==================== block 1
$ cat config.mk
export PLATFORM = sky130hd
export DESIGN_NAME = run_ctrl
export DESIGN_NICKNAME = d
export VERILOG_FILES = /design/src/rtl/run_ctrl_pkg.sv /design/src/rtl/debounce.sv /design/src/rtl/run_ctrl.sv
export SDC_FILE = /design/constraint.sdc
export NUM_CORES = 1
export LEC_CHECK = 0
export CAP_MARGIN = 15
export CORE_AREA = 2 2 119 121
export CTS_CLUSTER_DIAMETER = 50
export DETAILED_ROUTE_END_ITERATION = 8
export DIE_AREA = 0 0 121 123
export GPL_TIMING_DRIVEN = 0
export PLACE_DENSITY = 0.69
export RECOVER_POWER = 50
export REMOVE_ABC_BUFFERS = 1
export SYNTH_ARGS = -nofsm -noshare
export SYNTH_HDL_FRONTEND = slang
export SYNTH_SLANG_ARGS = --single-unit
$ cat constraint.sdc
create_clock -name clk -period 4.35 [get_ports clk]
set_clock_uncertainty 0.2 [all_clocks]
set_input_delay 0.435 -clock clk [delete_from_list [all_inputs] [get_ports clk]]
set_output_delay 0.435 -clock clk [all_outputs]
set_load 0.02 [all_outputs]
$ cat src/rtl/run_ctrl_pkg.sv
// Shared run-state encoding and default timing constants for the run/step controller.
package run_ctrl_pkg;

  typedef enum logic [1:0] {
    HALT  = 2'd0,
    RUN   = 2'd1,
    STEP  = 2'd2,
    BREAK = 2'd3
  } run_state_t;

  localparam int unsigned DB_LIMIT_DEFAULT = 1000000;  // 10 ms at 100 MHz
  localparam int unsigned RUN_DIV_DEFAULT  = 20000;

endpackage

$ cat src/rtl/debounce.sv
// Two-flop synchronizer followed by a stable-level debouncer.
// level_o follows the synced input only after it has differed for DB_LIMIT consecutive cycles.
module debounce
  import run_ctrl_pkg::*;
#(
  parameter int unsigned DB_LIMIT = DB_LIMIT_DEFAULT
) (
  input  logic clk,
  input  logic rst,
  input  logic din_i,
  output logic level_o
);

  localparam int CW = $clog2(DB_LIMIT + 1);
  localparam logic [CW-1:0] CNT_LAST = CW'(DB_LIMIT - 1);

  logic          sync1_q, sync2_q;
  logic          level_q, level_d;
  logic [CW-1:0] cnt_q, cnt_d;

  always_comb begin
    level_d = level_q;
    cnt_d   = '0;
    // Any cycle where the synced input agrees with the level restarts the count.
    if (sync2_q != level_q) begin
      if (cnt_q == CNT_LAST) begin
        level_d = sync2_q;
      end else begin
        cnt_d = cnt_q + CW'(1);
      end
    end
  end

  always_ff @(posedge clk) begin
    if (rst) begin
      sync1_q <= 1'b0;
      sync2_q <= 1'b0;
      level_q <= 1'b0;
      cnt_q   <= '0;
    end else begin
      sync1_q <= din_i;
      sync2_q <= sync1_q;
      level_q <= level_d;
      cnt_q   <= cnt_d;
    end
  end

  assign level_o = level_q;

endmodule

$ cat src/rtl/run_ctrl.sv
// Run/halt/single-step controller issuing one-cycle cpu_en pulses with a PC breakpoint.
// All outputs registered; a step request gives STEP+cpu_en one cycle later.
module run_ctrl
  import run_ctrl_pkg::*;
#(
  parameter int unsigned DB_LIMIT = DB_LIMIT_DEFAULT,
  parameter int unsigned RUN_DIV  = RUN_DIV_DEFAULT
) (
  input  logic        clk,
  input  logic        rst,
  input  logic        btn_step,
  input  logic        sw_run,
  input  logic        bp_en,
  input  logic [31:0] bp_addr,
  input  logic [31:0] pc_current,
  output logic        cpu_en,
  output logic [1:0]  state,
  output logic        halted,
  output logic [31:0] step_cnt
);

  localparam int PW = (RUN_DIV > 1) ? $clog2(RUN_DIV) : 1;
  localparam logic [PW-1:0] PRESC_LAST = PW'(RUN_DIV - 1);

  logic btn_lvl, run_lvl;

  debounce #(.DB_LIMIT(DB_LIMIT)) u_db_step (
    .clk    (clk),
    .rst    (rst),
    .din_i  (btn_step),
    .level_o(btn_lvl)
  );

  debounce #(.DB_LIMIT(DB_LIMIT)) u_db_run (
    .clk    (clk),
    .rst    (rst),
    .din_i  (sw_run),
    .level_o(run_lvl)
  );

  run_state_t    state_q, state_d;
  logic          cpu_en_q, cpu_en_d;
  logic          halted_q, halted_d;
  logic [PW-1:0] presc_q, presc_d;
  logic [31:0]   step_cnt_q, step_cnt_d;
  logic          btn_prev_q, step_req_q;
  logic          armed_q, armed_d;
  logic          slot, bp_hit;

  assign slot   = (presc_q == PRESC_LAST);
  assign bp_hit = bp_en && (pc_current == bp_addr);

  always_comb begin
    state_d  = state_q;
    cpu_en_d = 1'b0;
    presc_d  = '0;
    // RUN may only be (re)entered after the switch has been seen low since the last breakpoint.
    armed_d  = armed_q | ~run_lvl;
    case (state_q)
      HALT: begin
        if (run_lvl && armed_q) begin
          state_d = RUN;
        end else if (step_req_q) begin
          state_d  = STEP;
          cpu_en_d = 1'b1;
        end
      end
      RUN: begin
        if (slot && bp_hit) begin
          state_d = BREAK;
          armed_d = 1'b0;
        end else if (!run_lvl) begin
          state_d = HALT;
        end else begin
          cpu_en_d = slot;
          presc_d  = slot ? '0 : presc_q + PW'(1);
        end
      end
      STEP: begin
        state_d = HALT;
      end
      BREAK: begin
        if (!run_lvl) begin
          state_d = HALT;
        end else if (step_req_q) begin
          state_d  = STEP;
          cpu_en_d = 1'b1;
        end
      end
      default: state_d = HALT;
    endcase
    halted_d   = (state_d == HALT) || (state_d == BREAK);
    step_cnt_d = step_cnt_q + {31'b0, cpu_en_q};
  end

  always_ff @(posedge clk) begin
    if (rst) begin
      state_q    <= HALT;
      cpu_en_q   <= 1'b0;
      halted_q   <= 1'b1;
      presc_q    <= '0;
      step_cnt_q <= '0;
      btn_prev_q <= 1'b0;
      step_req_q <= 1'b0;
      armed_q    <= 1'b0;
    end else begin
      state_q    <= state_d;
      cpu_en_q   <= cpu_en_d;
      halted_q   <= halted_d;
      presc_q    <= presc_d;
      step_cnt_q <= step_cnt_d;
      btn_prev_q <= btn_lvl;
      step_req_q <= btn_lvl & ~btn_prev_q;
      armed_q    <= armed_d;
    end
  end

  assign cpu_en   = cpu_en_q;
  assign state    = state_q;
  assign halted   = halted_q;
  assign step_cnt = step_cnt_q;

endmodule
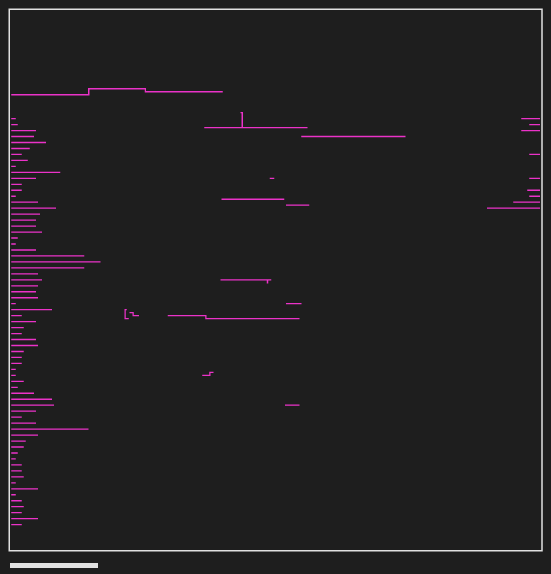
**Above:** block 1 (met3 routing).
The bar under the picture is 20 um long.
85 nets have wire on it. The layer carries 531 um of wire.
total vias in the final route: 3885
met3 Track Usage GR: 0.0383
overall routed net length: 9890 um

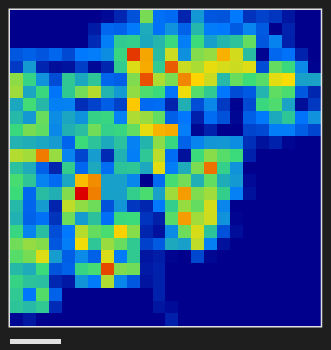
**Above:** block 1 (wire density map).
The bar under the picture is 20 um long. The die is cut into 24 by 25 equal tiles; dark blue is low, red is high, scaled to the fullest tile. Values are wire area over tile area, all layers added.
The fullest tile reaches 0.40. 19% of the tiles are over half the peak. The mean over all tiles is 0.11. The emptiest ninth of the die: bottom right.
final routed wire length divided by cell count: 12.1 um
global routing usage summed across all routing layers: 0.138

==> run notes <==
Here are the numbers from the latest Yosys + OpenROAD run.

In this run the most critical hold path is launched from btn_prev_q. Per the timing report, the most critical flop-to-flop path originates at u_db_step.cnt_q[0]. The combinational share of power is 0.058. The number of maximum-capacitance constraint violations came out at 1.

The detailed router reports a met3 wire length of between 500 and 600 um. The final reports fail on max-capacitance violations, max-slew violations. The worst-case headroom to the max-slew limit is -0.372. The number of non-filler instances in the completed layout came out at around 800. Pins over their slew limit in the final report were tallied at 48. Per the post-route antenna check, the number of violating nets is 0. The met2 demand-to-capacity share in global routing is 0.251.

The timing report shows that the slowest cell on the worst path is sky130_fd_sc_hd__clkbuf_1. The data required time reported for the critical path is ~4300 ps. The run finished, with violations left. The post-layout instance area is 6170 um2. The post-DP HPWL is about 7500 um.

==================== block 2
## src/rtl/cache_arbiter_if.sv

```systemverilog
// cache_arbiter_if: line-transaction bus joining both caches, the arbiter and the memory port
interface cache_arbiter_if #(
  parameter int LINE_W = 256,
  parameter int ADDR_W = 32
);
  logic              i_read;
  logic [ADDR_W-1:0] i_addr;
  logic [LINE_W-1:0] i_rdata;
  logic              i_resp;
  logic              d_read;
  logic              d_write;
  logic [ADDR_W-1:0] d_addr;
  logic [LINE_W-1:0] d_wdata;
  logic [LINE_W-1:0] d_rdata;
  logic              d_resp;
  logic              mem_read;
  logic              mem_write;
  logic [ADDR_W-1:0] mem_addr;
  logic [LINE_W-1:0] mem_wdata;
  logic [LINE_W-1:0] mem_rdata;
  logic              mem_resp;
  modport slave (
    input  i_read, i_addr, d_read, d_write, d_addr, d_wdata, mem_rdata, mem_resp,
    output i_rdata, i_resp, d_rdata, d_resp, mem_read, mem_write, mem_addr, mem_wdata
  );
  modport master (
    output i_read, i_addr, d_read, d_write, d_addr, d_wdata, mem_rdata, mem_resp,
    input  i_rdata, i_resp, d_rdata, d_resp, mem_read, mem_write, mem_addr, mem_wdata
  );
endinterface

```

## src/rtl/cache_arbiter.sv

```systemverilog
// cache_arbiter: round-robin sharing of one line-wide memory port between I-cache and D-cache
module cache_arbiter #(
  parameter int LINE_W = 256,
  parameter int ADDR_W = 32
) (
  input logic           clk,
  input logic           rst,
  cache_arbiter_if.slave bus
);
  typedef enum logic [1:0] {IDLE, I_RD, D_RD, D_WR} state_t;
  state_t            r_state, w_next;
  logic              r_last_d, r_i_resp, r_d_resp;
  logic [ADDR_W-1:0] r_addr;
  logic [LINE_W-1:0] r_wdata, r_i_rdata, r_d_rdata;
  logic              w_d_req, w_grant_d, w_done;
  assign w_d_req   = bus.d_read | bus.d_write;
  assign w_grant_d = w_d_req & (~bus.i_read | ~r_last_d);
  assign w_done    = bus.mem_resp & (r_state != IDLE);
  // state register; reset abandons any in-flight memory transaction
  always_ff @(posedge clk or posedge rst) begin
    if (rst) r_state <= IDLE;
    else     r_state <= w_next;
  end
  // arbitrate in IDLE (a combined read+write is served as a writeback), hold until memory completes
  always_comb begin
    w_next = IDLE;
    case (r_state)
      IDLE:             w_next = w_grant_d ? (bus.d_write ? D_WR : D_RD) : (bus.i_read ? I_RD : IDLE);
      I_RD, D_RD, D_WR: w_next = w_done ? IDLE : r_state;
      default:          w_next = IDLE;
    endcase
  end
  // latch the winner's request at grant, pulse the granted side's resp and capture read data
  always_ff @(posedge clk or posedge rst) begin
    if (rst) begin
      r_last_d  <= 1'b0;
      r_i_resp  <= 1'b0;
      r_d_resp  <= 1'b0;
      r_addr    <= '0;
      r_wdata   <= '0;
      r_i_rdata <= '0;
      r_d_rdata <= '0;
    end else begin
      r_i_resp <= w_done & (r_state == I_RD);
      r_d_resp <= w_done & (r_state != I_RD);
      if (w_done && r_state == I_RD) r_i_rdata <= bus.mem_rdata;
      if (w_done && r_state == D_RD) r_d_rdata <= bus.mem_rdata;
      if (r_state == IDLE && w_next != IDLE) begin
        r_addr   <= w_grant_d ? bus.d_addr : bus.i_addr;
        r_wdata  <= (w_grant_d & bus.d_write) ? bus.d_wdata : '0;
        r_last_d <= w_grant_d;
      end
    end
  end
  assign bus.mem_read  = (r_state == I_RD) || (r_state == D_RD);
  assign bus.mem_write = (r_state == D_WR);
  assign bus.mem_addr  = r_addr;
  assign bus.mem_wdata = (r_state == D_WR) ? r_wdata : '0;
  assign bus.i_resp    = r_i_resp;
  assign bus.d_resp    = r_d_resp;
  assign bus.i_rdata   = r_i_rdata;
  assign bus.d_rdata   = r_d_rdata;
  a_rw_excl: assert property (@(posedge clk) disable iff (rst) !(bus.d_read && bus.d_write));
endmodule
```

## src/flat_wrapper.sv

```systemverilog
// flat-port wrapper written by rule: the top's interface ports become plain ports
module cache_arbiter_flat 
#(
  parameter int LINE_W = 256,
  parameter int ADDR_W = 32
)
  (clk, rst, bus_i_read, bus_i_addr, bus_d_read, bus_d_write, bus_d_addr, bus_d_wdata, bus_mem_rdata, bus_mem_resp, bus_i_rdata, bus_i_resp, bus_d_rdata, bus_d_resp, bus_mem_read, bus_mem_write, bus_mem_addr, bus_mem_wdata);
  cache_arbiter_if #(.LINE_W(LINE_W), .ADDR_W(ADDR_W)) bus_i ();
  input logic clk;
  input logic rst;
  input wire logic [$bits(bus_i.i_read)-1:0] bus_i_read;
  input wire logic [$bits(bus_i.i_addr)-1:0] bus_i_addr;
  input wire logic [$bits(bus_i.d_read)-1:0] bus_d_read;
  input wire logic [$bits(bus_i.d_write)-1:0] bus_d_write;
  input wire logic [$bits(bus_i.d_addr)-1:0] bus_d_addr;
  input wire logic [$bits(bus_i.d_wdata)-1:0] bus_d_wdata;
  input wire logic [$bits(bus_i.mem_rdata)-1:0] bus_mem_rdata;
  input wire logic [$bits(bus_i.mem_resp)-1:0] bus_mem_resp;
  output wire logic [$bits(bus_i.i_rdata)-1:0] bus_i_rdata;
  output wire logic [$bits(bus_i.i_resp)-1:0] bus_i_resp;
  output wire logic [$bits(bus_i.d_rdata)-1:0] bus_d_rdata;
  output wire logic [$bits(bus_i.d_resp)-1:0] bus_d_resp;
  output wire logic [$bits(bus_i.mem_read)-1:0] bus_mem_read;
  output wire logic [$bits(bus_i.mem_write)-1:0] bus_mem_write;
  output wire logic [$bits(bus_i.mem_addr)-1:0] bus_mem_addr;
  output wire logic [$bits(bus_i.mem_wdata)-1:0] bus_mem_wdata;
  assign bus_i.i_read = bus_i_read;
  assign bus_i.i_addr = bus_i_addr;
  assign bus_i.d_read = bus_d_read;
  assign bus_i.d_write = bus_d_write;
  assign bus_i.d_addr = bus_d_addr;
  assign bus_i.d_wdata = bus_d_wdata;
  assign bus_i.mem_rdata = bus_mem_rdata;
  assign bus_i.mem_resp = bus_mem_resp;
  assign bus_i_rdata = bus_i.i_rdata;
  assign bus_i_resp = bus_i.i_resp;
  assign bus_d_rdata = bus_i.d_rdata;
  assign bus_d_resp = bus_i.d_resp;
  assign bus_mem_read = bus_i.mem_read;
  assign bus_mem_write = bus_i.mem_write;
  assign bus_mem_addr = bus_i.mem_addr;
  assign bus_mem_wdata = bus_i.mem_wdata;
  cache_arbiter #(.LINE_W(LINE_W), .ADDR_W(ADDR_W)) u_core (.clk(clk), .rst(rst), .bus(bus_i));
endmodule
```

## config.mk

```make
export PLATFORM = sky130hd
export DESIGN_NAME = cache_arbiter_flat
export DESIGN_NICKNAME = d
export VERILOG_FILES = /design/src/rtl/cache_arbiter_if.sv /design/src/rtl/cache_arbiter.sv /design/src/flat_wrapper.sv
export SDC_FILE = /design/constraint.sdc
export NUM_CORES = 2
export LEC_CHECK = 0
export CORE_AREA = 2 2 541 543
export DETAILED_ROUTE_END_ITERATION = 16
export DIE_AREA = 0 0 543 545
export GPL_TIMING_DRIVEN = 0
export MAX_ROUTING_LAYER = met4
export PLACE_DENSITY = 0.34
export SYNTH_ARGS = -nofsm -noshare
export SYNTH_HDL_FRONTEND = slang
export SYNTH_SLANG_ARGS = --single-unit
export TNS_END_PERCENT = 100
```

## constraint.sdc

```tcl
create_clock -name clk -period 27.1 [get_ports clk]
set_clock_uncertainty 0.2 [all_clocks]
set_input_delay 2.71 -clock clk [delete_from_list [all_inputs] [get_ports clk]]
set_output_delay 2.71 -clock clk [all_outputs]
set_load 0.01 [all_outputs]
```

==> run notes <==
Here are the numbers from the latest Yosys + OpenROAD run.

The routability congestion estimate is 0.814. The standard cell with the maximum stage delay on the critical path is sky130_fd_sc_hd__clkbuf_1. The worst ir drop on vdd is ~0.052 mV. The synthesized netlist contains 29 unique library cells. The worst-case headroom to the max-slew limit is 0.396. Of all the cell area in the finished design, non-clock buffers hold 0.280. The number of non-filler instances in the completed layout came out at ~7600.

The mean instance size in the synthesized netlist is 15.3 um2. Per the TritonCTS log, the buffer count is 111. The layout buffer count excluding clock buffers came out at 1546. Overall power consumption after layout is estimated at 6.25 mW. The power density over the cells is 115 nW/um2. The count of nets left with antenna violations after detail routing came out at 1. By instance count after routing, the leading logic cell types are 1385 x sky130_fd_sc_hd__clkdlybuf4s50_1, 805 x sky130_fd_sc_hd__dfrtp_1, 300 x sky130_fd_sc_hd__mux2_1.

The layout summary lists the proportion of cells stronger than drive strength 1 as 0.150. The die covers 296000 um2. The cell-mix breakdown from Yosys lists the adder-cell area share as 0.00158. The fraction of power consumed by sequential logic came out at 0.342.

Synthesis produced a netlist whose cell count is around 2100. The final reports fail on antenna violations. The run finished, with violations left. The cell repeated most along the worst path is sky130_fd_sc_hd__clkbuf_1. Setup slack closes at around 20000 ps. The flip-flop and latch count after synthesis came out at about 800. The area of the mapped netlist is 31700 um2. The count of flip-flops and latches came out at 805. Looking at the group totals, the largest power group turns out to be combinational cells.
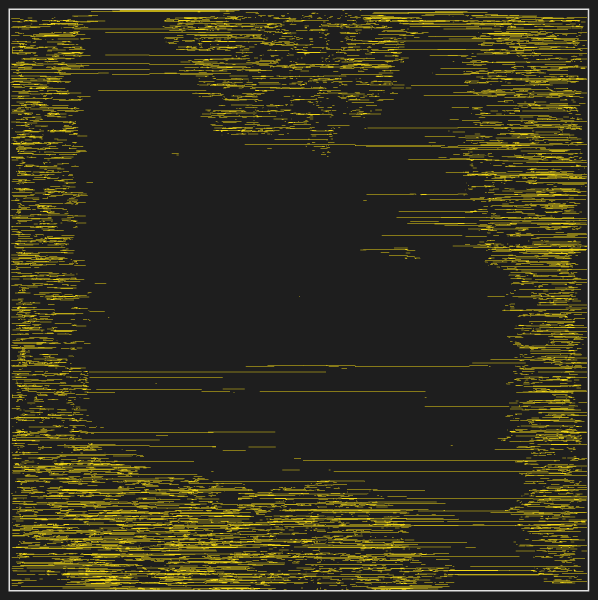
**Above:** block 2 (metal 1).
3756 nets have wire on it. The layer carries 70.8 mm of wire.
met1 usage in global routing: 0.133
overall routed net length: 195000 um
total vias in the final route: 24200

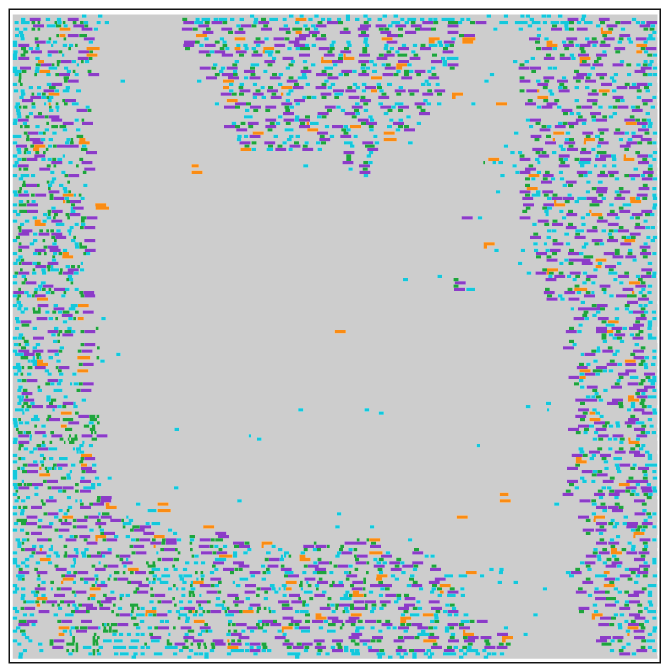
**Above:** block 2 (cell classes on the final placement).
Fill, decap, tap and diode cells in grey.
Key: clock drivers and dummy loads = orange [cells 197]; remaining buffers and delay cells = cyan [cells 1546]; sequential cells = purple [cells 805]; remaining logic cells = green [cells 1116]
standard-cell row count: 198
core occupancy in the finished layout: 0.188
core box area: 290000 um2
area of all placed cells without fillers: 54500 um2
sequential share of cell area: 0.370

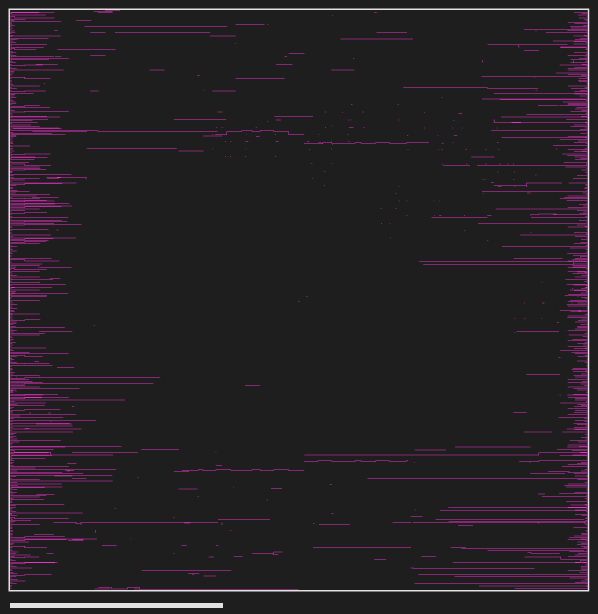
**Above:** block 2 (met3 routing).
The bar under the picture is 200 um long.
The longest straight run is 220 um. The layer carries 18800 um of wire. 902 nets have wire on it. The wires run mostly horizontal. The layer holds 9.7% of the routed length.
met3 Track Usage GR: 0.0517


==================== block 3
**Block 3: wire density map**

The bar under the picture is 100 um long. The die is cut into 38 by 38 equal tiles; dark blue is low, red is high, scaled to the fullest tile. Values are wire area over tile area, all layers added.
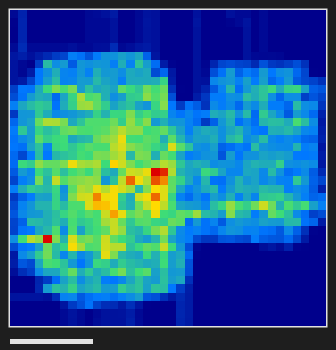
**Block 3: met3 routing**

The bar under the picture is 100 um long.
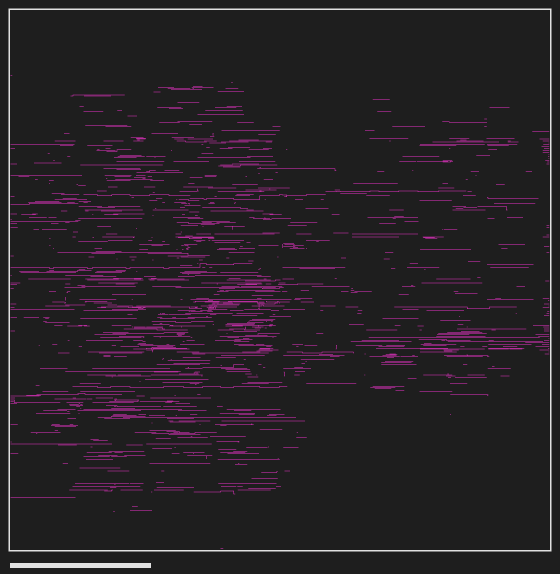
--- src/rtl/matrix_result_collector.sv ---
// Consumer end of the 3x3 matrix multiplier: captures raw accumulators, descales each by SCALE
// with one shared serial restoring divider, saturates to DATA_WIDTH, and serves a registered read port.
// Optional macro DESCALE_ROUND_EN: round half away from zero instead of truncating toward zero.
module matrix_result_collector #(
  parameter int DATA_WIDTH = 32,
  parameter int ACC_WIDTH  = 66,
  parameter int SCALE      = 1000,
  parameter int MAT_SIZE   = 9
) (
  input  logic                         clk,
  input  logic                         rst,
  input  logic signed [ACC_WIDTH-1:0]  c_in,
  input  logic                         c_valid,
  input  logic [1:0]                   row,
  input  logic [1:0]                   col,
  input  logic                         mult_done,
  input  logic                         clear,
  input  logic                         rd_en,
  input  logic [3:0]                   rd_addr,
  output logic signed [DATA_WIDTH-1:0] rd_data,
  output logic                         rd_valid,
  output logic                         busy,
  output logic                         results_ready,
  output logic                         sat_flag,
  output logic                         err_flag
);
  // Remainder never exceeds 2*SCALE-1 after the shift, so clog2(SCALE)+1 bits suffice.
  localparam int RW = $clog2(SCALE) + 1;
  localparam int QW = ACC_WIDTH + 1;
  localparam int CW = $clog2(ACC_WIDTH + 2);
  localparam logic [RW-1:0] SCALE_R  = RW'(SCALE);
  localparam logic [RW:0]   SCALE_R2 = (RW+1)'(SCALE);
  localparam logic [CW-1:0] ITERS    = CW'(ACC_WIDTH);
  localparam logic [3:0]    N_ENT    = 4'(MAT_SIZE);
  localparam logic [QW-1:0] POS_MAX  = {{(QW-DATA_WIDTH+1){1'b0}}, {(DATA_WIDTH-1){1'b1}}};
  localparam logic [QW-1:0] NEG_MAG  = POS_MAX + QW'(1);

  typedef enum logic [1:0] {IDLE, CAPTURE, DIVIDE, DONE} state_t;

  state_t                              state;
  logic [MAT_SIZE-1:0][ACC_WIDTH-1:0]  raw;
  logic [MAT_SIZE-1:0][DATA_WIDTH-1:0] result;
  logic [MAT_SIZE-1:0]                 rcvd;

  logic [3:0]           ent;
  logic [CW-1:0]        phase;
  logic [ACC_WIDTH-1:0] dq;
  logic [RW-1:0]        rem;
  logic                 neg;

  logic                 idx_ok;
  logic [3:0]           wr_idx;
  logic [MAT_SIZE-1:0]  wr_bit;

  always_comb begin
    idx_ok = (row != 2'd3) && (col != 2'd3);
    wr_idx = {2'b00, row} * 4'd3 + {2'b00, col};
    wr_bit = '0;
    if (c_valid && idx_ok) wr_bit[wr_idx] = 1'b1;
  end

  logic [3:0]            ent_i;
  logic [ACC_WIDTH-1:0]  op_sel;
  logic [ACC_WIDTH-1:0]  op_mag;
  logic                  op_neg;
  logic [RW-1:0]         rem_sh;
  logic                  sub_ok;
  logic                  rnd_up;
  logic [QW-1:0]         q_mag;
  logic                  clamp;
  logic [DATA_WIDTH-1:0] wval;

  always_comb begin
    ent_i  = (ent < N_ENT) ? ent : 4'd0;
    // Entries never received in this run divide as zero, whatever stale raw data remains.
    op_sel = rcvd[ent_i] ? raw[ent_i] : '0;
    op_neg = op_sel[ACC_WIDTH-1];
    op_mag = op_neg ? ('0 - op_sel) : op_sel;
    rem_sh = RW'({rem, dq[ACC_WIDTH-1]});
    sub_ok = rem_sh >= SCALE_R;
`ifdef DESCALE_ROUND_EN
    rnd_up = {rem, 1'b0} >= SCALE_R2;
`else
    rnd_up = 1'b0;
`endif
    q_mag = {1'b0, dq} + {{(QW-1){1'b0}}, rnd_up};
    clamp = neg ? (q_mag > NEG_MAG) : (q_mag > POS_MAX);
    if (clamp)
      wval = neg ? {1'b1, {(DATA_WIDTH-1){1'b0}}} : {1'b0, {(DATA_WIDTH-1){1'b1}}};
    else
      wval = neg ? DATA_WIDTH'(~q_mag + QW'(1)) : q_mag[DATA_WIDTH-1:0];
  end

  always_ff @(posedge clk) begin
    if (rst || clear) begin
      state         <= IDLE;
      rd_data       <= '0;
      rd_valid      <= 1'b0;
      busy          <= 1'b0;
      results_ready <= 1'b0;
      sat_flag      <= 1'b0;
      err_flag      <= 1'b0;
      raw           <= '0;
      rcvd          <= '0;
      ent           <= '0;
      phase         <= '0;
      dq            <= '0;
      rem           <= '0;
      neg           <= 1'b0;
      if (rst) result <= '0;
    end else begin
      rd_valid <= rd_en;
      if (rd_en) rd_data <= (rd_addr < N_ENT) ? result[rd_addr] : '0;

      case (state)
        IDLE, CAPTURE, DONE: begin
          if (c_valid) begin
            if (idx_ok) begin
              raw[wr_idx]   <= c_in;
              rcvd[wr_idx]  <= 1'b1;
              state         <= CAPTURE;
              results_ready <= 1'b0;
            end else begin
              err_flag <= 1'b1;
            end
          end
          // A sample arriving with mult_done counts toward completeness.
          if (mult_done) begin
            state         <= DIVIDE;
            busy          <= 1'b1;
            results_ready <= 1'b0;
            ent           <= '0;
            phase         <= '0;
            if (!(&(rcvd | wr_bit))) err_flag <= 1'b1;
          end
        end

        DIVIDE: begin
          if (c_valid || mult_done) err_flag <= 1'b1;
          if (ent == N_ENT) begin
            state         <= DONE;
            busy          <= 1'b0;
            results_ready <= 1'b1;
            rcvd          <= '0;
          end else if (phase == '0) begin
            dq    <= op_mag;
            neg   <= op_neg;
            rem   <= '0;
            phase <= phase + CW'(1);
          end else if (phase <= ITERS) begin
            dq    <= {dq[ACC_WIDTH-2:0], sub_ok};
            rem   <= sub_ok ? (rem_sh - SCALE_R) : rem_sh;
            phase <= phase + CW'(1);
          end else begin
            result[ent] <= wval;
            if (clamp) sat_flag <= 1'b1;
            ent   <= ent + 4'd1;
            phase <= '0;
          end
        end

        default: state <= IDLE;
      endcase
    end
  end

endmodule

--- config.mk ---
export PLATFORM = sky130hd
export DESIGN_NAME = matrix_result_collector
export DESIGN_NICKNAME = d
export VERILOG_FILES = /design/src/rtl/matrix_result_collector.sv
export SDC_FILE = /design/constraint.sdc
export NUM_CORES = 2
export LEC_CHECK = 0
export CORE_MARGIN = 2
export CORE_UTILIZATION = 35
export CTS_CLUSTER_SIZE = 12
export DETAILED_ROUTE_END_ITERATION = 7
export SLEW_MARGIN = 30
export SYNTH_ARGS = -nofsm -noshare
export SYNTH_HDL_FRONTEND = slang
export SYNTH_SLANG_ARGS = --single-unit
--- constraint.sdc ---
create_clock -name clk -period 55.7 [get_ports clk]
set_clock_uncertainty 0.2 [all_clocks]
set_input_delay 13.925 -clock clk [delete_from_list [all_inputs] [get_ports clk]]
set_output_delay 13.925 -clock clk [all_outputs]
set_load 0.005 [all_outputs]
==> run notes <==
Here are the numbers from the latest Yosys + OpenROAD run.

The longest individual stage delay on the worst path is 890 ps. STA classifies the critical path endpoint as a flop. The total inserted antenna cells is 2. Switching power as a fraction of the total was reported as 0.255. The number of hold-repair buffers added at the cts stage came out at 0. The final critical-path share of the clock period is 0.321. The number of buffers between clock root and the deepest sink came out at 3. STA shows the worst min-delay path finishing at raw[334]. The critical path contains buffers and inverters numbering 2 combined. Of all cell types, the one taking the most synthesized area is sky130_fd_sc_hd__dfxtp_1. Logic depth along the worst register-to-register path is recorded as 14. The launch point of the critical path was reported as row[1]. The cell-mix breakdown from Yosys lists the XOR/XNOR area share as 0.0120. The post-synth count of flops with an enable pin is 288. In the floorplan report the effective utilization is 0.351.

The multi-input combinational cells in the finished layout cover a total of 24700 um2. The run finished with clean final reports. The mean instance size in the synthesized netlist is 8.51 um2. On met2, the global router reports a usage of 0.348. The total negative slack for setup checks is 0 ps. By area the synthesized netlist is led by sky130_fd_sc_hd__dfxtp_1 29%, sky130_fd_sc_hd__edfxtp_1 17%, sky130_fd_sc_hd__nand2_1 11%.

Per the layout report, the design carries 165 clock buffers.
Notes on 'wire density map' of block 3 above:
15% of the tiles are over half the peak. The mean over all tiles is 0.19. 27% of the tiles are nearly empty. The emptiest ninth of the die: bottom right.
global routing usage summed across all routing layers: 0.222
overall routed net length: 168000 um
final routed wire length divided by cell count: 22.0 um
total vias in the final route: 43600

Notes on 'met3 routing' of block 3 above:
The longest straight run is 122 um. The wires run mostly horizontal. The layer carries 13800 um of wire. The layer holds 8.2% of the routed length.
met3 Track Usage GR: 0.0385


==================== block 4
**Block 4: wire density map**

The bar under the picture is 100 um long. The die is cut into 22 by 31 equal tiles; dark blue is low, red is high, scaled to the fullest tile. Values are wire area over tile area, all layers added.
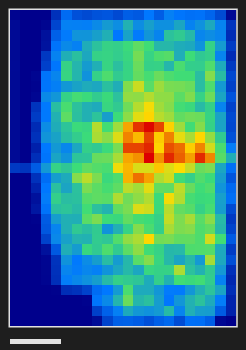
**Block 4: cell classes on the final placement**

Fill, decap, tap and diode cells in grey.
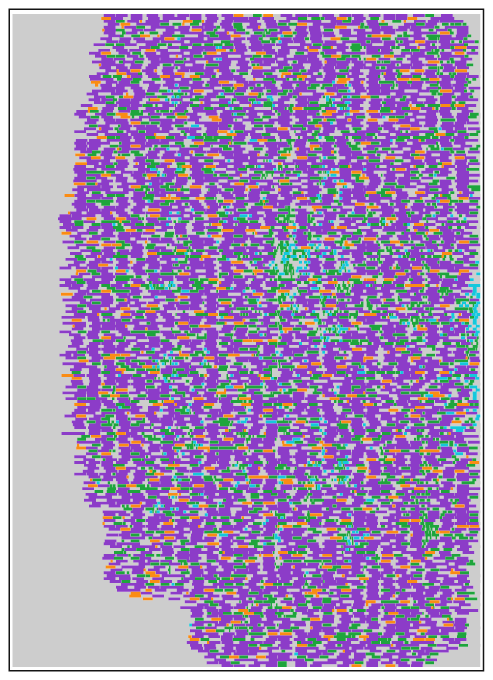
**Block 4: metal 1**

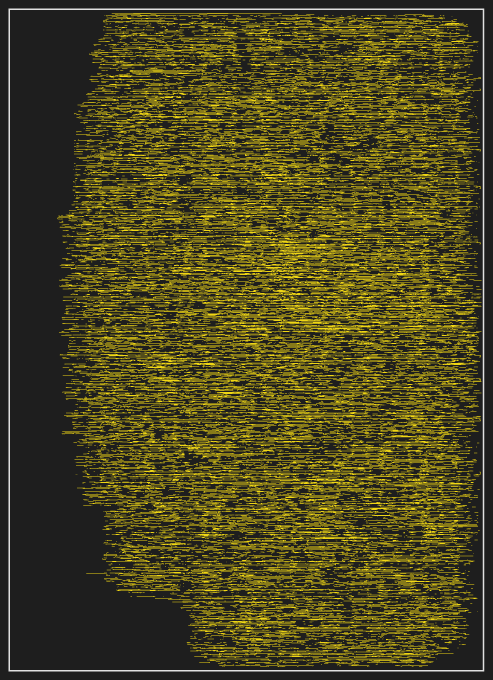
**config.mk**
```make
export PLATFORM = sky130hd
export DESIGN_NAME = mem_stall_resp_flat
export DESIGN_NICKNAME = d
export VERILOG_FILES = /design/src/rtl/mem_stall_resp_pkg.sv /design/src/rtl/mem_stall_resp_if.sv /design/src/rtl/mem_stall_resp_array.sv /design/src/rtl/mem_stall_resp.sv /design/src/flat_wrapper.sv
export SDC_FILE = /design/constraint.sdc
export NUM_CORES = 2
export LEC_CHECK = 0
export CAP_MARGIN = 0
export CORE_ASPECT_RATIO = 1.4
export CORE_MARGIN = 2
export CORE_UTILIZATION = 59
export CTS_CLUSTER_SIZE = 40
export DETAILED_ROUTE_END_ITERATION = 8
export GPL_ROUTABILITY_DRIVEN = 0
export PLACE_DENSITY = 0.75
export SLEW_MARGIN = 20
export SYNTH_ARGS = -nofsm -noshare
export SYNTH_HDL_FRONTEND = slang
export SYNTH_SLANG_ARGS = --single-unit
```
**constraint.sdc**
```tcl
create_clock -name clk -period 7.6 [get_ports clk]
set_input_delay 1.52 -clock clk [delete_from_list [all_inputs] [get_ports clk]]
set_output_delay 1.52 -clock clk [all_outputs]
set_load 0.005 [all_outputs]
```
**src/rtl/mem_stall_resp_pkg.sv**
```systemverilog
// rtl/mem_stall_resp_pkg.sv - shared state encoding, op codes and width default for mem_stall_resp
package mem_pkg;

    typedef enum logic [1:0] {
        IDLE = 2'd0,
        WAIT = 2'd1,
        DONE = 2'd2
    } state_t;

    localparam logic OP_RD = 1'b0;
    localparam logic OP_WR = 1'b1;

    localparam int MEM_DW = 16;

endpackage

```
**src/rtl/mem_stall_resp_if.sv**
```systemverilog
// rtl/mem_stall_resp_if.sv - proc load/store port between the proc (master) and the stalling memory (slave)
interface mem_stall_resp_if
    import mem_pkg::*;
#(
    parameter int DW = MEM_DW
);
    logic          rd;
    logic          wr;
    logic [15:0]   addr;
    logic [DW-1:0] data_in;
    logic [DW-1:0] data_out;
    logic          stall;
    logic          done;
    logic          busy;
    logic          err;

    modport master (
        output rd, wr, addr, data_in,
        input  data_out, stall, done, busy, err
    );

    modport slave (
        input  rd, wr, addr, data_in,
        output data_out, stall, done, busy, err
    );
endinterface

```
**src/rtl/mem_stall_resp_array.sv**
```systemverilog
// rtl/mem_stall_resp_array.sv - DEPTH x DW storage, synchronous write, combinational read, no reset
module mem_array
    import mem_pkg::*;
#(
    parameter int DW    = MEM_DW,
    parameter int DEPTH = 256,
    parameter int AW    = $clog2(DEPTH)
) (
    input  logic          clk,
    input  logic          we,
    input  logic [AW-1:0] widx,
    input  logic [DW-1:0] wdata,
    input  logic [AW-1:0] ridx,
    output logic [DW-1:0] rdata
);
    logic [DW-1:0] mem [DEPTH];

    always_ff @(posedge clk) begin
        if (we) begin
            mem[widx] <= wdata;
        end
    end

    assign rdata = mem[ridx];
endmodule

```
**src/rtl/mem_stall_resp.sv**
```systemverilog
// rtl/mem_stall_resp.sv - fixed-latency stalling data memory; MEM_ALIGN_ERR_EN flags unaligned accesses
module mem_stall_resp
    import mem_pkg::*;
#(
    parameter int DW    = MEM_DW,
    parameter int DEPTH = 256,
    parameter int LAT   = 4
) (
    input  logic             clk,
    input  logic             rst,
    mem_stall_resp_if.slave  bus
);
    localparam int AW = $clog2(DEPTH);

    state_t        state, state_nxt;
    logic [3:0]    cnt;
    logic          req_op;
    logic [AW-1:0] req_idx;
    logic [DW-1:0] req_wdata;
    logic [DW-1:0] data_out_q;
    logic          err_q;

    logic          req_valid, illegal, accept;
    logic [AW-1:0] live_idx;
    logic          live_op;
    logic          fire_now, fire_wait, fire;
    logic [AW-1:0] f_idx;
    logic          f_op;
    logic [DW-1:0] f_wdata;
    logic          drop;
    logic          arr_we;
    logic [DW-1:0] arr_rdata;

    assign req_valid = bus.rd ^ bus.wr;
    assign illegal   = bus.rd & bus.wr;
    assign accept    = (state == IDLE) && req_valid;
    // The shift drops the byte bit; the cast wraps addresses beyond DEPTH*2.
    assign live_idx  = AW'(bus.addr >> 1);
    assign live_op   = bus.wr ? OP_WR : OP_RD;

    // With LAT=1 the access happens on the accept edge using the live request.
    assign fire_now  = accept && (LAT == 1);
    assign fire_wait = (state == WAIT) && (cnt == 4'd1);
    assign fire      = fire_now || fire_wait;
    assign f_idx     = fire_now ? live_idx    : req_idx;
    assign f_op      = fire_now ? live_op     : req_op;
    assign f_wdata   = fire_now ? bus.data_in : req_wdata;

`ifdef MEM_ALIGN_ERR_EN
    logic req_unal;
    assign drop = fire_now ? bus.addr[0] : req_unal;
`else
    assign drop = 1'b0;
`endif

    assign arr_we = fire && (f_op == OP_WR) && !drop;

    mem_array #(
        .DW    (DW),
        .DEPTH (DEPTH),
        .AW    (AW)
    ) u_array (
        .clk   (clk),
        .we    (arr_we),
        .widx  (f_idx),
        .wdata (f_wdata),
        .ridx  (f_idx),
        .rdata (arr_rdata)
    );

    always_ff @(posedge clk or posedge rst) begin
        if (rst) begin
            state <= IDLE;
        end else begin
            state <= state_nxt;
        end
    end

    always_comb begin
        state_nxt = state;
        case (state)
            IDLE:    if (req_valid) state_nxt = (LAT == 1) ? DONE : WAIT;
            WAIT:    if (cnt == 4'd1) state_nxt = DONE;
            DONE:    state_nxt = IDLE;
            default: state_nxt = IDLE;
        endcase
    end

    always_comb begin
        bus.stall = 1'b0;
        bus.done  = 1'b0;
        bus.busy  = 1'b0;
        if (!rst) begin
            bus.stall = accept || (state == WAIT);
            bus.done  = (state == DONE);
            bus.busy  = (state != IDLE);
        end
    end

    always_ff @(posedge clk or posedge rst) begin
        if (rst) begin
            cnt        <= 4'd0;
            req_op     <= OP_RD;
            req_idx    <= '0;
            req_wdata  <= '0;
            data_out_q <= '0;
            err_q      <= 1'b0;
`ifdef MEM_ALIGN_ERR_EN
            req_unal   <= 1'b0;
`endif
        end else begin
            err_q <= ((state == IDLE) && illegal) || (fire && drop);
            if (accept) begin
                cnt       <= 4'(LAT - 1);
                req_op    <= live_op;
                req_idx   <= live_idx;
                req_wdata <= bus.data_in;
`ifdef MEM_ALIGN_ERR_EN
                req_unal  <= bus.addr[0];
`endif
            end else if (state == WAIT) begin
                cnt <= cnt - 4'd1;
            end
            if (fire && ((f_op == OP_RD) || drop)) begin
                data_out_q <= drop ? '0 : arr_rdata;
            end
        end
    end

    assign bus.data_out = data_out_q;
    assign bus.err      = err_q;
endmodule

```
**src/flat_wrapper.sv**
```systemverilog
// flat-port wrapper written by rule: the top's interface ports become plain ports
module mem_stall_resp_flat import mem_pkg::*;
#(
    parameter int DW    = MEM_DW,
    parameter int DEPTH = 256,
    parameter int LAT   = 4
)
  (clk, rst, bus_rd, bus_wr, bus_addr, bus_data_in, bus_data_out, bus_stall, bus_done, bus_busy, bus_err);
  mem_stall_resp_if #(.DW(DW)) bus_i ();
  input  logic clk;
  input  logic rst;
  input wire logic [$bits(bus_i.rd)-1:0] bus_rd;
  input wire logic [$bits(bus_i.wr)-1:0] bus_wr;
  input wire logic [$bits(bus_i.addr)-1:0] bus_addr;
  input wire logic [$bits(bus_i.data_in)-1:0] bus_data_in;
  output wire logic [$bits(bus_i.data_out)-1:0] bus_data_out;
  output wire logic [$bits(bus_i.stall)-1:0] bus_stall;
  output wire logic [$bits(bus_i.done)-1:0] bus_done;
  output wire logic [$bits(bus_i.busy)-1:0] bus_busy;
  output wire logic [$bits(bus_i.err)-1:0] bus_err;
  assign bus_i.rd = bus_rd;
  assign bus_i.wr = bus_wr;
  assign bus_i.addr = bus_addr;
  assign bus_i.data_in = bus_data_in;
  assign bus_data_out = bus_i.data_out;
  assign bus_stall = bus_i.stall;
  assign bus_done = bus_i.done;
  assign bus_busy = bus_i.busy;
  assign bus_err = bus_i.err;
  mem_stall_resp #(.DW(DW), .DEPTH(DEPTH), .LAT(LAT)) u_core (.clk(clk), .rst(rst), .bus(bus_i));
endmodule
```
==> run notes <==
Here are the numbers from the latest Yosys + OpenROAD run.

The mean instance size in the synthesized netlist came out at 22.1 um2. The first-pass detailed-route iteration total is 8. The number of sinks on the clock net came out at 4144.

The run finished with clean final reports. The largest contributor to cell area by class is sequential cells. The area fraction in xor and xnor cells is 0.0000550. The total met3 wirelength after detailed routing came out at 47000 um.

The critical path's slowest stage uses the library cell sky130_fd_sc_hd__dfrtp_4. Traced cell by cell, the critical path runs through buf_4 -> buf_4 -> mux2i_1 -> a22oi_1 -> a22oi_1 -> o211ai_1 -> o21ai_0 -> nor4b_2 -> o32ai_1. The post-synthesis chip area from yosys came out at about 160000 um2.

The setup slack of the worst register-to-register path is ~2500 ps. The highest achievable clock rate is 195 MHz. The number of well-tap cells placed is 3518. The launch point of the worst min-delay path is recorded as u_core.cnt[3]. The number of warnings printed during yosys synthesis is 0.

The share of synthesized cell area in full adder, half adder and majority cells came out at 0.000236. The proportion of total power due to net switching came out at 0.331. The number of endpoints failing setup at the final stage is 0. The count of nets left with antenna violations after detail routing is 0. In the synthesized netlist the dominant register cell turns out to be sky130_fd_sc_hd__edfxtp_1.

The cell with the most instances after synthesis is sky130_fd_sc_hd__edfxtp_1. The number of hold-repair buffers added at the cts stage is 0. The sum of routed wire segments on met1 is 137000 um.

Summed over all nets, the switching power comes to ~23 mW. The overall routing resource usage came out at 0.304. The starting density of the core came out at 0.593. The smallest clock period supported by the final layout is computed as 5120 ps. The top cell type's share of synthesized area came out at 0.773. Setup repair after global routing left no endpoint under its margin.

The largest register by flop count is u_core.u_array.mem.
Notes on 'wire density map' of block 4 above:
The densest ninth of the die: middle. The emptiest ninth of the die: bottom left. 13% of the tiles are nearly empty. 29% of the tiles are over half the peak. The fullest tile reaches 0.74.
final routed wire length divided by cell count: 36.5 um
total vias in the final route: 79500

Notes on 'cell classes on the final placement' of block 4 above:
Key: remaining logic cells = green [cells 2644]; sequential cells = purple [cells 4144]; clock drivers and dummy loads = orange [cells 655]; remaining buffers and delay cells = cyan [cells 470]
core occupancy in the finished layout: 0.662
core box area: 268000 um2
sequential share of cell area: 0.700

Notes on 'metal 1' of block 4 above:
The wires run mostly horizontal. 7438 nets have wire on it. The layer carries 137 mm of wire.
overall routed net length: 417000 um
met1 usage in global routing: 0.381


==================== block 5
**Block 5: cell classes on the final placement**

Fill, decap, tap and diode cells in grey.
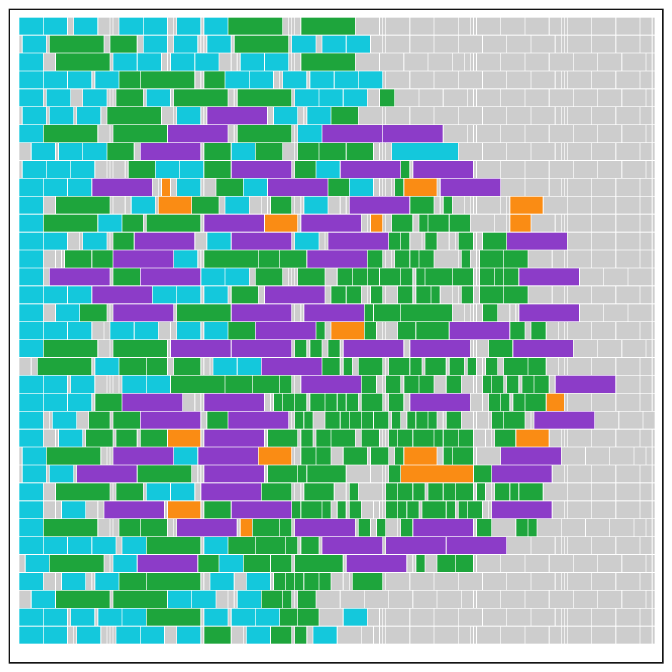
**Block 5: metal 1**

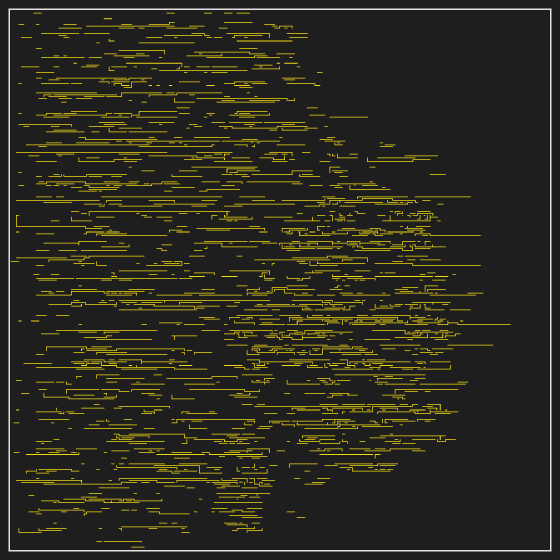
**src/rtl/disp_pkg.sv**
```systemverilog
// Shared types and constants for the display scheduler.
package disp_pkg;

    typedef enum logic [1:0] {
        StIdle,
        StShowHi,
        StShowLo
    } disp_state_e;

    // One second at 50 MHz.
    localparam int unsigned DefaultDwell = 50000000;

endpackage

```
**src/rtl/disp_rr_pick.sv**
```systemverilog
// Round-robin picker: first set bit of valid_i searching upward from start_i, with wrap.
module disp_rr_pick #(
    parameter int unsigned NSRC = 4,
    parameter int unsigned IW   = $clog2(NSRC)
) (
    input  logic [NSRC-1:0] valid_i,
    input  logic [IW-1:0]   start_i,
    output logic [IW-1:0]   pick_o,
    output logic            any_o
);

    int unsigned idx;

    always_comb begin
        pick_o = start_i;
        any_o  = |valid_i;
        idx    = 0;
        // Walk the ring backwards so the nearest candidate to start_i wins.
        for (int k = NSRC - 1; k >= 0; k--) begin
            idx = (32'(start_i) + 32'(k)) % NSRC;
            if (valid_i[idx]) begin
                pick_o = IW'(idx);
            end
        end
    end

endmodule

```
**src/rtl/disp_scheduler.sv**
```systemverilog
// Cycles registered source words onto LEDs, upper half then lower half, round-robin.
// Optional manual advance is enabled by defining DISP_STEP_EN.
module disp_scheduler
    import disp_pkg::*;
#(
    parameter int unsigned N     = 32,
    parameter int unsigned NSRC  = 4,
    parameter int unsigned DWELL = DefaultDwell
) (
    input  logic                    clk,
    input  logic                    rst,
    input  logic [NSRC*N-1:0]       src_data,
    input  logic [NSRC-1:0]         src_valid,
    input  logic                    hold,
    input  logic                    step,
    output logic [N/2-1:0]          led_out,
    output logic [$clog2(NSRC)-1:0] cur_src,
    output logic                    half,
    output logic                    frame_done
);

    localparam int unsigned IW = $clog2(NSRC);
    localparam int unsigned CW = (DWELL > 1) ? $clog2(DWELL) : 1;
    localparam int unsigned HW = N / 2;

    disp_state_e   state_q, state_d;
    logic [HW-1:0] led_q, led_d;
    logic [HW-1:0] snap_q, snap_d;
    logic [IW-1:0] cur_q, cur_d;
    logic          half_q, half_d;
    logic          fd_q, fd_d;
    logic [CW-1:0] cnt_q, cnt_d;

    logic [IW-1:0] start_idx;
    logic [IW-1:0] pick;
    logic          any_valid;
    logic [N-1:0]  sel_word;
    logic          step_adv;
    logic          adv;

`ifdef DISP_STEP_EN
    assign step_adv = step;
`else
    logic unused_step;
    assign unused_step = step;
    assign step_adv    = 1'b0;
`endif

    // IDLE resumes at cur_src itself; after a frame the current source is tried last.
    assign start_idx = (state_q == StIdle) ? cur_q :
                       (cur_q == IW'(NSRC - 1)) ? '0 : cur_q + IW'(1);

    disp_rr_pick #(
        .NSRC (NSRC),
        .IW   (IW)
    ) u_pick (
        .valid_i (src_valid),
        .start_i (start_idx),
        .pick_o  (pick),
        .any_o   (any_valid)
    );

    assign sel_word = src_data[int'(pick)*N +: N];
    assign adv      = (cnt_q == CW'(DWELL - 1)) || step_adv;

    always_comb begin
        state_d = state_q;
        led_d   = led_q;
        snap_d  = snap_q;
        cur_d   = cur_q;
        half_d  = half_q;
        fd_d    = 1'b0;
        cnt_d   = cnt_q;
        if (!hold) begin
            unique case (state_q)
                StIdle: begin
                    if (any_valid) begin
                        state_d = StShowHi;
                        cur_d   = pick;
                        led_d   = sel_word[N-1:HW];
                        snap_d  = sel_word[HW-1:0];
                        half_d  = 1'b0;
                        cnt_d   = '0;
                    end else begin
                        led_d  = '0;
                        half_d = 1'b0;
                    end
                end
                StShowHi: begin
                    if (adv) begin
                        state_d = StShowLo;
                        led_d   = snap_q;
                        half_d  = 1'b1;
                        cnt_d   = '0;
                    end else begin
                        cnt_d = cnt_q + CW'(1);
                    end
                end
                StShowLo: begin
                    if (adv) begin
                        fd_d   = 1'b1;
                        half_d = 1'b0;
                        cnt_d  = '0;
                        if (any_valid) begin
                            state_d = StShowHi;
                            cur_d   = pick;
                            led_d   = sel_word[N-1:HW];
                            snap_d  = sel_word[HW-1:0];
                        end else begin
                            state_d = StIdle;
                            led_d   = '0;
                        end
                    end else begin
                        cnt_d = cnt_q + CW'(1);
                    end
                end
                default: state_d = StIdle;
            endcase
        end
    end

    always_ff @(posedge clk or posedge rst) begin
        if (rst) begin
            state_q <= StIdle;
            led_q   <= '0;
            snap_q  <= '0;
            cur_q   <= '0;
            half_q  <= 1'b0;
            fd_q    <= 1'b0;
            cnt_q   <= '0;
        end else begin
            state_q <= state_d;
            led_q   <= led_d;
            snap_q  <= snap_d;
            cur_q   <= cur_d;
            half_q  <= half_d;
            fd_q    <= fd_d;
            cnt_q   <= cnt_d;
        end
    end

    assign led_out    = led_q;
    assign cur_src    = cur_q;
    assign half       = half_q;
    assign frame_done = fd_q;

endmodule

```
**config.mk**
```make
export PLATFORM = sky130hd
export DESIGN_NAME = disp_scheduler
export DESIGN_NICKNAME = d
export VERILOG_FILES = /design/src/rtl/disp_pkg.sv /design/src/rtl/disp_rr_pick.sv /design/src/rtl/disp_scheduler.sv
export SDC_FILE = /design/constraint.sdc
export NUM_CORES = 1
export LEC_CHECK = 0
export ABC_CLOCK_PERIOD_IN_PS = 4500
export CAP_MARGIN = 10
export CORE_UTILIZATION = 44
export DETAILED_ROUTE_END_ITERATION = 10
export GPL_TIMING_DRIVEN = 0
export HOLD_SLACK_MARGIN = 0.12
export PLACE_DENSITY = 0.9
export REMOVE_ABC_BUFFERS = 1
export SLEW_MARGIN = 20
export SYNTH_ARGS = -nofsm -noshare
export SYNTH_HDL_FRONTEND = slang
export SYNTH_HIERARCHICAL = 1
export SYNTH_SLANG_ARGS = --single-unit
```
**constraint.sdc**
```tcl
create_clock -name clk -period 4.5 [get_ports clk]
set_clock_uncertainty 0.05 [all_clocks]
set_input_delay 0.9 -clock clk [delete_from_list [all_inputs] [get_ports clk]]
set_output_delay 0.9 -clock clk [all_outputs]
set_load 0.005 [all_outputs]
```
==> run notes <==
Here are the numbers from the latest Yosys + OpenROAD run.

The cell area after placement came out at ~5700 um2. The share of synthesized cell area in full adder, half adder and majority cells is 0.0181. The power report attributes to the clock group a share of 0.159. The number of H-tree levels came out at 3. According to the floorplan report, the die height is 99.0 um. The maximum fanout encountered on the critical timing path is 33. The total power consumption of the routed design came out at around 3.2 mW. The number of distinct library cells after synthesis is around 55. The total met3 wirelength after detailed routing came out at 1100 um. Of the total power, registers draw 0.281. For this run, the post-layout net count is around 640. The cell count after placement came out at 595.

Walking the critical path from launch to capture passes 9 cell instances. The gate count after technology mapping is 352. The classification of the worst-slack hold path is reg2reg.

TritonCTS built the clock tree. The share of the yosys chip area belonging to registers came out at 0.387. The top cell type's share of synthesized area is 0.387. The initial antenna violation count is 0. Yosys shows that the main logic family after synthesis is multiplexers. The pin count of the biggest net entering global routing is ~57.

The count of nets left with antenna violations after detail routing came out at 0. The post-synth tally of flip-flops with integrated enable is 0. The simple logic cell fraction of the synthesized area is 0.144. The portion of the layout cell area used by clock cells came out at 0.0332. The heaviest power group is combinational cells. The flow ran to the end, and the final reports show no timing, DRC or antenna violations.
About 'cell classes on the final placement' of block 5:
Key: remaining logic cells = green [cells 265]; clock drivers and dummy loads = orange [cells 16]; sequential cells = purple [cells 64]; remaining buffers and delay cells = cyan [cells 155]
area of all placed cells without fillers: 5950 um2
core occupancy in the finished layout: 0.647

About 'metal 1' of block 5:
The layer holds 34% of the routed length. 557 nets have wire on it. The wires run mostly horizontal. The layer carries 4310 um of wire.
met1 usage in global routing: 0.320
total vias in the final route: 3841
overall routed net length: 12700 um


==================== block 6
**Block 6: clock wiring as the flow saved it**

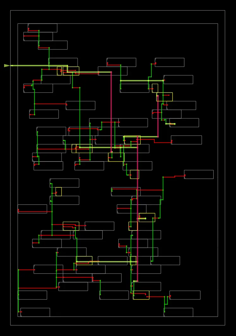
**Block 6: wire density map**

The bar under the picture is 20 um long. The die is cut into 14 by 20 equal tiles; dark blue is low, red is high, scaled to the fullest tile. Values are wire area over tile area, all layers added.
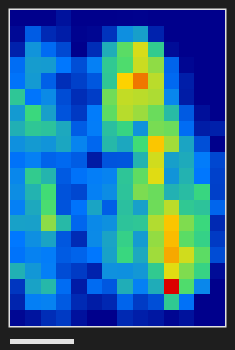
==> config.mk <==
export PLATFORM = sky130hd
export DESIGN_NAME = frame_sequencer_flat
export DESIGN_NICKNAME = d
export VERILOG_FILES = /design/src/rtl/frame_sequencer_if.sv /design/src/rtl/frame_sequencer.sv /design/src/flat_wrapper.sv
export SDC_FILE = /design/constraint.sdc
export NUM_CORES = 1
export LEC_CHECK = 0
export ABC_AREA = 1
export ABC_CLOCK_PERIOD_IN_PS = 3500
export CAP_MARGIN = 30
export CORE_ASPECT_RATIO = 1.5
export CORE_MARGIN = 2
export CORE_UTILIZATION = 51
export CTS_CLUSTER_DIAMETER = 80
export DETAILED_ROUTE_END_ITERATION = 16
export MAX_ROUTING_LAYER = met4
export PLACE_DENSITY = 0.9
export SETUP_SLACK_MARGIN = 0.3
export SYNTH_ARGS = -nofsm -noshare
export SYNTH_HDL_FRONTEND = slang
export SYNTH_SLANG_ARGS = --single-unit
export TNS_END_PERCENT = 100
==> constraint.sdc <==
create_clock -name clk_i -period 3.5 [get_ports clk_i]
set_clock_uncertainty 0.1 [all_clocks]
set_input_delay 0.525 -clock clk_i [delete_from_list [all_inputs] [get_ports clk_i]]
set_output_delay 0.525 -clock clk_i [all_outputs]
set_load 0.005 [all_outputs]
==> src/rtl/frame_sequencer_if.sv <==
// Handshake and datapath-control bundle between an upstream pixel source, the frame
// sequencer and its downstream pipeline. The sequencer is the slave side.
interface frame_sequencer_if #(
   parameter int unsigned MAX_PIXEL_BITS = 24
);
   logic [1:0]                mode_i;
   logic                      start_i;
   logic                      in_valid_i;
   logic                      in_ready_o;
   logic [MAX_PIXEL_BITS-1:0] in_pixel_i;
   logic [1:0]                select_o;
   logic                      start_sobel_o;
   logic                      px_rdy_o;
   logic [MAX_PIXEL_BITS-1:0] pixel_o;
   logic                      px_rdy_i;
   logic                      busy_o;
   logic                      frame_done_o;
   logic                      timeout_o;

   modport slave (
      input  mode_i, start_i, in_valid_i, in_pixel_i, px_rdy_i,
      output in_ready_o, select_o, start_sobel_o, px_rdy_o, pixel_o, busy_o, frame_done_o,
             timeout_o
   );

   modport master (
      output mode_i, start_i, in_valid_i, in_pixel_i, px_rdy_i,
      input  in_ready_o, select_o, start_sobel_o, px_rdy_o, pixel_o, busy_o, frame_done_o,
             timeout_o
   );
endinterface

==> src/rtl/frame_sequencer.sv <==
// Frame sequencer: streams one frame of pixels into the datapath, then waits for the
// expected number of output strobes (or an idle timeout) before signalling completion.
module frame_sequencer #(
   parameter int unsigned IMG_WIDTH      = 16,
   parameter int unsigned IMG_HEIGHT     = 16,
   parameter int unsigned MAX_PIXEL_BITS = 24,
   parameter int unsigned TIMEOUT_CYCLES = 1023
) (
   input logic              clk_i,
   input logic              nreset_i,
   frame_sequencer_if.slave bus
);
   localparam int unsigned NumPixels = IMG_WIDTH * IMG_HEIGHT;
   localparam int unsigned NumInner  = (IMG_WIDTH - 2) * (IMG_HEIGHT - 2);
   localparam int unsigned CntW      = $clog2(NumPixels + 1);
   localparam int unsigned IdleW     = $clog2(TIMEOUT_CYCLES + 1);

   localparam logic [CntW-1:0]  LastIn   = CntW'(NumPixels - 1);
   localparam logic [CntW-1:0]  ExpFull  = CntW'(NumPixels);
   localparam logic [CntW-1:0]  ExpInner = CntW'(NumInner);
   localparam logic [IdleW-1:0] IdleMax  = IdleW'(TIMEOUT_CYCLES);

   typedef enum logic [2:0] {StIdle, StStart, StStream, StDrain, StDone} state_e;

   state_e                    state_q, state_d;
   logic [1:0]                select_q, select_d;
   logic [CntW-1:0]           in_cnt_q, in_cnt_d;
   logic [CntW-1:0]           out_cnt_q, out_cnt_d;
   logic [IdleW-1:0]          idle_cnt_q, idle_cnt_d;
   logic                      timeout_q, timeout_d;
   logic                      px_rdy_q;
   logic [MAX_PIXEL_BITS-1:0] pixel_q;

   logic [CntW-1:0] out_expected;
   logic            accept;
   logic            out_strobe;

   // Sobel modes (00/01) lose the one-pixel border on every side.
   assign out_expected = select_q[1] ? ExpFull : ExpInner;
   assign accept       = (state_q == StStream) && bus.in_valid_i;
   assign out_strobe   = bus.px_rdy_i && ((state_q == StStream) || (state_q == StDrain));

   always_comb begin
      state_d    = state_q;
      select_d   = select_q;
      in_cnt_d   = in_cnt_q;
      out_cnt_d  = out_cnt_q;
      idle_cnt_d = idle_cnt_q;
      timeout_d  = timeout_q;

      if (out_strobe && (out_cnt_q < out_expected)) begin
         out_cnt_d = out_cnt_q + 1'b1;
      end

      unique case (state_q)
         StIdle: begin
            if (bus.start_i) begin
               select_d   = bus.mode_i;
               in_cnt_d   = '0;
               out_cnt_d  = '0;
               idle_cnt_d = '0;
               timeout_d  = 1'b0;
               state_d    = StStart;
            end
         end
         StStart: state_d = StStream;
         StStream: begin
            if (accept) begin
               in_cnt_d = in_cnt_q + 1'b1;
               if (in_cnt_q == LastIn) begin
                  state_d = StDrain;
               end
            end
         end
         StDrain: begin
            // Completion wins over a timeout expiring in the same cycle.
            if (out_cnt_d >= out_expected) begin
               state_d = StDone;
            end else if (bus.px_rdy_i) begin
               idle_cnt_d = '0;
            end else if (idle_cnt_q >= IdleMax - 1'b1) begin
               idle_cnt_d = IdleMax;
               timeout_d  = 1'b1;
               state_d    = StDone;
            end else begin
               idle_cnt_d = idle_cnt_q + 1'b1;
            end
         end
         StDone:  state_d = StIdle;
         default: state_d = StIdle;
      endcase
   end

   always_ff @(posedge clk_i or negedge nreset_i) begin
      if (!nreset_i) begin
         state_q    <= StIdle;
         select_q   <= 2'b00;
         in_cnt_q   <= '0;
         out_cnt_q  <= '0;
         idle_cnt_q <= '0;
         timeout_q  <= 1'b0;
         px_rdy_q   <= 1'b0;
         pixel_q    <= '0;
      end else begin
         state_q    <= state_d;
         select_q   <= select_d;
         in_cnt_q   <= in_cnt_d;
         out_cnt_q  <= out_cnt_d;
         idle_cnt_q <= idle_cnt_d;
         timeout_q  <= timeout_d;
         px_rdy_q   <= accept;
         if (accept) begin
            pixel_q <= bus.in_pixel_i;
         end
      end
   end

   assign bus.in_ready_o    = (state_q == StStream);
   assign bus.busy_o        = (state_q != StIdle);
   assign bus.start_sobel_o = (state_q == StStart) && !select_q[1];
   assign bus.frame_done_o  = (state_q == StDone);
   assign bus.select_o      = select_q;
   assign bus.px_rdy_o      = px_rdy_q;
   assign bus.pixel_o       = pixel_q;
   assign bus.timeout_o     = timeout_q;
endmodule

==> src/flat_wrapper.sv <==
// flat-port wrapper written by rule: the top's interface ports become plain ports
module frame_sequencer_flat 
#(
   parameter int unsigned IMG_WIDTH      = 16,
   parameter int unsigned IMG_HEIGHT     = 16,
   parameter int unsigned MAX_PIXEL_BITS = 24,
   parameter int unsigned TIMEOUT_CYCLES = 1023
)
  (clk_i, nreset_i, bus_mode_i, bus_start_i, bus_in_valid_i, bus_in_pixel_i, bus_px_rdy_i, bus_in_ready_o, bus_select_o, bus_start_sobel_o, bus_px_rdy_o, bus_pixel_o, bus_busy_o, bus_frame_done_o, bus_timeout_o);
  frame_sequencer_if #(.MAX_PIXEL_BITS(MAX_PIXEL_BITS)) bus_i ();
  input logic clk_i;
  input logic nreset_i;
  input wire logic [$bits(bus_i.mode_i)-1:0] bus_mode_i;
  input wire logic [$bits(bus_i.start_i)-1:0] bus_start_i;
  input wire logic [$bits(bus_i.in_valid_i)-1:0] bus_in_valid_i;
  input wire logic [$bits(bus_i.in_pixel_i)-1:0] bus_in_pixel_i;
  input wire logic [$bits(bus_i.px_rdy_i)-1:0] bus_px_rdy_i;
  output wire logic [$bits(bus_i.in_ready_o)-1:0] bus_in_ready_o;
  output wire logic [$bits(bus_i.select_o)-1:0] bus_select_o;
  output wire logic [$bits(bus_i.start_sobel_o)-1:0] bus_start_sobel_o;
  output wire logic [$bits(bus_i.px_rdy_o)-1:0] bus_px_rdy_o;
  output wire logic [$bits(bus_i.pixel_o)-1:0] bus_pixel_o;
  output wire logic [$bits(bus_i.busy_o)-1:0] bus_busy_o;
  output wire logic [$bits(bus_i.frame_done_o)-1:0] bus_frame_done_o;
  output wire logic [$bits(bus_i.timeout_o)-1:0] bus_timeout_o;
  assign bus_i.mode_i = bus_mode_i;
  assign bus_i.start_i = bus_start_i;
  assign bus_i.in_valid_i = bus_in_valid_i;
  assign bus_i.in_pixel_i = bus_in_pixel_i;
  assign bus_i.px_rdy_i = bus_px_rdy_i;
  assign bus_in_ready_o = bus_i.in_ready_o;
  assign bus_select_o = bus_i.select_o;
  assign bus_start_sobel_o = bus_i.start_sobel_o;
  assign bus_px_rdy_o = bus_i.px_rdy_o;
  assign bus_pixel_o = bus_i.pixel_o;
  assign bus_busy_o = bus_i.busy_o;
  assign bus_frame_done_o = bus_i.frame_done_o;
  assign bus_timeout_o = bus_i.timeout_o;
  frame_sequencer #(.IMG_WIDTH(IMG_WIDTH), .IMG_HEIGHT(IMG_HEIGHT), .MAX_PIXEL_BITS(MAX_PIXEL_BITS), .TIMEOUT_CYCLES(TIMEOUT_CYCLES)) u_core (.clk_i(clk_i), .nreset_i(nreset_i), .bus(bus_i));
endmodule
==> run notes <==
Here are the numbers from the latest Yosys + OpenROAD run.

The post-synth tally of flip-flops with integrated enable came out at 0. The yosys stat cell total is ~400. The count of flip-flops and latches is 59. The number of endpoints failing setup at the final stage is 0. The complex-gate fraction of the synthesized area is 0.0627. The run finished with clean final reports.

The element type at the critical path start is a flop. The routed wirelength on the met1 layer is recorded as just over 3000 um. The layout cell share with drive strength beyond 1 came out at 0.119.

Summing all multiplexer cells gives an area fraction of 0. The proportion of total power due to net switching is 0.405. The average via count per standard cell came out at about 5.5. The DRC marker count from the first detailed-route iteration came out at 220.

The group that draws the most power in this run is combinational cells. Looking at the clock tree report, the maximum root-to-sink buffer count equals 2. The worst setup path is captured at a flop. The cell taking the most area after synthesis is sky130_fd_sc_hd__dfrtp_1. In the final layout, the multi-input gates occupy roughly 1600 um2. In the finished design, the share of the clock period the worst path needs comes to 0.927. The routability congestion estimate is 0.817. The number of clock-tree buffers in the layout came out at 11. The number of buffers inserted by post-CTS setup repair is 0.

The via count of the first global-routing pass is 2997. The area enclosed by the die boundary came out at 6710 um2. The static leakage power is 2.06 nW. IR analysis of the VDD net gives a maximum drop of about 0.42 mV.

The number of maximum-capacitance violations recorded for the run is 0.
Notes on 'clock wiring as the flow saved it' of block 6 above:
CTS buffer count: 9
CTS sink cnt: 59

Notes on 'wire density map' of block 6 above:
16% of the tiles are over half the peak. The mean over all tiles is 0.20. 15% of the tiles are nearly empty. The fullest tile reaches 0.72. The emptiest ninth of the die: top right.
overall routed net length: 8260 um
final routed wire length divided by cell count: 14.7 um
total vias in the final route: 3078


==================== block 7
**Block 7: clock wiring as the flow saved it**

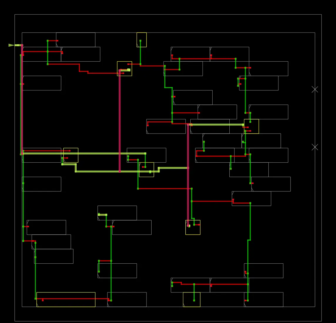
**Block 7: cell classes on the final placement**

Fill, decap, tap and diode cells in grey.
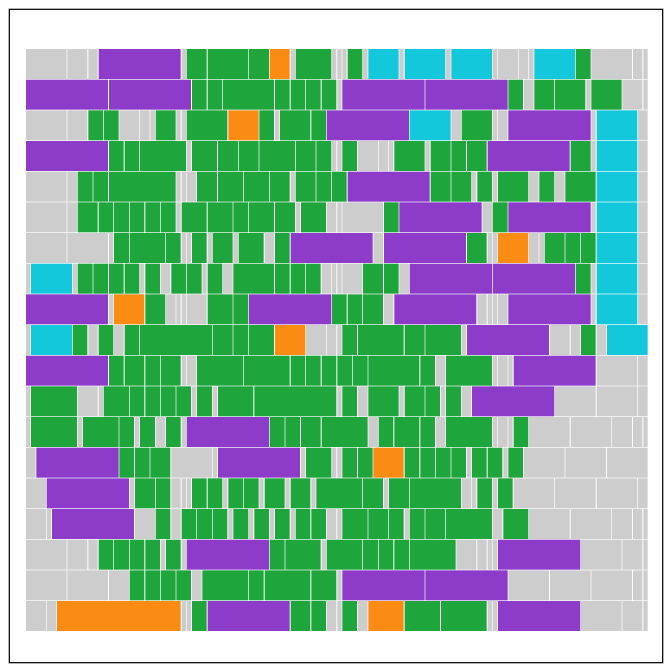
**Block 7: metal 1**

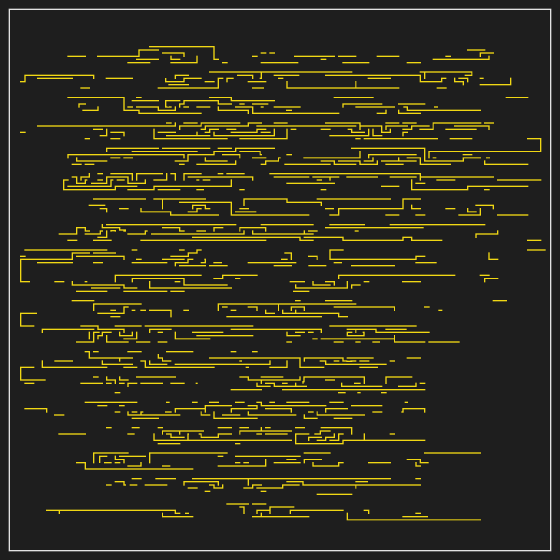
--- src/rtl/fifo_uart_tx.sv ---
// ============================================================================
// Module   : fifo_uart_tx
// Purpose  : Drains a FIFO read port one byte at a time and shifts each byte
//            out LSB-first as an asynchronous serial frame: start bit, WIDTH
//            data bits, optional even-parity bit and one stop bit.
// Options  : define UART_TX_PARITY_EN to insert the even-parity bit.
// Revision : 1.0 - initial release
// ============================================================================
`default_nettype none

module fifo_uart_tx #(
    parameter int WIDTH        = 8,
    parameter int CLKS_PER_BIT = 434
) (
    input  logic             i_clk,
    input  logic             i_rest,
    input  logic [WIDTH-1:0] i_data,
    input  logic             i_empty,
    output logic             o_ren,
    output logic             o_tx,
    output logic             o_busy,
    output logic             o_done
);

    localparam int              BW        = $clog2(WIDTH) + 1;
    localparam logic [15:0]     BAUD_LAST = 16'(CLKS_PER_BIT - 1);
    localparam logic [BW-1:0]   BIT_LAST  = BW'(WIDTH - 1);

    typedef enum logic [2:0] {
        S_IDLE   = 3'd0,
        S_REQ    = 3'd1,
        S_LOAD   = 3'd2,
        S_START  = 3'd3,
        S_DATA   = 3'd4,
`ifdef UART_TX_PARITY_EN
        S_PARITY = 3'd5,
`endif
        S_STOP   = 3'd6
    } state_t;

    state_t             state_q, state_d;
    logic [15:0]        baud_q, baud_d;
    logic [BW-1:0]      bit_q, bit_d;
    logic [WIDTH-1:0]   shift_q, shift_d;
    logic               tx_q, tx_d;
    logic               ren_q, ren_d;
    logic               busy_q, busy_d;
    logic               done_q, done_d;
    logic               baud_last;
`ifdef UART_TX_PARITY_EN
    logic               par_q, par_d;
`endif

    assign baud_last = (baud_q == BAUD_LAST);

    // Next-state, counters and registered-output values, all derived from the
    // upcoming state so every output is a flop with no input-to-output path.
    always_comb begin
        state_d = state_q;
        baud_d  = baud_q + 16'd1;
        bit_d   = bit_q;
        shift_d = shift_q;
`ifdef UART_TX_PARITY_EN
        par_d   = par_q;
`endif
        case (state_q)
            S_IDLE: begin
                baud_d = '0;
                if (!i_empty) state_d = S_REQ;
            end
            S_REQ:  state_d = S_LOAD;
            S_LOAD: begin
                shift_d = i_data;
`ifdef UART_TX_PARITY_EN
                par_d   = ^i_data;
`endif
                state_d = S_START;
            end
            S_START: begin
                if (baud_last) begin
                    bit_d   = '0;
                    state_d = S_DATA;
                end
            end
            S_DATA: begin
                if (baud_last) begin
                    baud_d  = '0;
                    shift_d = shift_q >> 1;
                    if (bit_q == BIT_LAST) begin
`ifdef UART_TX_PARITY_EN
                        state_d = S_PARITY;
`else
                        state_d = S_STOP;
`endif
                    end else begin
                        bit_d = bit_q + 1'b1;
                    end
                end
            end
`ifdef UART_TX_PARITY_EN
            S_PARITY: begin
                if (baud_last) state_d = S_STOP;
            end
`endif
            S_STOP: begin
                // Final stop cycle is the only other point where i_empty is looked at.
                if (baud_last) state_d = i_empty ? S_IDLE : S_REQ;
            end
            default: state_d = S_IDLE;
        endcase

        // Every state entry restarts the bit-period count.
        if (state_d != state_q) baud_d = '0;

        ren_d  = (state_d == S_REQ);
        busy_d = (state_d != S_IDLE);
        done_d = (state_d == S_STOP) && (baud_d == BAUD_LAST);
        case (state_d)
            S_START:  tx_d = 1'b0;
            S_DATA:   tx_d = shift_d[0];
`ifdef UART_TX_PARITY_EN
            S_PARITY: tx_d = par_d;
`endif
            default:  tx_d = 1'b1;
        endcase
    end

    // State and output registers with synchronous reset; line returns high at once.
    always_ff @(posedge i_clk) begin
        if (i_rest) begin
            state_q <= S_IDLE;
            baud_q  <= '0;
            bit_q   <= '0;
            shift_q <= '0;
            tx_q    <= 1'b1;
            ren_q   <= 1'b0;
            busy_q  <= 1'b0;
            done_q  <= 1'b0;
`ifdef UART_TX_PARITY_EN
            par_q   <= 1'b0;
`endif
        end else begin
            state_q <= state_d;
            baud_q  <= baud_d;
            bit_q   <= bit_d;
            shift_q <= shift_d;
            tx_q    <= tx_d;
            ren_q   <= ren_d;
            busy_q  <= busy_d;
            done_q  <= done_d;
`ifdef UART_TX_PARITY_EN
            par_q   <= par_d;
`endif
        end
    end

    assign o_tx   = tx_q;
    assign o_ren  = ren_q;
    assign o_busy = busy_q;
    assign o_done = done_q;

endmodule

`default_nettype wire

--- config.mk ---
export PLATFORM = sky130hd
export DESIGN_NAME = fifo_uart_tx
export DESIGN_NICKNAME = d
export VERILOG_FILES = /design/src/rtl/fifo_uart_tx.sv
export SDC_FILE = /design/constraint.sdc
export NUM_CORES = 1
export LEC_CHECK = 0
export ABC_AREA = 1
export CORE_UTILIZATION = 62
export CTS_CLUSTER_SIZE = 16
export DETAILED_ROUTE_END_ITERATION = 8
export PLACE_DENSITY = 0.95
export SLEW_MARGIN = 30
export SYNTH_ARGS = -nofsm -noshare
export SYNTH_HDL_FRONTEND = slang
export SYNTH_SLANG_ARGS = --single-unit
--- constraint.sdc ---
create_clock -name i_clk -period 3.21 [get_ports i_clk]
set_input_delay 0.963 -clock i_clk [delete_from_list [all_inputs] [get_ports i_clk]]
set_output_delay 0.963 -clock i_clk [all_outputs]
set_load 0.01 [all_outputs]
==> run notes <==
Here are the numbers from the latest Yosys + OpenROAD run.

In the synthesis report, Yosys lists the chip area as 1930 um2. The count of cells in the finished layout, fillers not included, comes to 314. The area added between synthesis and finish came out at 12.6%. The routed design uses 1830 um of met2 wire. The script computed the net switching share of total power as 0.278. Multi-input combinational cells in the finished layout were counted as between 150 and 200.

By area the synthesized netlist is led by sky130_fd_sc_hd__dfxtp_1 36%, sky130_fd_sc_hd__nand2_1 11%, sky130_fd_sc_hd__nor2_1 8.4%. The total overflow left after global routing is 0. The run finished, with violations left. Of the available clock period, the critical path in the final layout requires 0.711.

The net switching power is 0.254 mW. The layout report lists the multi-input gate area as 1080 um2. The total inserted antenna cells is 0. The number of sinks on the clock net is 35.

Per the final report, the share of cell area in clock cells is 0.0374. For reference, the critical path is captured by baud_q[15]. The internal power is 0.662 mW. The required arrival time at the worst endpoint came out at 3490 ps. The number of flip-flops under the largest register name came out at 16. For this run, the top clock speed supported by timing is roughly 440 MHz. The synthesis run identifies the leading combinational cell family as simple AND/OR/NAND/NOR gates. The area enclosed by the die boundary is 3340 um2. The number of remaining DRC errors is 2. The cell count after placement is 306. The static leakage power came out at 0.888 nW. The count of final max-slew check failures came out at 0. The buffering stage count on the worst path with inverters included is 2. The checks that failed: design-rule violations.

Counting endpoints that fail hold in the final report gives 0. The number of hold-repair buffers added at the cts stage is 0.
## Picture notes: 'clock wiring as the flow saved it' of block 7
clk pwr: 0.326 mW
CTS buffer count: 5
Clock Latency Late Sink: 350 ps

## Picture notes: 'cell classes on the final placement' of block 7
Key: remaining buffers and delay cells = cyan [cells 15]; clock drivers and dummy loads = orange [cells 8]; sequential cells = purple [cells 35]; remaining logic cells = green [cells 225]
core box area: 2850 um2
sequential share of cell area: 0.322
standard-cell row count: 19
area of all placed cells without fillers: 2180 um2

## Picture notes: 'metal 1' of block 7
The wires run mostly horizontal. The layer carries 1790 um of wire. The longest straight run is 21.2 um. 275 nets have wire on it. The layer holds 46% of the routed length.
met1 usage in global routing: 0.333
overall routed net length: 3930 um


==================== block 8
**Block 8: wire density map**

The bar under the picture is 20 um long. The die is cut into 21 by 21 equal tiles; dark blue is low, red is high, scaled to the fullest tile. Values are wire area over tile area, all layers added.
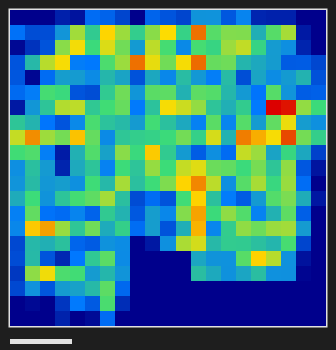
**Block 8: metal 1**

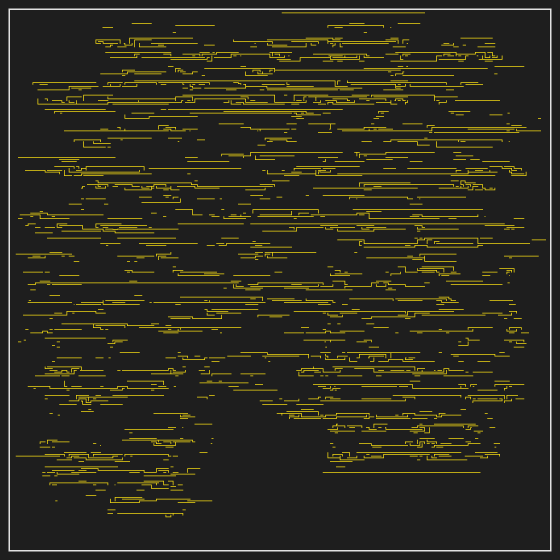
**Block 8: clock wiring as the flow saved it**

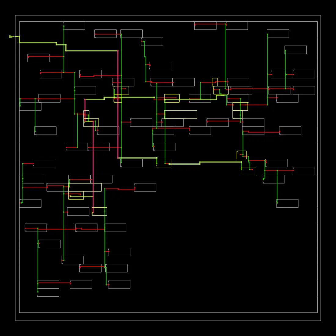
## src/rtl/bcd_pkg.sv

```systemverilog
// rtl/bcd_pkg.sv - shared types and constants for the BCD-to-binary converter
package bcd_pkg;

  // Sequencer states: waiting for a word, folding digits, holding a result
  typedef enum logic [1:0] {
    IDLE = 2'd0,
    CONV = 2'd1,
    DONE = 2'd2
  } state_e;

  localparam int DIGIT_MAX    = 9;
  localparam int BCD_NIBBLE_W = 4;

  // A nibble is not a decimal digit when it exceeds 9
  function automatic logic digit_bad(input logic [BCD_NIBBLE_W-1:0] d);
    return (d > BCD_NIBBLE_W'(DIGIT_MAX));
  endfunction

endpackage

```

## src/rtl/bcd_to_bin_seq_if.sv

```systemverilog
// rtl/bcd_to_bin_seq_if.sv - input word and result handshakes of the converter
interface bcd_to_bin_seq_if
  import bcd_pkg::*;
#(
  parameter int DIGITS = 4,
  parameter int OUT_W  = 14
);

  logic                             in_valid;
  logic                             in_ready;
  logic [BCD_NIBBLE_W*DIGITS-1:0]   in_bcd;
  logic                             out_valid;
  logic                             out_ready;
  logic [OUT_W-1:0]                 out_bin;
  logic                             out_err;

  // Source of BCD words and consumer of results
  modport master (
    output in_valid, in_bcd, out_ready,
    input  in_ready, out_valid, out_bin, out_err
  );

  // The converter itself
  modport slave (
    input  in_valid, in_bcd, out_ready,
    output in_ready, out_valid, out_bin, out_err
  );

endinterface

```

## src/rtl/bcd_digit_mac.sv

```systemverilog
// rtl/bcd_digit_mac.sv - one Horner step: acc*10 + d with bad-digit flag
module bcd_digit_mac
  import bcd_pkg::*;
#(
  parameter int OUT_W = 14
) (
  input  logic [OUT_W-1:0]        acc_i,
  input  logic [BCD_NIBBLE_W-1:0] d_i,
  output logic [OUT_W-1:0]        acc_o,
  output logic                    d_bad_o
);

  logic [OUT_W-1:0] acc_x10;

  // Multiply by ten with two shifts and an add; overflow past OUT_W is dropped
  always_comb begin
    acc_x10 = (acc_i << 3) + (acc_i << 1);
    acc_o   = acc_x10 + OUT_W'(d_i);
    d_bad_o = digit_bad(d_i);
  end

endmodule

```

## src/rtl/bcd_to_bin_seq.sv

```systemverilog
// rtl/bcd_to_bin_seq.sv - sequential handshaked multi-digit BCD to binary converter
module bcd_to_bin_seq
  import bcd_pkg::*;
#(
  parameter int DIGITS = 4,
  parameter int OUT_W  = 14,
  parameter int CNT_W  = 16
) (
  input  logic              clk,
  input  logic              rst_n,
  bcd_to_bin_seq_if.slave   bus,
  output logic              busy,
  output logic [CNT_W-1:0]  conv_cnt
);

  localparam int WORD_W = BCD_NIBBLE_W * DIGITS;
  // Keep the digit counter at least one bit wide so DIGITS=1 still builds
  localparam int DCNT_W = (DIGITS > 1) ? $clog2(DIGITS) : 1;
  localparam logic [DCNT_W-1:0] LAST_DIGIT = DCNT_W'(DIGITS - 1);

  state_e              state_q, state_d;
  logic [WORD_W-1:0]   shift_q, shift_d;
  logic [OUT_W-1:0]    acc_q,   acc_d;
  logic                err_q,   err_d;
  logic [DCNT_W-1:0]   dcnt_q,  dcnt_d;
  logic [CNT_W-1:0]    cnt_q,   cnt_d;
  logic [OUT_W-1:0]    obin_q,  obin_d;
  logic                oerr_q,  oerr_d;

  logic [BCD_NIBBLE_W-1:0] top_digit;
  logic [OUT_W-1:0]        mac_acc;
  logic                    mac_bad;
  logic                    err_next;

  assign top_digit = shift_q[WORD_W-1 -: BCD_NIBBLE_W];

  bcd_digit_mac #(.OUT_W(OUT_W)) u_mac (
    .acc_i   (acc_q),
    .d_i     (top_digit),
    .acc_o   (mac_acc),
    .d_bad_o (mac_bad)
  );

  assign err_next = err_q | mac_bad;

  // Handshake flags depend only on the state register
  assign bus.in_ready  = (state_q == IDLE);
  assign bus.out_valid = (state_q == DONE);
  assign bus.out_bin   = obin_q;
  assign bus.out_err   = oerr_q;
  assign busy          = (state_q != IDLE);
  assign conv_cnt      = cnt_q;

  // State and datapath registers, all cleared by the synchronous reset
  always_ff @(posedge clk) begin
    if (!rst_n) begin
      state_q <= IDLE;
      shift_q <= '0;
      acc_q   <= '0;
      err_q   <= 1'b0;
      dcnt_q  <= '0;
      cnt_q   <= '0;
      obin_q  <= '0;
      oerr_q  <= 1'b0;
    end else begin
      state_q <= state_d;
      shift_q <= shift_d;
      acc_q   <= acc_d;
      err_q   <= err_d;
      dcnt_q  <= dcnt_d;
      cnt_q   <= cnt_d;
      obin_q  <= obin_d;
      oerr_q  <= oerr_d;
    end
  end

  // Next-state logic: accept a word, fold one digit per cycle, hold the result
  always_comb begin
    state_d = state_q;
    shift_d = shift_q;
    acc_d   = acc_q;
    err_d   = err_q;
    dcnt_d  = dcnt_q;
    cnt_d   = cnt_q;
    obin_d  = obin_q;
    oerr_d  = oerr_q;

    case (state_q)
      IDLE: begin
        if (bus.in_valid) begin
          shift_d = bus.in_bcd;
          acc_d   = '0;
          err_d   = 1'b0;
          dcnt_d  = '0;
          state_d = CONV;
        end
      end

      CONV: begin
        acc_d   = mac_acc;
        err_d   = err_next;
        shift_d = shift_q << BCD_NIBBLE_W;
        dcnt_d  = dcnt_q + DCNT_W'(1);
        if (dcnt_q == LAST_DIGIT) begin
          // A word with any bad nibble reports zero rather than a garbage value
          obin_d  = err_next ? '0 : mac_acc;
          oerr_d  = err_next;
          dcnt_d  = '0;
          state_d = DONE;
        end
      end

      DONE: begin
        if (bus.out_ready) begin
          cnt_d   = cnt_q + CNT_W'(1);
          obin_d  = '0;
          oerr_d  = 1'b0;
          state_d = IDLE;
        end
      end

      default: begin
        state_d = IDLE;
      end
    endcase
  end

endmodule

```

## src/flat_wrapper.sv

```systemverilog
// flat-port wrapper written by rule: the top's interface ports become plain ports
module bcd_to_bin_seq_flat import bcd_pkg::*;
#(
  parameter int DIGITS = 4,
  parameter int OUT_W  = 14,
  parameter int CNT_W  = 16
)
  (clk, rst_n, busy, conv_cnt, bus_in_valid, bus_in_bcd, bus_out_ready, bus_in_ready, bus_out_valid, bus_out_bin, bus_out_err);
  bcd_to_bin_seq_if #(.DIGITS(DIGITS), .OUT_W(OUT_W)) bus_i ();
  input  logic clk;
  input  logic rst_n;
  output logic busy;
  output logic [CNT_W-1:0] conv_cnt;
  input wire logic [$bits(bus_i.in_valid)-1:0] bus_in_valid;
  input wire logic [$bits(bus_i.in_bcd)-1:0] bus_in_bcd;
  input wire logic [$bits(bus_i.out_ready)-1:0] bus_out_ready;
  output wire logic [$bits(bus_i.in_ready)-1:0] bus_in_ready;
  output wire logic [$bits(bus_i.out_valid)-1:0] bus_out_valid;
  output wire logic [$bits(bus_i.out_bin)-1:0] bus_out_bin;
  output wire logic [$bits(bus_i.out_err)-1:0] bus_out_err;
  assign bus_i.in_valid = bus_in_valid;
  assign bus_i.in_bcd = bus_in_bcd;
  assign bus_i.out_ready = bus_out_ready;
  assign bus_in_ready = bus_i.in_ready;
  assign bus_out_valid = bus_i.out_valid;
  assign bus_out_bin = bus_i.out_bin;
  assign bus_out_err = bus_i.out_err;
  bcd_to_bin_seq #(.DIGITS(DIGITS), .OUT_W(OUT_W), .CNT_W(CNT_W)) u_core (.clk(clk), .rst_n(rst_n), .bus(bus_i), .busy(busy), .conv_cnt(conv_cnt));
endmodule
```

## config.mk

```make
export PLATFORM = sky130hd
export DESIGN_NAME = bcd_to_bin_seq_flat
export DESIGN_NICKNAME = d
export VERILOG_FILES = /design/src/rtl/bcd_pkg.sv /design/src/rtl/bcd_to_bin_seq_if.sv /design/src/rtl/bcd_digit_mac.sv /design/src/rtl/bcd_to_bin_seq.sv /design/src/flat_wrapper.sv
export SDC_FILE = /design/constraint.sdc
export NUM_CORES = 1
export LEC_CHECK = 0
export ABC_AREA = 1
export CORE_UTILIZATION = 35
export CTS_CLUSTER_SIZE = 14
export DETAILED_ROUTE_END_ITERATION = 16
export DONT_BUFFER_PORTS = 1
export HOLD_SLACK_MARGIN = 0.1
export PLACE_DENSITY = 0.46
export SKIP_CTS_REPAIR_TIMING = 1
export SLEW_MARGIN = 20
export SYNTH_ARGS = -nofsm -noshare
export SYNTH_HDL_FRONTEND = slang
export SYNTH_HIERARCHICAL = 1
export SYNTH_SLANG_ARGS = --single-unit
export TNS_END_PERCENT = 100
```

## constraint.sdc

```tcl
create_clock -name clk -period 6.06 [get_ports clk]
set_clock_uncertainty 0.1 [all_clocks]
set_input_delay 1.212 -clock clk [delete_from_list [all_inputs] [get_ports clk]]
set_output_delay 1.212 -clock clk [all_outputs]
set_load 0.02 [all_outputs]
```

==> run notes <==
Here are the numbers from the latest Yosys + OpenROAD run.

The run finished with clean final reports. The signal on the critical path passes through nor2_1 -> inv_1. The number of multi-input combinational cells in the layout is 374. The minimum clock period came out at ~2900 ps. The clock slew at the register clock pins of the worst setup and hold paths came out at 80 ps.

The worst hold path endpoint is u_core/shift_q[14]. Per the slew report, the remaining headroom to the max-slew limit stands at 0.374. The launch point of the critical path is u_core/state_q[1]. The number of endpoints failing setup at the final stage is 0. The cell area after placement came out at 3620 um2. The first-pass GRT wire length came out at 14200 um. Entering global routing, the biggest net connects 39 pins. At the end of routability-driven placement, the weighted congestion stood at 0.807.

The number of maximum-capacitance constraint violations came out at 0. Along the worst hold path, the cell count comes to 2. The timing report attributes the biggest portion of critical-path delay to simple AND/OR/NAND/NOR gates. The vertical die dimension reported for this design is 103 um.
## Picture notes: 'wire density map' of block 8
The emptiest ninth of the die: bottom middle. 17% of the tiles are nearly empty. 29% of the tiles are over half the peak. The mean over all tiles is 0.13. The fullest tile reaches 0.39.
final routed wire length divided by cell count: 14.1 um
overall routed net length: 9050 um
global routing usage summed across all routing layers: 0.177
total vias in the final route: 3138

## Picture notes: 'metal 1' of block 8
The wires run mostly horizontal. The layer carries 4390 um of wire. The layer holds 48% of the routed length. The longest straight run is 48.3 um. 513 nets have wire on it.
met1 usage in global routing: 0.238

## Picture notes: 'clock wiring as the flow saved it' of block 8
CTS buffer count: 9
flop count: 65
number of clock buffer instances in the layout: 9
Clock Latency Late Sink: 340 ps


==================== block 9
**Block 9: cell classes on the final placement**

Fill, decap, tap and diode cells in grey.
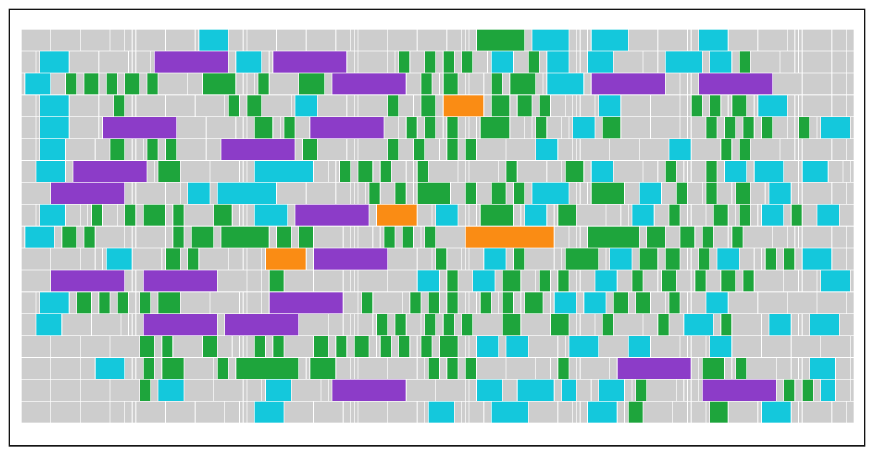
**Block 9: clock wiring as the flow saved it**

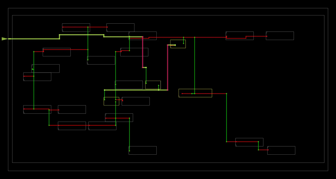
**Block 9: metal 1**

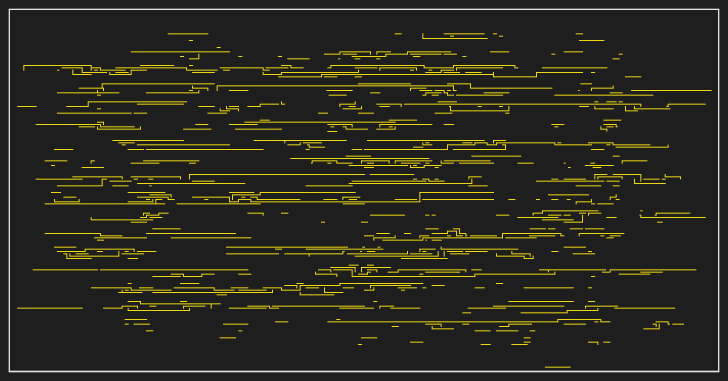
<file path="config.mk">
export PLATFORM = sky130hd
export DESIGN_NAME = timer0_compare_unit
export DESIGN_NICKNAME = d
export VERILOG_FILES = /design/src/rtl/timer0_compare_unit_pkg.sv /design/src/rtl/timer0_oc_waveform.sv /design/src/rtl/timer0_compare_unit.sv
export SDC_FILE = /design/constraint.sdc
export NUM_CORES = 1
export LEC_CHECK = 0
export ABC_AREA = 1
export CAP_MARGIN = 20
export CELL_PAD_IN_SITES_DETAIL_PLACEMENT = 1
export CELL_PAD_IN_SITES_GLOBAL_PLACEMENT = 1
export CORE_ASPECT_RATIO = 0.5
export CORE_UTILIZATION = 25
export DETAILED_ROUTE_END_ITERATION = 16
export HOLD_SLACK_MARGIN = 0.05
export PLACE_DENSITY_LB_ADDON = 0.1
export SKIP_LAST_GASP = 1
export SYNTH_ARGS = -nofsm -noshare
export SYNTH_HDL_FRONTEND = slang
export SYNTH_SLANG_ARGS = --single-unit
</file>
<file path="constraint.sdc">
create_clock -name sysClock -period 1.7 [get_ports sysClock]
set_clock_uncertainty 0.05 [all_clocks]
set_input_delay 0.425 -clock sysClock [delete_from_list [all_inputs] [get_ports sysClock]]
set_output_delay 0.425 -clock sysClock [all_outputs]
set_load 0.02 [all_outputs]
</file>
<file path="src/rtl/timer0_compare_unit_pkg.sv">
// Shared encodings for the timer0 output-compare stage: waveform modes,
// compare-output actions and TCCR bit positions.
package timer0_compare_unit_pkg;

  typedef enum logic [1:0] {
    WGM_NORMAL = 2'b00,
    WGM_PHASE  = 2'b01,
    WGM_CTC    = 2'b10,
    WGM_FAST   = 2'b11
  } wgm_e;

  typedef enum logic [1:0] {
    COM_DISCONNECT = 2'b00,
    COM_TOGGLE     = 2'b01,
    COM_CLEAR      = 2'b10,
    COM_SET        = 2'b11
  } com_e;

  localparam int TCCR_FOC0   = 7;
  localparam int TCCR_WGM00  = 6;
  localparam int TCCR_COM_HI = 5;
  localparam int TCCR_COM_LO = 4;
  localparam int TCCR_WGM01  = 3;

  // Both PWM modes have WGM00 set; they share OCR double-buffering.
  function automatic logic is_pwm(input wgm_e mode);
    return mode[0];
  endfunction

endpackage

</file>
<file path="src/rtl/timer0_oc_waveform.sv">
// Next-state logic for the OC0 waveform register, from the current mode,
// compare-output action and this cycle's match/top/direction events.
module timer0_oc_waveform
  import timer0_compare_unit_pkg::*;
(
  input  wgm_e wgm,
  input  com_e com,
  input  logic match,
  input  logic top,
  input  logic count_dir,
  input  logic foc,
  input  logic ocr_zero,
  input  logic ocr_max,
  input  logic oc_current,
  output logic oc_next
);

  logic phase_level;

  // COM 01 only has meaning in the non-PWM modes; PWM modes treat it as 00.
  always_comb begin
    oc_next     = oc_current;
    phase_level = count_dir;
    case (wgm)
      WGM_NORMAL, WGM_CTC: begin
        if (match || foc) begin
          case (com)
            COM_TOGGLE: oc_next = ~oc_current;
            COM_CLEAR:  oc_next = 1'b0;
            COM_SET:    oc_next = 1'b1;
            default:    oc_next = oc_current;
          endcase
        end
      end
      WGM_FAST: begin
        if (com == COM_CLEAR || com == COM_SET) begin
          if (top)
            oc_next = (com == COM_CLEAR);
          else if (match)
            oc_next = (com == COM_SET);
        end
      end
      WGM_PHASE: begin
        // Extremes pin the output so OCR=0/MAX give a flat waveform.
        if (ocr_zero)
          phase_level = 1'b0;
        else if (ocr_max)
          phase_level = 1'b1;
        if (match && (com == COM_CLEAR || com == COM_SET))
          oc_next = (com == COM_CLEAR) ? phase_level : ~phase_level;
      end
      default: oc_next = oc_current;
    endcase
  end

endmodule

</file>
<file path="src/rtl/timer0_compare_unit.sv">
// Output-compare stage for timer0: OCR0 buffering, compare/overflow flags,
// CTC clear request and the OC0 waveform register.
module timer0_compare_unit
  import timer0_compare_unit_pkg::*;
#(
  parameter int   WIDTH    = 8,
  parameter logic OC_RESET = 1'b0
) (
  input  logic             sysClock,
  input  logic             reset,
  input  logic             count_tick,
  input  logic [WIDTH-1:0] TCNT_value,
  input  logic             count_dir,
  input  logic [7:0]       TCCR_value,
  input  logic             OCR_write,
  input  logic [WIDTH-1:0] OCR_input,
  input  logic [1:0]       flag_clear,
  input  logic [1:0]       TIMSK_value,
  output logic [WIDTH-1:0] OCR_output,
  output logic             OC0,
  output logic             OC0_enable,
  output logic             OCF0,
  output logic             TOV0,
  output logic             ctc_clear,
  output logic             irq_compare,
  output logic             irq_overflow
);

  localparam logic [WIDTH-1:0] MAX_VALUE    = '1;
  localparam logic [WIDTH-1:0] BOTTOM_VALUE = '0;

  wgm_e             wgm;
  com_e             com;
  logic             pwm_mode;
  logic             match;
  logic             at_top;
  logic             tov_set;
  logic             oc_next;
  logic [WIDTH-1:0] ocr_buffer;
  logic [WIDTH-1:0] ocr_active;
  logic             unused_tccr;

  assign wgm         = wgm_e'({TCCR_value[TCCR_WGM01], TCCR_value[TCCR_WGM00]});
  assign com         = com_e'(TCCR_value[TCCR_COM_HI:TCCR_COM_LO]);
  assign pwm_mode    = is_pwm(wgm);
  assign unused_tccr = ^TCCR_value[2:0];

  assign match   = count_tick & (TCNT_value == ocr_active);
  assign at_top  = count_tick & (TCNT_value == MAX_VALUE);
  // Phase-correct overflows when the down-count reaches BOTTOM.
  assign tov_set = (wgm == WGM_PHASE)
                   ? (count_tick & count_dir & (TCNT_value == BOTTOM_VALUE))
                   : at_top;

  assign OCR_output   = ocr_buffer;
  assign OC0_enable   = (com != COM_DISCONNECT);
  assign irq_compare  = OCF0 & TIMSK_value[1];
  assign irq_overflow = TOV0 & TIMSK_value[0];

  timer0_oc_waveform u_waveform (
    .wgm        (wgm),
    .com        (com),
    .match      (match),
    .top        (at_top),
    .count_dir  (count_dir),
    .foc        (TCCR_value[TCCR_FOC0]),
    .ocr_zero   (ocr_active == BOTTOM_VALUE),
    .ocr_max    (ocr_active == MAX_VALUE),
    .oc_current (OC0),
    .oc_next    (oc_next)
  );

  // In PWM modes the active compare value only reloads at TOP, so a CPU
  // write mid-period cannot produce a glitched pulse.
  always_ff @(posedge sysClock or posedge reset) begin
    if (reset) begin
      ocr_buffer <= '0;
      ocr_active <= '0;
    end else begin
      if (OCR_write)
        ocr_buffer <= OCR_input;
      if (OCR_write && !pwm_mode)
        ocr_active <= OCR_input;
      else if (pwm_mode && at_top)
        ocr_active <= ocr_buffer;
    end
  end

  // Setting a flag takes priority over a simultaneous write-1-to-clear.
  always_ff @(posedge sysClock or posedge reset) begin
    if (reset) begin
      OCF0      <= 1'b0;
      TOV0      <= 1'b0;
      ctc_clear <= 1'b0;
      OC0       <= OC_RESET;
    end else begin
      OCF0      <= match | (OCF0 & ~flag_clear[1]);
      TOV0      <= tov_set | (TOV0 & ~flag_clear[0]);
      ctc_clear <= match & (wgm == WGM_CTC);
      OC0       <= oc_next;
    end
  end

endmodule

</file>
==> run notes <==
Here are the numbers from the latest Yosys + OpenROAD run.

The run finished with clean final reports. The footprint of the multi-input gates came out at 709 um2. The number of well-tap cells placed is 70. The chip width is 106 um. The critical path is of the in2out type. The worst path in the final design needs a cycle of 1640 ps, including I/O delays and setup. The flip-flop and latch count after synthesis is 20.

The kind of cell with the highest combined delay along the critical path is buffers and inverters. The length of routed met2 wiring came out at a little under 2000 um. The setup slack at placement is -398 ps.

The smallest setup slack after layout came out at 60.6 ps. Signal routing reaches up to met4. The total met3 wirelength after detailed routing came out at 192 um. TritonCTS built the clock tree. The logs give a warning total of 31. Checking max transition, the worst relative margin is 0.795. The count of buffers inserted at the top-level ports is 44. The post-DP HPWL came out at 3550 um.
About 'cell classes on the final placement' of block 9:
Key: sequential cells = purple [cells 20]; clock drivers and dummy loads = orange [cells 4]; remaining logic cells = green [cells 172]; remaining buffers and delay cells = cyan [cells 78]
sequential share of cell area: 0.225
standard-cell row count: 18
core box area: 5070 um2

About 'clock wiring as the flow saved it' of block 9:
flop count: 20
CTS buffer count: 3
CTS sink cnt: 20
number of clock buffer instances in the layout: 3

About 'metal 1' of block 9:
The layer carries 2260 um of wire. The layer holds 51% of the routed length.
total vias in the final route: 1486
overall routed net length: 4440 um
met1 usage in global routing: 0.232


==================== block 10
**config.mk**
```make
export PLATFORM = sky130hd
export DESIGN_NAME = id_ex_stage
export DESIGN_NICKNAME = d
export VERILOG_FILES = /design/src/rtl/id_ex_stage.sv
export SDC_FILE = /design/constraint.sdc
export NUM_CORES = 1
export LEC_CHECK = 0
export ABC_CLOCK_PERIOD_IN_PS = 7300
export CAP_MARGIN = 20
export CELL_PAD_IN_SITES_DETAIL_PLACEMENT = 1
export CELL_PAD_IN_SITES_GLOBAL_PLACEMENT = 2
export CORE_ASPECT_RATIO = 1.25
export CORE_MARGIN = 4
export CORE_UTILIZATION = 27
export CTS_CLUSTER_SIZE = 14
export DETAILED_ROUTE_END_ITERATION = 7
export PLACE_DENSITY = 0.88
export SKIP_CTS_REPAIR_TIMING = 1
export SLEW_MARGIN = 25
export SYNTH_ARGS = -nofsm -noshare
export SYNTH_HDL_FRONTEND = slang
export SYNTH_SLANG_ARGS = --single-unit
export TNS_END_PERCENT = 5
```
**constraint.sdc**
```tcl
create_clock -name clk -period 7.3 [get_ports clk]
set_clock_uncertainty 0.1 [all_clocks]
set_input_delay 0.73 -clock clk [delete_from_list [all_inputs] [get_ports clk]]
set_output_delay 0.73 -clock clk [all_outputs]
set_load 0.02 [all_outputs]
```
**src/rtl/id_ex_stage.sv**
```systemverilog
// rtl/id_ex_stage.sv - ID/EX pipeline register with WB bypass, load-use stall and forwarding selects
module id_ex_stage #(
    parameter int CTRL_W = 8
) (
    input  logic              clk,
    input  logic              rst,
    input  logic              id_valid,
    input  logic [4:0]        id_rs,
    input  logic [4:0]        id_rt,
    input  logic [4:0]        id_dst,
    input  logic              id_regwrite,
    input  logic              id_memread,
    input  logic [CTRL_W-1:0] id_ctrl,
    input  logic [31:0]       id_imm,
    input  logic [31:0]       id_pc4,
    input  logic [31:0]       read_d1,
    input  logic [31:0]       read_d2,
    input  logic              mem_regwrite,
    input  logic [4:0]        mem_dst,
    input  logic              wb_regwrite,
    input  logic [4:0]        wb_dst,
    input  logic [31:0]       wb_data,
    input  logic              hold,
    input  logic              flush,
    output logic              stall,
    output logic              ex_valid,
    output logic [4:0]        ex_rs,
    output logic [4:0]        ex_rt,
    output logic [4:0]        ex_dst,
    output logic              ex_regwrite,
    output logic              ex_memread,
    output logic [CTRL_W-1:0] ex_ctrl,
    output logic [31:0]       ex_a,
    output logic [31:0]       ex_b,
    output logic [31:0]       ex_imm,
    output logic [31:0]       ex_pc4,
    output logic [1:0]        ex_fwd_a,
    output logic [1:0]        ex_fwd_b
);

    logic        lu;
    logic        wb_hit_a, wb_hit_b;
    logic [31:0] a_next, b_next;
    logic [1:0]  fwd_a_next, fwd_b_next;

    always_comb begin
        lu = ex_valid & ex_memread & (ex_dst != 5'd0) & id_valid &
             ((ex_dst == id_rs) | (ex_dst == id_rt));
        stall = (lu | hold) & ~flush;

        // The regfile has no write-through, so a same-cycle write-back is patched in here.
        wb_hit_a = wb_regwrite & (wb_dst != 5'd0) & (wb_dst == id_rs);
        wb_hit_b = wb_regwrite & (wb_dst != 5'd0) & (wb_dst == id_rt);
        a_next   = wb_hit_a ? wb_data : read_d1;
        b_next   = wb_hit_b ? wb_data : read_d2;

        // Producer in EX now reaches EX/MEM next cycle, so it takes priority over EX/MEM -> MEM/WB.
        fwd_a_next = 2'b00;
        if (ex_valid & ex_regwrite & (ex_dst != 5'd0) & (ex_dst == id_rs))
            fwd_a_next = 2'b01;
        else if (mem_regwrite & (mem_dst != 5'd0) & (mem_dst == id_rs))
            fwd_a_next = 2'b10;

        fwd_b_next = 2'b00;
        if (ex_valid & ex_regwrite & (ex_dst != 5'd0) & (ex_dst == id_rt))
            fwd_b_next = 2'b01;
        else if (mem_regwrite & (mem_dst != 5'd0) & (mem_dst == id_rt))
            fwd_b_next = 2'b10;
    end

    always_ff @(posedge clk or posedge rst) begin
        if (rst) begin
            ex_valid    <= 1'b0;
            ex_rs       <= 5'd0;
            ex_rt       <= 5'd0;
            ex_dst      <= 5'd0;
            ex_regwrite <= 1'b0;
            ex_memread  <= 1'b0;
            ex_ctrl     <= '0;
            ex_a        <= 32'd0;
            ex_b        <= 32'd0;
            ex_imm      <= 32'd0;
            ex_pc4      <= 32'd0;
            ex_fwd_a    <= 2'b00;
            ex_fwd_b    <= 2'b00;
        end else if (flush || (!hold && lu)) begin
            // Bubble: only the control that could cause side effects is cleared.
            ex_valid    <= 1'b0;
            ex_regwrite <= 1'b0;
            ex_memread  <= 1'b0;
            ex_fwd_a    <= 2'b00;
            ex_fwd_b    <= 2'b00;
        end else if (!hold) begin
            ex_valid    <= id_valid;
            ex_rs       <= id_rs;
            ex_rt       <= id_rt;
            ex_dst      <= id_dst;
            ex_regwrite <= id_regwrite & id_valid;
            ex_memread  <= id_memread & id_valid;
            ex_ctrl     <= id_ctrl;
            ex_a        <= a_next;
            ex_b        <= b_next;
            ex_imm      <= id_imm;
            ex_pc4      <= id_pc4;
            ex_fwd_a    <= fwd_a_next;
            ex_fwd_b    <= fwd_b_next;
        end
    end

endmodule

```
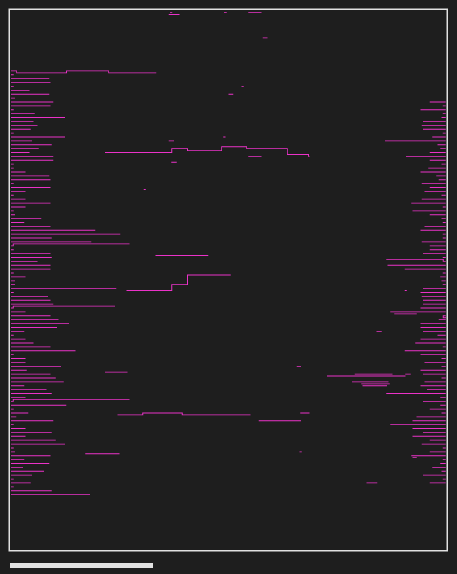
**Above:** block 10 (met3 routing).
The bar under the picture is 50 um long.
224 nets have wire on it. The layer holds 8.9% of the routed length. The layer carries 2150 um of wire. The longest straight run is 40.5 um. The wires run mostly horizontal.
met3 Track Usage GR: 0.0702
total vias in the final route: 5341
overall routed net length: 24200 um

==> run notes <==
Here are the numbers from the latest Yosys + OpenROAD run.

The worst hold margin came out at 384 ps. The post-synth tally of flip-flops with integrated enable is 0. The internal power is 2.00 mW. Wire segments on met3 add up to 2150 um in the final route. The overall routing resource usage came out at 0.167.

The CTS tree is yes. Looking at the critical path, the single cell with the biggest stage delay is sky130_fd_sc_hd__clkdlybuf4s50_1. The clock latency of the later-clocked register in the worst-skew pair is 430 ps.

In this design, the stage delay of the slowest critical-path cell is 620 ps. The chip width is 153 um. The smallest setup slack after layout came out at 3440 ps. Timing would allow up to 259 MHz. By area the synthesized netlist is led by sky130_fd_sc_hd__dfrtp_1 56%, sky130_fd_sc_hd__mux2_2 26%, sky130_fd_sc_hd__mux2_1 8.4%.

The gate count after technology mapping came out at ~470. The flow ran to the end, and the final reports show no timing, DRC or antenna violations. The power report lists the sequential group at approximately 1.1 mW. The met2 demand-to-capacity share in global routing is 0.301. According to the cell report, flip-flops and latches in the layout number 158. The area share of buffers outside the clock network is 0.314.

The area fraction in xor and xnor cells is 0.0372. The flow reports power dissipated in the clock network as 0.940 mW. The cell repeated most along the worst path is sky130_fd_sc_hd__clkdlybuf4s50_1. The top cell types in the final layout, fill and taps aside, are 360 x sky130_fd_sc_hd__clkdlybuf4s50_1, 162 x sky130_fd_sc_hd__mux2_2, 158 x sky130_fd_sc_hd__dfrtp_1. The layout inverter count without the clock tree came out at 2. The element type at the critical path start is an input port.

In the synthesized netlist the dominant register cell turns out to be sky130_fd_sc_hd__dfrtp_1. The static leakage power came out at 4.56 nW. The power in combinational cells is 0.785 mW. The clock share of power came out at 0.335.
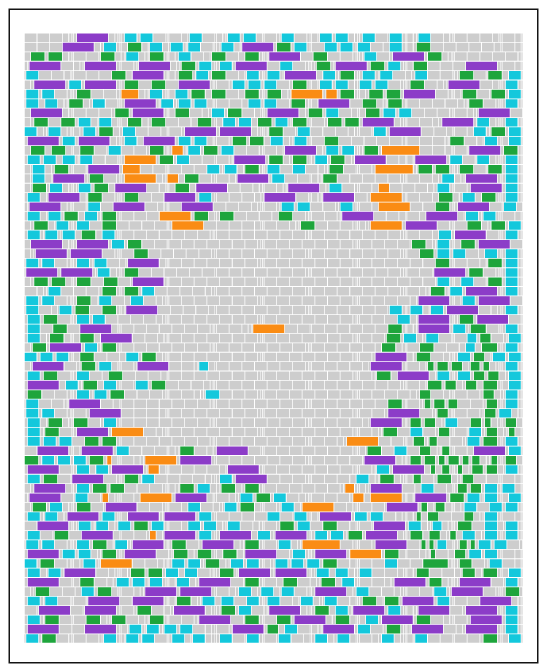
**Above:** block 10 (cell classes on the final placement).
Fill, decap, tap and diode cells in grey.
Key: remaining buffers and delay cells = cyan [cells 366]; clock drivers and dummy loads = orange [cells 32]; remaining logic cells = green [cells 286]; sequential cells = purple [cells 158]
sequential share of cell area: 0.340
area of all placed cells without fillers: 11600 um2
core box area: 25500 um2


==================== block 11
**Block 11: met3 routing**

The bar under the picture is 20 um long.
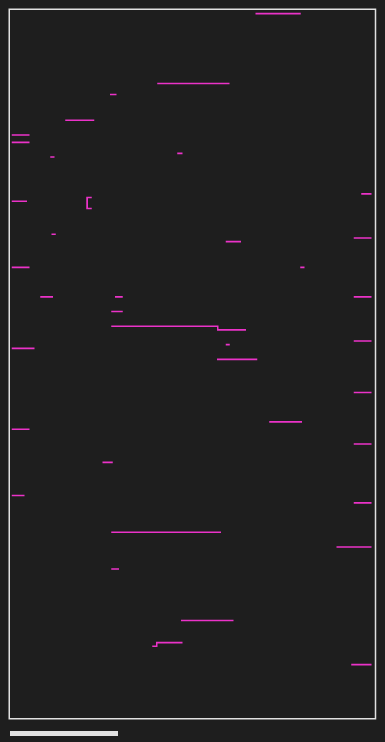
**Block 11: cell classes on the final placement**

Fill, decap, tap and diode cells in grey.
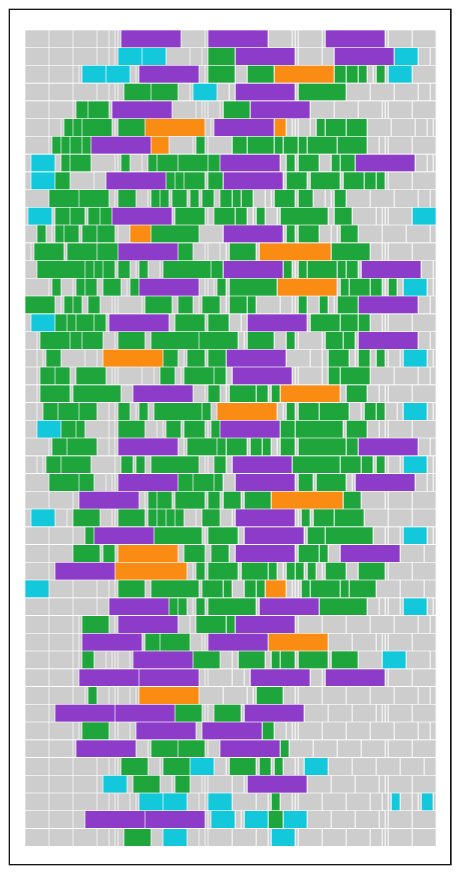
**Block 11: clock wiring as the flow saved it**

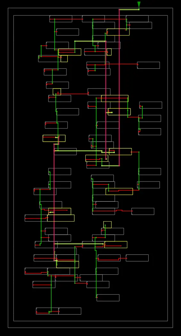
<file path="src/rtl/bw_pkg.sv">
// Shared helpers for the pipelined Baugh-Wooley multiplier: row summation,
// signed-mode correction constant and ceiling division for rows-per-stage.
package bw_pkg;

  localparam int MAX_W = 32;

  function automatic int ceil_div(input int x, input int y);
    return (x + y - 1) / y;
  endfunction

  // Correction constant for the complemented cross terms (mod 2^(aw+bw) by caller).
  function automatic logic [63:0] bw_const(input int aw, input int bw);
    return (64'd1 << (aw - 1)) + (64'd1 << (bw - 1)) + (64'd1 << (aw + bw - 1));
  endfunction

  // Sum of partial-product rows lo..hi; in signed mode the sign cross terms are inverted.
  function automatic logic [63:0] bw_rows(input int aw, input int bw, input int lo,
                                          input int hi, input logic tc,
                                          input logic [31:0] a, input logic [31:0] b);
    logic [63:0] acc;
    logic        pp;
    acc = '0;
    for (int j = 0; j < MAX_W; j++) begin
      if (j >= lo && j <= hi && j < bw) begin
        for (int i = 0; i < MAX_W; i++) begin
          if (i < aw) begin
            pp = a[i] & b[j];
            if (tc && ((i == aw - 1) != (j == bw - 1)))
              pp = ~pp;
            acc = acc + (64'(pp) << (i + j));
          end
        end
      end
    end
    return acc;
  endfunction

endpackage

</file>
<file path="src/rtl/bw_pipe_stage.sv">
// One pipeline slice: adds rows LO..HI into the running sum and carries the
// operands and mode forward. Holds everything while stall is high.
module bw_pipe_stage
  import bw_pkg::*;
#(
  parameter int A_W   = 8,
  parameter int B_W   = 6,
  parameter int LO    = 0,
  parameter int HI    = 1,
  parameter bit FIRST = 1'b0
) (
  input  logic               clk,
  input  logic               rst,
  input  logic               stall,
  input  logic               prv_valid,
  input  logic [A_W-1:0]     prv_a,
  input  logic [B_W-1:0]     prv_b,
  input  logic               prv_tc,
  input  logic [A_W+B_W-1:0] prv_sum,
  output logic               valid,
  output logic [A_W-1:0]     a,
  output logic [B_W-1:0]     b,
  output logic               tc,
  output logic [A_W+B_W-1:0] sum
);

  localparam int P_W = A_W + B_W;

  logic [P_W-1:0] sum_next;

  always_comb begin
    sum_next = P_W'(64'(prv_sum)
                    + bw_rows(A_W, B_W, LO, HI, prv_tc, 32'(prv_a), 32'(prv_b))
                    + ((FIRST && prv_tc) ? bw_const(A_W, B_W) : 64'd0));
  end

  // Payload only loads with a valid token so mult keeps the last product across bubbles.
  always_ff @(posedge clk or negedge rst) begin
    if (!rst) begin
      valid <= 1'b0;
      a     <= '0;
      b     <= '0;
      tc    <= 1'b0;
      sum   <= '0;
    end else if (!stall) begin
      valid <= prv_valid;
      if (prv_valid) begin
        a   <= prv_a;
        b   <= prv_b;
        tc  <= prv_tc;
        sum <= sum_next;
      end
    end
  end

endmodule

</file>
<file path="src/rtl/baugh_wooley_pipe.sv">
// Parametrised pipelined Baugh-Wooley multiplier with valid/ready backpressure.
// Optional accumulator on the output side is enabled by defining BW_MAC_EN.
module baugh_wooley_pipe
  import bw_pkg::*;
#(
  parameter int A_W    = 8,
  parameter int B_W    = 6,
  parameter int STAGES = 3
) (
  input  logic               clk,
  input  logic               rst,
  input  logic               in_valid,
  output logic               in_ready,
  input  logic [A_W-1:0]     a,
  input  logic [B_W-1:0]     b,
  input  logic               tc_mode,
  output logic               out_valid,
  input  logic               out_ready,
  output logic [A_W+B_W-1:0] mult
`ifdef BW_MAC_EN
  ,
  input  logic               acc_clr,
  output logic [A_W+B_W+7:0] acc,
  output logic               acc_valid
`endif
);

  localparam int P_W = A_W + B_W;
  localparam int RPS = ceil_div(B_W, STAGES);

  logic              stall;
  logic [STAGES:0]   v;
  logic [A_W-1:0]    av [STAGES+1];
  logic [B_W-1:0]    bv [STAGES+1];
  logic              tv [STAGES+1];
  logic [P_W-1:0]    sv [STAGES+1];

  assign stall     = out_valid & ~out_ready;
  assign in_ready  = ~stall;
  assign v[0]      = in_valid;
  assign av[0]     = a;
  assign bv[0]     = b;
  assign tv[0]     = tc_mode;
  assign sv[0]     = '0;
  assign out_valid = v[STAGES];
  assign mult      = sv[STAGES];

  generate
    for (genvar gi = 0; gi < STAGES; gi++) begin : g_stage
      // Trailing stages may get an empty row range when B_W is not a multiple of STAGES.
      localparam int LO = gi * RPS;
      localparam int HI = (((gi + 1) * RPS < B_W) ? (gi + 1) * RPS : B_W) - 1;

      bw_pipe_stage #(
        .A_W  (A_W),
        .B_W  (B_W),
        .LO   (LO),
        .HI   (HI),
        .FIRST(gi == 0)
      ) u_stage (
        .clk      (clk),
        .rst      (rst),
        .stall    (stall),
        .prv_valid(v[gi]),
        .prv_a    (av[gi]),
        .prv_b    (bv[gi]),
        .prv_tc   (tv[gi]),
        .prv_sum  (sv[gi]),
        .valid    (v[gi+1]),
        .a        (av[gi+1]),
        .b        (bv[gi+1]),
        .tc       (tv[gi+1]),
        .sum      (sv[gi+1])
      );
    end
  endgenerate

`ifdef BW_MAC_EN
  logic           out_xfer;
  logic [P_W+7:0] ext;

  assign out_xfer = out_valid & out_ready;
  assign ext      = tv[STAGES] ? {{8{mult[P_W-1]}}, mult} : {8'd0, mult};

  always_ff @(posedge clk or negedge rst) begin
    if (!rst) begin
      acc       <= '0;
      acc_valid <= 1'b0;
    end else begin
      acc_valid <= out_xfer;
      if (out_xfer)
        acc <= acc_clr ? ext : acc + ext;
      else if (acc_clr)
        acc <= '0;
    end
  end
`endif

endmodule

</file>
<file path="config.mk">
export PLATFORM = sky130hd
export DESIGN_NAME = baugh_wooley_pipe
export DESIGN_NICKNAME = d
export VERILOG_FILES = /design/src/rtl/bw_pkg.sv /design/src/rtl/bw_pipe_stage.sv /design/src/rtl/baugh_wooley_pipe.sv
export SDC_FILE = /design/constraint.sdc
export NUM_CORES = 1
export LEC_CHECK = 0
export ABC_AREA = 0
export CAP_MARGIN = 10
export CORE_ASPECT_RATIO = 2
export CORE_MARGIN = 2
export CORE_UTILIZATION = 50
export DETAILED_ROUTE_END_ITERATION = 16
export HOLD_SLACK_MARGIN = 0.08
export MAX_ROUTING_LAYER = met4
export PLACE_DENSITY = 0.75
export RECOVER_POWER = 25
export SLEW_MARGIN = 20
export SYNTH_ARGS = -nofsm -noshare
export SYNTH_HDL_FRONTEND = slang
export SYNTH_SLANG_ARGS = --single-unit
</file>
<file path="constraint.sdc">
create_clock -name clk -period 5.8 [get_ports clk]
set_input_delay 0.58 -clock clk [delete_from_list [all_inputs] [get_ports clk]]
set_output_delay 0.58 -clock clk [all_outputs]
set_load 0.01 [all_outputs]
</file>
==> run notes <==
Here are the numbers from the latest Yosys + OpenROAD run.

The floorplan report gives the top-level pin count as 35. All stages included, the depth of the critical timing path comes to 2. The register area is about 1600 um2. The number of maximum-capacitance constraint violations is 1. The worst hold margin is around 470 ps.

Hold analysis shows the worst path with a depth of 2. The sum of routed wire segments on met1 is between 2000 and 3000 um. The number of H-tree levels is 3.

The share of the yosys chip area belonging to registers is 0.392. The filler cells instantiated in the layout total 648. The overall routing resource usage is 0.198. The type of the setup path with the least slack is in2async. The biggest slice of the area belongs to multi-input combinational cells.

The power report attributes to the clock group a share of 0.192. The internal power came out at 1.94 mW. The floorplan die height is 131 um. The final reports fail on max-capacitance violations, max-slew violations.

The count of final max-slew check failures is 64. The run finished, with violations left. STA classifies the critical path startpoint as an input port.
## Picture notes: 'met3 routing' of block 11
The layer holds 2.2% of the routed length. The wires run mostly horizontal. 24 nets have wire on it.
overall routed net length: 7500 um
total vias in the final route: 2723

## Picture notes: 'cell classes on the final placement' of block 11
Key: remaining logic cells = green [cells 300]; sequential cells = purple [cells 63]; clock drivers and dummy loads = orange [cells 16]; remaining buffers and delay cells = cyan [cells 35]
core occupancy in the finished layout: 0.603
sequential share of cell area: 0.332
core box area: 7890 um2

## Picture notes: 'clock wiring as the flow saved it' of block 11
flop count: 63
CTS buffer count: 9
CTS sink cnt: 63


==================== block 12
<file path="src/rtl/orpheus_pkg.sv">
// orpheus_pkg: shared FSM states, widths and result sign extension for the sine voice scheduler
package orpheus_pkg;
   localparam int CORDIC_W = 17;
   localparam int ANGLE_W  = 16;
   localparam int SINE_W   = 32;
   localparam int VOICE_W  = 3;
   typedef enum logic [1:0] {IDLE, ISSUE, WAIT, DELIVER} sched_state_t;
   function automatic logic [SINE_W-1:0] sext_sine(input logic [CORDIC_W-1:0] v);
      return {{(SINE_W - CORDIC_W){v[CORDIC_W-1]}}, v};
   endfunction
endpackage

</file>
<file path="src/rtl/mod_rr_arbiter.sv">
// mod_rr_arbiter: grants the first set request found at or after ptr, wrapping modulo N
module mod_rr_arbiter #(
   parameter int N = 4
) (
   input  logic [N-1:0]         req,
   input  logic [$clog2(N)-1:0] ptr,
   output logic [$clog2(N)-1:0] gnt_idx,
   output logic                 gnt_any
);
   localparam int IW = $clog2(N);
   localparam int SW = IW + 1;
   logic [SW-1:0] sum;
   logic [IW-1:0] cand;
   always_comb begin
      gnt_idx = '0;
      gnt_any = 1'b0;
      sum = '0;
      cand = '0;
      // farthest offset first, so the request nearest the pointer overwrites and wins
      for (int i = N - 1; i >= 0; i--) begin
         sum = {1'b0, ptr} + SW'(i);
         cand = sum >= SW'(N) ? IW'(sum - SW'(N)) : IW'(sum);
         if (req[cand]) begin
            gnt_idx = cand;
            gnt_any = 1'b1;
         end
      end
   end
endmodule

</file>
<file path="src/rtl/mod_sine_scheduler.sv">
// mod_sine_scheduler: shares one CORDIC among sine voices, one job in flight, round-robin grant with watchdog
module mod_sine_scheduler
   import orpheus_pkg::*;
#(
   parameter int NUM_VOICES = 4,
   parameter int TIMEOUT    = 64
) (
   input  logic                                i_clk,
   input  logic                                i_nrst,
   input  logic [NUM_VOICES-1:0]               i_req,
   input  logic [NUM_VOICES-1:0][ANGLE_W-1:0]  i_angle,
   output logic [NUM_VOICES-1:0]               o_ack,
   output logic signed [SINE_W-1:0]            o_sine,
   output logic                                o_valid,
   output logic [VOICE_W-1:0]                  o_voice,
   output logic                                o_timeout,
   output logic signed [ANGLE_W-1:0]           o_cordic_angle,
   output logic                                o_cordic_start,
   input  logic signed [CORDIC_W-1:0]          i_cordic_sine,
   input  logic                                i_cordic_ready
);
   localparam int IW   = $clog2(NUM_VOICES);
   localparam int WD_W = $clog2(TIMEOUT + 1);

   sched_state_t        state_q, state_d;
   logic [IW-1:0]       idx_q, ptr_q, gnt_idx;
   logic                gnt_any, timeout_hit, dlv;
   logic [ANGLE_W-1:0]  angle_q;
   logic [CORDIC_W-1:0] result_q;
   logic [WD_W-1:0]     wd_q;

   mod_rr_arbiter #(.N(NUM_VOICES)) u_arb (
      .req     (i_req),
      .ptr     (ptr_q),
      .gnt_idx (gnt_idx),
      .gnt_any (gnt_any)
   );

   always_comb begin
      state_d = state_q;
      timeout_hit = 1'b0;
      case (state_q)
         IDLE:  state_d = gnt_any ? ISSUE : IDLE;
         ISSUE: state_d = WAIT;
         WAIT: begin
            // a completion on the last watchdog cycle beats the timeout
            timeout_hit = !i_cordic_ready && wd_q == WD_W'(TIMEOUT - 1);
            state_d = (i_cordic_ready || timeout_hit) ? DELIVER : WAIT;
         end
         default: state_d = IDLE;
      endcase
      dlv = state_q == DELIVER;
      o_valid = dlv;
      o_timeout = timeout_hit;
      o_cordic_start = state_q == ISSUE;
      o_cordic_angle = (state_q == ISSUE || state_q == WAIT) ? angle_q : '0;
      o_voice = dlv ? VOICE_W'(idx_q) : '0;
      o_ack = dlv ? NUM_VOICES'(1) << idx_q : '0;
      o_sine = dlv ? sext_sine(result_q) : '0;
   end

   always_ff @(posedge i_clk or negedge i_nrst) begin
      if (!i_nrst) begin
         state_q  <= IDLE;
         idx_q    <= '0;
         ptr_q    <= '0;
         angle_q  <= '0;
         result_q <= '0;
         wd_q     <= '0;
      end else begin
         state_q <= state_d;
         if (state_q == IDLE && gnt_any) begin
            idx_q   <= gnt_idx;
            angle_q <= i_angle[gnt_idx];
            ptr_q   <= gnt_idx == IW'(NUM_VOICES - 1) ? '0 : gnt_idx + 1'b1;
         end
         if (state_q == ISSUE)
            wd_q <= '0;
         else if (state_q == WAIT)
            wd_q <= wd_q + 1'b1;
         if (state_q == WAIT && i_cordic_ready)
            result_q <= i_cordic_sine;
         else if (timeout_hit)
            result_q <= '0;
      end
   end
endmodule
</file>
<file path="config.mk">
export PLATFORM = sky130hd
export DESIGN_NAME = mod_sine_scheduler
export DESIGN_NICKNAME = d
export VERILOG_FILES = /design/src/rtl/orpheus_pkg.sv /design/src/rtl/mod_rr_arbiter.sv /design/src/rtl/mod_sine_scheduler.sv
export SDC_FILE = /design/constraint.sdc
export NUM_CORES = 1
export LEC_CHECK = 0
export CELL_PAD_IN_SITES_DETAIL_PLACEMENT = 1
export CELL_PAD_IN_SITES_GLOBAL_PLACEMENT = 2
export CORE_MARGIN = 5
export CORE_UTILIZATION = 25
export DETAILED_ROUTE_END_ITERATION = 6
export PLACE_DENSITY = 0.95
export SETUP_SLACK_MARGIN = 0.05
export SLEW_MARGIN = 10
export SYNTH_ARGS = -nofsm -noshare
export SYNTH_HDL_FRONTEND = slang
export SYNTH_SLANG_ARGS = --single-unit
export TNS_END_PERCENT = 1
</file>
<file path="constraint.sdc">
create_clock -name i_clk -period 5.05 [get_ports i_clk]
set_input_delay 1.2625 -clock i_clk [delete_from_list [all_inputs] [get_ports i_clk]]
set_output_delay 1.2625 -clock i_clk [all_outputs]
set_load 0.005 [all_outputs]
</file>
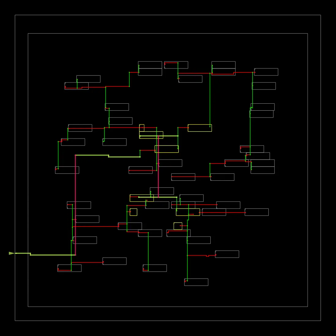
**Above:** block 12 (clock wiring as the flow saved it).
number of clock buffer instances in the layout: 5
Clock Latency Late Sink: 280 ps

==> run notes <==
Here are the numbers from the latest Yosys + OpenROAD run.

The internal power is 1.47 mW. The layout filler cell count is 1307. In the final routing, the length of wire on met1 measures 3880 um. The smallest setup slack after layout came out at 1410 ps. The number of buffers inserted by post-CTS setup repair came out at 0. The detailed router used layers up to and including met4. The run finished with clean final reports.

The power density over the cells came out at 525 nW/um2. The final timing report lists a max-slew violation count of 0. The heaviest power group is combinational cells. Measured against the total synthesized area, the mux share comes to 0.0653.

The static leakage power is 1.80 nW. The multi-input combinational area share came out at 0.343. In this run the mean area of a mapped cell was 10.4 um2. The top cell type's share of synthesized area is 0.390.

The area fraction in xor and xnor cells came out at 0.00890. The routed length per instance is 16.6 um.

==================== block 13
[src/rtl/neuron_pkg.sv]
// Shared constants and FSM encoding for the neuron core and its downstream monitors.
// Potentials are signed Q12.9 fixed point.
package neuron_pkg;

    localparam int W     = 21;
    localparam int FRAC  = 9;
    localparam int ONE_Q = 1 << FRAC;

    typedef enum logic [1:0] {
        ARMED   = 2'd0,
        FIRED   = 2'd1,
        REFRACT = 2'd2
    } spike_state_e;

endpackage

[src/rtl/spike_ts_fifo.sv]
// First-word fall-through timestamp FIFO with occupancy tracking and drop reporting.
// A push into a full FIFO survives only if a pop frees a slot on the same edge.
module spike_ts_fifo #(
    parameter int DW    = 16,
    parameter int DEPTH = 4
) (
    input  logic          clk,
    input  logic          set,
    input  logic          push_i,
    input  logic [DW-1:0] data_i,
    input  logic          pop_i,
    output logic [DW-1:0] data_o,
    output logic          valid_o,
    output logic          drop_o
);

    localparam int AW = $clog2(DEPTH);

    logic [DW-1:0] mem_q [DEPTH];
    logic [AW-1:0] wr_ptr_q, wr_ptr_d;
    logic [AW-1:0] rd_ptr_q, rd_ptr_d;
    logic [AW:0]   count_q, count_d;
    logic [DW-1:0] last_q;
    logic          empty, full, do_push, do_pop;

    assign empty   = (count_q == '0);
    assign full    = (count_q == (AW+1)'(DEPTH));
    assign do_pop  = pop_i && !empty;
    assign do_push = push_i && (!full || do_pop);
    assign drop_o  = push_i && full && !do_pop;

    always_comb begin
        wr_ptr_d = wr_ptr_q;
        rd_ptr_d = rd_ptr_q;
        count_d  = count_q;
        if (do_push) wr_ptr_d = wr_ptr_q + AW'(1);
        if (do_pop)  rd_ptr_d = rd_ptr_q + AW'(1);
        case ({do_push, do_pop})
            2'b10:   count_d = count_q + (AW+1)'(1);
            2'b01:   count_d = count_q - (AW+1)'(1);
            default: count_d = count_q;
        endcase
    end

    always_ff @(posedge clk) begin
        if (set) begin
            wr_ptr_q <= '0;
            rd_ptr_q <= '0;
            count_q  <= '0;
            last_q   <= '0;
        end else begin
            wr_ptr_q <= wr_ptr_d;
            rd_ptr_q <= rd_ptr_d;
            count_q  <= count_d;
            if (!empty) last_q <= mem_q[rd_ptr_q];
        end
    end

    always_ff @(posedge clk) begin
        if (do_push) mem_q[wr_ptr_q] <= data_i;
    end

    // Once drained, the output keeps the last head seen rather than a stale slot.
    assign data_o  = empty ? last_q : mem_q[rd_ptr_q];
    assign valid_o = !empty;

endmodule

[src/rtl/spike_monitor.sv]
// Threshold-crossing spike detector with hysteresis, refractory hold-off,
// timestamped spike FIFO, saturating spike count and sticky overflow flag.
module spike_monitor
    import neuron_pkg::*;
#(
    parameter int W          = neuron_pkg::W,
    parameter int TS_W       = 16,
    parameter int FIFO_DEPTH = 4,
    parameter int REFRAC     = 4
) (
    input  logic            clk,
    input  logic            set,
    input  logic            en,
    input  logic [W-1:0]    v,
    input  logic [W-1:0]    vth,
    input  logic [W-1:0]    vhyst,
    output logic            spike,
    output logic [TS_W-1:0] ts_data,
    output logic            ts_valid,
    input  logic            ts_ready,
    output logic [TS_W-1:0] spike_count,
    output logic            overflow,
    output logic [1:0]      state_dbg
);

    localparam int RC_W = (REFRAC > 0) ? $clog2(REFRAC + 1) : 1;

    spike_state_e    state_q, state_d;
    logic [RC_W-1:0] rcnt_q, rcnt_d;
    logic [TS_W-1:0] tnow_q, count_q;
    logic            spike_q, overflow_q;
    logic            fire, drop, pop;

    // Lower bound carried at W+2 bits so vth - vhyst can never wrap.
    logic signed [W+1:0] vlo, v_ext;
    logic                ge_th, below_lo;

    assign vlo      = {{2{vth[W-1]}}, vth} - {2'b00, vhyst};
    assign v_ext    = {{2{v[W-1]}}, v};
    assign ge_th    = ($signed(v) >= $signed(vth));
    assign below_lo = (v_ext < vlo);

    always_ff @(posedge clk) begin
        if (set) begin
            state_q <= ARMED;
            rcnt_q  <= '0;
        end else begin
            state_q <= state_d;
            rcnt_q  <= rcnt_d;
        end
    end

    always_comb begin
        state_d = state_q;
        rcnt_d  = rcnt_q;
        if (en) begin
            case (state_q)
                ARMED: begin
                    if (ge_th) state_d = FIRED;
                end
                FIRED: begin
                    if (below_lo) begin
                        if (REFRAC == 0) begin
                            state_d = ARMED;
                        end else begin
                            state_d = REFRACT;
                            rcnt_d  = RC_W'(REFRAC);
                        end
                    end
                end
                REFRACT: begin
                    if (rcnt_q <= RC_W'(1)) begin
                        state_d = ARMED;
                        rcnt_d  = '0;
                    end else begin
                        rcnt_d = rcnt_q - RC_W'(1);
                    end
                end
                default: begin
                    state_d = ARMED;
                    rcnt_d  = '0;
                end
            endcase
        end
    end

    always_comb begin
        fire = en && (state_q == ARMED) && ge_th;
    end

    always_ff @(posedge clk) begin
        if (set) begin
            tnow_q     <= '0;
            spike_q    <= 1'b0;
            count_q    <= '0;
            overflow_q <= 1'b0;
        end else begin
            if (en) tnow_q <= tnow_q + TS_W'(1);
            spike_q <= fire;
            if (fire && (count_q != '1)) count_q <= count_q + TS_W'(1);
            if (drop) overflow_q <= 1'b1;
        end
    end

    assign pop = ts_valid && ts_ready;

    spike_ts_fifo #(
        .DW    (TS_W),
        .DEPTH (FIFO_DEPTH)
    ) u_fifo (
        .clk     (clk),
        .set     (set),
        .push_i  (fire),
        .data_i  (tnow_q),
        .pop_i   (pop),
        .data_o  (ts_data),
        .valid_o (ts_valid),
        .drop_o  (drop)
    );

    assign spike       = spike_q;
    assign spike_count = count_q;
    assign overflow    = overflow_q;
    assign state_dbg   = state_q;

endmodule

[config.mk]
export PLATFORM = sky130hd
export DESIGN_NAME = spike_monitor
export DESIGN_NICKNAME = d
export VERILOG_FILES = /design/src/rtl/neuron_pkg.sv /design/src/rtl/spike_ts_fifo.sv /design/src/rtl/spike_monitor.sv
export SDC_FILE = /design/constraint.sdc
export NUM_CORES = 1
export LEC_CHECK = 0
export ABC_AREA = 0
export CAP_MARGIN = 20
export CORE_AREA = 3 3 118 120
export DETAILED_ROUTE_END_ITERATION = 6
export DIE_AREA = 0 0 121 123
export PLACE_DENSITY = 0.84
export SYNTH_ARGS = -nofsm -noshare
export SYNTH_HDL_FRONTEND = slang
export SYNTH_HIERARCHICAL = 1
export SYNTH_SLANG_ARGS = --single-unit
[constraint.sdc]
create_clock -name clk -period 9 [get_ports clk]
set_input_delay 1.35 -clock clk [delete_from_list [all_inputs] [get_ports clk]]
set_output_delay 1.35 -clock clk [all_outputs]
set_load 0.1 [all_outputs]
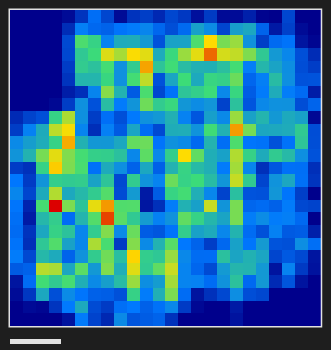
**Above:** block 13 (wire density map).
The bar under the picture is 20 um long. The die is cut into 24 by 25 equal tiles; dark blue is low, red is high, scaled to the fullest tile. Values are wire area over tile area, all layers added.
The fullest tile reaches 0.65. 15% of the tiles are over half the peak. 12% of the tiles are nearly empty. The densest ninth of the die: left middle.
overall routed net length: 17700 um
total vias in the final route: 6064

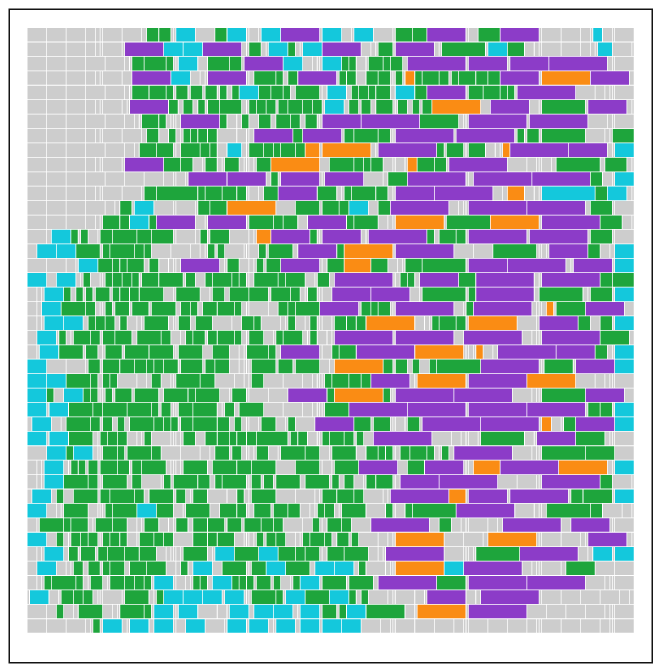
**Above:** block 13 (cell classes on the final placement).
Fill, decap, tap and diode cells in grey.
Key: remaining buffers and delay cells = cyan [cells 106]; sequential cells = purple [cells 128]; clock drivers and dummy loads = orange [cells 32]; remaining logic cells = green [cells 583]
core box area: 13100 um2
sequential share of cell area: 0.341
area of all placed cells without fillers: 9400 um2
core occupancy in the finished layout: 0.719
standard-cell row count: 42

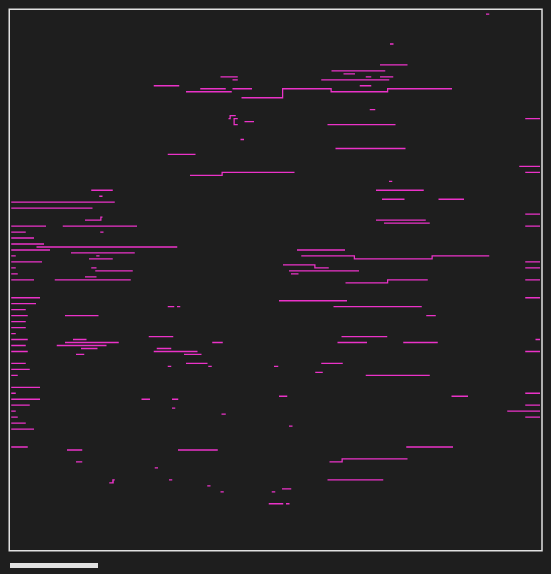
**Above:** block 13 (met3 routing).
The bar under the picture is 20 um long.
The layer carries 870 um of wire. The wires run mostly horizontal.
met3 Track Usage GR: 0.0563

==> run notes <==
Here are the numbers from the latest Yosys + OpenROAD run.

The total met3 wirelength after detailed routing is 870 um. The flow ran to the end, and the final reports show no timing, DRC or antenna violations. The routed design could run at a clock period as short as 6040 ps. The synthesis log from Yosys contains 6 warnings.

By area the synthesized netlist is led by sky130_fd_sc_hd__edfxtp_1 25%, sky130_fd_sc_hd__dfxtp_1 17%, sky130_fd_sc_hd__ha_1 12%. sky130_fd_sc_hd__ha_1 is the most common cell in the netlist. Between the synthesized netlist and the finished layout, the area growth was recorded as 22.6%. The count of nets left with antenna violations after detail routing is 0.

The overall routing resource usage came out at 0.241. Of the total standard cell area in the layout, the multi-input combinational portion is 0.434. Looking at the hold checks, the worst path lands on overflow. The cell area after placement came out at 8790 um2. The die is ~120 um tall. The static leakage power is about 3.7 nW. The synthesis report names the predominant flop master as sky130_fd_sc_hd__edfxtp_1.

The proportion of total power due to net switching is 0.289. Per the synthesis report, the simple-gate share of the synthesized area is 0.156. The clock share of power is 0.392. The number of buffers inserted during clock tree synthesis is 17. The number of remaining DRC errors is 0. The area fraction in xor and xnor cells is 0.0377. The depth of the worst hold-timing path came out at 2. The post-synthesis chip area from yosys came out at between 7000 and 8000 um2.

The power consumed by sequential cells came out at 0.645 mW. Looking at the max-slew report, the worst-margin pin has a slew of 1060 ps. The pin count of the biggest net entering global routing is 67.

The via count of the first global-routing pass is 6071. The yosys stat cell total is 736.

==================== block 14
**Block 14: cell classes on the final placement**

Fill, decap, tap and diode cells in grey.
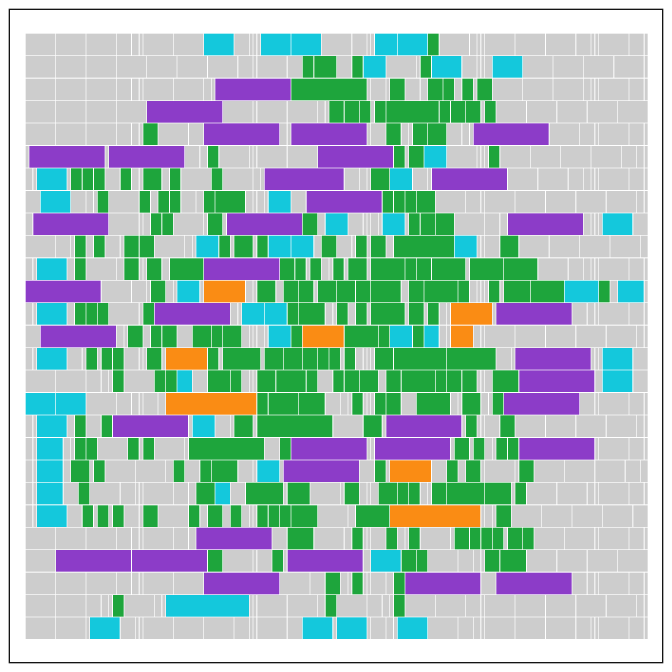
**Block 14: wire density map**

The bar under the picture is 20 um long. The die is cut into 16 by 16 equal tiles; dark blue is low, red is high, scaled to the fullest tile. Values are wire area over tile area, all layers added.
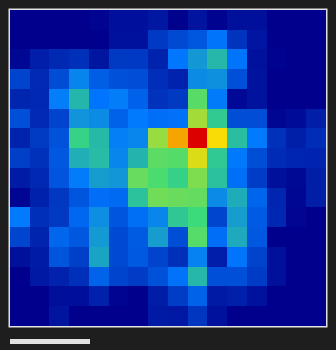
===== src/rtl/seq_pattern_tx_if.sv =====
// Job-request and serial-output bundle for seq_pattern_tx.
// repeat_cnt carries the repeat count; "repeat" itself is a reserved word.
interface seq_pattern_tx_if #(
    parameter int unsigned PAT_W = 8,
    parameter int unsigned LEN_W = 4,
    parameter int unsigned CNT_W = 4,
    parameter int unsigned GAP_W = 4
);
    logic             start;
    logic             abort;
    logic [PAT_W-1:0] pattern;
    logic [LEN_W-1:0] len;
    logic [CNT_W-1:0] repeat_cnt;
    logic [GAP_W-1:0] gap;
    logic             out;
    logic             out_valid;
    logic             frame_last;
    logic             busy;
    logic             done;

    modport master (
        output start, abort, pattern, len, repeat_cnt, gap,
        input  out, out_valid, frame_last, busy, done
    );

    modport slave (
        input  start, abort, pattern, len, repeat_cnt, gap,
        output out, out_valid, frame_last, busy, done
    );
endinterface


===== src/rtl/seq_pattern_tx.sv =====
// Serial pattern transmitter: sends a latched pattern MSB-first, repeat+1 frames with
// gap idle cycles between frames. All outputs come straight from flops.
module seq_pattern_tx #(
    parameter int unsigned PAT_W = 8,
    parameter int unsigned LEN_W = 4,
    parameter int unsigned CNT_W = 4,
    parameter int unsigned GAP_W = 4
) (
    input  logic               clk,
    input  logic               rst,
    seq_pattern_tx_if.slave    bus
);
    typedef enum logic [1:0] {StIdle, StSend, StGap} state_e;

    state_e           state_q, state_d;
    logic [PAT_W-1:0] pat_q, pat_d;
    logic [LEN_W-1:0] len_q, len_d;
    logic [LEN_W-1:0] idx_q, idx_d;
    logic [CNT_W-1:0] frames_q, frames_d;
    logic [GAP_W-1:0] gap_q, gap_d;
    logic [GAP_W-1:0] gap_cnt_q, gap_cnt_d;
    logic             out_q, out_d;
    logic             valid_q, valid_d;
    logic             last_q, last_d;
    logic             busy_q, busy_d;
    logic             done_q, done_d;
    logic [LEN_W-1:0] len_clamped;
    logic [PAT_W-1:0] pat_shift;

    always_comb begin
        len_clamped = bus.len;
        if (bus.len == '0 || bus.len > LEN_W'(PAT_W)) len_clamped = LEN_W'(PAT_W);
    end

    // Output flops are loaded with the value for the cycle being entered, so the
    // first bit shows up in the cycle right after the accepting edge.
    always_comb begin
        state_d   = state_q;
        pat_d     = pat_q;
        len_d     = len_q;
        idx_d     = idx_q;
        frames_d  = frames_q;
        gap_d     = gap_q;
        gap_cnt_d = gap_cnt_q;
        valid_d   = 1'b0;
        busy_d    = 1'b0;
        done_d    = 1'b0;

        unique case (state_q)
            StIdle: begin
                if (bus.start && !bus.abort) begin
                    pat_d    = bus.pattern;
                    len_d    = len_clamped;
                    frames_d = bus.repeat_cnt;
                    gap_d    = bus.gap;
                    idx_d    = len_clamped - LEN_W'(1);
                    state_d  = StSend;
                    valid_d  = 1'b1;
                    busy_d   = 1'b1;
                end
            end
            StSend: begin
                if (bus.abort) begin
                    state_d = StIdle;
                end else if (idx_q != '0) begin
                    idx_d   = idx_q - LEN_W'(1);
                    valid_d = 1'b1;
                    busy_d  = 1'b1;
                end else if (frames_q == '0) begin
                    state_d = StIdle;
                    done_d  = 1'b1;
                end else begin
                    frames_d = frames_q - CNT_W'(1);
                    busy_d   = 1'b1;
                    if (gap_q == '0) begin
                        idx_d   = len_q - LEN_W'(1);
                        valid_d = 1'b1;
                    end else begin
                        state_d   = StGap;
                        gap_cnt_d = gap_q - GAP_W'(1);
                    end
                end
            end
            StGap: begin
                if (bus.abort) begin
                    state_d = StIdle;
                end else begin
                    busy_d = 1'b1;
                    if (gap_cnt_q == '0) begin
                        state_d = StSend;
                        idx_d   = len_q - LEN_W'(1);
                        valid_d = 1'b1;
                    end else begin
                        gap_cnt_d = gap_cnt_q - GAP_W'(1);
                    end
                end
            end
            default: state_d = StIdle;
        endcase

        pat_shift = pat_d >> idx_d;
        out_d     = valid_d & pat_shift[0];
        last_d    = valid_d && (idx_d == '0);
    end

    always_ff @(posedge clk or posedge rst) begin
        if (rst) begin
            state_q   <= StIdle;
            pat_q     <= '0;
            len_q     <= '0;
            idx_q     <= '0;
            frames_q  <= '0;
            gap_q     <= '0;
            gap_cnt_q <= '0;
            out_q     <= 1'b0;
            valid_q   <= 1'b0;
            last_q    <= 1'b0;
            busy_q    <= 1'b0;
            done_q    <= 1'b0;
        end else begin
            state_q   <= state_d;
            pat_q     <= pat_d;
            len_q     <= len_d;
            idx_q     <= idx_d;
            frames_q  <= frames_d;
            gap_q     <= gap_d;
            gap_cnt_q <= gap_cnt_d;
            out_q     <= out_d;
            valid_q   <= valid_d;
            last_q    <= last_d;
            busy_q    <= busy_d;
            done_q    <= done_d;
        end
    end

    assign bus.out        = out_q;
    assign bus.out_valid  = valid_q;
    assign bus.frame_last = last_q;
    assign bus.busy       = busy_q;
    assign bus.done       = done_q;
endmodule


===== src/flat_wrapper.sv =====
// flat-port wrapper written by rule: the top's interface ports become plain ports
module seq_pattern_tx_flat 
#(
    parameter int unsigned PAT_W = 8,
    parameter int unsigned LEN_W = 4,
    parameter int unsigned CNT_W = 4,
    parameter int unsigned GAP_W = 4
)
  (clk, rst, bus_start, bus_abort, bus_pattern, bus_len, bus_repeat_cnt, bus_gap, bus_out, bus_out_valid, bus_frame_last, bus_busy, bus_done);
  seq_pattern_tx_if #(.PAT_W(PAT_W), .LEN_W(LEN_W), .CNT_W(CNT_W), .GAP_W(GAP_W)) bus_i ();
  input  logic clk;
  input  logic rst;
  input wire logic [$bits(bus_i.start)-1:0] bus_start;
  input wire logic [$bits(bus_i.abort)-1:0] bus_abort;
  input wire logic [$bits(bus_i.pattern)-1:0] bus_pattern;
  input wire logic [$bits(bus_i.len)-1:0] bus_len;
  input wire logic [$bits(bus_i.repeat_cnt)-1:0] bus_repeat_cnt;
  input wire logic [$bits(bus_i.gap)-1:0] bus_gap;
  output wire logic [$bits(bus_i.out)-1:0] bus_out;
  output wire logic [$bits(bus_i.out_valid)-1:0] bus_out_valid;
  output wire logic [$bits(bus_i.frame_last)-1:0] bus_frame_last;
  output wire logic [$bits(bus_i.busy)-1:0] bus_busy;
  output wire logic [$bits(bus_i.done)-1:0] bus_done;
  assign bus_i.start = bus_start;
  assign bus_i.abort = bus_abort;
  assign bus_i.pattern = bus_pattern;
  assign bus_i.len = bus_len;
  assign bus_i.repeat_cnt = bus_repeat_cnt;
  assign bus_i.gap = bus_gap;
  assign bus_out = bus_i.out;
  assign bus_out_valid = bus_i.out_valid;
  assign bus_frame_last = bus_i.frame_last;
  assign bus_busy = bus_i.busy;
  assign bus_done = bus_i.done;
  seq_pattern_tx #(.PAT_W(PAT_W), .LEN_W(LEN_W), .CNT_W(CNT_W), .GAP_W(GAP_W)) u_core (.clk(clk), .rst(rst), .bus(bus_i));
endmodule

===== config.mk =====
export PLATFORM = sky130hd
export DESIGN_NAME = seq_pattern_tx_flat
export DESIGN_NICKNAME = d
export VERILOG_FILES = /design/src/rtl/seq_pattern_tx_if.sv /design/src/rtl/seq_pattern_tx.sv /design/src/flat_wrapper.sv
export SDC_FILE = /design/constraint.sdc
export NUM_CORES = 1
export LEC_CHECK = 0
export ABC_AREA = 1
export CAP_MARGIN = 20
export CORE_MARGIN = 1.5
export CORE_UTILIZATION = 35
export DETAILED_ROUTE_END_ITERATION = 16
export GPL_ROUTABILITY_DRIVEN = 0
export GPL_TIMING_DRIVEN = 0
export MAX_ROUTING_LAYER = met4
export SETUP_SLACK_MARGIN = 0.5
export SYNTH_ARGS = -nofsm -noshare
export SYNTH_HDL_FRONTEND = slang
export SYNTH_SLANG_ARGS = --single-unit

===== constraint.sdc =====
create_clock -name clk -period 2.5 [get_ports clk]
set_clock_uncertainty 0.15 [all_clocks]
set_input_delay 0.5 -clock clk [delete_from_list [all_inputs] [get_ports clk]]
set_output_delay 0.5 -clock clk [all_outputs]
set_load 0.02 [all_outputs]

==> run notes <==
Here are the numbers from the latest Yosys + OpenROAD run.

The run finished with clean final reports. The first-pass GRT wire length came out at 8330 um. The layout inverter count without the clock tree is 39. For this run, the script counts the antenna cells in the layout as 0. Hold analysis lists the worst path endpoint as u_core.pat_q[6]. The detailed placer reported the number of placed instances as 369. Among the non-sequential cells, simple AND/OR/NAND/NOR gates take the most area. The sequential share of cell area came out at 0.306. The launch point of the critical path is u_core.idx_q[0]. The cell area after placement is 2420 um2. The clock slew at the register clock pins of the worst setup and hold paths came out at 80 ps. The power density over the cells came out at ~1300 nW/um2. Per the synthesis report, the dominant area consumer among library cells is sky130_fd_sc_hd__dfrtp_1.

The count of buffers inserted at the top-level ports came out at 28. The number of remaining DRC errors came out at 0. Clock latency on the worst-skew pair, taken at its later pin, is 290 ps. The number of multi-input combinational cells came out at 191.

The power consumed by sequential cells is 0.976 mW. In this run, the synthesized area fraction spent on and/or/nand/nor cells is recorded as 0.313. The internal power came out at just over 2 mW.
About 'cell classes on the final placement' of block 14:
Key: clock drivers and dummy loads = orange [cells 8]; sequential cells = purple [cells 35]; remaining logic cells = green [cells 230]; remaining buffers and delay cells = cyan [cells 50]
core occupancy in the finished layout: 0.517
area of all placed cells without fillers: 2860 um2

About 'wire density map' of block 14:
The fullest tile reaches 0.78. 24% of the tiles are nearly empty. The densest ninth of the die: middle. The mean over all tiles is 0.13. The emptiest ninth of the die: top right.
global routing usage summed across all routing layers: 0.176
total vias in the final route: 1947


==================== block 15
### src/rtl/pdu_tx_framer_pkg.sv
// ============================================================================
// Module   : pdu_tx_framer_pkg
// Brief    : Shared TX-path constants, descriptor/metadata types and flit helpers.
// Revision : 1.0
// ============================================================================
`default_nettype none

package pdu_tx_framer_pkg;

    localparam int FLIT_BYTES         = 64;
    localparam int TX_MAX_PKT_BYTES   = 9600;
    localparam int TX_MIN_FRAME_BYTES = 60;

    typedef struct packed {
        logic [15:0] size;
    } tx_desc_t;

    typedef struct packed {
        logic [15:0] len;
        logic [7:0]  port;
        logic [7:0]  flags;
    } metadata_t;

    typedef struct packed {
        metadata_t   meta;
        logic [31:0] timestamp;
    } pkt_meta_t;

    typedef struct packed {
        logic [511:0] data;
        logic         sop;
        logic         eop;
        logic [5:0]   empty;
    } flit_t;

    // PCIe byte 0 sits in [7:0]; Ethernet byte 0 must land in [511:504].
    function automatic logic [511:0] swap_flit_endianness(input logic [511:0] flit);
        logic [511:0] swapped;
        swapped = '0;
        for (int i = 0; i < FLIT_BYTES; i++) begin
            swapped[511-8*i -: 8] = flit[8*i +: 8];
        end
        return swapped;
    endfunction

    function automatic logic [9:0] ceil_flits(input logic [15:0] size);
        return size[15:6] + {9'd0, |size[5:0]};
    endfunction

endpackage

`default_nettype wire

### src/rtl/pdu_tx_framer_skid_buf.sv
// ============================================================================
// Module   : flit_skid_buf
// Brief    : Two-entry skid buffer with registered output carrying flit_t.
// Revision : 1.0
// ============================================================================
`default_nettype none

module flit_skid_buf
    import pdu_tx_framer_pkg::*;
(
    input  logic  clk,
    input  logic  rst,
    input  logic  in_valid,
    input  flit_t in_flit,
    output logic  full,
    output logic  out_valid,
    output flit_t out_flit,
    input  logic  out_ready
);

    logic  out_vld_q, out_vld_d;
    flit_t out_q, out_d;
    logic  sk_vld_q, sk_vld_d;
    flit_t sk_q, sk_d;
    logic  pop;

    always_ff @(posedge clk) begin
        if (rst) begin
            out_vld_q <= 1'b0;
            out_q     <= '0;
            sk_vld_q  <= 1'b0;
            sk_q      <= '0;
        end else begin
            out_vld_q <= out_vld_d;
            out_q     <= out_d;
            sk_vld_q  <= sk_vld_d;
            sk_q      <= sk_d;
        end
    end

    always_comb begin
        out_vld_d = out_vld_q;
        out_d     = out_q;
        sk_vld_d  = sk_vld_q;
        sk_d      = sk_q;
        pop       = out_vld_q & out_ready;
        if (!out_vld_q || pop) begin
            // Output slot frees up: the older skid entry always goes first.
            if (sk_vld_q) begin
                out_vld_d = 1'b1;
                out_d     = sk_q;
                sk_vld_d  = in_valid;
                if (in_valid) begin
                    sk_d = in_flit;
                end
            end else begin
                out_vld_d = in_valid;
                if (in_valid) begin
                    out_d = in_flit;
                end
            end
        end else if (in_valid) begin
            sk_vld_d = 1'b1;
            sk_d     = in_flit;
        end
    end

    assign full      = sk_vld_q;
    assign out_valid = out_vld_q;
    assign out_flit  = out_q;

endmodule

`default_nettype wire

### src/rtl/pdu_tx_framer.sv
// ============================================================================
// Module   : pdu_tx_framer
// Brief    : Frames byte-swapped PCIe TX flits into an Avalon-ST egress stream.
//            Optional runt padding is enabled by defining TX_PAD_RUNT_EN.
// Revision : 1.0
// ============================================================================
`default_nettype none

module pdu_tx_framer
    import pdu_tx_framer_pkg::*;
#(
    parameter int MAX_PKT_BYTES = TX_MAX_PKT_BYTES
) (
    input  logic         clk,
    input  logic         rst,
    input  logic [511:0] in_pkt_data,
    input  logic         in_pkt_valid,
    output logic         in_pkt_ready,
    input  tx_desc_t     in_desc_data,
    input  logic         in_desc_valid,
    output logic         in_desc_ready,
    output logic [511:0] out_data,
    output logic         out_sop,
    output logic         out_eop,
    output logic [5:0]   out_empty,
    output logic         out_valid,
    input  logic         out_ready,
    output logic [31:0]  tx_pkt_cnt,
    output logic [31:0]  tx_drop_cnt
);

    localparam logic [1:0] ST_IDLE   = 2'd0;
    localparam logic [1:0] ST_STREAM = 2'd1;
    localparam logic [1:0] ST_DRAIN  = 2'd2;

    logic [1:0]  state_q, state_d;
    logic [9:0]  flits_left_q, flits_left_d;
    logic [5:0]  size_lo_q, size_lo_d;
    logic        sop_pend_q, sop_pend_d;
    logic [31:0] pkt_cnt_q, pkt_cnt_d;
    logic [31:0] drop_cnt_q, drop_cnt_d;
`ifdef TX_PAD_RUNT_EN
    logic        pad_q, pad_d;
    logic        cur_pad;
`endif

    logic [15:0] desc_size;
    logic [9:0]  desc_flits;
    logic        desc_zero;
    logic        desc_over;
    logic        desc_acc;
    logic        pkt_acc;
    logic        push;
    logic [9:0]  cur_flits;
    logic [5:0]  cur_size_lo;
    logic        skid_full;
    flit_t       push_flit;
    flit_t       skid_out;

    assign desc_size  = in_desc_data.size;
    assign desc_flits = ceil_flits(desc_size);
    assign desc_zero  = (desc_size == 16'd0);
    assign desc_over  = ({16'd0, desc_size} > 32'(MAX_PKT_BYTES));

    // State register
    always_ff @(posedge clk) begin
        if (rst) begin
            state_q      <= ST_IDLE;
            flits_left_q <= '0;
            size_lo_q    <= '0;
            sop_pend_q   <= 1'b0;
            pkt_cnt_q    <= '0;
            drop_cnt_q   <= '0;
`ifdef TX_PAD_RUNT_EN
            pad_q        <= 1'b0;
`endif
        end else begin
            state_q      <= state_d;
            flits_left_q <= flits_left_d;
            size_lo_q    <= size_lo_d;
            sop_pend_q   <= sop_pend_d;
            pkt_cnt_q    <= pkt_cnt_d;
            drop_cnt_q   <= drop_cnt_d;
`ifdef TX_PAD_RUNT_EN
            pad_q        <= pad_d;
`endif
        end
    end

    // Next-state logic
    always_comb begin
        state_d      = state_q;
        flits_left_d = flits_left_q;
        size_lo_d    = size_lo_q;
        sop_pend_d   = sop_pend_q;
        pkt_cnt_d    = pkt_cnt_q;
        drop_cnt_d   = drop_cnt_q;
`ifdef TX_PAD_RUNT_EN
        pad_d        = pad_q;
`endif
        case (state_q)
            ST_IDLE: begin
                if (desc_acc) begin
                    if (desc_zero) begin
                        drop_cnt_d = drop_cnt_q + 32'd1;
                    end else if (desc_over) begin
                        drop_cnt_d   = drop_cnt_q + 32'd1;
                        flits_left_d = desc_flits;
                        state_d      = ST_DRAIN;
                    end else begin
                        size_lo_d = desc_size[5:0];
`ifdef TX_PAD_RUNT_EN
                        pad_d     = ({16'd0, desc_size} < 32'(TX_MIN_FRAME_BYTES));
`endif
                        if (pkt_acc) begin
                            flits_left_d = desc_flits - 10'd1;
                            sop_pend_d   = 1'b0;
                            if (desc_flits == 10'd1) begin
                                pkt_cnt_d = pkt_cnt_q + 32'd1;
                            end else begin
                                state_d = ST_STREAM;
                            end
                        end else begin
                            flits_left_d = desc_flits;
                            sop_pend_d   = 1'b1;
                            state_d      = ST_STREAM;
                        end
                    end
                end
            end
            ST_STREAM: begin
                if (pkt_acc) begin
                    flits_left_d = flits_left_q - 10'd1;
                    sop_pend_d   = 1'b0;
                    if (flits_left_q == 10'd1) begin
                        pkt_cnt_d = pkt_cnt_q + 32'd1;
                        state_d   = ST_IDLE;
                    end
                end
            end
            ST_DRAIN: begin
                if (pkt_acc) begin
                    flits_left_d = flits_left_q - 10'd1;
                    if (flits_left_q == 10'd1) begin
                        state_d = ST_IDLE;
                    end
                end
            end
            default: state_d = ST_IDLE;
        endcase
    end

    // Output logic: handshakes and the flit pushed into the skid buffer
    always_comb begin
        in_desc_ready = !rst && (state_q == ST_IDLE) && !skid_full;
        in_pkt_ready  = 1'b0;
        case (state_q)
            ST_IDLE:   in_pkt_ready = !rst && in_desc_valid && !skid_full && !desc_zero && !desc_over;
            ST_STREAM: in_pkt_ready = !rst && !skid_full;
            ST_DRAIN:  in_pkt_ready = !rst;
            default:   in_pkt_ready = 1'b0;
        endcase
        desc_acc    = in_desc_valid && in_desc_ready;
        pkt_acc     = in_pkt_valid && in_pkt_ready;
        push        = pkt_acc && (state_q != ST_DRAIN);
        cur_flits   = (state_q == ST_IDLE) ? desc_flits : flits_left_q;
        cur_size_lo = (state_q == ST_IDLE) ? desc_size[5:0] : size_lo_q;

        push_flit.data  = swap_flit_endianness(in_pkt_data);
        push_flit.sop   = (state_q == ST_IDLE) || sop_pend_q;
        push_flit.eop   = (cur_flits == 10'd1);
        push_flit.empty = push_flit.eop ? (6'd0 - cur_size_lo) : 6'd0;
`ifdef TX_PAD_RUNT_EN
        cur_pad = (state_q == ST_IDLE) ? ({16'd0, desc_size} < 32'(TX_MIN_FRAME_BYTES)) : pad_q;
        if (cur_pad) begin
            push_flit.empty = 6'(FLIT_BYTES - TX_MIN_FRAME_BYTES);
            for (int p = 0; p < FLIT_BYTES; p++) begin
                if (p >= int'(cur_size_lo) && p < TX_MIN_FRAME_BYTES) begin
                    push_flit.data[511-8*p -: 8] = 8'd0;
                end
            end
        end
`endif
    end

    flit_skid_buf u_skid (
        .clk       (clk),
        .rst       (rst),
        .in_valid  (push),
        .in_flit   (push_flit),
        .full      (skid_full),
        .out_valid (out_valid),
        .out_flit  (skid_out),
        .out_ready (out_ready)
    );

    assign out_data    = skid_out.data;
    assign out_sop     = skid_out.sop;
    assign out_eop     = skid_out.eop;
    assign out_empty   = skid_out.empty;
    assign tx_pkt_cnt  = pkt_cnt_q;
    assign tx_drop_cnt = drop_cnt_q;

endmodule

`default_nettype wire

### config.mk
export PLATFORM = sky130hd
export DESIGN_NAME = pdu_tx_framer
export DESIGN_NICKNAME = d
export VERILOG_FILES = /design/src/rtl/pdu_tx_framer_pkg.sv /design/src/rtl/pdu_tx_framer_skid_buf.sv /design/src/rtl/pdu_tx_framer.sv
export SDC_FILE = /design/constraint.sdc
export NUM_CORES = 2
export LEC_CHECK = 0
export CAP_MARGIN = 40
export CORE_AREA = 2 2 430 432
export DETAILED_ROUTE_END_ITERATION = 8
export DIE_AREA = 0 0 432 434
export PLACE_DENSITY_LB_ADDON = 0.1
export SETUP_SLACK_MARGIN = 0.15
export SYNTH_ARGS = -nofsm -noshare
export SYNTH_HDL_FRONTEND = slang
export SYNTH_SLANG_ARGS = --single-unit
### constraint.sdc
create_clock -name clk -period 3.7 [get_ports clk]
set_input_delay 0.37 -clock clk [delete_from_list [all_inputs] [get_ports clk]]
set_output_delay 0.37 -clock clk [all_outputs]
set_load 0.05 [all_outputs]
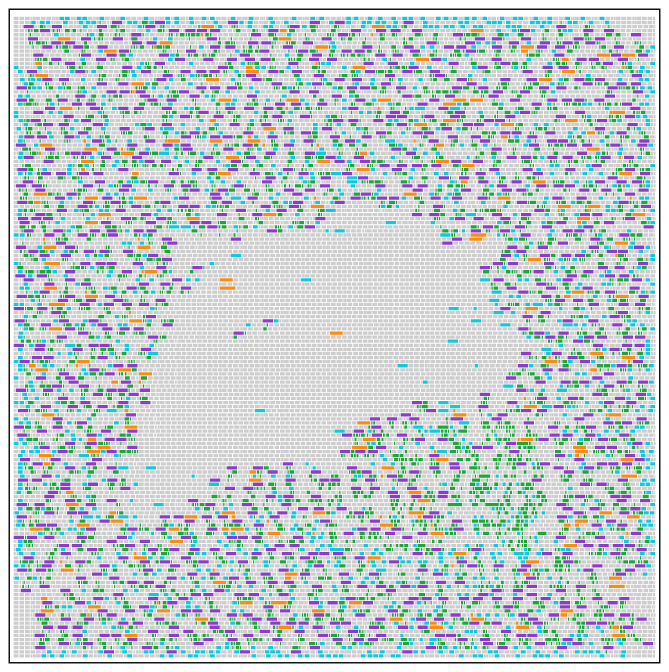
**Above:** block 15 (cell classes on the final placement).
Fill, decap, tap and diode cells in grey.
Key: sequential cells = purple [cells 1125]; clock drivers and dummy loads = orange [cells 248]; remaining logic cells = green [cells 3671]; remaining buffers and delay cells = cyan [cells 1277]
area of all placed cells without fillers: 66200 um2
core occupancy in the finished layout: 0.363
core box area: 182000 um2
sequential share of cell area: 0.340
standard-cell row count: 157

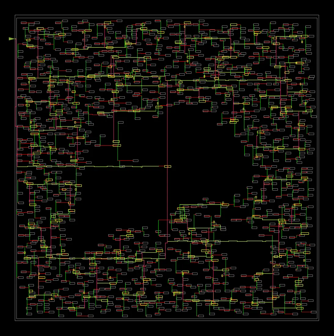
**Above:** block 15 (clock wiring as the flow saved it).
setup skew after layout: 37.7 ps
number of clock buffer instances in the layout: 207

==> run notes <==
Here are the numbers from the latest Yosys + OpenROAD run.

The number of sinks on the clock net is about 1100. STA classifies the critical path endpoint as a flop. The standard cell with the maximum stage delay on the critical path is sky130_fd_sc_hd__or4_1.

In this run the top signal layer used is met5. The largest family of logic cells by area is AND-OR/OR-AND gates. The layout buffer count excluding clock buffers came out at 1277. The met1 capacity usage during global routing is 0.218. The run finished with clean final reports.

The CTS tree is yes. The synthesized netlist was found by Yosys to have 5247 cells. The logic depth of the worst setup path including buffers came out at 14. For this block, the initial DRC count from the detailed router was roughly 2200. By instance count, the leading cell after synthesis is sky130_fd_sc_hd__dfxtp_1. The count of warning messages emitted by the tools is 54.

The via count of the first global-routing pass came out at 39000. The first detailed-routing pass ran for 5 iterations. The minimum clock period is 3400 ps. The total inserted antenna cells is 25. The met3 global-route usage came out at 0.0625.

Setup repair after global routing left no endpoint under its margin. The average via count per standard cell came out at 4.66. The post-DP HPWL is 128000 um. For the clock group, total power comes out at around 14 mW. Following the worst setup path forward leads to its endpoint at tx_pkt_cnt[12]. The buffering stage count on the worst path with inverters included is 4.

==================== block 16
**Block 16: metal 1**

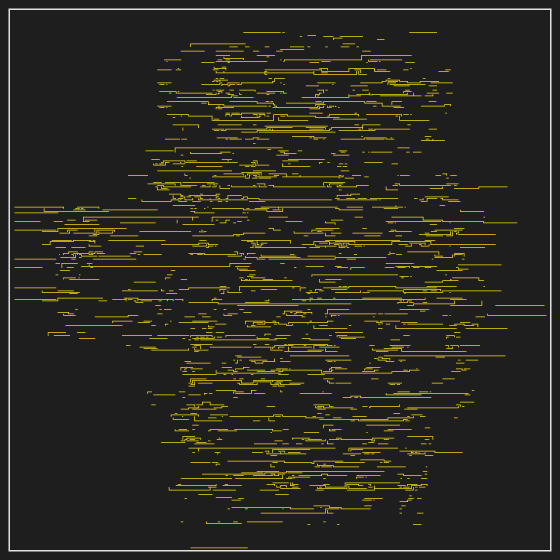
===== src/rtl/mac_pkg.sv =====
// Shared types for the sum-of-squares MAC result path.
package mac_pkg;

    localparam int unsigned ACC_W = 20;

    typedef logic [ACC_W-1:0] acc_t;

    typedef struct packed {
        logic wrap;
        acc_t value;
    } mac_result_t;

endpackage


===== src/rtl/sink_fifo.sv =====
// Result FIFO: storage, rd/wr pointers, explicit occupancy count and push/pop arbitration.
module sink_fifo
    import mac_pkg::*;
#(
    parameter int unsigned DEPTH = 4
) (
    input  logic                       clk,
    input  logic                       reset,
    input  logic                       push,
    input  mac_result_t                wr_data,
    input  logic                       pop_req,
    output mac_result_t                rd_data,
    output logic                       rd_valid,
    output logic [$clog2(DEPTH+1)-1:0] count,
    output logic                       push_drop_c
);

    localparam int unsigned PTR_W = $clog2(DEPTH);
    localparam int unsigned CNT_W = $clog2(DEPTH + 1);

    mac_result_t        mem [DEPTH];
    logic [PTR_W-1:0]   wr_ptr;
    logic [PTR_W-1:0]   rd_ptr;
    logic               empty_c;
    logic               full_c;
    logic               pop_c;
    logic               wr_en_c;
    logic [CNT_W-1:0]   count_nxt_c;

    assign empty_c = (count == '0);
    assign full_c  = (count == CNT_W'(DEPTH));

    // A pop frees the slot a same-edge push into a full FIFO needs.
    assign pop_c       = !empty_c && pop_req;
    assign wr_en_c     = push && (!full_c || pop_c);
    assign push_drop_c = push && full_c && !pop_c;

    always_comb begin
        count_nxt_c = count;
        case ({wr_en_c, pop_c})
            2'b10:   count_nxt_c = count + CNT_W'(1);
            2'b01:   count_nxt_c = count - CNT_W'(1);
            default: count_nxt_c = count;
        endcase
    end

    always_ff @(posedge clk or negedge reset) begin
        if (!reset) begin
            wr_ptr <= '0;
            rd_ptr <= '0;
            count  <= '0;
        end else begin
            if (wr_en_c) begin
                wr_ptr <= wr_ptr + PTR_W'(1);
            end
            if (pop_c) begin
                rd_ptr <= rd_ptr + PTR_W'(1);
            end
            count <= count_nxt_c;
        end
    end

    // Storage needs no reset: an empty FIFO never exposes a slot.
    always_ff @(posedge clk) begin
        if (wr_en_c) begin
            mem[wr_ptr] <= wr_data;
        end
    end

    assign rd_valid = !empty_c;
    assign rd_data  = empty_c ? '0 : mem[rd_ptr];

endmodule


===== src/rtl/mac_result_sink.sv =====
// Consumer of MAC results: wrap detection, sticky overflow/drop flags, FIFO to a valid/ready reader.
module mac_result_sink
    import mac_pkg::*;
#(
    parameter int unsigned DATA_W = ACC_W,
    parameter int unsigned DEPTH  = 4
) (
    input  logic                       clk,
    input  logic                       reset,
    input  logic [DATA_W-1:0]          f,
    input  logic                       valid_out,
    output logic [DATA_W-1:0]          m_data,
    output logic                       m_wrap,
    output logic                       m_valid,
    input  logic                       m_ready,
    output logic [$clog2(DEPTH+1)-1:0] count,
    output logic                       overflow,
    output logic                       drop,
    input  logic                       clear_flags
);

    acc_t        prev_f;
    logic        wrap_c;
    logic        drop_evt_c;
    mac_result_t wr_entry_c;
    mac_result_t head_c;

    // Unsigned compare against the last sampled word, dropped or not.
    assign wrap_c     = valid_out && (acc_t'(f) < prev_f);
    assign wr_entry_c = '{wrap: wrap_c, value: acc_t'(f)};

    sink_fifo #(
        .DEPTH (DEPTH)
    ) u_fifo (
        .clk         (clk),
        .reset       (reset),
        .push        (valid_out),
        .wr_data     (wr_entry_c),
        .pop_req     (m_ready),
        .rd_data     (head_c),
        .rd_valid    (m_valid),
        .count       (count),
        .push_drop_c (drop_evt_c)
    );

    assign m_data = DATA_W'(head_c.value);
    assign m_wrap = head_c.wrap;

    always_ff @(posedge clk or negedge reset) begin
        if (!reset) begin
            prev_f <= '0;
        end else if (valid_out) begin
            prev_f <= acc_t'(f);
        end
    end

    // Set events take priority over a same-edge clear.
    always_ff @(posedge clk or negedge reset) begin
        if (!reset) begin
            overflow <= 1'b0;
            drop     <= 1'b0;
        end else begin
            if (wrap_c) begin
                overflow <= 1'b1;
            end else if (clear_flags) begin
                overflow <= 1'b0;
            end
            if (drop_evt_c) begin
                drop <= 1'b1;
            end else if (clear_flags) begin
                drop <= 1'b0;
            end
        end
    end

endmodule

===== config.mk =====
export PLATFORM = sky130hd
export DESIGN_NAME = mac_result_sink
export DESIGN_NICKNAME = d
export VERILOG_FILES = /design/src/rtl/mac_pkg.sv /design/src/rtl/sink_fifo.sv /design/src/rtl/mac_result_sink.sv
export SDC_FILE = /design/constraint.sdc
export NUM_CORES = 1
export LEC_CHECK = 0
export ABC_AREA = 1
export CAP_MARGIN = 5
export CORE_MARGIN = 4
export CORE_UTILIZATION = 35
export CTS_BUF_LIST = sky130_fd_sc_hd__clkbuf_4 sky130_fd_sc_hd__clkbuf_8
export CTS_CLUSTER_DIAMETER = 30
export DETAILED_ROUTE_END_ITERATION = 8
export PLACE_DENSITY = 0.62
export SLEW_MARGIN = 20
export SYNTH_ARGS = -nofsm -noshare
export SYNTH_HDL_FRONTEND = slang
export SYNTH_SLANG_ARGS = --single-unit

===== constraint.sdc =====
create_clock -name clk -period 2.7 [get_ports clk]
set_clock_uncertainty 0.15 [all_clocks]
set_input_delay 0.405 -clock clk [delete_from_list [all_inputs] [get_ports clk]]
set_output_delay 0.405 -clock clk [all_outputs]
set_load 0.005 [all_outputs]

==> run notes <==
Here are the numbers from the latest Yosys + OpenROAD run.

The flip-flop and latch count after synthesis is 113. Of the total power, registers draw 0.377. The run reported a max-capacitance violation count of 0. The number of distinct library cells after synthesis came out at 21.

The core box area is 13900 um2. The most critical min-delay path falls under in2async. The final layout report lists a non-clock buffer count of 72. The first-pass detailed-route iteration total came out at 5. The most crowded layer after global routing is met2. The script logs the ratio of routed vias to standard cells as 4.70. The total negative slack for setup checks is 0 ps.

From left edge to right edge, the die measures 127 um. The sequential share of cell area came out at 0.521. Endpoints failing hold in the final report were tallied at 0. Measured on the final layout, buffering overhead outside the clock network stands at 0.115.

The required arrival time at the worst endpoint is 2140 ps. For this design, the CTS-stage hold fixing added 0 buffers. The number of clock-tree buffers in the layout came out at 25.

Leaving out fill and tap cells, the most frequent cell in the layout is sky130_fd_sc_hd__nor2_1. The area added between synthesis and finish is 25.5%. The run finished with clean final reports. The largest register by flop count is u_fifo.mem. The highest metal layer used by the detailed router is met4. The layout filler cell count came out at roughly 1300. The standard cell with the maximum stage delay on the critical path is sky130_fd_sc_hd__clkdlybuf4s50_1. The post-layout instance area is 6230 um2. The register area came out at 3250 um2.

The largest registers in the layout are u_fifo.mem: 84 flops, prev_f: 20 flops, u_fifo.count: 3 flops. Among the non-sequential cells, simple AND/OR/NAND/NOR gates take the most area.
Notes on 'metal 1' of block 16 above:
The wires run mostly horizontal. 544 nets have wire on it.
met1 usage in global routing: 0.169
overall routed net length: 10600 um
total vias in the final route: 3418


==================== block 17
**Block 17: metal 1**

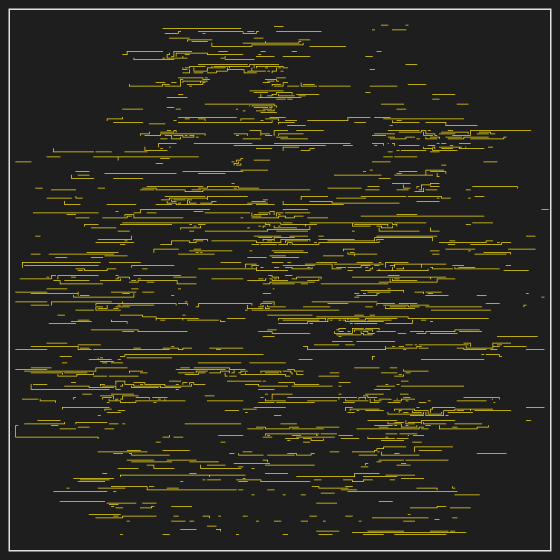
<file path="config.mk">
export PLATFORM = sky130hd
export DESIGN_NAME = lomo_frame_receiver
export DESIGN_NICKNAME = d
export VERILOG_FILES = /design/src/rtl/lomo_pkg.sv /design/src/rtl/lomo_sync_edge.sv /design/src/rtl/lomo_frame_receiver.sv
export SDC_FILE = /design/constraint.sdc
export NUM_CORES = 1
export LEC_CHECK = 0
export CAP_MARGIN = 25
export CORE_UTILIZATION = 37
export CTS_CLUSTER_DIAMETER = 80
export DETAILED_ROUTE_END_ITERATION = 10
export HOLD_SLACK_MARGIN = 0.1
export PLACE_DENSITY_LB_ADDON = 0.12
export SLEW_MARGIN = 5
export SYNTH_ARGS = -nofsm -noshare
export SYNTH_HDL_FRONTEND = slang
export SYNTH_SLANG_ARGS = --single-unit
</file>
<file path="constraint.sdc">
create_clock -name clk -period 5.1 [get_ports clk]
set_clock_uncertainty 0.05 [all_clocks]
set_input_delay 0.51 -clock clk [delete_from_list [all_inputs] [get_ports clk]]
set_output_delay 0.51 -clock clk [all_outputs]
set_load 0.02 [all_outputs]
</file>
<file path="src/rtl/lomo_pkg.sv">
// Shared constants and state type for the LOMO serial frame receiver.
package lomo_pkg;

  localparam int BITS_PER_WORD = 16;
  localparam int WORDS_PER_STR = 20;
  localparam int STR_PER_FRM   = 64;

  // Word 0 carries tag bit 0, word 10 carries tag bit 1.
  localparam int TAG_WORD_LO = 0;
  localparam int TAG_WORD_HI = 10;

  typedef enum logic {
    ST_HUNT   = 1'b0,
    ST_LOCKED = 1'b1
  } lomo_state_t;

endpackage

</file>
<file path="src/rtl/lomo_sync_edge.sv">
// Three-flop synchronizer for one asynchronous link input, with falling-edge detect.
module lomo_sync_edge (
  input  logic clk,
  input  logic reset,
  input  logic i_d,
  output logic o_q2,
  output logic o_fall
);

  logic [2:0] r_sync;

  always_ff @(posedge clk or posedge reset) begin
    if (reset) r_sync <= '0;
    else       r_sync <= {r_sync[1:0], i_d};
  end

  assign o_q2   = r_sync[1];
  assign o_fall = !r_sync[1] && r_sync[2];

endmodule

</file>
<file path="src/rtl/lomo_frame_receiver.sv">
// Deserializes the LOMO link into 16-bit words and tracks word/string/frame position.
//   state     | meaning
//   ST_HUNT   | waiting for MK to mark bit 15 of word 0, string 0
//   ST_LOCKED | aligned; counting bits, words and strings
module lomo_frame_receiver
  import lomo_pkg::*;
#(
  parameter int TIMEOUT_CYC = 4096,
  parameter int ERR_CNT_W   = 8
) (
  input  logic                 clk,
  input  logic                 reset,
  input  logic                 MK,
  input  logic                 CLK,
  input  logic                 DAT,
  output logic [15:0]          word_data,
  output logic [4:0]           word_idx,
  output logic [5:0]           str_idx,
  output logic                 word_valid,
  output logic                 frame_start,
  output logic [8:0]           frm_num,
  output logic                 locked,
  output logic                 err_marker,
  output logic                 err_tag,
  output logic [ERR_CNT_W-1:0] err_cnt
);

  localparam int TO_W = $clog2(TIMEOUT_CYC + 1);

  lomo_state_t r_state, w_state_nxt;

  logic w_clk_fall, w_clk_s2;
  logic w_dat_s2, w_dat_fall;
  logic w_mk_s2, w_mk_fall;
  logic w_unused;

  logic [14:0]          r_shift;
  logic [3:0]           r_bit_cnt;
  logic [4:0]           r_word_cnt;
  logic [5:0]           r_str_cnt;
  logic [TO_W-1:0]      r_to_cnt;
  logic [15:0]          r_word_data;
  logic [4:0]           r_word_idx;
  logic [5:0]           r_str_idx;
  logic [8:0]           r_frm_num;
  logic                 r_word_valid, r_frame_start, r_err_marker, r_err_tag;
  logic [ERR_CNT_W-1:0] r_err_cnt;

  logic        w_at_head, w_realign, w_mk_err, w_shift_bit, w_word_done;
  logic        w_tag_err, w_timeout, w_first_word;
  logic [15:0] w_word;

  lomo_sync_edge u_sync_clk (.clk(clk), .reset(reset), .i_d(CLK), .o_q2(w_clk_s2), .o_fall(w_clk_fall));
  lomo_sync_edge u_sync_dat (.clk(clk), .reset(reset), .i_d(DAT), .o_q2(w_dat_s2), .o_fall(w_dat_fall));
  lomo_sync_edge u_sync_mk  (.clk(clk), .reset(reset), .i_d(MK),  .o_q2(w_mk_s2),  .o_fall(w_mk_fall));

  assign w_unused = ^{w_clk_s2, w_dat_fall, w_mk_fall};

  assign w_at_head    = (r_bit_cnt == 4'(BITS_PER_WORD - 1)) && (r_word_cnt == '0) && (r_str_cnt == '0);
  assign w_first_word = (r_word_cnt == '0) && (r_str_cnt == '0);
  // Any MK off the frame head re-anchors the position; in HUNT it is the acquisition itself.
  assign w_realign    = w_clk_fall && w_mk_s2 && ((r_state == ST_HUNT) || !w_at_head);
  assign w_mk_err     = w_realign && (r_state == ST_LOCKED);
  assign w_shift_bit  = w_clk_fall && (r_state == ST_LOCKED) && !w_realign;
  assign w_word_done  = w_shift_bit && (r_bit_cnt == '0);
  assign w_word       = {r_shift, w_dat_s2};
  assign w_tag_err    = w_word_done &&
                        (((r_word_cnt == 5'(TAG_WORD_LO)) && w_dat_s2) ||
                         ((r_word_cnt == 5'(TAG_WORD_HI)) && !w_dat_s2));
  assign w_timeout    = (r_state == ST_LOCKED) && !w_clk_fall && (r_to_cnt == '0);

  always_ff @(posedge clk or posedge reset) begin
    if (reset) r_state <= ST_HUNT;
    else       r_state <= w_state_nxt;
  end

  always_comb begin
    w_state_nxt = r_state;
    case (r_state)
      ST_HUNT:   if (w_clk_fall && w_mk_s2) w_state_nxt = ST_LOCKED;
      ST_LOCKED: if (w_timeout)             w_state_nxt = ST_HUNT;
      default:                              w_state_nxt = ST_HUNT;
    endcase
  end

  always_comb begin
    locked = 1'b0;
    case (r_state)
      ST_LOCKED: locked = 1'b1;
      default:   locked = 1'b0;
    endcase
  end

  // Down-counter reloaded on every bit; terminal count means the link clock stopped.
  always_ff @(posedge clk or posedge reset) begin
    if (reset)               r_to_cnt <= '0;
    else if (w_clk_fall)     r_to_cnt <= TO_W'(TIMEOUT_CYC - 1);
    else if (r_to_cnt != '0) r_to_cnt <= r_to_cnt - 1'b1;
  end

  always_ff @(posedge clk or posedge reset) begin
    if (reset) begin
      r_shift       <= '0;
      r_bit_cnt     <= '0;
      r_word_cnt    <= '0;
      r_str_cnt     <= '0;
      r_word_data   <= '0;
      r_word_idx    <= '0;
      r_str_idx     <= '0;
      r_frm_num     <= '0;
      r_word_valid  <= 1'b0;
      r_frame_start <= 1'b0;
      r_err_marker  <= 1'b0;
      r_err_tag     <= 1'b0;
      r_err_cnt     <= '0;
    end else begin
      r_word_valid  <= w_word_done;
      r_frame_start <= w_word_done && w_first_word;
      r_err_marker  <= w_mk_err;
      r_err_tag     <= w_tag_err;
      if ((w_mk_err || w_tag_err) && (r_err_cnt != {ERR_CNT_W{1'b1}}))
        r_err_cnt <= r_err_cnt + 1'b1;

      if (w_timeout) begin
        r_shift    <= '0;
        r_bit_cnt  <= '0;
        r_word_cnt <= '0;
        r_str_cnt  <= '0;
      end else if (w_realign) begin
        r_shift    <= {14'd0, w_dat_s2};
        r_bit_cnt  <= 4'(BITS_PER_WORD - 2);
        r_word_cnt <= '0;
        r_str_cnt  <= '0;
      end else if (w_shift_bit) begin
        r_shift <= w_word[14:0];
        if (r_bit_cnt == '0) begin
          r_bit_cnt   <= 4'(BITS_PER_WORD - 1);
          r_word_data <= w_word;
          r_word_idx  <= r_word_cnt;
          r_str_idx   <= r_str_cnt;
          if (w_first_word) r_frm_num <= w_word[15:7];
          if (r_word_cnt == 5'(WORDS_PER_STR - 1)) begin
            r_word_cnt <= '0;
            r_str_cnt  <= (r_str_cnt == 6'(STR_PER_FRM - 1)) ? '0 : r_str_cnt + 1'b1;
          end else begin
            r_word_cnt <= r_word_cnt + 1'b1;
          end
        end else begin
          r_bit_cnt <= r_bit_cnt - 1'b1;
        end
      end
    end
  end

  assign word_data   = r_word_data;
  assign word_idx    = r_word_idx;
  assign str_idx     = r_str_idx;
  assign word_valid  = r_word_valid;
  assign frame_start = r_frame_start;
  assign frm_num     = r_frm_num;
  assign err_marker  = r_err_marker;
  assign err_tag     = r_err_tag;
  assign err_cnt     = r_err_cnt;

endmodule

</file>
==> run notes <==
Here are the numbers from the latest Yosys + OpenROAD run.

From synthesis to final layout, the design area changed by 21.1%. The die is 111 um tall. The count of nets left with antenna violations once routing finished came out at 0.

The post-DP HPWL is 5730 um. Setup repair after global routing left no endpoint under its margin. The layout contains a multi-input combinational cell count of between 200 and 300. The run finished, with violations left. For this run, design rule violations remaining after detail routing come to 4. Yosys attributes the largest share of cell area to sky130_fd_sc_hd__dfrtp_1 56%, sky130_fd_sc_hd__mux2_2 8.6%, sky130_fd_sc_hd__nand2_1 4.7%. Pins over their slew limit in the final report were tallied at 0. The launch point of the worst min-delay path is recorded as u_sync_mk.r_sync[0].

The met3 global-route usage came out at 0.0299. Of all the cell area in the finished design, the clock network holds 0.0553. The average instance in the mapped netlist occupies approximately 11 um2. The script logs the ratio of routed vias to standard cells as 5.13.

Looking at the reg2reg group, the worst path ends at err_cnt[1]. The CTS log lists the clock sinks for this run as ~99. In the per-layer breakdown of the detailed-route log, met1 shows 4400 um.

For reference, the most critical setup path is categorized as reg2reg. Per the synthesis report, the adder-cell share of the synthesized area is 0.0283. In the synthesized netlist, the cells that appear most often are 99 x sky130_fd_sc_hd__dfrtp_1, 56 x sky130_fd_sc_hd__nand2_1, 34 x sky130_fd_sc_hd__mux2_2.

The via count of the first global-routing pass came out at 3028. The checks that failed: design-rule violations.
## Picture notes: 'metal 1' of block 17
The wires run mostly horizontal. The layer carries 4400 um of wire.
total vias in the final route: 3009
overall routed net length: 8720 um
met1 usage in global routing: 0.219


==================== block 18
`config.mk`:
```
export PLATFORM = sky130hd
export DESIGN_NAME = instruction_fetch_unit_flat
export DESIGN_NICKNAME = d
export VERILOG_FILES = /design/src/rtl/instruction_fetch_unit_if.sv /design/src/rtl/instruction_fetch_unit.sv /design/src/flat_wrapper.sv
export SDC_FILE = /design/constraint.sdc
export NUM_CORES = 2
export LEC_CHECK = 0
export ABC_AREA = 1
export CAP_MARGIN = 10
export CORE_AREA = 2 2 612 614
export CTS_BUF_LIST = sky130_fd_sc_hd__clkbuf_8
export DETAILED_ROUTE_END_ITERATION = 6
export DIE_AREA = 0 0 614 616
export GPL_ROUTABILITY_DRIVEN = 0
export SETUP_SLACK_MARGIN = 0.2
export SLEW_MARGIN = 20
export SYNTH_ARGS = -nofsm -noshare
export SYNTH_HDL_FRONTEND = slang
export SYNTH_SLANG_ARGS = --single-unit
```
`constraint.sdc`:
```
create_clock -name clock_i -period 8.4 [get_ports clock_i]
set_input_delay 2.1 -clock clock_i [delete_from_list [all_inputs] [get_ports clock_i]]
set_output_delay 2.1 -clock clock_i [all_outputs]
set_load 0.01 [all_outputs]
```
`src/rtl/instruction_fetch_unit_if.sv`:
```
// rtl/instruction_fetch_unit_if.sv - debug-unit side of the fetch unit: loader stream, run control, status
interface instruction_fetch_unit_if;
    logic       en_pipeline;
    logic       load_start;
    logic       load_valid;
    logic [7:0] load_byte;
    logic       run_start;
    logic       halt;
    logic       load_done;
    logic       load_error;
    logic       loaded;
    logic [1:0] state;

    // Debug unit drives control and program bytes, observes status
    modport master (
        output en_pipeline, load_start, load_valid, load_byte, run_start,
        input  halt, load_done, load_error, loaded, state
    );

    // Fetch unit consumes control and program bytes, reports status
    modport slave (
        input  en_pipeline, load_start, load_valid, load_byte, run_start,
        output halt, load_done, load_error, loaded, state
    );
endinterface

```
`src/rtl/instruction_fetch_unit.sv`:
```
// rtl/instruction_fetch_unit.sv - PC, instruction memory, byte-stream program loader and run sequencing
module instruction_fetch_unit #(
    parameter int                NB_DATA   = 32,
    parameter int                NB_PC     = 7,
    parameter logic [NB_DATA-1:0] HALT_WORD = 32'hFFFF_FFFF
) (
    input  logic                      clock_i,
    input  logic                      reset_i,
    instruction_fetch_unit_if.slave   dbg,
    input  logic                      stall_i,
    input  logic                      pc_src_i,
    input  logic [NB_PC-1:0]          pc_branch_i,
    output logic [NB_PC-1:0]          pc_o,
    output logic [NB_DATA-1:0]        instruction_o
);

    localparam int               DEPTH     = 2 ** NB_PC;
    localparam logic [NB_PC-1:0] LAST_ADDR = '1;

    typedef enum logic [1:0] {
        S_IDLE   = 2'b00,
        S_LOAD   = 2'b01,
        S_RUN    = 2'b10,
        S_HALTED = 2'b11
    } state_t;

    state_t             state_q;
    logic [NB_PC-1:0]   pc_q;
    logic [NB_PC-1:0]   wr_ptr_q;
    logic [1:0]         byte_cnt_q;
    logic [NB_DATA-1:0] buf_q;
    logic               halt_q;
    logic               load_done_q;
    logic               load_error_q;
    logic               loaded_q;

    logic [NB_DATA-1:0] mem [DEPTH];
    logic [NB_DATA-1:0] assembled;
    logic [NB_DATA-1:0] fetched;
    logic               word_wr;

    // Word formed by shifting the incoming byte into the buffer (MSB first)
    assign assembled = {buf_q[NB_DATA-9:0], dbg.load_byte};
    assign fetched   = mem[pc_q];
    // A word is complete on the 4th accepted byte; a restart pulse discards it
    assign word_wr   = (state_q == S_LOAD) && dbg.load_valid && !dbg.load_start
                       && (byte_cnt_q == 2'd3) && !reset_i;

    assign pc_o          = pc_q + 1'b1;
    assign instruction_o = (state_q == S_RUN) ? fetched : '0;

    assign dbg.halt       = halt_q;
    assign dbg.load_done  = load_done_q;
    assign dbg.load_error = load_error_q;
    assign dbg.loaded     = loaded_q;
    assign dbg.state      = state_q;

    // Instruction memory write port; contents survive reset
    always_ff @(posedge clock_i) begin
        if (word_wr) begin
            mem[wr_ptr_q] <= assembled;
        end
    end

    // Sequencer: loader, PC update and registered status outputs
    always_ff @(posedge clock_i) begin
        if (reset_i) begin
            state_q      <= S_IDLE;
            pc_q         <= '0;
            wr_ptr_q     <= '0;
            byte_cnt_q   <= '0;
            buf_q        <= '0;
            halt_q       <= 1'b0;
            load_done_q  <= 1'b0;
            load_error_q <= 1'b0;
            loaded_q     <= 1'b0;
        end else begin
            load_done_q <= 1'b0;
            case (state_q)
                S_IDLE: begin
                    if (dbg.load_start) begin
                        state_q      <= S_LOAD;
                        wr_ptr_q     <= '0;
                        byte_cnt_q   <= '0;
                        load_error_q <= 1'b0;
                        loaded_q     <= 1'b0;
                    end else if (dbg.run_start && loaded_q) begin
                        state_q <= S_RUN;
                        pc_q    <= '0;
                    end
                end
                S_LOAD: begin
                    if (dbg.load_start) begin
                        wr_ptr_q   <= '0;
                        byte_cnt_q <= '0;
                    end else if (dbg.load_valid) begin
                        buf_q <= assembled;
                        if (byte_cnt_q == 2'd3) begin
                            byte_cnt_q <= '0;
                            if (wr_ptr_q != LAST_ADDR) begin
                                wr_ptr_q <= wr_ptr_q + 1'b1;
                            end
                            if (assembled == HALT_WORD) begin
                                state_q     <= S_IDLE;
                                loaded_q    <= 1'b1;
                                load_done_q <= 1'b1;
                            end else if (wr_ptr_q == LAST_ADDR) begin
                                state_q      <= S_IDLE;
                                load_error_q <= 1'b1;
                                loaded_q     <= 1'b0;
                            end
                        end else begin
                            byte_cnt_q <= byte_cnt_q + 1'b1;
                        end
                    end
                end
                S_RUN: begin
                    // A taken branch flushes a wrong-path halt and overrides a stall
                    if (dbg.en_pipeline) begin
                        if (pc_src_i) begin
                            pc_q <= pc_branch_i;
                        end else if (fetched == HALT_WORD) begin
                            state_q <= S_HALTED;
                            halt_q  <= 1'b1;
                        end else if (!stall_i) begin
                            pc_q <= pc_q + 1'b1;
                        end
                    end
                end
                S_HALTED: begin
                    if (dbg.load_start) begin
                        state_q      <= S_LOAD;
                        halt_q       <= 1'b0;
                        wr_ptr_q     <= '0;
                        byte_cnt_q   <= '0;
                        load_error_q <= 1'b0;
                        loaded_q     <= 1'b0;
                    end else if (dbg.run_start) begin
                        state_q <= S_RUN;
                        halt_q  <= 1'b0;
                        pc_q    <= '0;
                    end
                end
                default: state_q <= S_IDLE;
            endcase
        end
    end

endmodule

```
`src/flat_wrapper.sv`:
```
// flat-port wrapper written by rule: the top's interface ports become plain ports
module instruction_fetch_unit_flat 
#(
    parameter int                NB_DATA   = 32,
    parameter int                NB_PC     = 7,
    parameter logic [NB_DATA-1:0] HALT_WORD = 32'hFFFF_FFFF
)
  (clock_i, reset_i, stall_i, pc_src_i, pc_branch_i, pc_o, instruction_o, dbg_en_pipeline, dbg_load_start, dbg_load_valid, dbg_load_byte, dbg_run_start, dbg_halt, dbg_load_done, dbg_load_error, dbg_loaded, dbg_state);
  instruction_fetch_unit_if dbg_i ();
  input  logic clock_i;
  input  logic reset_i;
  input  logic stall_i;
  input  logic pc_src_i;
  input  logic [NB_PC-1:0] pc_branch_i;
  output logic [NB_PC-1:0] pc_o;
  output logic [NB_DATA-1:0] instruction_o;
  input wire logic [$bits(dbg_i.en_pipeline)-1:0] dbg_en_pipeline;
  input wire logic [$bits(dbg_i.load_start)-1:0] dbg_load_start;
  input wire logic [$bits(dbg_i.load_valid)-1:0] dbg_load_valid;
  input wire logic [$bits(dbg_i.load_byte)-1:0] dbg_load_byte;
  input wire logic [$bits(dbg_i.run_start)-1:0] dbg_run_start;
  output wire logic [$bits(dbg_i.halt)-1:0] dbg_halt;
  output wire logic [$bits(dbg_i.load_done)-1:0] dbg_load_done;
  output wire logic [$bits(dbg_i.load_error)-1:0] dbg_load_error;
  output wire logic [$bits(dbg_i.loaded)-1:0] dbg_loaded;
  output wire logic [$bits(dbg_i.state)-1:0] dbg_state;
  assign dbg_i.en_pipeline = dbg_en_pipeline;
  assign dbg_i.load_start = dbg_load_start;
  assign dbg_i.load_valid = dbg_load_valid;
  assign dbg_i.load_byte = dbg_load_byte;
  assign dbg_i.run_start = dbg_run_start;
  assign dbg_halt = dbg_i.halt;
  assign dbg_load_done = dbg_i.load_done;
  assign dbg_load_error = dbg_i.load_error;
  assign dbg_loaded = dbg_i.loaded;
  assign dbg_state = dbg_i.state;
  instruction_fetch_unit #(.NB_DATA(NB_DATA), .NB_PC(NB_PC), .HALT_WORD(HALT_WORD)) u_core (.clock_i(clock_i), .reset_i(reset_i), .dbg(dbg_i), .stall_i(stall_i), .pc_src_i(pc_src_i), .pc_branch_i(pc_branch_i), .pc_o(pc_o), .instruction_o(instruction_o));
endmodule
```
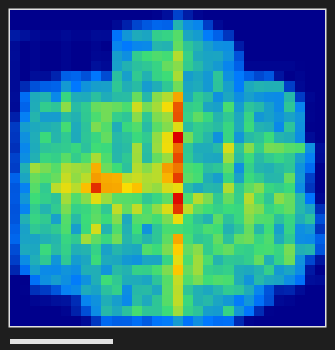
**Above:** block 18 (wire density map).
The bar under the picture is 200 um long. The die is cut into 31 by 31 equal tiles; dark blue is low, red is high, scaled to the fullest tile. Values are wire area over tile area, all layers added.
18% of the tiles are nearly empty. The mean over all tiles is 0.23. The densest ninth of the die: middle. 23% of the tiles are over half the peak. The fullest tile reaches 0.68.
total vias in the final route: 112000
final routed wire length divided by cell count: 26.6 um
global routing usage summed across all routing layers: 0.268
overall routed net length: 518000 um

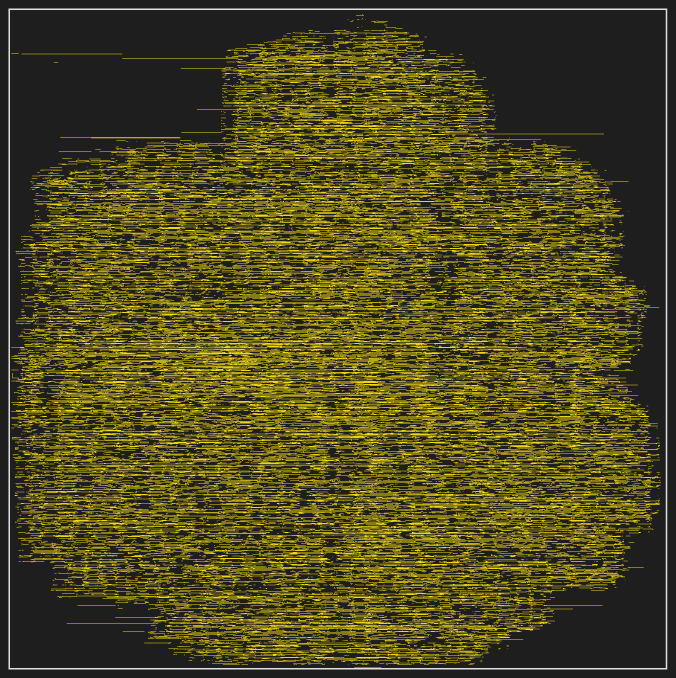
**Above:** block 18 (metal 1).
The wires run mostly horizontal. The layer carries 206 mm of wire. 12851 nets have wire on it. The longest straight run is 222 um. The layer holds 40% of the routed length.
met1 usage in global routing: 0.371

==> run notes <==
Here are the numbers from the latest Yosys + OpenROAD run.

The pin slew with the least headroom to its limit is 1260 ps. The total number of nets in the final design is 14000. The kind of cell adding the most delay to the critical path is buffers and inverters. In this run the clock root is driven by a sky130_fd_sc_hd__clkbuf_8.

The sequential share of cell area is 0.668. The static leakage power is 65.6 nW. The starting density of the core came out at 0.448. The cell count after placement came out at 18200. The total negative slack for setup checks is 0 ps. STA classifies the critical path startpoint as a flop. The met2 demand-to-capacity share in global routing came out at 0.414. The number of H-tree levels came out at 6. The clock latency of the later-clocked register in the worst-skew pair is 1240 ps. The first-pass GRT wire length came out at 742000 um. The net switching power came out at 22.4 mW. The run finished with clean final reports. The fraction of registers with async set/reset is 0. The portion of the layout cell area used by clock cells is 0.0651.
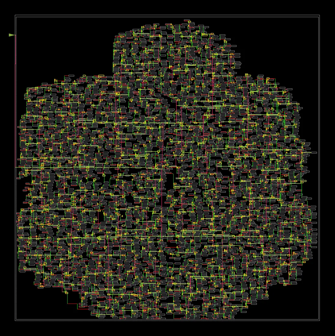
**Above:** block 18 (clock wiring as the flow saved it).
flop count: 4149
number of clock buffer instances in the layout: 692
CTS buffer count: 680


==================== block 19
**src/rtl/cpu_run_pkg.sv**
```systemverilog
// cpu_run_pkg: shared state and stop-cause encodings for the CPU run controller
package cpu_run_pkg;
    typedef enum logic [1:0] {HOLD, WAIT, RUN, DONE} run_state_e;
    typedef enum logic [1:0] {
        STOP_NONE    = 2'b00,
        STOP_HALT    = 2'b01,
        STOP_IDLE    = 2'b10,
        STOP_TIMEOUT = 2'b11
    } stop_cause_e;
endpackage

```
**src/rtl/cpu_run_ctrl_sat_counter.sv**
```systemverilog
// sat_counter: up-counter that sticks at all-ones, with synchronous clear
module sat_counter #(
    parameter int W = 32
) (
    input  logic         CLK,
    input  logic         CLR_N,
    input  logic         clr,
    input  logic         inc,
    output logic [W-1:0] q
);
    always_ff @(posedge CLK or negedge CLR_N)
        if (!CLR_N) q <= '0;
        else if (clr) q <= '0;
        else if (inc && q != '1) q <= q + W'(1);
endmodule

```
**src/rtl/cpu_run_ctrl.sv**
```systemverilog
// cpu_run_ctrl: sequences core reset/enable, counts run statistics and stops the core
// on halt address, idle PC or timeout.
module cpu_run_ctrl
    import cpu_run_pkg::*;
#(
    parameter int ADDR_W     = 32,
    parameter int CNT_W      = 32,
    parameter int RST_HOLD   = 2,
    parameter int HALT_ADDR  = 76,
    parameter int IDLE_LIMIT = 8,
    parameter int TIMEOUT    = 600
) (
    input  logic              CLK,
    input  logic              CLR_N,
    input  logic              Start,
    input  logic [ADDR_W-1:0] Addr,
    input  logic              stall,
    input  logic              condition_met,
    output logic              Core_Clr_N,
    output logic              Core_En,
    output logic              Done,
    output logic [1:0]        Status,
    output logic [CNT_W-1:0]  Cycle_Cnt,
    output logic [CNT_W-1:0]  Stall_Cnt,
    output logic [CNT_W-1:0]  Branch_Cnt
);
    localparam int IW = IDLE_LIMIT < 1 ? 1 : $clog2(IDLE_LIMIT + 1);
    // A timeout beyond the saturated cycle count can never match, so drop it outright
    localparam bit TO_EN = TIMEOUT != 0 && 64'(TIMEOUT) <= (64'd1 << CNT_W);

    run_state_e        state, state_nx;
    stop_cause_e       cause;
    logic [7:0]        hold_cnt;
    logic [IW-1:0]     idle_cnt, idle_nx;
    logic [ADDR_W-1:0] prev_pc;
    logic              hit_a, hit_b, hit_c, run, clr;

    always_comb begin
        state_nx = state;
        run      = state == RUN;
        clr      = state == DONE && Start;
        idle_nx  = (Addr == prev_pc && !stall) ? idle_cnt + IW'(1) : '0;
        hit_a    = Addr == ADDR_W'(HALT_ADDR);
        hit_b    = IDLE_LIMIT != 0 && idle_nx == IW'(IDLE_LIMIT);
        hit_c    = TO_EN && ({1'b0, Cycle_Cnt} + (CNT_W+1)'(1) == (CNT_W+1)'(TIMEOUT));
        cause    = hit_a ? STOP_HALT : hit_b ? STOP_IDLE : hit_c ? STOP_TIMEOUT : STOP_NONE;
        unique case (state)
            HOLD: state_nx = hold_cnt == 8'(RST_HOLD - 1) ? WAIT : HOLD;
            WAIT: state_nx = Start ? RUN : WAIT;
            RUN:  state_nx = cause != STOP_NONE ? DONE : RUN;
            DONE: state_nx = Start ? HOLD : DONE;
        endcase
    end

    always_ff @(posedge CLK or negedge CLR_N) begin
        if (!CLR_N) begin
            state      <= HOLD;
            hold_cnt   <= '0;
            idle_cnt   <= '0;
            prev_pc    <= '0;
            Status     <= STOP_NONE;
            Core_Clr_N <= 1'b0;
            Core_En    <= 1'b0;
            Done       <= 1'b0;
        end else begin
            state    <= state_nx;
            hold_cnt <= (state == HOLD && state_nx == HOLD) ? hold_cnt + 8'd1 : '0;
            idle_cnt <= run ? idle_nx : '0;
            if ((state == WAIT && Start) || run) prev_pc <= Addr;
            if (run && state_nx == DONE) Status <= cause;
            else if (clr) Status <= STOP_NONE;
            // Pin drivers follow the next state so they stay true flops
            Core_Clr_N <= state_nx != HOLD;
            Core_En    <= state_nx == RUN;
            Done       <= state_nx == DONE;
        end
    end

    sat_counter #(.W(CNT_W)) u_cycle (.CLK(CLK), .CLR_N(CLR_N), .clr(clr), .inc(run), .q(Cycle_Cnt));
    sat_counter #(.W(CNT_W)) u_stall (.CLK(CLK), .CLR_N(CLR_N), .clr(clr), .inc(run && stall), .q(Stall_Cnt));
    sat_counter #(.W(CNT_W)) u_branch (.CLK(CLK), .CLR_N(CLR_N), .clr(clr), .inc(run && condition_met), .q(Branch_Cnt));
endmodule

```
**config.mk**
```make
export PLATFORM = sky130hd
export DESIGN_NAME = cpu_run_ctrl
export DESIGN_NICKNAME = d
export VERILOG_FILES = /design/src/rtl/cpu_run_pkg.sv /design/src/rtl/cpu_run_ctrl_sat_counter.sv /design/src/rtl/cpu_run_ctrl.sv
export SDC_FILE = /design/constraint.sdc
export NUM_CORES = 1
export LEC_CHECK = 0
export ABC_AREA = 1
export ABC_CLOCK_PERIOD_IN_PS = 5400
export CAP_MARGIN = 40
export CELL_PAD_IN_SITES_DETAIL_PLACEMENT = 0
export CELL_PAD_IN_SITES_GLOBAL_PLACEMENT = 2
export CORE_MARGIN = 3
export CORE_UTILIZATION = 33
export DETAILED_ROUTE_END_ITERATION = 10
export PLACE_DENSITY_LB_ADDON = 0.1
export SKIP_CTS_REPAIR_TIMING = 1
export SYNTH_ARGS = -nofsm -noshare
export SYNTH_HDL_FRONTEND = slang
export SYNTH_SLANG_ARGS = --single-unit
```
**constraint.sdc**
```tcl
create_clock -name CLK -period 5.4 [get_ports CLK]
set_input_delay 1.08 -clock CLK [delete_from_list [all_inputs] [get_ports CLK]]
set_output_delay 1.08 -clock CLK [all_outputs]
set_load 0.02 [all_outputs]
```
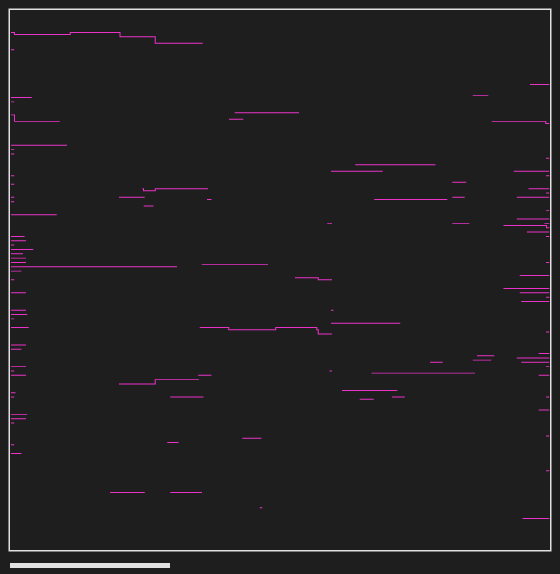
**Above:** block 19 (met3 routing).
The bar under the picture is 50 um long.
92 nets have wire on it. The layer carries 806 um of wire.
overall routed net length: 26500 um
met3 Track Usage GR: 0.0298
total vias in the final route: 8292

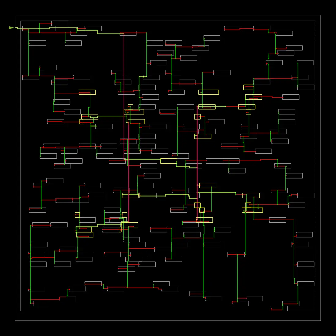
**Above:** block 19 (clock wiring as the flow saved it).
clk pwr: 1.15 mW
number of clock buffer instances in the layout: 19
CTS buffer count: 17
Clock Latency Late Sink: 430 ps
CTS sink cnt: 147

==> run notes <==
Here are the numbers from the latest Yosys + OpenROAD run.

The proportion of total power due to net switching came out at 0.415. The launch point of the worst reg-to-reg path is u_branch.q[0]. The routability congestion estimate came out at roughly 0.8. The maximum fanout encountered on the critical timing path came out at 17. The layout inverter count without the clock tree is approximately 150. The run finished with clean final reports. Sorting the synthesized cells by how often they occur yields 387 x sky130_fd_sc_hd__nand2_1, 147 x sky130_fd_sc_hd__dfrtp_1, 146 x sky130_fd_sc_hd__inv_1.

Per the final report, the share of cell area in clock cells is 0.0497. The total negative slack for setup checks came out at 0 ps. The total power consumption of the routed design is 4.76 mW. The length of routed met2 wiring came out at 12000 um.

The number of nets in the synthesized netlist came out at 1278. The average via count per standard cell came out at 4.82. The met2 demand-to-capacity share in global routing came out at 0.298.

The core box area came out at 26100 um2. The combinational power reported by the tool is about 1.9 mW. The cell area after placement is between 10000 and 15000 um2.

==================== block 20
**Block 20: metal 1**

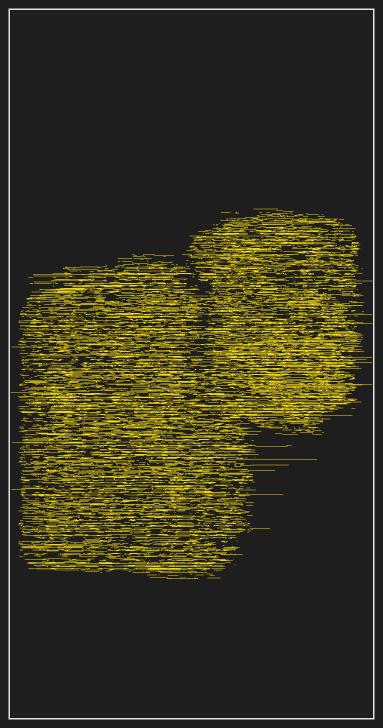
**Block 20: met3 routing**

The bar under the picture is 100 um long.
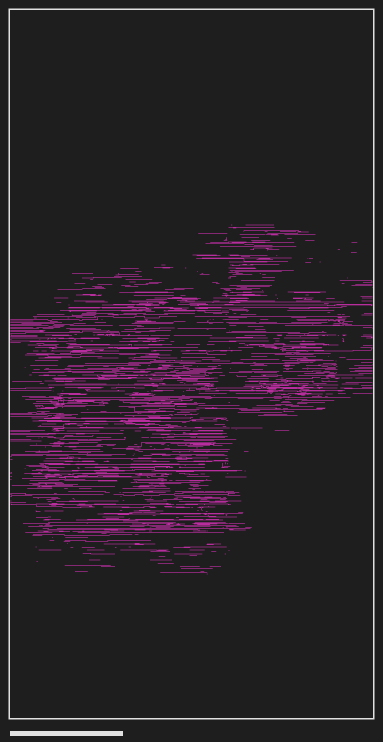
<file path="config.mk">
export PLATFORM = sky130hd
export DESIGN_NAME = processor_core
export DESIGN_NICKNAME = d
export VERILOG_FILES = /design/src/rtl/processor_core.sv
export SDC_FILE = /design/constraint.sdc
export NUM_CORES = 2
export LEC_CHECK = 0
export CORE_ASPECT_RATIO = 2
export CORE_MARGIN = 8
export CORE_UTILIZATION = 23
export DETAILED_ROUTE_END_ITERATION = 6
export DONT_BUFFER_PORTS = 1
export HOLD_SLACK_MARGIN = 0.05
export REMOVE_ABC_BUFFERS = 1
export SLEW_MARGIN = 10
export SYNTH_ARGS = -nofsm -noshare
export SYNTH_HDL_FRONTEND = slang
export SYNTH_SLANG_ARGS = --single-unit
</file>
<file path="constraint.sdc">
create_clock -name clk -period 12.5 [get_ports clk]
set_input_delay 1.25 -clock clk [delete_from_list [all_inputs] [get_ports clk]]
set_output_delay 1.25 -clock clk [all_outputs]
set_load 0.02 [all_outputs]
</file>
<file path="src/rtl/processor_core.sv">
// Single-cycle register-file ALU core: 32 x 16-bit GPRs, an SGPR holding the
// upper half of multiply products, and a registered {sign, zero, overflow, carry} flag set.
module processor_core #(
    parameter int DATA_W   = 16,
    parameter int NUM_REGS = 32
) (
    input  logic              clk,
    input  logic              rst,
    input  logic [31:0]       instr,
    input  logic              instr_valid,
    input  logic [4:0]        dbg_addr,
    output logic [DATA_W-1:0] dbg_data,
    output logic [DATA_W-1:0] sgpr,
    output logic [3:0]        flags
);

    typedef enum logic [4:0] {
        OP_MOVSGPR = 5'd0,
        OP_MOV     = 5'd1,
        OP_ADD     = 5'd2,
        OP_SUB     = 5'd3,
        OP_MUL     = 5'd4,
        OP_OR      = 5'd5,
        OP_AND     = 5'd6,
        OP_XOR     = 5'd7,
        OP_XNOR    = 5'd8,
        OP_NAND    = 5'd9,
        OP_NOR     = 5'd10,
        OP_NOT     = 5'd11
    } opcode_t;

    logic [DATA_W-1:0]   gpr [NUM_REGS];

    opcode_t             opcode;
    logic [4:0]          rdst;
    logic [4:0]          rsrc1;
    logic [4:0]          rsrc2;
    logic                imm_mode;
    logic [15:0]         imm;

    logic [DATA_W-1:0]   op_a;
    logic [DATA_W-1:0]   op_b;
    logic [DATA_W:0]     sum;
    logic [DATA_W-1:0]   diff;
    logic [2*DATA_W-1:0] product;

    logic [DATA_W-1:0]   result;
    logic                result_we;
    logic                flags_we;
    logic                sgpr_we;
    logic                carry;
    logic                overflow;
    logic                zero;
    logic [3:0]          next_flags;

    assign opcode   = opcode_t'(instr[31:27]);
    assign rdst     = instr[26:22];
    assign rsrc1    = instr[21:17];
    assign imm_mode = instr[16];
    assign rsrc2    = instr[15:11];
    assign imm      = instr[15:0];

    // Sources come straight from the array, so a write to rdst lands after they are used.
    assign op_a    = gpr[rsrc1];
    assign op_b    = imm_mode ? DATA_W'(imm) : gpr[rsrc2];
    assign sum     = {1'b0, op_a} + {1'b0, op_b};
    assign diff    = op_a - op_b;
    assign product = op_a * op_b;

    assign dbg_data = gpr[dbg_addr];

    always_comb begin
        result    = '0;
        result_we = 1'b0;
        flags_we  = 1'b0;
        sgpr_we   = 1'b0;
        carry     = 1'b0;
        overflow  = 1'b0;
        case (opcode)
            OP_MOVSGPR: begin
                result    = sgpr;
                result_we = 1'b1;
            end
            OP_MOV: begin
                // Register MOV copies rsrc1, not rsrc2.
                result    = imm_mode ? op_b : op_a;
                result_we = 1'b1;
                flags_we  = 1'b1;
            end
            OP_ADD: begin
                result    = sum[DATA_W-1:0];
                carry     = sum[DATA_W];
                overflow  = (op_a[DATA_W-1] == op_b[DATA_W-1]) &&
                            (sum[DATA_W-1] != op_a[DATA_W-1]);
                result_we = 1'b1;
                flags_we  = 1'b1;
            end
            OP_SUB: begin
                result    = diff;
                overflow  = (op_a[DATA_W-1] != op_b[DATA_W-1]) &&
                            (diff[DATA_W-1] != op_a[DATA_W-1]);
                result_we = 1'b1;
                flags_we  = 1'b1;
            end
            OP_MUL: begin
                result    = product[DATA_W-1:0];
                result_we = 1'b1;
                flags_we  = 1'b1;
                sgpr_we   = 1'b1;
            end
            OP_OR: begin
                result    = op_a | op_b;
                result_we = 1'b1;
                flags_we  = 1'b1;
            end
            OP_AND: begin
                result    = op_a & op_b;
                result_we = 1'b1;
                flags_we  = 1'b1;
            end
            OP_XOR: begin
                result    = op_a ^ op_b;
                result_we = 1'b1;
                flags_we  = 1'b1;
            end
            OP_XNOR: begin
                result    = ~(op_a ^ op_b);
                result_we = 1'b1;
                flags_we  = 1'b1;
            end
            OP_NAND: begin
                result    = ~(op_a & op_b);
                result_we = 1'b1;
                flags_we  = 1'b1;
            end
            OP_NOR: begin
                result    = ~(op_a | op_b);
                result_we = 1'b1;
                flags_we  = 1'b1;
            end
            OP_NOT: begin
                result    = ~op_a;
                result_we = 1'b1;
                flags_we  = 1'b1;
            end
            default: begin
            end
        endcase
        // Multiply reports zero on the whole product, not just the low half.
        zero       = (opcode == OP_MUL) ? (product == '0) : (result == '0);
        next_flags = {result[DATA_W-1], zero, overflow, carry};
    end

    always_ff @(posedge clk) begin
        if (rst) begin
            for (int i = 0; i < NUM_REGS; i++) begin
                gpr[i] <= '0;
            end
            sgpr  <= '0;
            flags <= '0;
        end else if (instr_valid) begin
            if (result_we) begin
                gpr[rdst] <= result;
            end
            if (sgpr_we) begin
                sgpr <= product[2*DATA_W-1:DATA_W];
            end
            if (flags_we) begin
                flags <= next_flags;
            end
        end
    end

endmodule

</file>
==> run notes <==
Here are the numbers from the latest Yosys + OpenROAD run.

For reference, the top logic cell family by area is multiplexers. Per STA, the startpoint of the critical path is instr[11]. The length of routed met2 wiring is 71000 um. The capture point of the worst register-to-register path is recorded as gpr[14][15]. The final worst clock skew came out at 39.8 ps. The layout summary lists the proportion of cells stronger than drive strength 1 as 0.191.

The cell area after placement is approximately 46000 um2. The highest metal layer used by the detailed router is met5. Setup repair after global routing left no endpoint under its margin. The run finished with clean final reports.

The cell count after placement came out at 5940. The capture point of the critical path is gpr[14][15]. In this run, the synthesized area fraction spent on xor and xnor cells is recorded as 0.00633. The longest individual stage delay on the worst path came out at 610 ps. The total inserted antenna cells came out at 1.

The layout filler cell count came out at around 20000. In this run the VDD rail shows a maximum IR drop of 0.232 mV. The launch point of the worst register-to-register path is recorded as gpr[22][10].

For this design, the sink count on the clock tree is 532. The minimum clock period came out at 9950 ps. The cell resize tally after clock tree synthesis is 0. The power in the clock group is 1.79 mW.
## Picture notes: 'metal 1' of block 20
The longest straight run is 79.1 um. The wires run mostly horizontal. The layer carries 59.9 mm of wire. The layer holds 37% of the routed length.
met1 usage in global routing: 0.206
overall routed net length: 164000 um
total vias in the final route: 32500

## Picture notes: 'met3 routing' of block 20
The longest straight run is 260 um. 570 nets have wire on it. The layer holds 15% of the routed length. The wires run mostly horizontal. The layer carries 24.5 mm of wire.
met3 Track Usage GR: 0.0530


==================== block 21
**Block 21: met3 routing**

The bar under the picture is 20 um long.
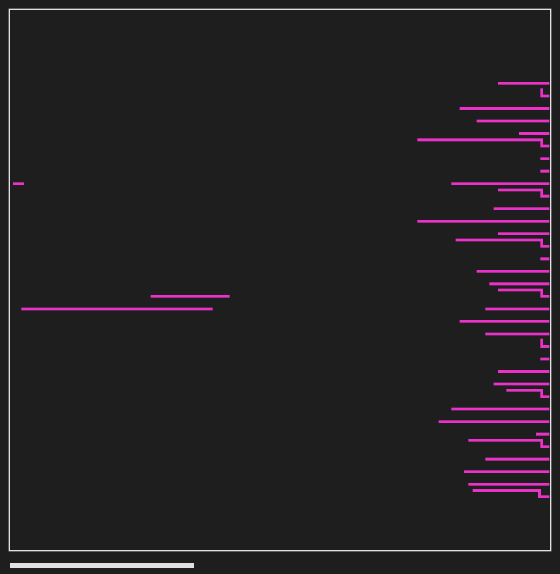
**Block 21: cell classes on the final placement**

Fill, decap, tap and diode cells in grey.
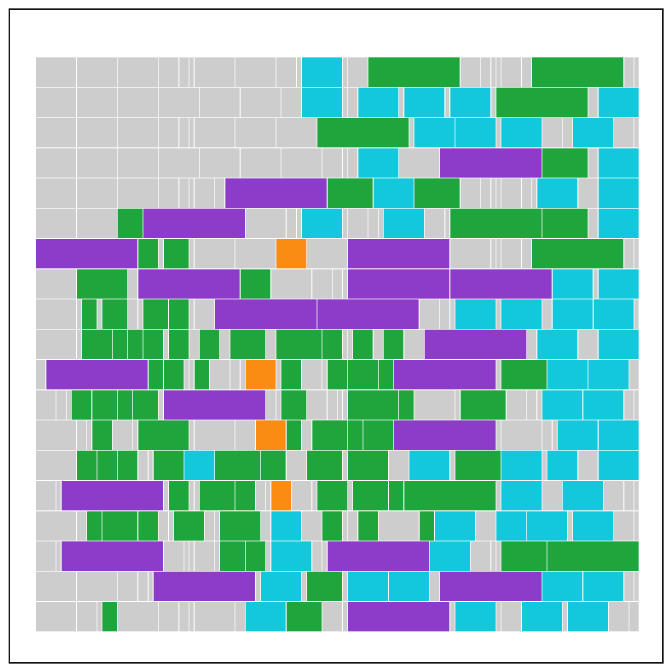
**src/rtl/muxn_lane_sel.sv**
```systemverilog
`default_nettype none
// ============================================================================
// Module  : muxn_lane_sel
// Brief   : N-channel registered lane/sprite word mux with manual load and
//           tick-driven auto rotation after a programmable dwell.
// Revision: 1.0 - initial release
// ============================================================================
module muxn_lane_sel #(
    parameter int NUM_CH  = 4,
    parameter int DATA_W  = 8,
    parameter int SEL_W   = 2,
    parameter int DWELL   = 16,
    parameter int DWELL_W = 8
) (
    input  logic                     MUXNSEL_CLOCK_50,
    input  logic                     MUXNSEL_RESET_InLow,
    input  logic                     MUXNSEL_MODE_IN,
    input  logic [SEL_W-1:0]         MUXNSEL_SELECT_IN,
    input  logic                     MUXNSEL_LOAD_IN,
    input  logic                     MUXNSEL_TICK_IN,
    input  logic                     MUXNSEL_HOLD_IN,
    input  logic [NUM_CH*DATA_W-1:0] MUXNSEL_DATA_IN,
    output logic [DATA_W-1:0]        MUXNSEL_DATA_OUT,
    output logic [SEL_W-1:0]         MUXNSEL_SEL_OUT,
    output logic                     MUXNSEL_VALID_OUT,
    output logic                     MUXNSEL_WRAP_OUT,
    output logic                     MUXNSEL_ERR_OUT
);

    localparam int                 NUM_SLOT   = 1 << SEL_W;
    localparam logic [SEL_W-1:0]   LAST_CH    = SEL_W'(NUM_CH - 1);
    localparam logic [DWELL_W-1:0] DWELL_LAST = DWELL_W'(DWELL - 1);

    logic [DATA_W-1:0]  slot [NUM_SLOT];
    logic               sel_ok;
    logic               mode_chg;

    logic [DATA_W-1:0]  data_q,  data_d;
    logic [SEL_W-1:0]   sel_q,   sel_d;
    logic [DWELL_W-1:0] cnt_q,   cnt_d;
    logic               valid_q, valid_d;
    logic               wrap_q,  wrap_d;
    logic               err_q,   err_d;
    logic               mode_prev_q, mode_prev_d;

    // Unused select codes read as zero so the mux index never leaves the array.
    generate
        for (genvar k = 0; k < NUM_SLOT; k++) begin : g_slot
            if (k < NUM_CH) begin : g_used
                assign slot[k] = MUXNSEL_DATA_IN[k*DATA_W +: DATA_W];
            end else begin : g_pad
                assign slot[k] = '0;
            end
        end
    endgenerate

    generate
        if (NUM_CH == NUM_SLOT) begin : g_sel_full
            assign sel_ok = 1'b1;
        end else begin : g_sel_part
            assign sel_ok = (MUXNSEL_SELECT_IN <= LAST_CH);
        end
    endgenerate

    assign mode_chg = (mode_prev_q != MUXNSEL_MODE_IN);

    always_comb begin
        data_d      = data_q;
        sel_d       = sel_q;
        cnt_d       = cnt_q;
        valid_d     = valid_q;
        mode_prev_d = mode_prev_q;
        wrap_d      = 1'b0;
        err_d       = 1'b0;

        if (!MUXNSEL_HOLD_IN) begin
            mode_prev_d = MUXNSEL_MODE_IN;
            data_d      = slot[sel_q];

            if (mode_chg) begin
                cnt_d = '0;
            end

            // Load beats tick; a tick on a mode-change edge is discarded.
            if (MUXNSEL_LOAD_IN) begin
                if (sel_ok) begin
                    sel_d = MUXNSEL_SELECT_IN;
                    cnt_d = '0;
                end else begin
                    err_d = 1'b1;
                end
            end else if (MUXNSEL_TICK_IN && MUXNSEL_MODE_IN && !mode_chg) begin
                if (cnt_q == DWELL_LAST) begin
                    cnt_d = '0;
                    if (sel_q == LAST_CH) begin
                        sel_d  = '0;
                        wrap_d = 1'b1;
                    end else begin
                        sel_d = sel_q + 1'b1;
                    end
                end else begin
                    cnt_d = cnt_q + 1'b1;
                end
            end

            valid_d = (sel_d == sel_q);
        end
    end

    always_ff @(posedge MUXNSEL_CLOCK_50 or negedge MUXNSEL_RESET_InLow) begin
        if (!MUXNSEL_RESET_InLow) begin
            data_q      <= '0;
            sel_q       <= '0;
            cnt_q       <= '0;
            valid_q     <= 1'b0;
            wrap_q      <= 1'b0;
            err_q       <= 1'b0;
            mode_prev_q <= 1'b0;
        end else begin
            data_q      <= data_d;
            sel_q       <= sel_d;
            cnt_q       <= cnt_d;
            valid_q     <= valid_d;
            wrap_q      <= wrap_d;
            err_q       <= err_d;
            mode_prev_q <= mode_prev_d;
        end
    end

    assign MUXNSEL_DATA_OUT  = data_q;
    assign MUXNSEL_SEL_OUT   = sel_q;
    assign MUXNSEL_VALID_OUT = valid_q;
    assign MUXNSEL_WRAP_OUT  = wrap_q;
    assign MUXNSEL_ERR_OUT   = err_q;

endmodule
`default_nettype wire

```
**config.mk**
```make
export PLATFORM = sky130hd
export DESIGN_NAME = muxn_lane_sel
export DESIGN_NICKNAME = d
export VERILOG_FILES = /design/src/rtl/muxn_lane_sel.sv
export SDC_FILE = /design/constraint.sdc
export NUM_CORES = 1
export LEC_CHECK = 0
export CAP_MARGIN = 20
export CORE_MARGIN = 2
export CORE_UTILIZATION = 42
export CTS_CLUSTER_DIAMETER = 30
export DETAILED_ROUTE_END_ITERATION = 10
export PLACE_DENSITY = 0.81
export REMOVE_ABC_BUFFERS = 1
export SYNTH_ARGS = -nofsm -noshare
export SYNTH_HDL_FRONTEND = slang
export SYNTH_SLANG_ARGS = --single-unit
```
**constraint.sdc**
```tcl
create_clock -name MUXNSEL_CLOCK_50 -period 2.3 [get_ports MUXNSEL_CLOCK_50]
set_input_delay 0.23 -clock MUXNSEL_CLOCK_50 [delete_from_list [all_inputs] [get_ports MUXNSEL_CLOCK_50]]
set_output_delay 0.23 -clock MUXNSEL_CLOCK_50 [all_outputs]
set_load 0.01 [all_outputs]
```
==> run notes <==
Here are the numbers from the latest Yosys + OpenROAD run.

The clock latency of the later-clocked register in the worst-skew pair came out at roughly 300 ps. The flow ran to the end, but the final reports show violations. The area growth from synthesis to layout is 45.5%. The number of endpoints failing setup at the final stage came out at 0. The checks that failed: design-rule violations. Across the run, the number of max-cap violations was 0. Per the STA report, the cell with the highest stage delay on the worst path is sky130_fd_sc_hd__dfrtp_1.

The buffer_ports step reported a buffer count of a little over 50. The via count of the first global-routing pass came out at about 1200. The number of warnings printed during yosys synthesis came out at 0.

Per the timing report, the most critical flop-to-flop path originates at cnt_q[4]. After detailed routing, the met2 layer carries 1720 um of wire. The number of remaining DRC errors is 9.

According to the cell report, the number of logic gates is around 80. The highest achievable clock rate came out at 505 MHz. The mapped netlist covers 1250 um2. The layout buffer count excluding clock buffers is roughly 55. From left edge to right edge, the die measures 58.6 um. The worst hold margin is 264 ps. The layout filler cell count came out at 222.

For reference, the placement row count at floorplan is 19. The number of buffers inserted by post-CTS setup repair came out at 0. The number of cells on the worst reg-to-reg path is 4. The portion of the layout cell area used by clock cells is 0.0151.
About 'met3 routing' of block 21:
The layer holds 7.7% of the routed length. 36 nets have wire on it. The layer carries 251 um of wire.
overall routed net length: 3260 um
met3 Track Usage GR: 0.0330

About 'cell classes on the final placement' of block 21:
Key: clock drivers and dummy loads = orange [cells 4]; remaining buffers and delay cells = cyan [cells 55]; remaining logic cells = green [cells 83]; sequential cells = purple [cells 21]
core box area: 2810 um2
area of all placed cells without fillers: 1820 um2


==================== block 22
**Block 22: wire density map**

The bar under the picture is 50 um long. The die is cut into 29 by 29 equal tiles; dark blue is low, red is high, scaled to the fullest tile. Values are wire area over tile area, all layers added.
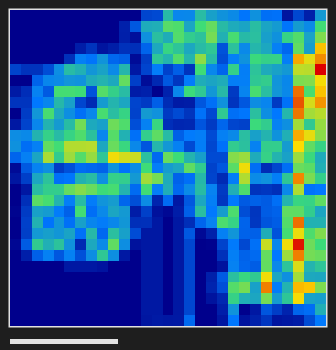
**Block 22: clock wiring as the flow saved it**

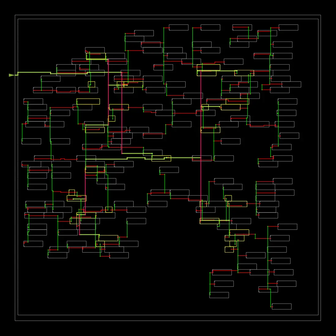
**Block 22: metal 1**

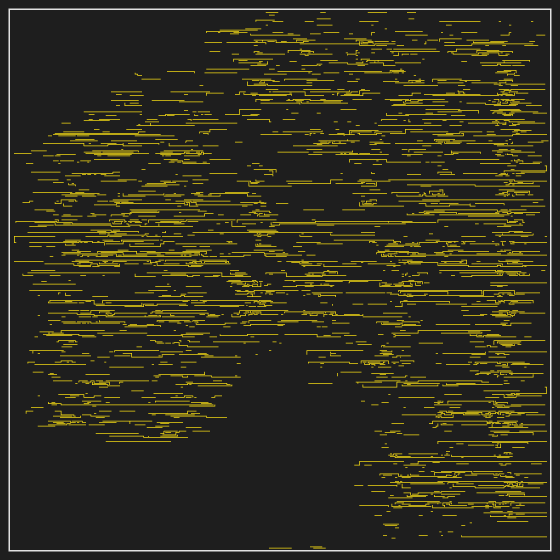
[src/rtl/store_drain_scheduler_pkg.sv]
// Shared types and constants for the store drain scheduler.
package store_drain_pkg;

    // Arbitration/issue state of the single data-memory port.
    typedef enum logic [1:0] {
        ST_IDLE  = 2'd0,
        ST_LOAD  = 2'd1,
        ST_STORE = 2'd2
    } drain_state_e;

    localparam int unsigned BYTE_BITS = 8;

    // Byte-enable width for a given data width.
    function automatic int unsigned mask_width(input int unsigned data_width);
        return data_width / BYTE_BITS;
    endfunction

endpackage

[src/rtl/store_drain_scheduler_if.sv]
// Data-memory request bus shared by loads and store drains.
interface store_drain_scheduler_if
    import store_drain_pkg::*;
#(
    parameter int unsigned ADDR_WIDTH = 32,
    parameter int unsigned DATA_WIDTH = 32
);
    localparam int unsigned MASK_WIDTH = mask_width(DATA_WIDTH);

    logic                  mem_req_valid;
    logic                  mem_req_we;
    logic [ADDR_WIDTH-1:0] mem_req_addr;
    logic [DATA_WIDTH-1:0] mem_req_wdata;
    logic [MASK_WIDTH-1:0] mem_req_wmask;
    logic                  mem_req_ready;

    // Requester side (the scheduler).
    modport master (
        output mem_req_valid,
        output mem_req_we,
        output mem_req_addr,
        output mem_req_wdata,
        output mem_req_wmask,
        input  mem_req_ready
    );

    // Memory side.
    modport slave (
        input  mem_req_valid,
        input  mem_req_we,
        input  mem_req_addr,
        input  mem_req_wdata,
        input  mem_req_wmask,
        output mem_req_ready
    );

endinterface

[src/rtl/store_drain_scheduler_commit_idx_fifo.sv]
// FIFO of committed store-buffer indices, in commit order.
module commit_idx_fifo
#(
    parameter  int unsigned DEPTH = 16,
    localparam int unsigned IDX   = $clog2(DEPTH),
    localparam int unsigned CNT   = IDX + 1
)
(
    input  logic           clk,
    input  logic           rst,
    input  logic           push,
    input  logic [IDX-1:0] push_idx,
    input  logic           pop,
    output logic [IDX-1:0] head_idx,
    output logic [CNT-1:0] count,
    output logic           full
);

    localparam logic [CNT-1:0] DEPTH_C = CNT'(DEPTH);
    localparam logic [IDX-1:0] LAST_C  = IDX'(DEPTH - 1);

    logic [IDX-1:0] slots [DEPTH];
    logic [IDX-1:0] head_q;
    logic [IDX-1:0] tail_q;
    logic [CNT-1:0] count_q;
    logic           do_push;
    logic           do_pop;

    assign full     = (count_q == DEPTH_C);
    assign count    = count_q;
    assign head_idx = slots[head_q];
    assign do_push  = push && !full;
    assign do_pop   = pop && (count_q != '0);

    // Slot storage; cleared on reset so the head reads 0 while empty.
    always_ff @(posedge clk or posedge rst) begin
        if (rst) begin
            for (int unsigned i = 0; i < DEPTH; i++) begin
                slots[i] <= '0;
            end
        end else if (do_push) begin
            slots[tail_q] <= push_idx;
        end
    end

    // Head/tail pointers wrapping modulo DEPTH, and occupancy count.
    always_ff @(posedge clk or posedge rst) begin
        if (rst) begin
            head_q  <= '0;
            tail_q  <= '0;
            count_q <= '0;
        end else begin
            if (do_push) begin
                tail_q <= (tail_q == LAST_C) ? '0 : tail_q + 1'b1;
            end
            if (do_pop) begin
                head_q <= (head_q == LAST_C) ? '0 : head_q + 1'b1;
            end
            case ({do_push, do_pop})
                2'b10:   count_q <= count_q + 1'b1;
                2'b01:   count_q <= count_q - 1'b1;
                default: count_q <= count_q;
            endcase
        end
    end

endmodule

[src/rtl/store_drain_scheduler.sv]
// Drains committed stores into the shared data-memory port, arbitrating
// against loads with a high-watermark and a starvation limit.
module store_drain_scheduler
    import store_drain_pkg::*;
#(
    parameter  int unsigned SB_DEPTH     = 16,
    parameter  int unsigned ADDR_WIDTH   = 32,
    parameter  int unsigned DATA_WIDTH   = 32,
    parameter  int unsigned HIGH_WM      = 12,
    parameter  int unsigned STARVE_LIMIT = 8,
    localparam int unsigned IDX          = $clog2(SB_DEPTH),
    localparam int unsigned CNT          = IDX + 1,
    localparam int unsigned MASK_WIDTH   = mask_width(DATA_WIDTH)
)
(
    input  logic                  clk,
    input  logic                  rst,

    input  logic                  commit_valid,
    input  logic [IDX-1:0]        commit_entry,
    output logic                  commit_ready,

    output logic [IDX-1:0]        rd_entry,
    input  logic [ADDR_WIDTH-1:0] rd_addr,
    input  logic [DATA_WIDTH-1:0] rd_data,
    input  logic [MASK_WIDTH-1:0] rd_mask,

    input  logic                  load_req_valid,
    input  logic [ADDR_WIDTH-1:0] load_req_addr,
    output logic                  load_req_ready,

    store_drain_scheduler_if.master mem,

    output logic                  retire_store_valid,
    output logic [IDX-1:0]        retire_entry,
    output logic [CNT-1:0]        pending_count,
    output logic                  sb_quiescent
);

    localparam logic [CNT-1:0] HIGH_WM_C = CNT'(HIGH_WM);
    localparam logic [CNT-1:0] STARVE_C  = CNT'(STARVE_LIMIT);

    drain_state_e          state_q;
    drain_state_e          state_d;
    logic [CNT-1:0]        count;
    logic                  full;
    logic [IDX-1:0]        head_idx;
    logic                  push;
    logic                  pop;
    logic                  grant_store;
    logic                  grant_load;
    logic                  force_drain;
    logic [CNT-1:0]        starve_q;
    logic [ADDR_WIDTH-1:0] addr_q;
    logic [DATA_WIDTH-1:0] data_q;
    logic [MASK_WIDTH-1:0] mask_q;
    logic                  retire_valid_q;
    logic [IDX-1:0]        retire_entry_q;

    assign commit_ready = !full;
    assign push         = commit_valid && commit_ready;

    commit_idx_fifo #(
        .DEPTH (SB_DEPTH)
    ) u_commit_fifo (
        .clk      (clk),
        .rst      (rst),
        .push     (push),
        .push_idx (commit_entry),
        .pop      (pop),
        .head_idx (head_idx),
        .count    (count),
        .full     (full)
    );

    assign rd_entry    = head_idx;
    assign force_drain = (count >= HIGH_WM_C) || (starve_q >= STARVE_C);

    // The in-flight store stays at the queue head until memory accepts it,
    // so the queue count alone already covers it.
    assign pending_count = count;
    assign sb_quiescent  = (count == '0) && (state_q != ST_STORE);

    assign mem.mem_req_valid = (state_q != ST_IDLE);
    assign mem.mem_req_we    = (state_q == ST_STORE);
    assign mem.mem_req_addr  = addr_q;
    assign mem.mem_req_wdata = data_q;
    assign mem.mem_req_wmask = mask_q;

    assign retire_store_valid = retire_valid_q;
    assign retire_entry       = retire_entry_q;

    // FSM state register.
    always_ff @(posedge clk or posedge rst) begin
        if (rst) begin
            state_q <= ST_IDLE;
        end else begin
            state_q <= state_d;
        end
    end

    // Arbitration in IDLE, completion in LOAD/STORE.
    always_comb begin
        state_d        = state_q;
        load_req_ready = 1'b0;
        grant_store    = 1'b0;
        grant_load     = 1'b0;
        pop            = 1'b0;
        unique case (state_q)
            ST_IDLE: begin
                if ((count != '0) && (force_drain || !load_req_valid)) begin
                    grant_store = 1'b1;
                    state_d     = ST_STORE;
                end else if (load_req_valid) begin
                    grant_load     = 1'b1;
                    load_req_ready = 1'b1;
                    state_d        = ST_LOAD;
                end
            end
            ST_LOAD: begin
                if (mem.mem_req_ready) begin
                    state_d = ST_IDLE;
                end
            end
            ST_STORE: begin
                if (mem.mem_req_ready) begin
                    pop     = 1'b1;
                    state_d = ST_IDLE;
                end
            end
            default: state_d = ST_IDLE;
        endcase
    end

    // Request field capture at grant; held stable until the next grant.
    always_ff @(posedge clk or posedge rst) begin
        if (rst) begin
            addr_q <= '0;
            data_q <= '0;
            mask_q <= '0;
        end else if (grant_store) begin
            addr_q <= rd_addr;
            data_q <= rd_data;
            mask_q <= rd_mask;
        end else if (grant_load) begin
            addr_q <= load_req_addr;
            data_q <= '0;
            mask_q <= '0;
        end
    end

    // Saturating count of load grants taken while stores wait.
    always_ff @(posedge clk or posedge rst) begin
        if (rst) begin
            starve_q <= '0;
        end else if (grant_store) begin
            starve_q <= '0;
        end else if (grant_load && (count != '0) && (starve_q != '1)) begin
            starve_q <= starve_q + 1'b1;
        end
    end

    // One-cycle free-list return of the entry memory just accepted.
    always_ff @(posedge clk or posedge rst) begin
        if (rst) begin
            retire_valid_q <= 1'b0;
            retire_entry_q <= '0;
        end else begin
            retire_valid_q <= pop;
            retire_entry_q <= pop ? head_idx : '0;
        end
    end

endmodule

[src/flat_wrapper.sv]
// flat-port wrapper written by rule: the top's interface ports become plain ports
module store_drain_scheduler_flat import store_drain_pkg::*;
#(
    parameter  int unsigned SB_DEPTH     = 16,
    parameter  int unsigned ADDR_WIDTH   = 32,
    parameter  int unsigned DATA_WIDTH   = 32,
    parameter  int unsigned HIGH_WM      = 12,
    parameter  int unsigned STARVE_LIMIT = 8,
    localparam int unsigned IDX          = $clog2(SB_DEPTH),
    localparam int unsigned CNT          = IDX + 1,
    localparam int unsigned MASK_WIDTH   = mask_width(DATA_WIDTH)
)
  (clk, rst, commit_valid, commit_entry, commit_ready, rd_entry, rd_addr, rd_data, rd_mask, load_req_valid, load_req_addr, load_req_ready, retire_store_valid, retire_entry, pending_count, sb_quiescent, mem_mem_req_valid, mem_mem_req_we, mem_mem_req_addr, mem_mem_req_wdata, mem_mem_req_wmask, mem_mem_req_ready);
  store_drain_scheduler_if #(.ADDR_WIDTH(ADDR_WIDTH), .DATA_WIDTH(DATA_WIDTH)) mem_i ();
  input  logic clk;
  input  logic rst;
  input  logic commit_valid;
  input  logic [IDX-1:0] commit_entry;
  output logic commit_ready;
  output logic [IDX-1:0] rd_entry;
  input  logic [ADDR_WIDTH-1:0] rd_addr;
  input  logic [DATA_WIDTH-1:0] rd_data;
  input  logic [MASK_WIDTH-1:0] rd_mask;
  input  logic load_req_valid;
  input  logic [ADDR_WIDTH-1:0] load_req_addr;
  output logic load_req_ready;
  output logic retire_store_valid;
  output logic [IDX-1:0] retire_entry;
  output logic [CNT-1:0] pending_count;
  output logic sb_quiescent;
  output wire logic [$bits(mem_i.mem_req_valid)-1:0] mem_mem_req_valid;
  output wire logic [$bits(mem_i.mem_req_we)-1:0] mem_mem_req_we;
  output wire logic [$bits(mem_i.mem_req_addr)-1:0] mem_mem_req_addr;
  output wire logic [$bits(mem_i.mem_req_wdata)-1:0] mem_mem_req_wdata;
  output wire logic [$bits(mem_i.mem_req_wmask)-1:0] mem_mem_req_wmask;
  input wire logic [$bits(mem_i.mem_req_ready)-1:0] mem_mem_req_ready;
  assign mem_mem_req_valid = mem_i.mem_req_valid;
  assign mem_mem_req_we = mem_i.mem_req_we;
  assign mem_mem_req_addr = mem_i.mem_req_addr;
  assign mem_mem_req_wdata = mem_i.mem_req_wdata;
  assign mem_mem_req_wmask = mem_i.mem_req_wmask;
  assign mem_i.mem_req_ready = mem_mem_req_ready;
  store_drain_scheduler #(.SB_DEPTH(SB_DEPTH), .ADDR_WIDTH(ADDR_WIDTH), .DATA_WIDTH(DATA_WIDTH), .HIGH_WM(HIGH_WM), .STARVE_LIMIT(STARVE_LIMIT)) u_core (.clk(clk), .rst(rst), .commit_valid(commit_valid), .commit_entry(commit_entry), .commit_ready(commit_ready), .rd_entry(rd_entry), .rd_addr(rd_addr), .rd_data(rd_data), .rd_mask(rd_mask), .load_req_valid(load_req_valid), .load_req_addr(load_req_addr), .load_req_ready(load_req_ready), .mem(mem_i), .retire_store_valid(retire_store_valid), .retire_entry(retire_entry), .pending_count(pending_count), .sb_quiescent(sb_quiescent));
endmodule
[config.mk]
export PLATFORM = sky130hd
export DESIGN_NAME = store_drain_scheduler_flat
export DESIGN_NICKNAME = d
export VERILOG_FILES = /design/src/rtl/store_drain_scheduler_pkg.sv /design/src/rtl/store_drain_scheduler_if.sv /design/src/rtl/store_drain_scheduler_commit_idx_fifo.sv /design/src/rtl/store_drain_scheduler.sv /design/src/flat_wrapper.sv
export SDC_FILE = /design/constraint.sdc
export NUM_CORES = 1
export LEC_CHECK = 0
export CORE_UTILIZATION = 35
export DETAILED_ROUTE_END_ITERATION = 8
export PLACE_DENSITY = 0.64
export SLEW_MARGIN = 20
export SYNTH_ARGS = -nofsm -noshare
export SYNTH_HDL_FRONTEND = slang
export SYNTH_SLANG_ARGS = --single-unit
[constraint.sdc]
create_clock -name clk -period 5.9 [get_ports clk]
set_clock_uncertainty 0.2 [all_clocks]
set_input_delay 1.18 -clock clk [delete_from_list [all_inputs] [get_ports clk]]
set_output_delay 1.18 -clock clk [all_outputs]
set_load 0.02 [all_outputs]
==> run notes <==
Here are the numbers from the latest Yosys + OpenROAD run.

The run finished with clean final reports. Per the cell usage report, the commonest logic cells after layout are 195 x sky130_fd_sc_hd__clkdlybuf4s50_1, 157 x sky130_fd_sc_hd__dfrtp_1, 51 x sky130_fd_sc_hd__mux2_2. The total inserted antenna cells is 1.

The number of warnings printed during yosys synthesis is 0. The power in the clock group came out at roughly 1.2 mW. The share of total power dissipated in combinational logic is 0.477.

The type of the setup path with the least slack is reg2out. Of all the cell area in the finished design, non-clock buffers hold 0.200. The fraction of power consumed by sequential logic came out at 0.329. The pre-antenna-repair detailed-routing pass consisted of 4 iterations.

The highest clock rate this design can be run at is 219 MHz. Summing every instance area after synthesis gives roughly 7300 um2. The number of well-tap cells placed is between 200 and 300. STA shows the worst min-delay path finishing at u_core.starve_q[2]. After synthesis, the most frequently instantiated cells are 157 x sky130_fd_sc_hd__dfrtp_1, 51 x sky130_fd_sc_hd__mux2_2, 43 x sky130_fd_sc_hd__a21oi_1.

The length of routed met2 wiring came out at 10300 um.
## Picture notes: 'wire density map' of block 22
The mean over all tiles is 0.15. The fullest tile reaches 0.57. 15% of the tiles are over half the peak. The emptiest ninth of the die: bottom middle. 18% of the tiles are nearly empty.
overall routed net length: 20300 um
final routed wire length divided by cell count: 19.3 um
total vias in the final route: 5583
global routing usage summed across all routing layers: 0.197

## Picture notes: 'clock wiring as the flow saved it' of block 22
flop count: 157
CTS sink cnt: 157

## Picture notes: 'metal 1' of block 22
The layer holds 42% of the routed length. 791 nets have wire on it. The layer carries 8420 um of wire.
met1 usage in global routing: 0.248


==================== block 23
**Block 23: metal 1**

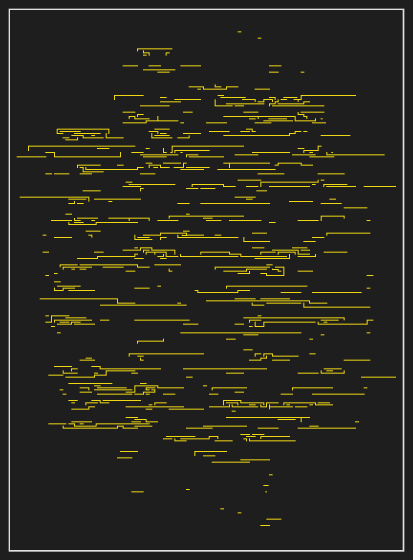
**Block 23: cell classes on the final placement**

Fill, decap, tap and diode cells in grey.
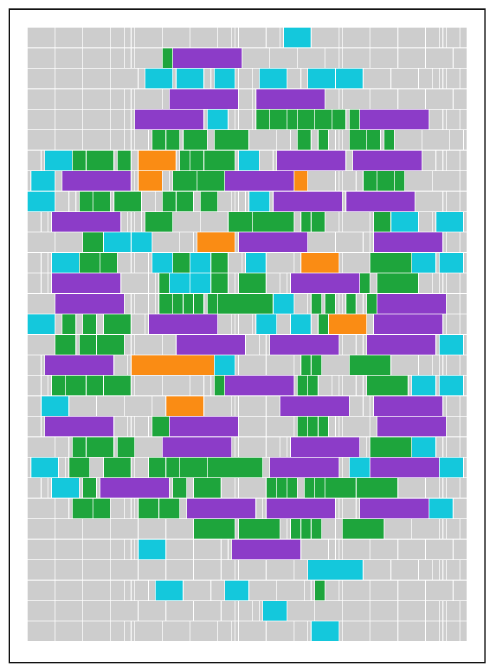
===== src/rtl/bit_serial_pkg.sv =====
// rtl/bit_serial_pkg.sv - shared state encodings and sizing helper for the bit-serial adder
package bit_serial_pkg;

    localparam logic [1:0] ENC_IDLE = 2'd0;
    localparam logic [1:0] ENC_RUN  = 2'd1;
    localparam logic [1:0] ENC_DONE = 2'd2;

    typedef enum logic [1:0] {
        IDLE = ENC_IDLE,
        RUN  = ENC_RUN,
        DONE = ENC_DONE
    } state_t;

    // Bit-counter width: ceil(log2(width)), at least 1, for widths 2..32
    function automatic int calc_cnt_w(input int width);
        int w;
        w = 1;
        for (int i = 1; i < 6; i++) begin
            if ((1 << w) < width) begin
                w = w + 1;
            end
        end
        return w;
    endfunction

endpackage


===== src/rtl/fa_bit_stage.sv =====
// rtl/fa_bit_stage.sv - combinational 1-bit full adder shared across all bit slots
module fa_bit_stage (
    input  logic a,
    input  logic b,
    input  logic cin,
    output logic sum,
    output logic carry
);

    assign sum   = a ^ b ^ cin;
    assign carry = (a & b) | (cin & (a ^ b));

endmodule


===== src/rtl/bit_serial_add_ctrl.sv =====
// rtl/bit_serial_add_ctrl.sv - LSB-first bit-serial adder sequencer; SERIAL_SUB_EN adds a subtract mode
module bit_serial_add_ctrl
    import bit_serial_pkg::*;
#(
    parameter int WIDTH = 8
) (
    input  logic             clk,
    input  logic             rst,
    input  logic             start,
    input  logic [WIDTH-1:0] a,
    input  logic [WIDTH-1:0] b,
    input  logic             cin,
`ifdef SERIAL_SUB_EN
    input  logic             sub,
`endif
    output logic             busy,
    output logic             done,
    output logic [WIDTH-1:0] sum,
    output logic             cout
);

    localparam int CNT_W = calc_cnt_w(WIDTH);

    state_t           state;
    logic [WIDTH-1:0] a_sh;
    logic [WIDTH-1:0] b_sh;
    logic [WIDTH-1:0] res_sh;
    logic             carry;
    logic [CNT_W-1:0] cnt;

    logic             stage_sum;
    logic             stage_carry;
    logic             sub_sel;
    logic [WIDTH-1:0] b_load;
    logic             carry_seed;
    logic             last_bit;
    logic [WIDTH-1:0] res_next;

`ifdef SERIAL_SUB_EN
    assign sub_sel = sub;
`else
    assign sub_sel = 1'b0;
`endif

    // Subtraction is a + ~b + 1, so invert B and force the initial carry high
    assign b_load     = sub_sel ? ~b : b;
    assign carry_seed = sub_sel | cin;
    assign last_bit   = (cnt == CNT_W'(WIDTH - 1));
    assign res_next   = {stage_sum, res_sh[WIDTH-1:1]};

    fa_bit_stage u_fa (
        .a     (a_sh[0]),
        .b     (b_sh[0]),
        .cin   (carry),
        .sum   (stage_sum),
        .carry (stage_carry)
    );

    // Controller: capture operands, step one bit per clock, publish result on the last bit
    always_ff @(posedge clk or posedge rst) begin
        if (rst) begin
            state  <= IDLE;
            busy   <= 1'b0;
            done   <= 1'b0;
            sum    <= '0;
            cout   <= 1'b0;
            a_sh   <= '0;
            b_sh   <= '0;
            res_sh <= '0;
            carry  <= 1'b0;
            cnt    <= '0;
        end else begin
            case (state)
                IDLE, DONE: begin
                    done <= 1'b0;
                    if (start) begin
                        a_sh  <= a;
                        b_sh  <= b_load;
                        carry <= carry_seed;
                        cnt   <= '0;
                        busy  <= 1'b1;
                        state <= RUN;
                    end else begin
                        state <= IDLE;
                    end
                end
                RUN: begin
                    a_sh   <= a_sh >> 1;
                    b_sh   <= b_sh >> 1;
                    res_sh <= res_next;
                    carry  <= stage_carry;
                    cnt    <= cnt + 1'b1;
                    if (last_bit) begin
                        sum   <= res_next;
                        cout  <= stage_carry;
                        busy  <= 1'b0;
                        done  <= 1'b1;
                        state <= DONE;
                    end
                end
                default: begin
                    busy  <= 1'b0;
                    done  <= 1'b0;
                    state <= IDLE;
                end
            endcase
        end
    end

endmodule


===== config.mk =====
export PLATFORM = sky130hd
export DESIGN_NAME = bit_serial_add_ctrl
export DESIGN_NICKNAME = d
export VERILOG_FILES = /design/src/rtl/bit_serial_pkg.sv /design/src/rtl/fa_bit_stage.sv /design/src/rtl/bit_serial_add_ctrl.sv
export SDC_FILE = /design/constraint.sdc
export NUM_CORES = 1
export LEC_CHECK = 0
export CELL_PAD_IN_SITES_DETAIL_PLACEMENT = 0
export CELL_PAD_IN_SITES_GLOBAL_PLACEMENT = 1
export CORE_ASPECT_RATIO = 1.4
export CORE_MARGIN = 2
export CORE_UTILIZATION = 37
export CTS_CLUSTER_DIAMETER = 50
export DETAILED_ROUTE_END_ITERATION = 6
export PLACE_DENSITY = 0.73
export SLEW_MARGIN = 20
export SYNTH_ARGS = -nofsm -noshare
export SYNTH_HDL_FRONTEND = slang
export SYNTH_HIERARCHICAL = 1
export SYNTH_SLANG_ARGS = --single-unit

===== constraint.sdc =====
create_clock -name clk -period 1.4 [get_ports clk]
set_input_delay 0.35 -clock clk [delete_from_list [all_inputs] [get_ports clk]]
set_output_delay 0.35 -clock clk [all_outputs]
set_load 0.01 [all_outputs]

==> run notes <==
Here are the numbers from the latest Yosys + OpenROAD run.

The worst hold margin came out at 413 ps. The number of multi-input combinational cells came out at 106. At the end of the flow, the number of nets in the layout was 229. The met3 global-route usage is 0.0312. The floorplan die height is around 87 um. The worst ir drop on vdd is 0.938 mV.

The yosys stat cell total came out at between 150 and 200. The largest family of logic cells by area is multiplexers. The cell area after placement is 2240 um2. The capture point of the critical path is sum[0].

The largest cell class by area is sequential cells. The largest individual stage delay along the critical path comes from the cell sky130_fd_sc_hd__dfrtp_1. The number of H-tree levels is 2. The run finished with clean final reports. Of all cell types, the one taking the most synthesized area is sky130_fd_sc_hd__dfrtp_1.

The synthesis report lists the most area-consuming cells as sky130_fd_sc_hd__dfrtp_1 54%, sky130_fd_sc_hd__mux2_4 7.5%, sky130_fd_sc_hd__mux2i_1 5.5%. The power in combinational cells came out at 2.06 mW. The top cell type's share of synthesized area is 0.541. Once detail routing completed, the nets flagged for antenna violations numbered 0. The setup slack at placement came out at -154 ps. In the final layout, excluding clock buffers the buffer count is ~46. The layout filler cell count came out at 465. Per the synthesis report, the AND-OR/OR-AND share of the synthesized area is 0.117. The timing report attributes the biggest portion of critical-path delay to adder cells. The count of final hold-check violations is 0. The launch point of the critical path is cnt[0].

The overall routing resource usage is 0.138. According to the timing report, the data required time at the worst endpoint equals 1580 ps. The final layout contains a sequential cell count of 39.
Notes on 'metal 1' of block 23 above:
The layer carries 1460 um of wire. The layer holds 44% of the routed length. The wires run mostly horizontal. The longest straight run is 19.3 um. 205 nets have wire on it.
total vias in the final route: 1275
met1 usage in global routing: 0.159
overall routed net length: 3350 um

Notes on 'cell classes on the final placement' of block 23 above:
Key: remaining logic cells = green [cells 114]; sequential cells = purple [cells 39]; remaining buffers and delay cells = cyan [cells 46]; clock drivers and dummy loads = orange [cells 8]
core box area: 4770 um2
sequential share of cell area: 0.410
area of all placed cells without fillers: 2380 um2
core occupancy in the finished layout: 0.499
standard-cell row count: 30


==================== block 24
### src/rtl/sync_fifo.sv
`default_nettype none
// ============================================================================
// Module      : sync_fifo
// Description : Single-clock FIFO of any depth with programmable almost
//               levels, FWFT or registered read, occupancy count, flush and
//               sticky overflow/underflow flags.
// Revision    : 1.0 - initial release
// ============================================================================
module sync_fifo #(
    parameter int DP     = 8,
    parameter int DW     = 32,
    parameter int AF_LVL = 4,
    parameter int AE_LVL = 1,
    parameter int FWFT   = 1,
    localparam int CW    = $clog2(DP + 1)
) (
    input  logic          clk,
    input  logic          reset_n,
    input  logic          flush,
    input  logic          wr_en,
    input  logic [DW-1:0] wr_data,
    output logic          full,
    output logic          afull,
    input  logic          rd_en,
    output logic [DW-1:0] rd_data,
    output logic          rd_valid,
    output logic          empty,
    output logic          aempty,
    output logic [CW-1:0] count,
    output logic          overflow,
    output logic          underflow
);

    localparam int             c_PW       = (DP > 1) ? $clog2(DP) : 1;
    localparam logic [c_PW-1:0] c_PTR_LAST = c_PW'(DP - 1);
    localparam logic [CW-1:0]   c_DEPTH    = CW'(DP);
    localparam logic [CW-1:0]   c_AF_LVL   = CW'(AF_LVL);
    localparam logic [CW-1:0]   c_AE_LVL   = CW'(AE_LVL);

    generate
        if (DP < 2) begin : g_chk_dp
            $error("sync_fifo: DP=%0d must be >= 2", DP);
        end
        if ((AF_LVL < 1) || (AF_LVL > DP)) begin : g_chk_af
            $error("sync_fifo: AF_LVL=%0d outside 1..DP", AF_LVL);
        end
        if ((AE_LVL < 0) || (AE_LVL > DP - 1)) begin : g_chk_ae
            $error("sync_fifo: AE_LVL=%0d outside 0..DP-1", AE_LVL);
        end
    endgenerate

    logic [DW-1:0]   r_mem [DP];
    logic [c_PW-1:0] r_wr_ptr;
    logic [c_PW-1:0] r_rd_ptr;
    logic [CW-1:0]   r_count;
    logic            r_overflow;
    logic            r_underflow;

    logic            w_full;
    logic            w_empty;
    logic            w_wr_acc;
    logic            w_rd_acc;
    logic [c_PW-1:0] w_wr_ptr_nxt;
    logic [c_PW-1:0] w_rd_ptr_nxt;

    assign w_full   = (r_count == c_DEPTH);
    assign w_empty  = (r_count == '0);
    // Flush swallows both requests; a read on empty never bypasses a write.
    assign w_wr_acc = wr_en && !w_full  && !flush;
    assign w_rd_acc = rd_en && !w_empty && !flush;

    assign w_wr_ptr_nxt = (r_wr_ptr == c_PTR_LAST) ? '0 : r_wr_ptr + c_PW'(1);
    assign w_rd_ptr_nxt = (r_rd_ptr == c_PTR_LAST) ? '0 : r_rd_ptr + c_PW'(1);

    always_ff @(posedge clk) begin
        if (w_wr_acc) begin
            r_mem[r_wr_ptr] <= wr_data;
        end
    end

    always_ff @(posedge clk or negedge reset_n) begin
        if (!reset_n) begin
            r_wr_ptr <= '0;
            r_rd_ptr <= '0;
            r_count  <= '0;
        end else if (flush) begin
            r_wr_ptr <= '0;
            r_rd_ptr <= '0;
            r_count  <= '0;
        end else begin
            if (w_wr_acc) begin
                r_wr_ptr <= w_wr_ptr_nxt;
            end
            if (w_rd_acc) begin
                r_rd_ptr <= w_rd_ptr_nxt;
            end
            case ({w_wr_acc, w_rd_acc})
                2'b10:   r_count <= r_count + CW'(1);
                2'b01:   r_count <= r_count - CW'(1);
                default: r_count <= r_count;
            endcase
        end
    end

    always_ff @(posedge clk or negedge reset_n) begin
        if (!reset_n) begin
            r_overflow  <= 1'b0;
            r_underflow <= 1'b0;
        end else if (flush) begin
            r_overflow  <= 1'b0;
            r_underflow <= 1'b0;
        end else begin
            if (wr_en && w_full) begin
                r_overflow <= 1'b1;
            end
            if (rd_en && w_empty) begin
                r_underflow <= 1'b1;
            end
        end
    end

    generate
        if (FWFT != 0) begin : g_fwft
            assign rd_data  = r_mem[r_rd_ptr];
            assign rd_valid = !w_empty;
        end else begin : g_reg_read
            logic [DW-1:0] r_rd_data;
            logic          r_rd_valid;

            // Data holds between reads; only the valid strobe is cleared.
            always_ff @(posedge clk or negedge reset_n) begin
                if (!reset_n) begin
                    r_rd_data  <= '0;
                    r_rd_valid <= 1'b0;
                end else if (flush) begin
                    r_rd_valid <= 1'b0;
                end else begin
                    r_rd_valid <= w_rd_acc;
                    if (w_rd_acc) begin
                        r_rd_data <= r_mem[r_rd_ptr];
                    end
                end
            end

            assign rd_data  = r_rd_data;
            assign rd_valid = r_rd_valid;
        end
    endgenerate

    assign full      = w_full;
    assign empty     = w_empty;
    assign afull     = (r_count >= c_AF_LVL);
    assign aempty    = (r_count <= c_AE_LVL);
    assign count     = r_count;
    assign overflow  = r_overflow;
    assign underflow = r_underflow;

endmodule
`default_nettype wire
### config.mk
export PLATFORM = sky130hd
export DESIGN_NAME = sync_fifo
export DESIGN_NICKNAME = d
export VERILOG_FILES = /design/src/rtl/sync_fifo.sv
export SDC_FILE = /design/constraint.sdc
export NUM_CORES = 1
export LEC_CHECK = 0
export CORE_MARGIN = 2
export CORE_UTILIZATION = 35
export CTS_CLUSTER_SIZE = 10
export DETAILED_ROUTE_END_ITERATION = 8
export GPL_ROUTABILITY_DRIVEN = 0
export GPL_TIMING_DRIVEN = 0
export PLACE_DENSITY = 0.54
export REMOVE_ABC_BUFFERS = 1
export SYNTH_ARGS = -nofsm -noshare
export SYNTH_HDL_FRONTEND = slang
export SYNTH_SLANG_ARGS = --single-unit
### constraint.sdc
create_clock -name clk -period 4.4 [get_ports clk]
set_input_delay 0.88 -clock clk [delete_from_list [all_inputs] [get_ports clk]]
set_output_delay 0.88 -clock clk [all_outputs]
set_load 0.05 [all_outputs]
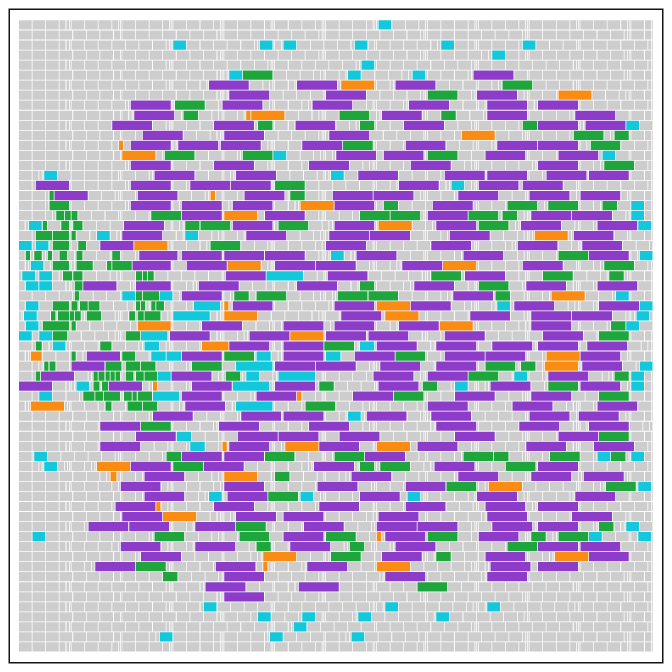
**Above:** block 24 (cell classes on the final placement).
Fill, decap, tap and diode cells in grey.
Key: sequential cells = purple [cells 268]; remaining logic cells = green [cells 177]; remaining buffers and delay cells = cyan [cells 96]; clock drivers and dummy loads = orange [cells 44]
sequential share of cell area: 0.623
area of all placed cells without fillers: 12800 um2
core occupancy in the finished layout: 0.435
standard-cell row count: 63

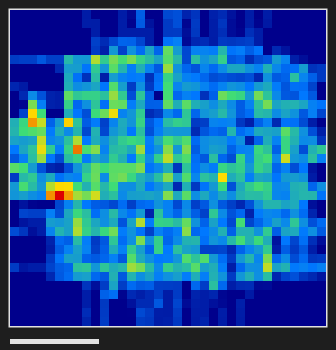
**Above:** block 24 (wire density map).
The bar under the picture is 50 um long. The die is cut into 35 by 35 equal tiles; dark blue is low, red is high, scaled to the fullest tile. Values are wire area over tile area, all layers added.
The fullest tile reaches 0.46. 21% of the tiles are nearly empty. 7.7% of the tiles are over half the peak. The densest ninth of the die: left middle.
final routed wire length divided by cell count: 21.4 um
overall routed net length: 20900 um

==> run notes <==
Here are the numbers from the latest Yosys + OpenROAD run.

The run finished with clean final reports. The number of maximum-capacitance constraint violations came out at 0. The layout filler cell count is 2537. The power in the clock group came out at 2.18 mW. The share of synthesized cell area in full adder, half adder and majority cells came out at 0.00958. The register area came out at 8000 um2. Setup repair after global routing left no endpoint under its margin. The HPWL after detailed placement is 12600 um.

The DRC violation total left in the routed layout is recorded as 0. The top cell type's share of synthesized area came out at 0.736. The capture point of the critical path was reported as rd_data[27]. The depth of the worst hold-timing path came out at 2. The met1 capacity usage during global routing came out at 0.184. The number of hold buffers added after CTS was 0. The simple logic cell fraction of the synthesized area is 0.0244.

Timing would allow up to 238 MHz. The element type at the critical path start is a flop. Counting only logic cells after layout, the most numerous master is sky130_fd_sc_hd__edfxtp_1. The clock slew at the register clock pins of the worst setup and hold paths came out at 50 ps.

On met3, the global router reports a usage of 0.0273. Counting distinct cell types in the post-synthesis netlist gives 37.


==> notes/layouts.md <==
Pictures saved along the way, in no particular order.

Cell classes on the final placement.
Fill, decap, tap and diode cells in grey.
panel A
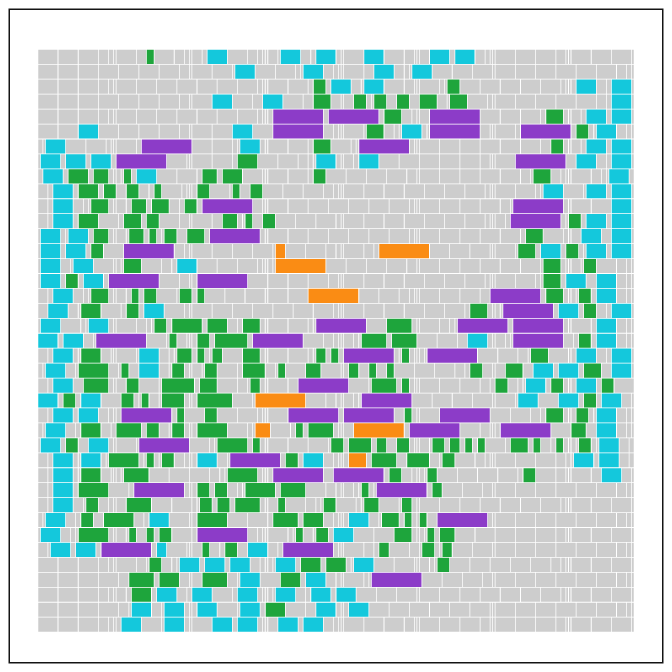
panel B
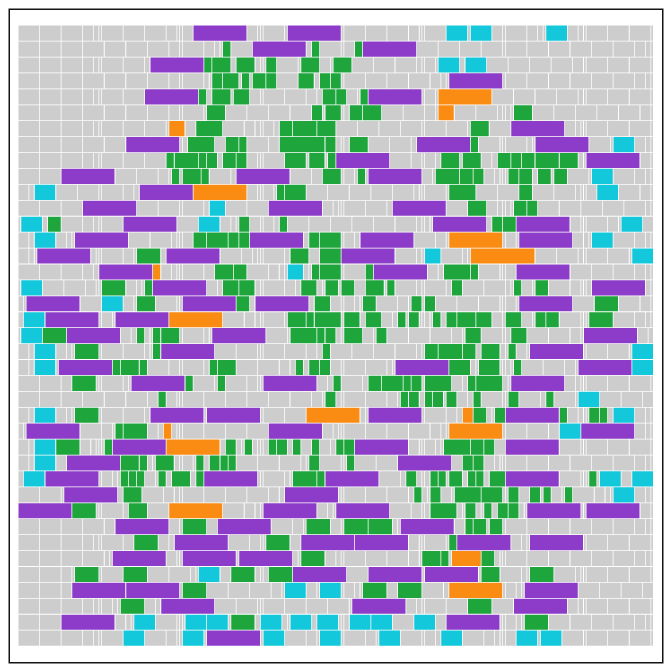
panel C
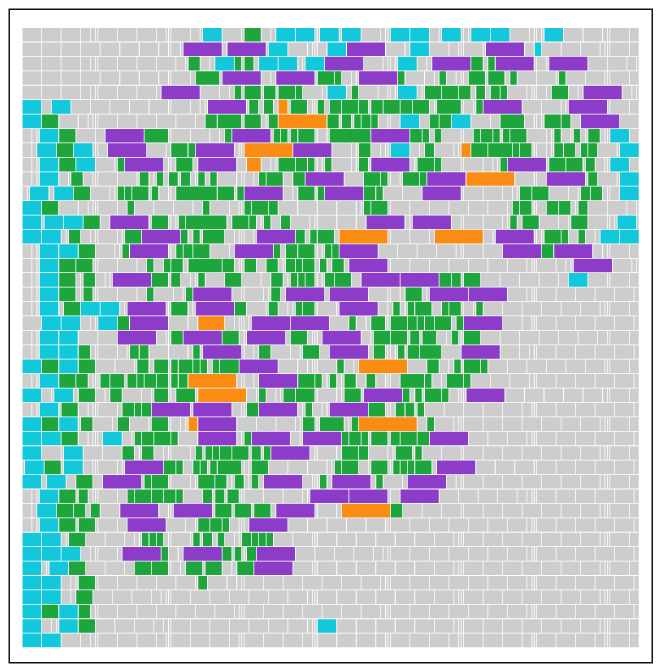
panel D
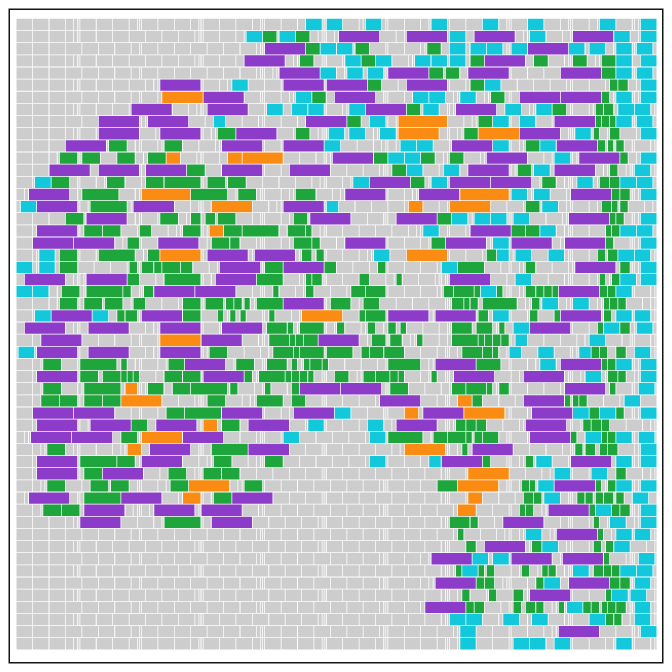
panel E
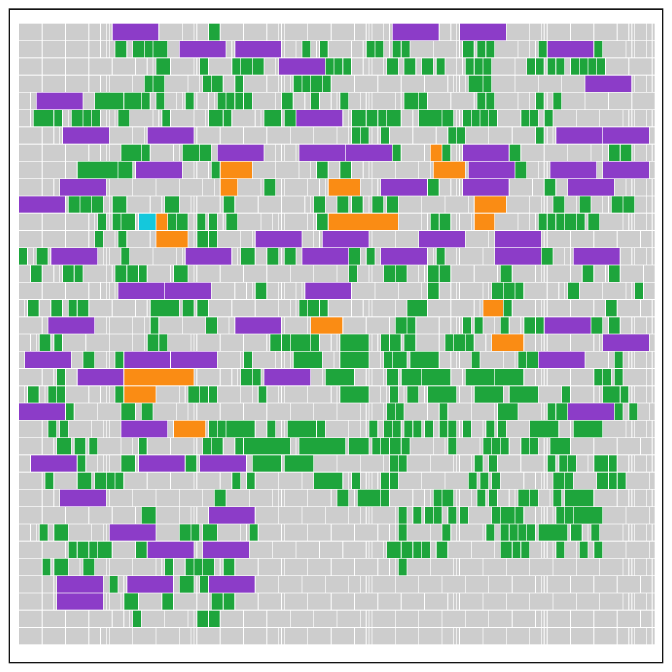
panel F
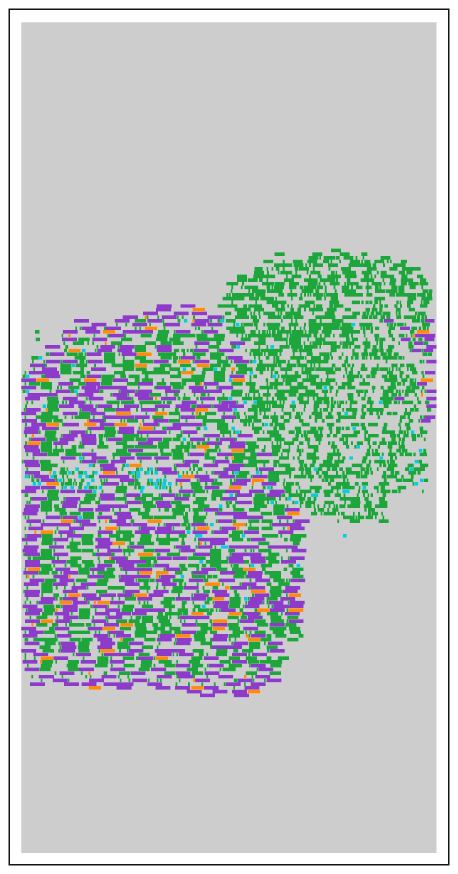
For block 22, see panel D.
For block 8, see panel E.
For block 12, see panel A.
For block 1, see panel C.
For block 17, see panel B.
For block 20, see panel F.
The one with the most sequential cells is panel F.
The one with the most cells is panel F.


==> screenshots <==
Cell classes on the final placement.
Fill, decap, tap and diode cells in grey.
Plate I
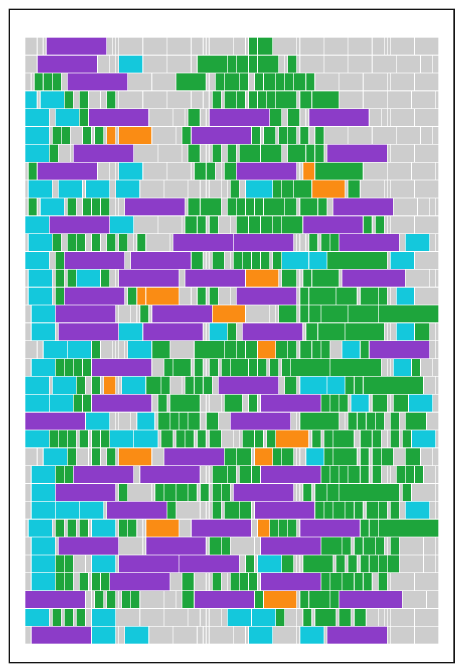
Plate II
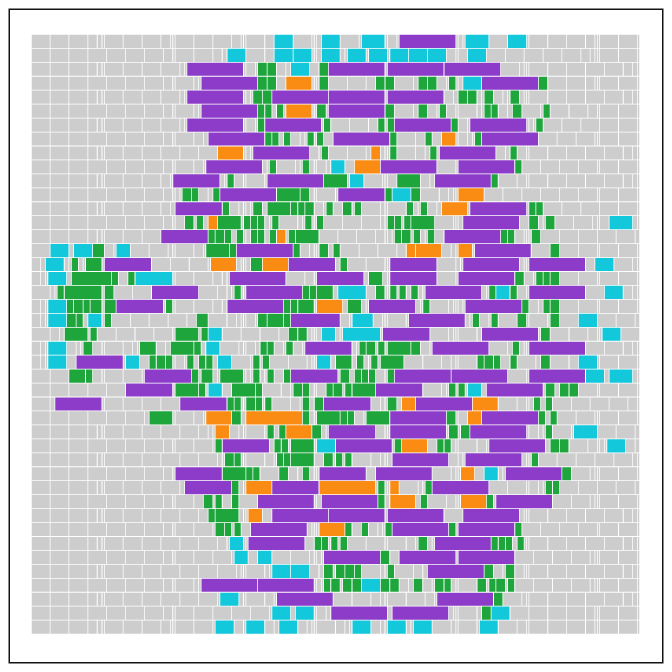
Plate III
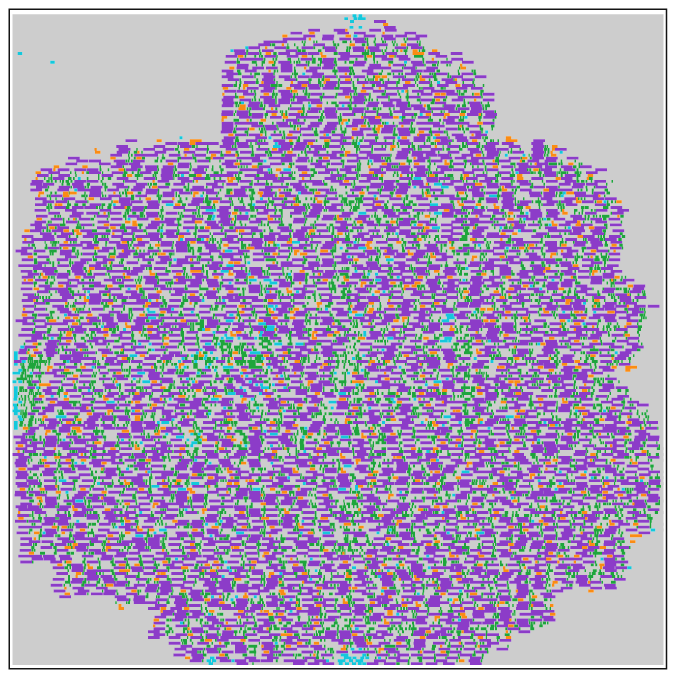
Plate IV
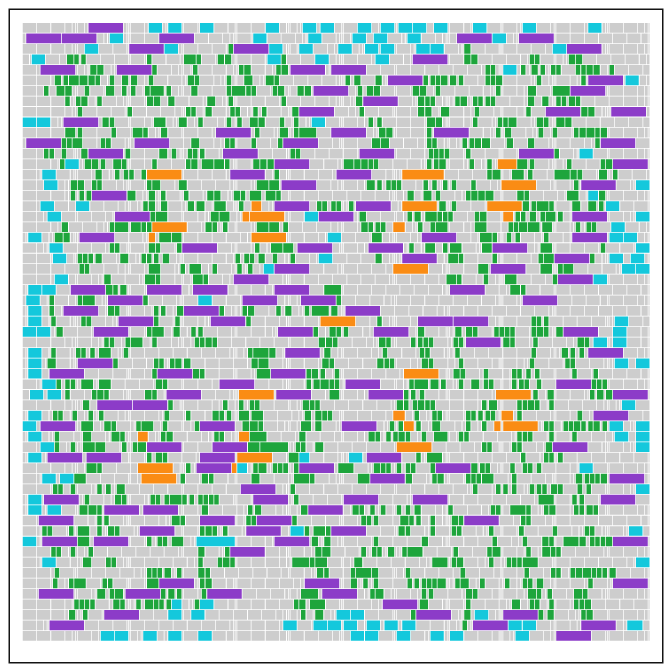
Plate V
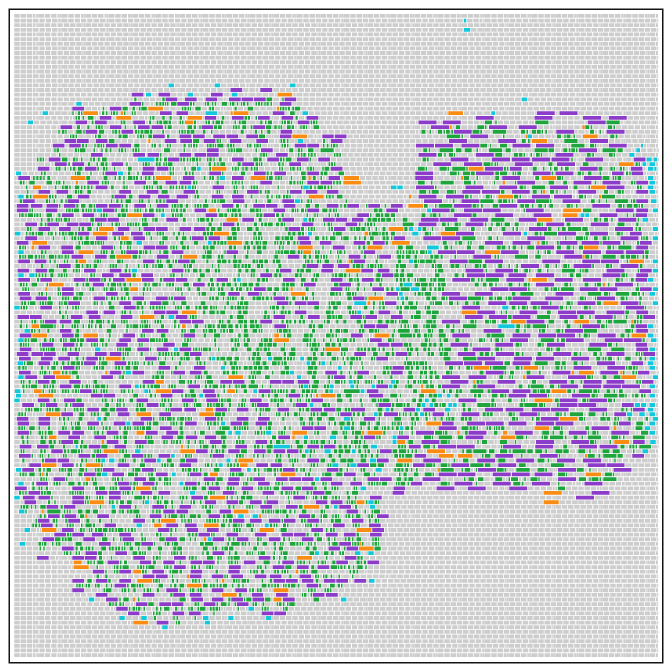
Plate III comes from block 18.
Plate V comes from block 3.
Plate IV comes from block 19.
Plate I comes from block 6.
Plate II comes from block 16.

Key to Plate IV:
Key: sequential cells = purple [cells 147]; remaining buffers and delay cells = cyan [cells 143]; remaining logic cells = green [cells 1066]; clock drivers and dummy loads = orange [cells 31]

Power figures rest on the tool's default switching activity, not on a simulated workload.
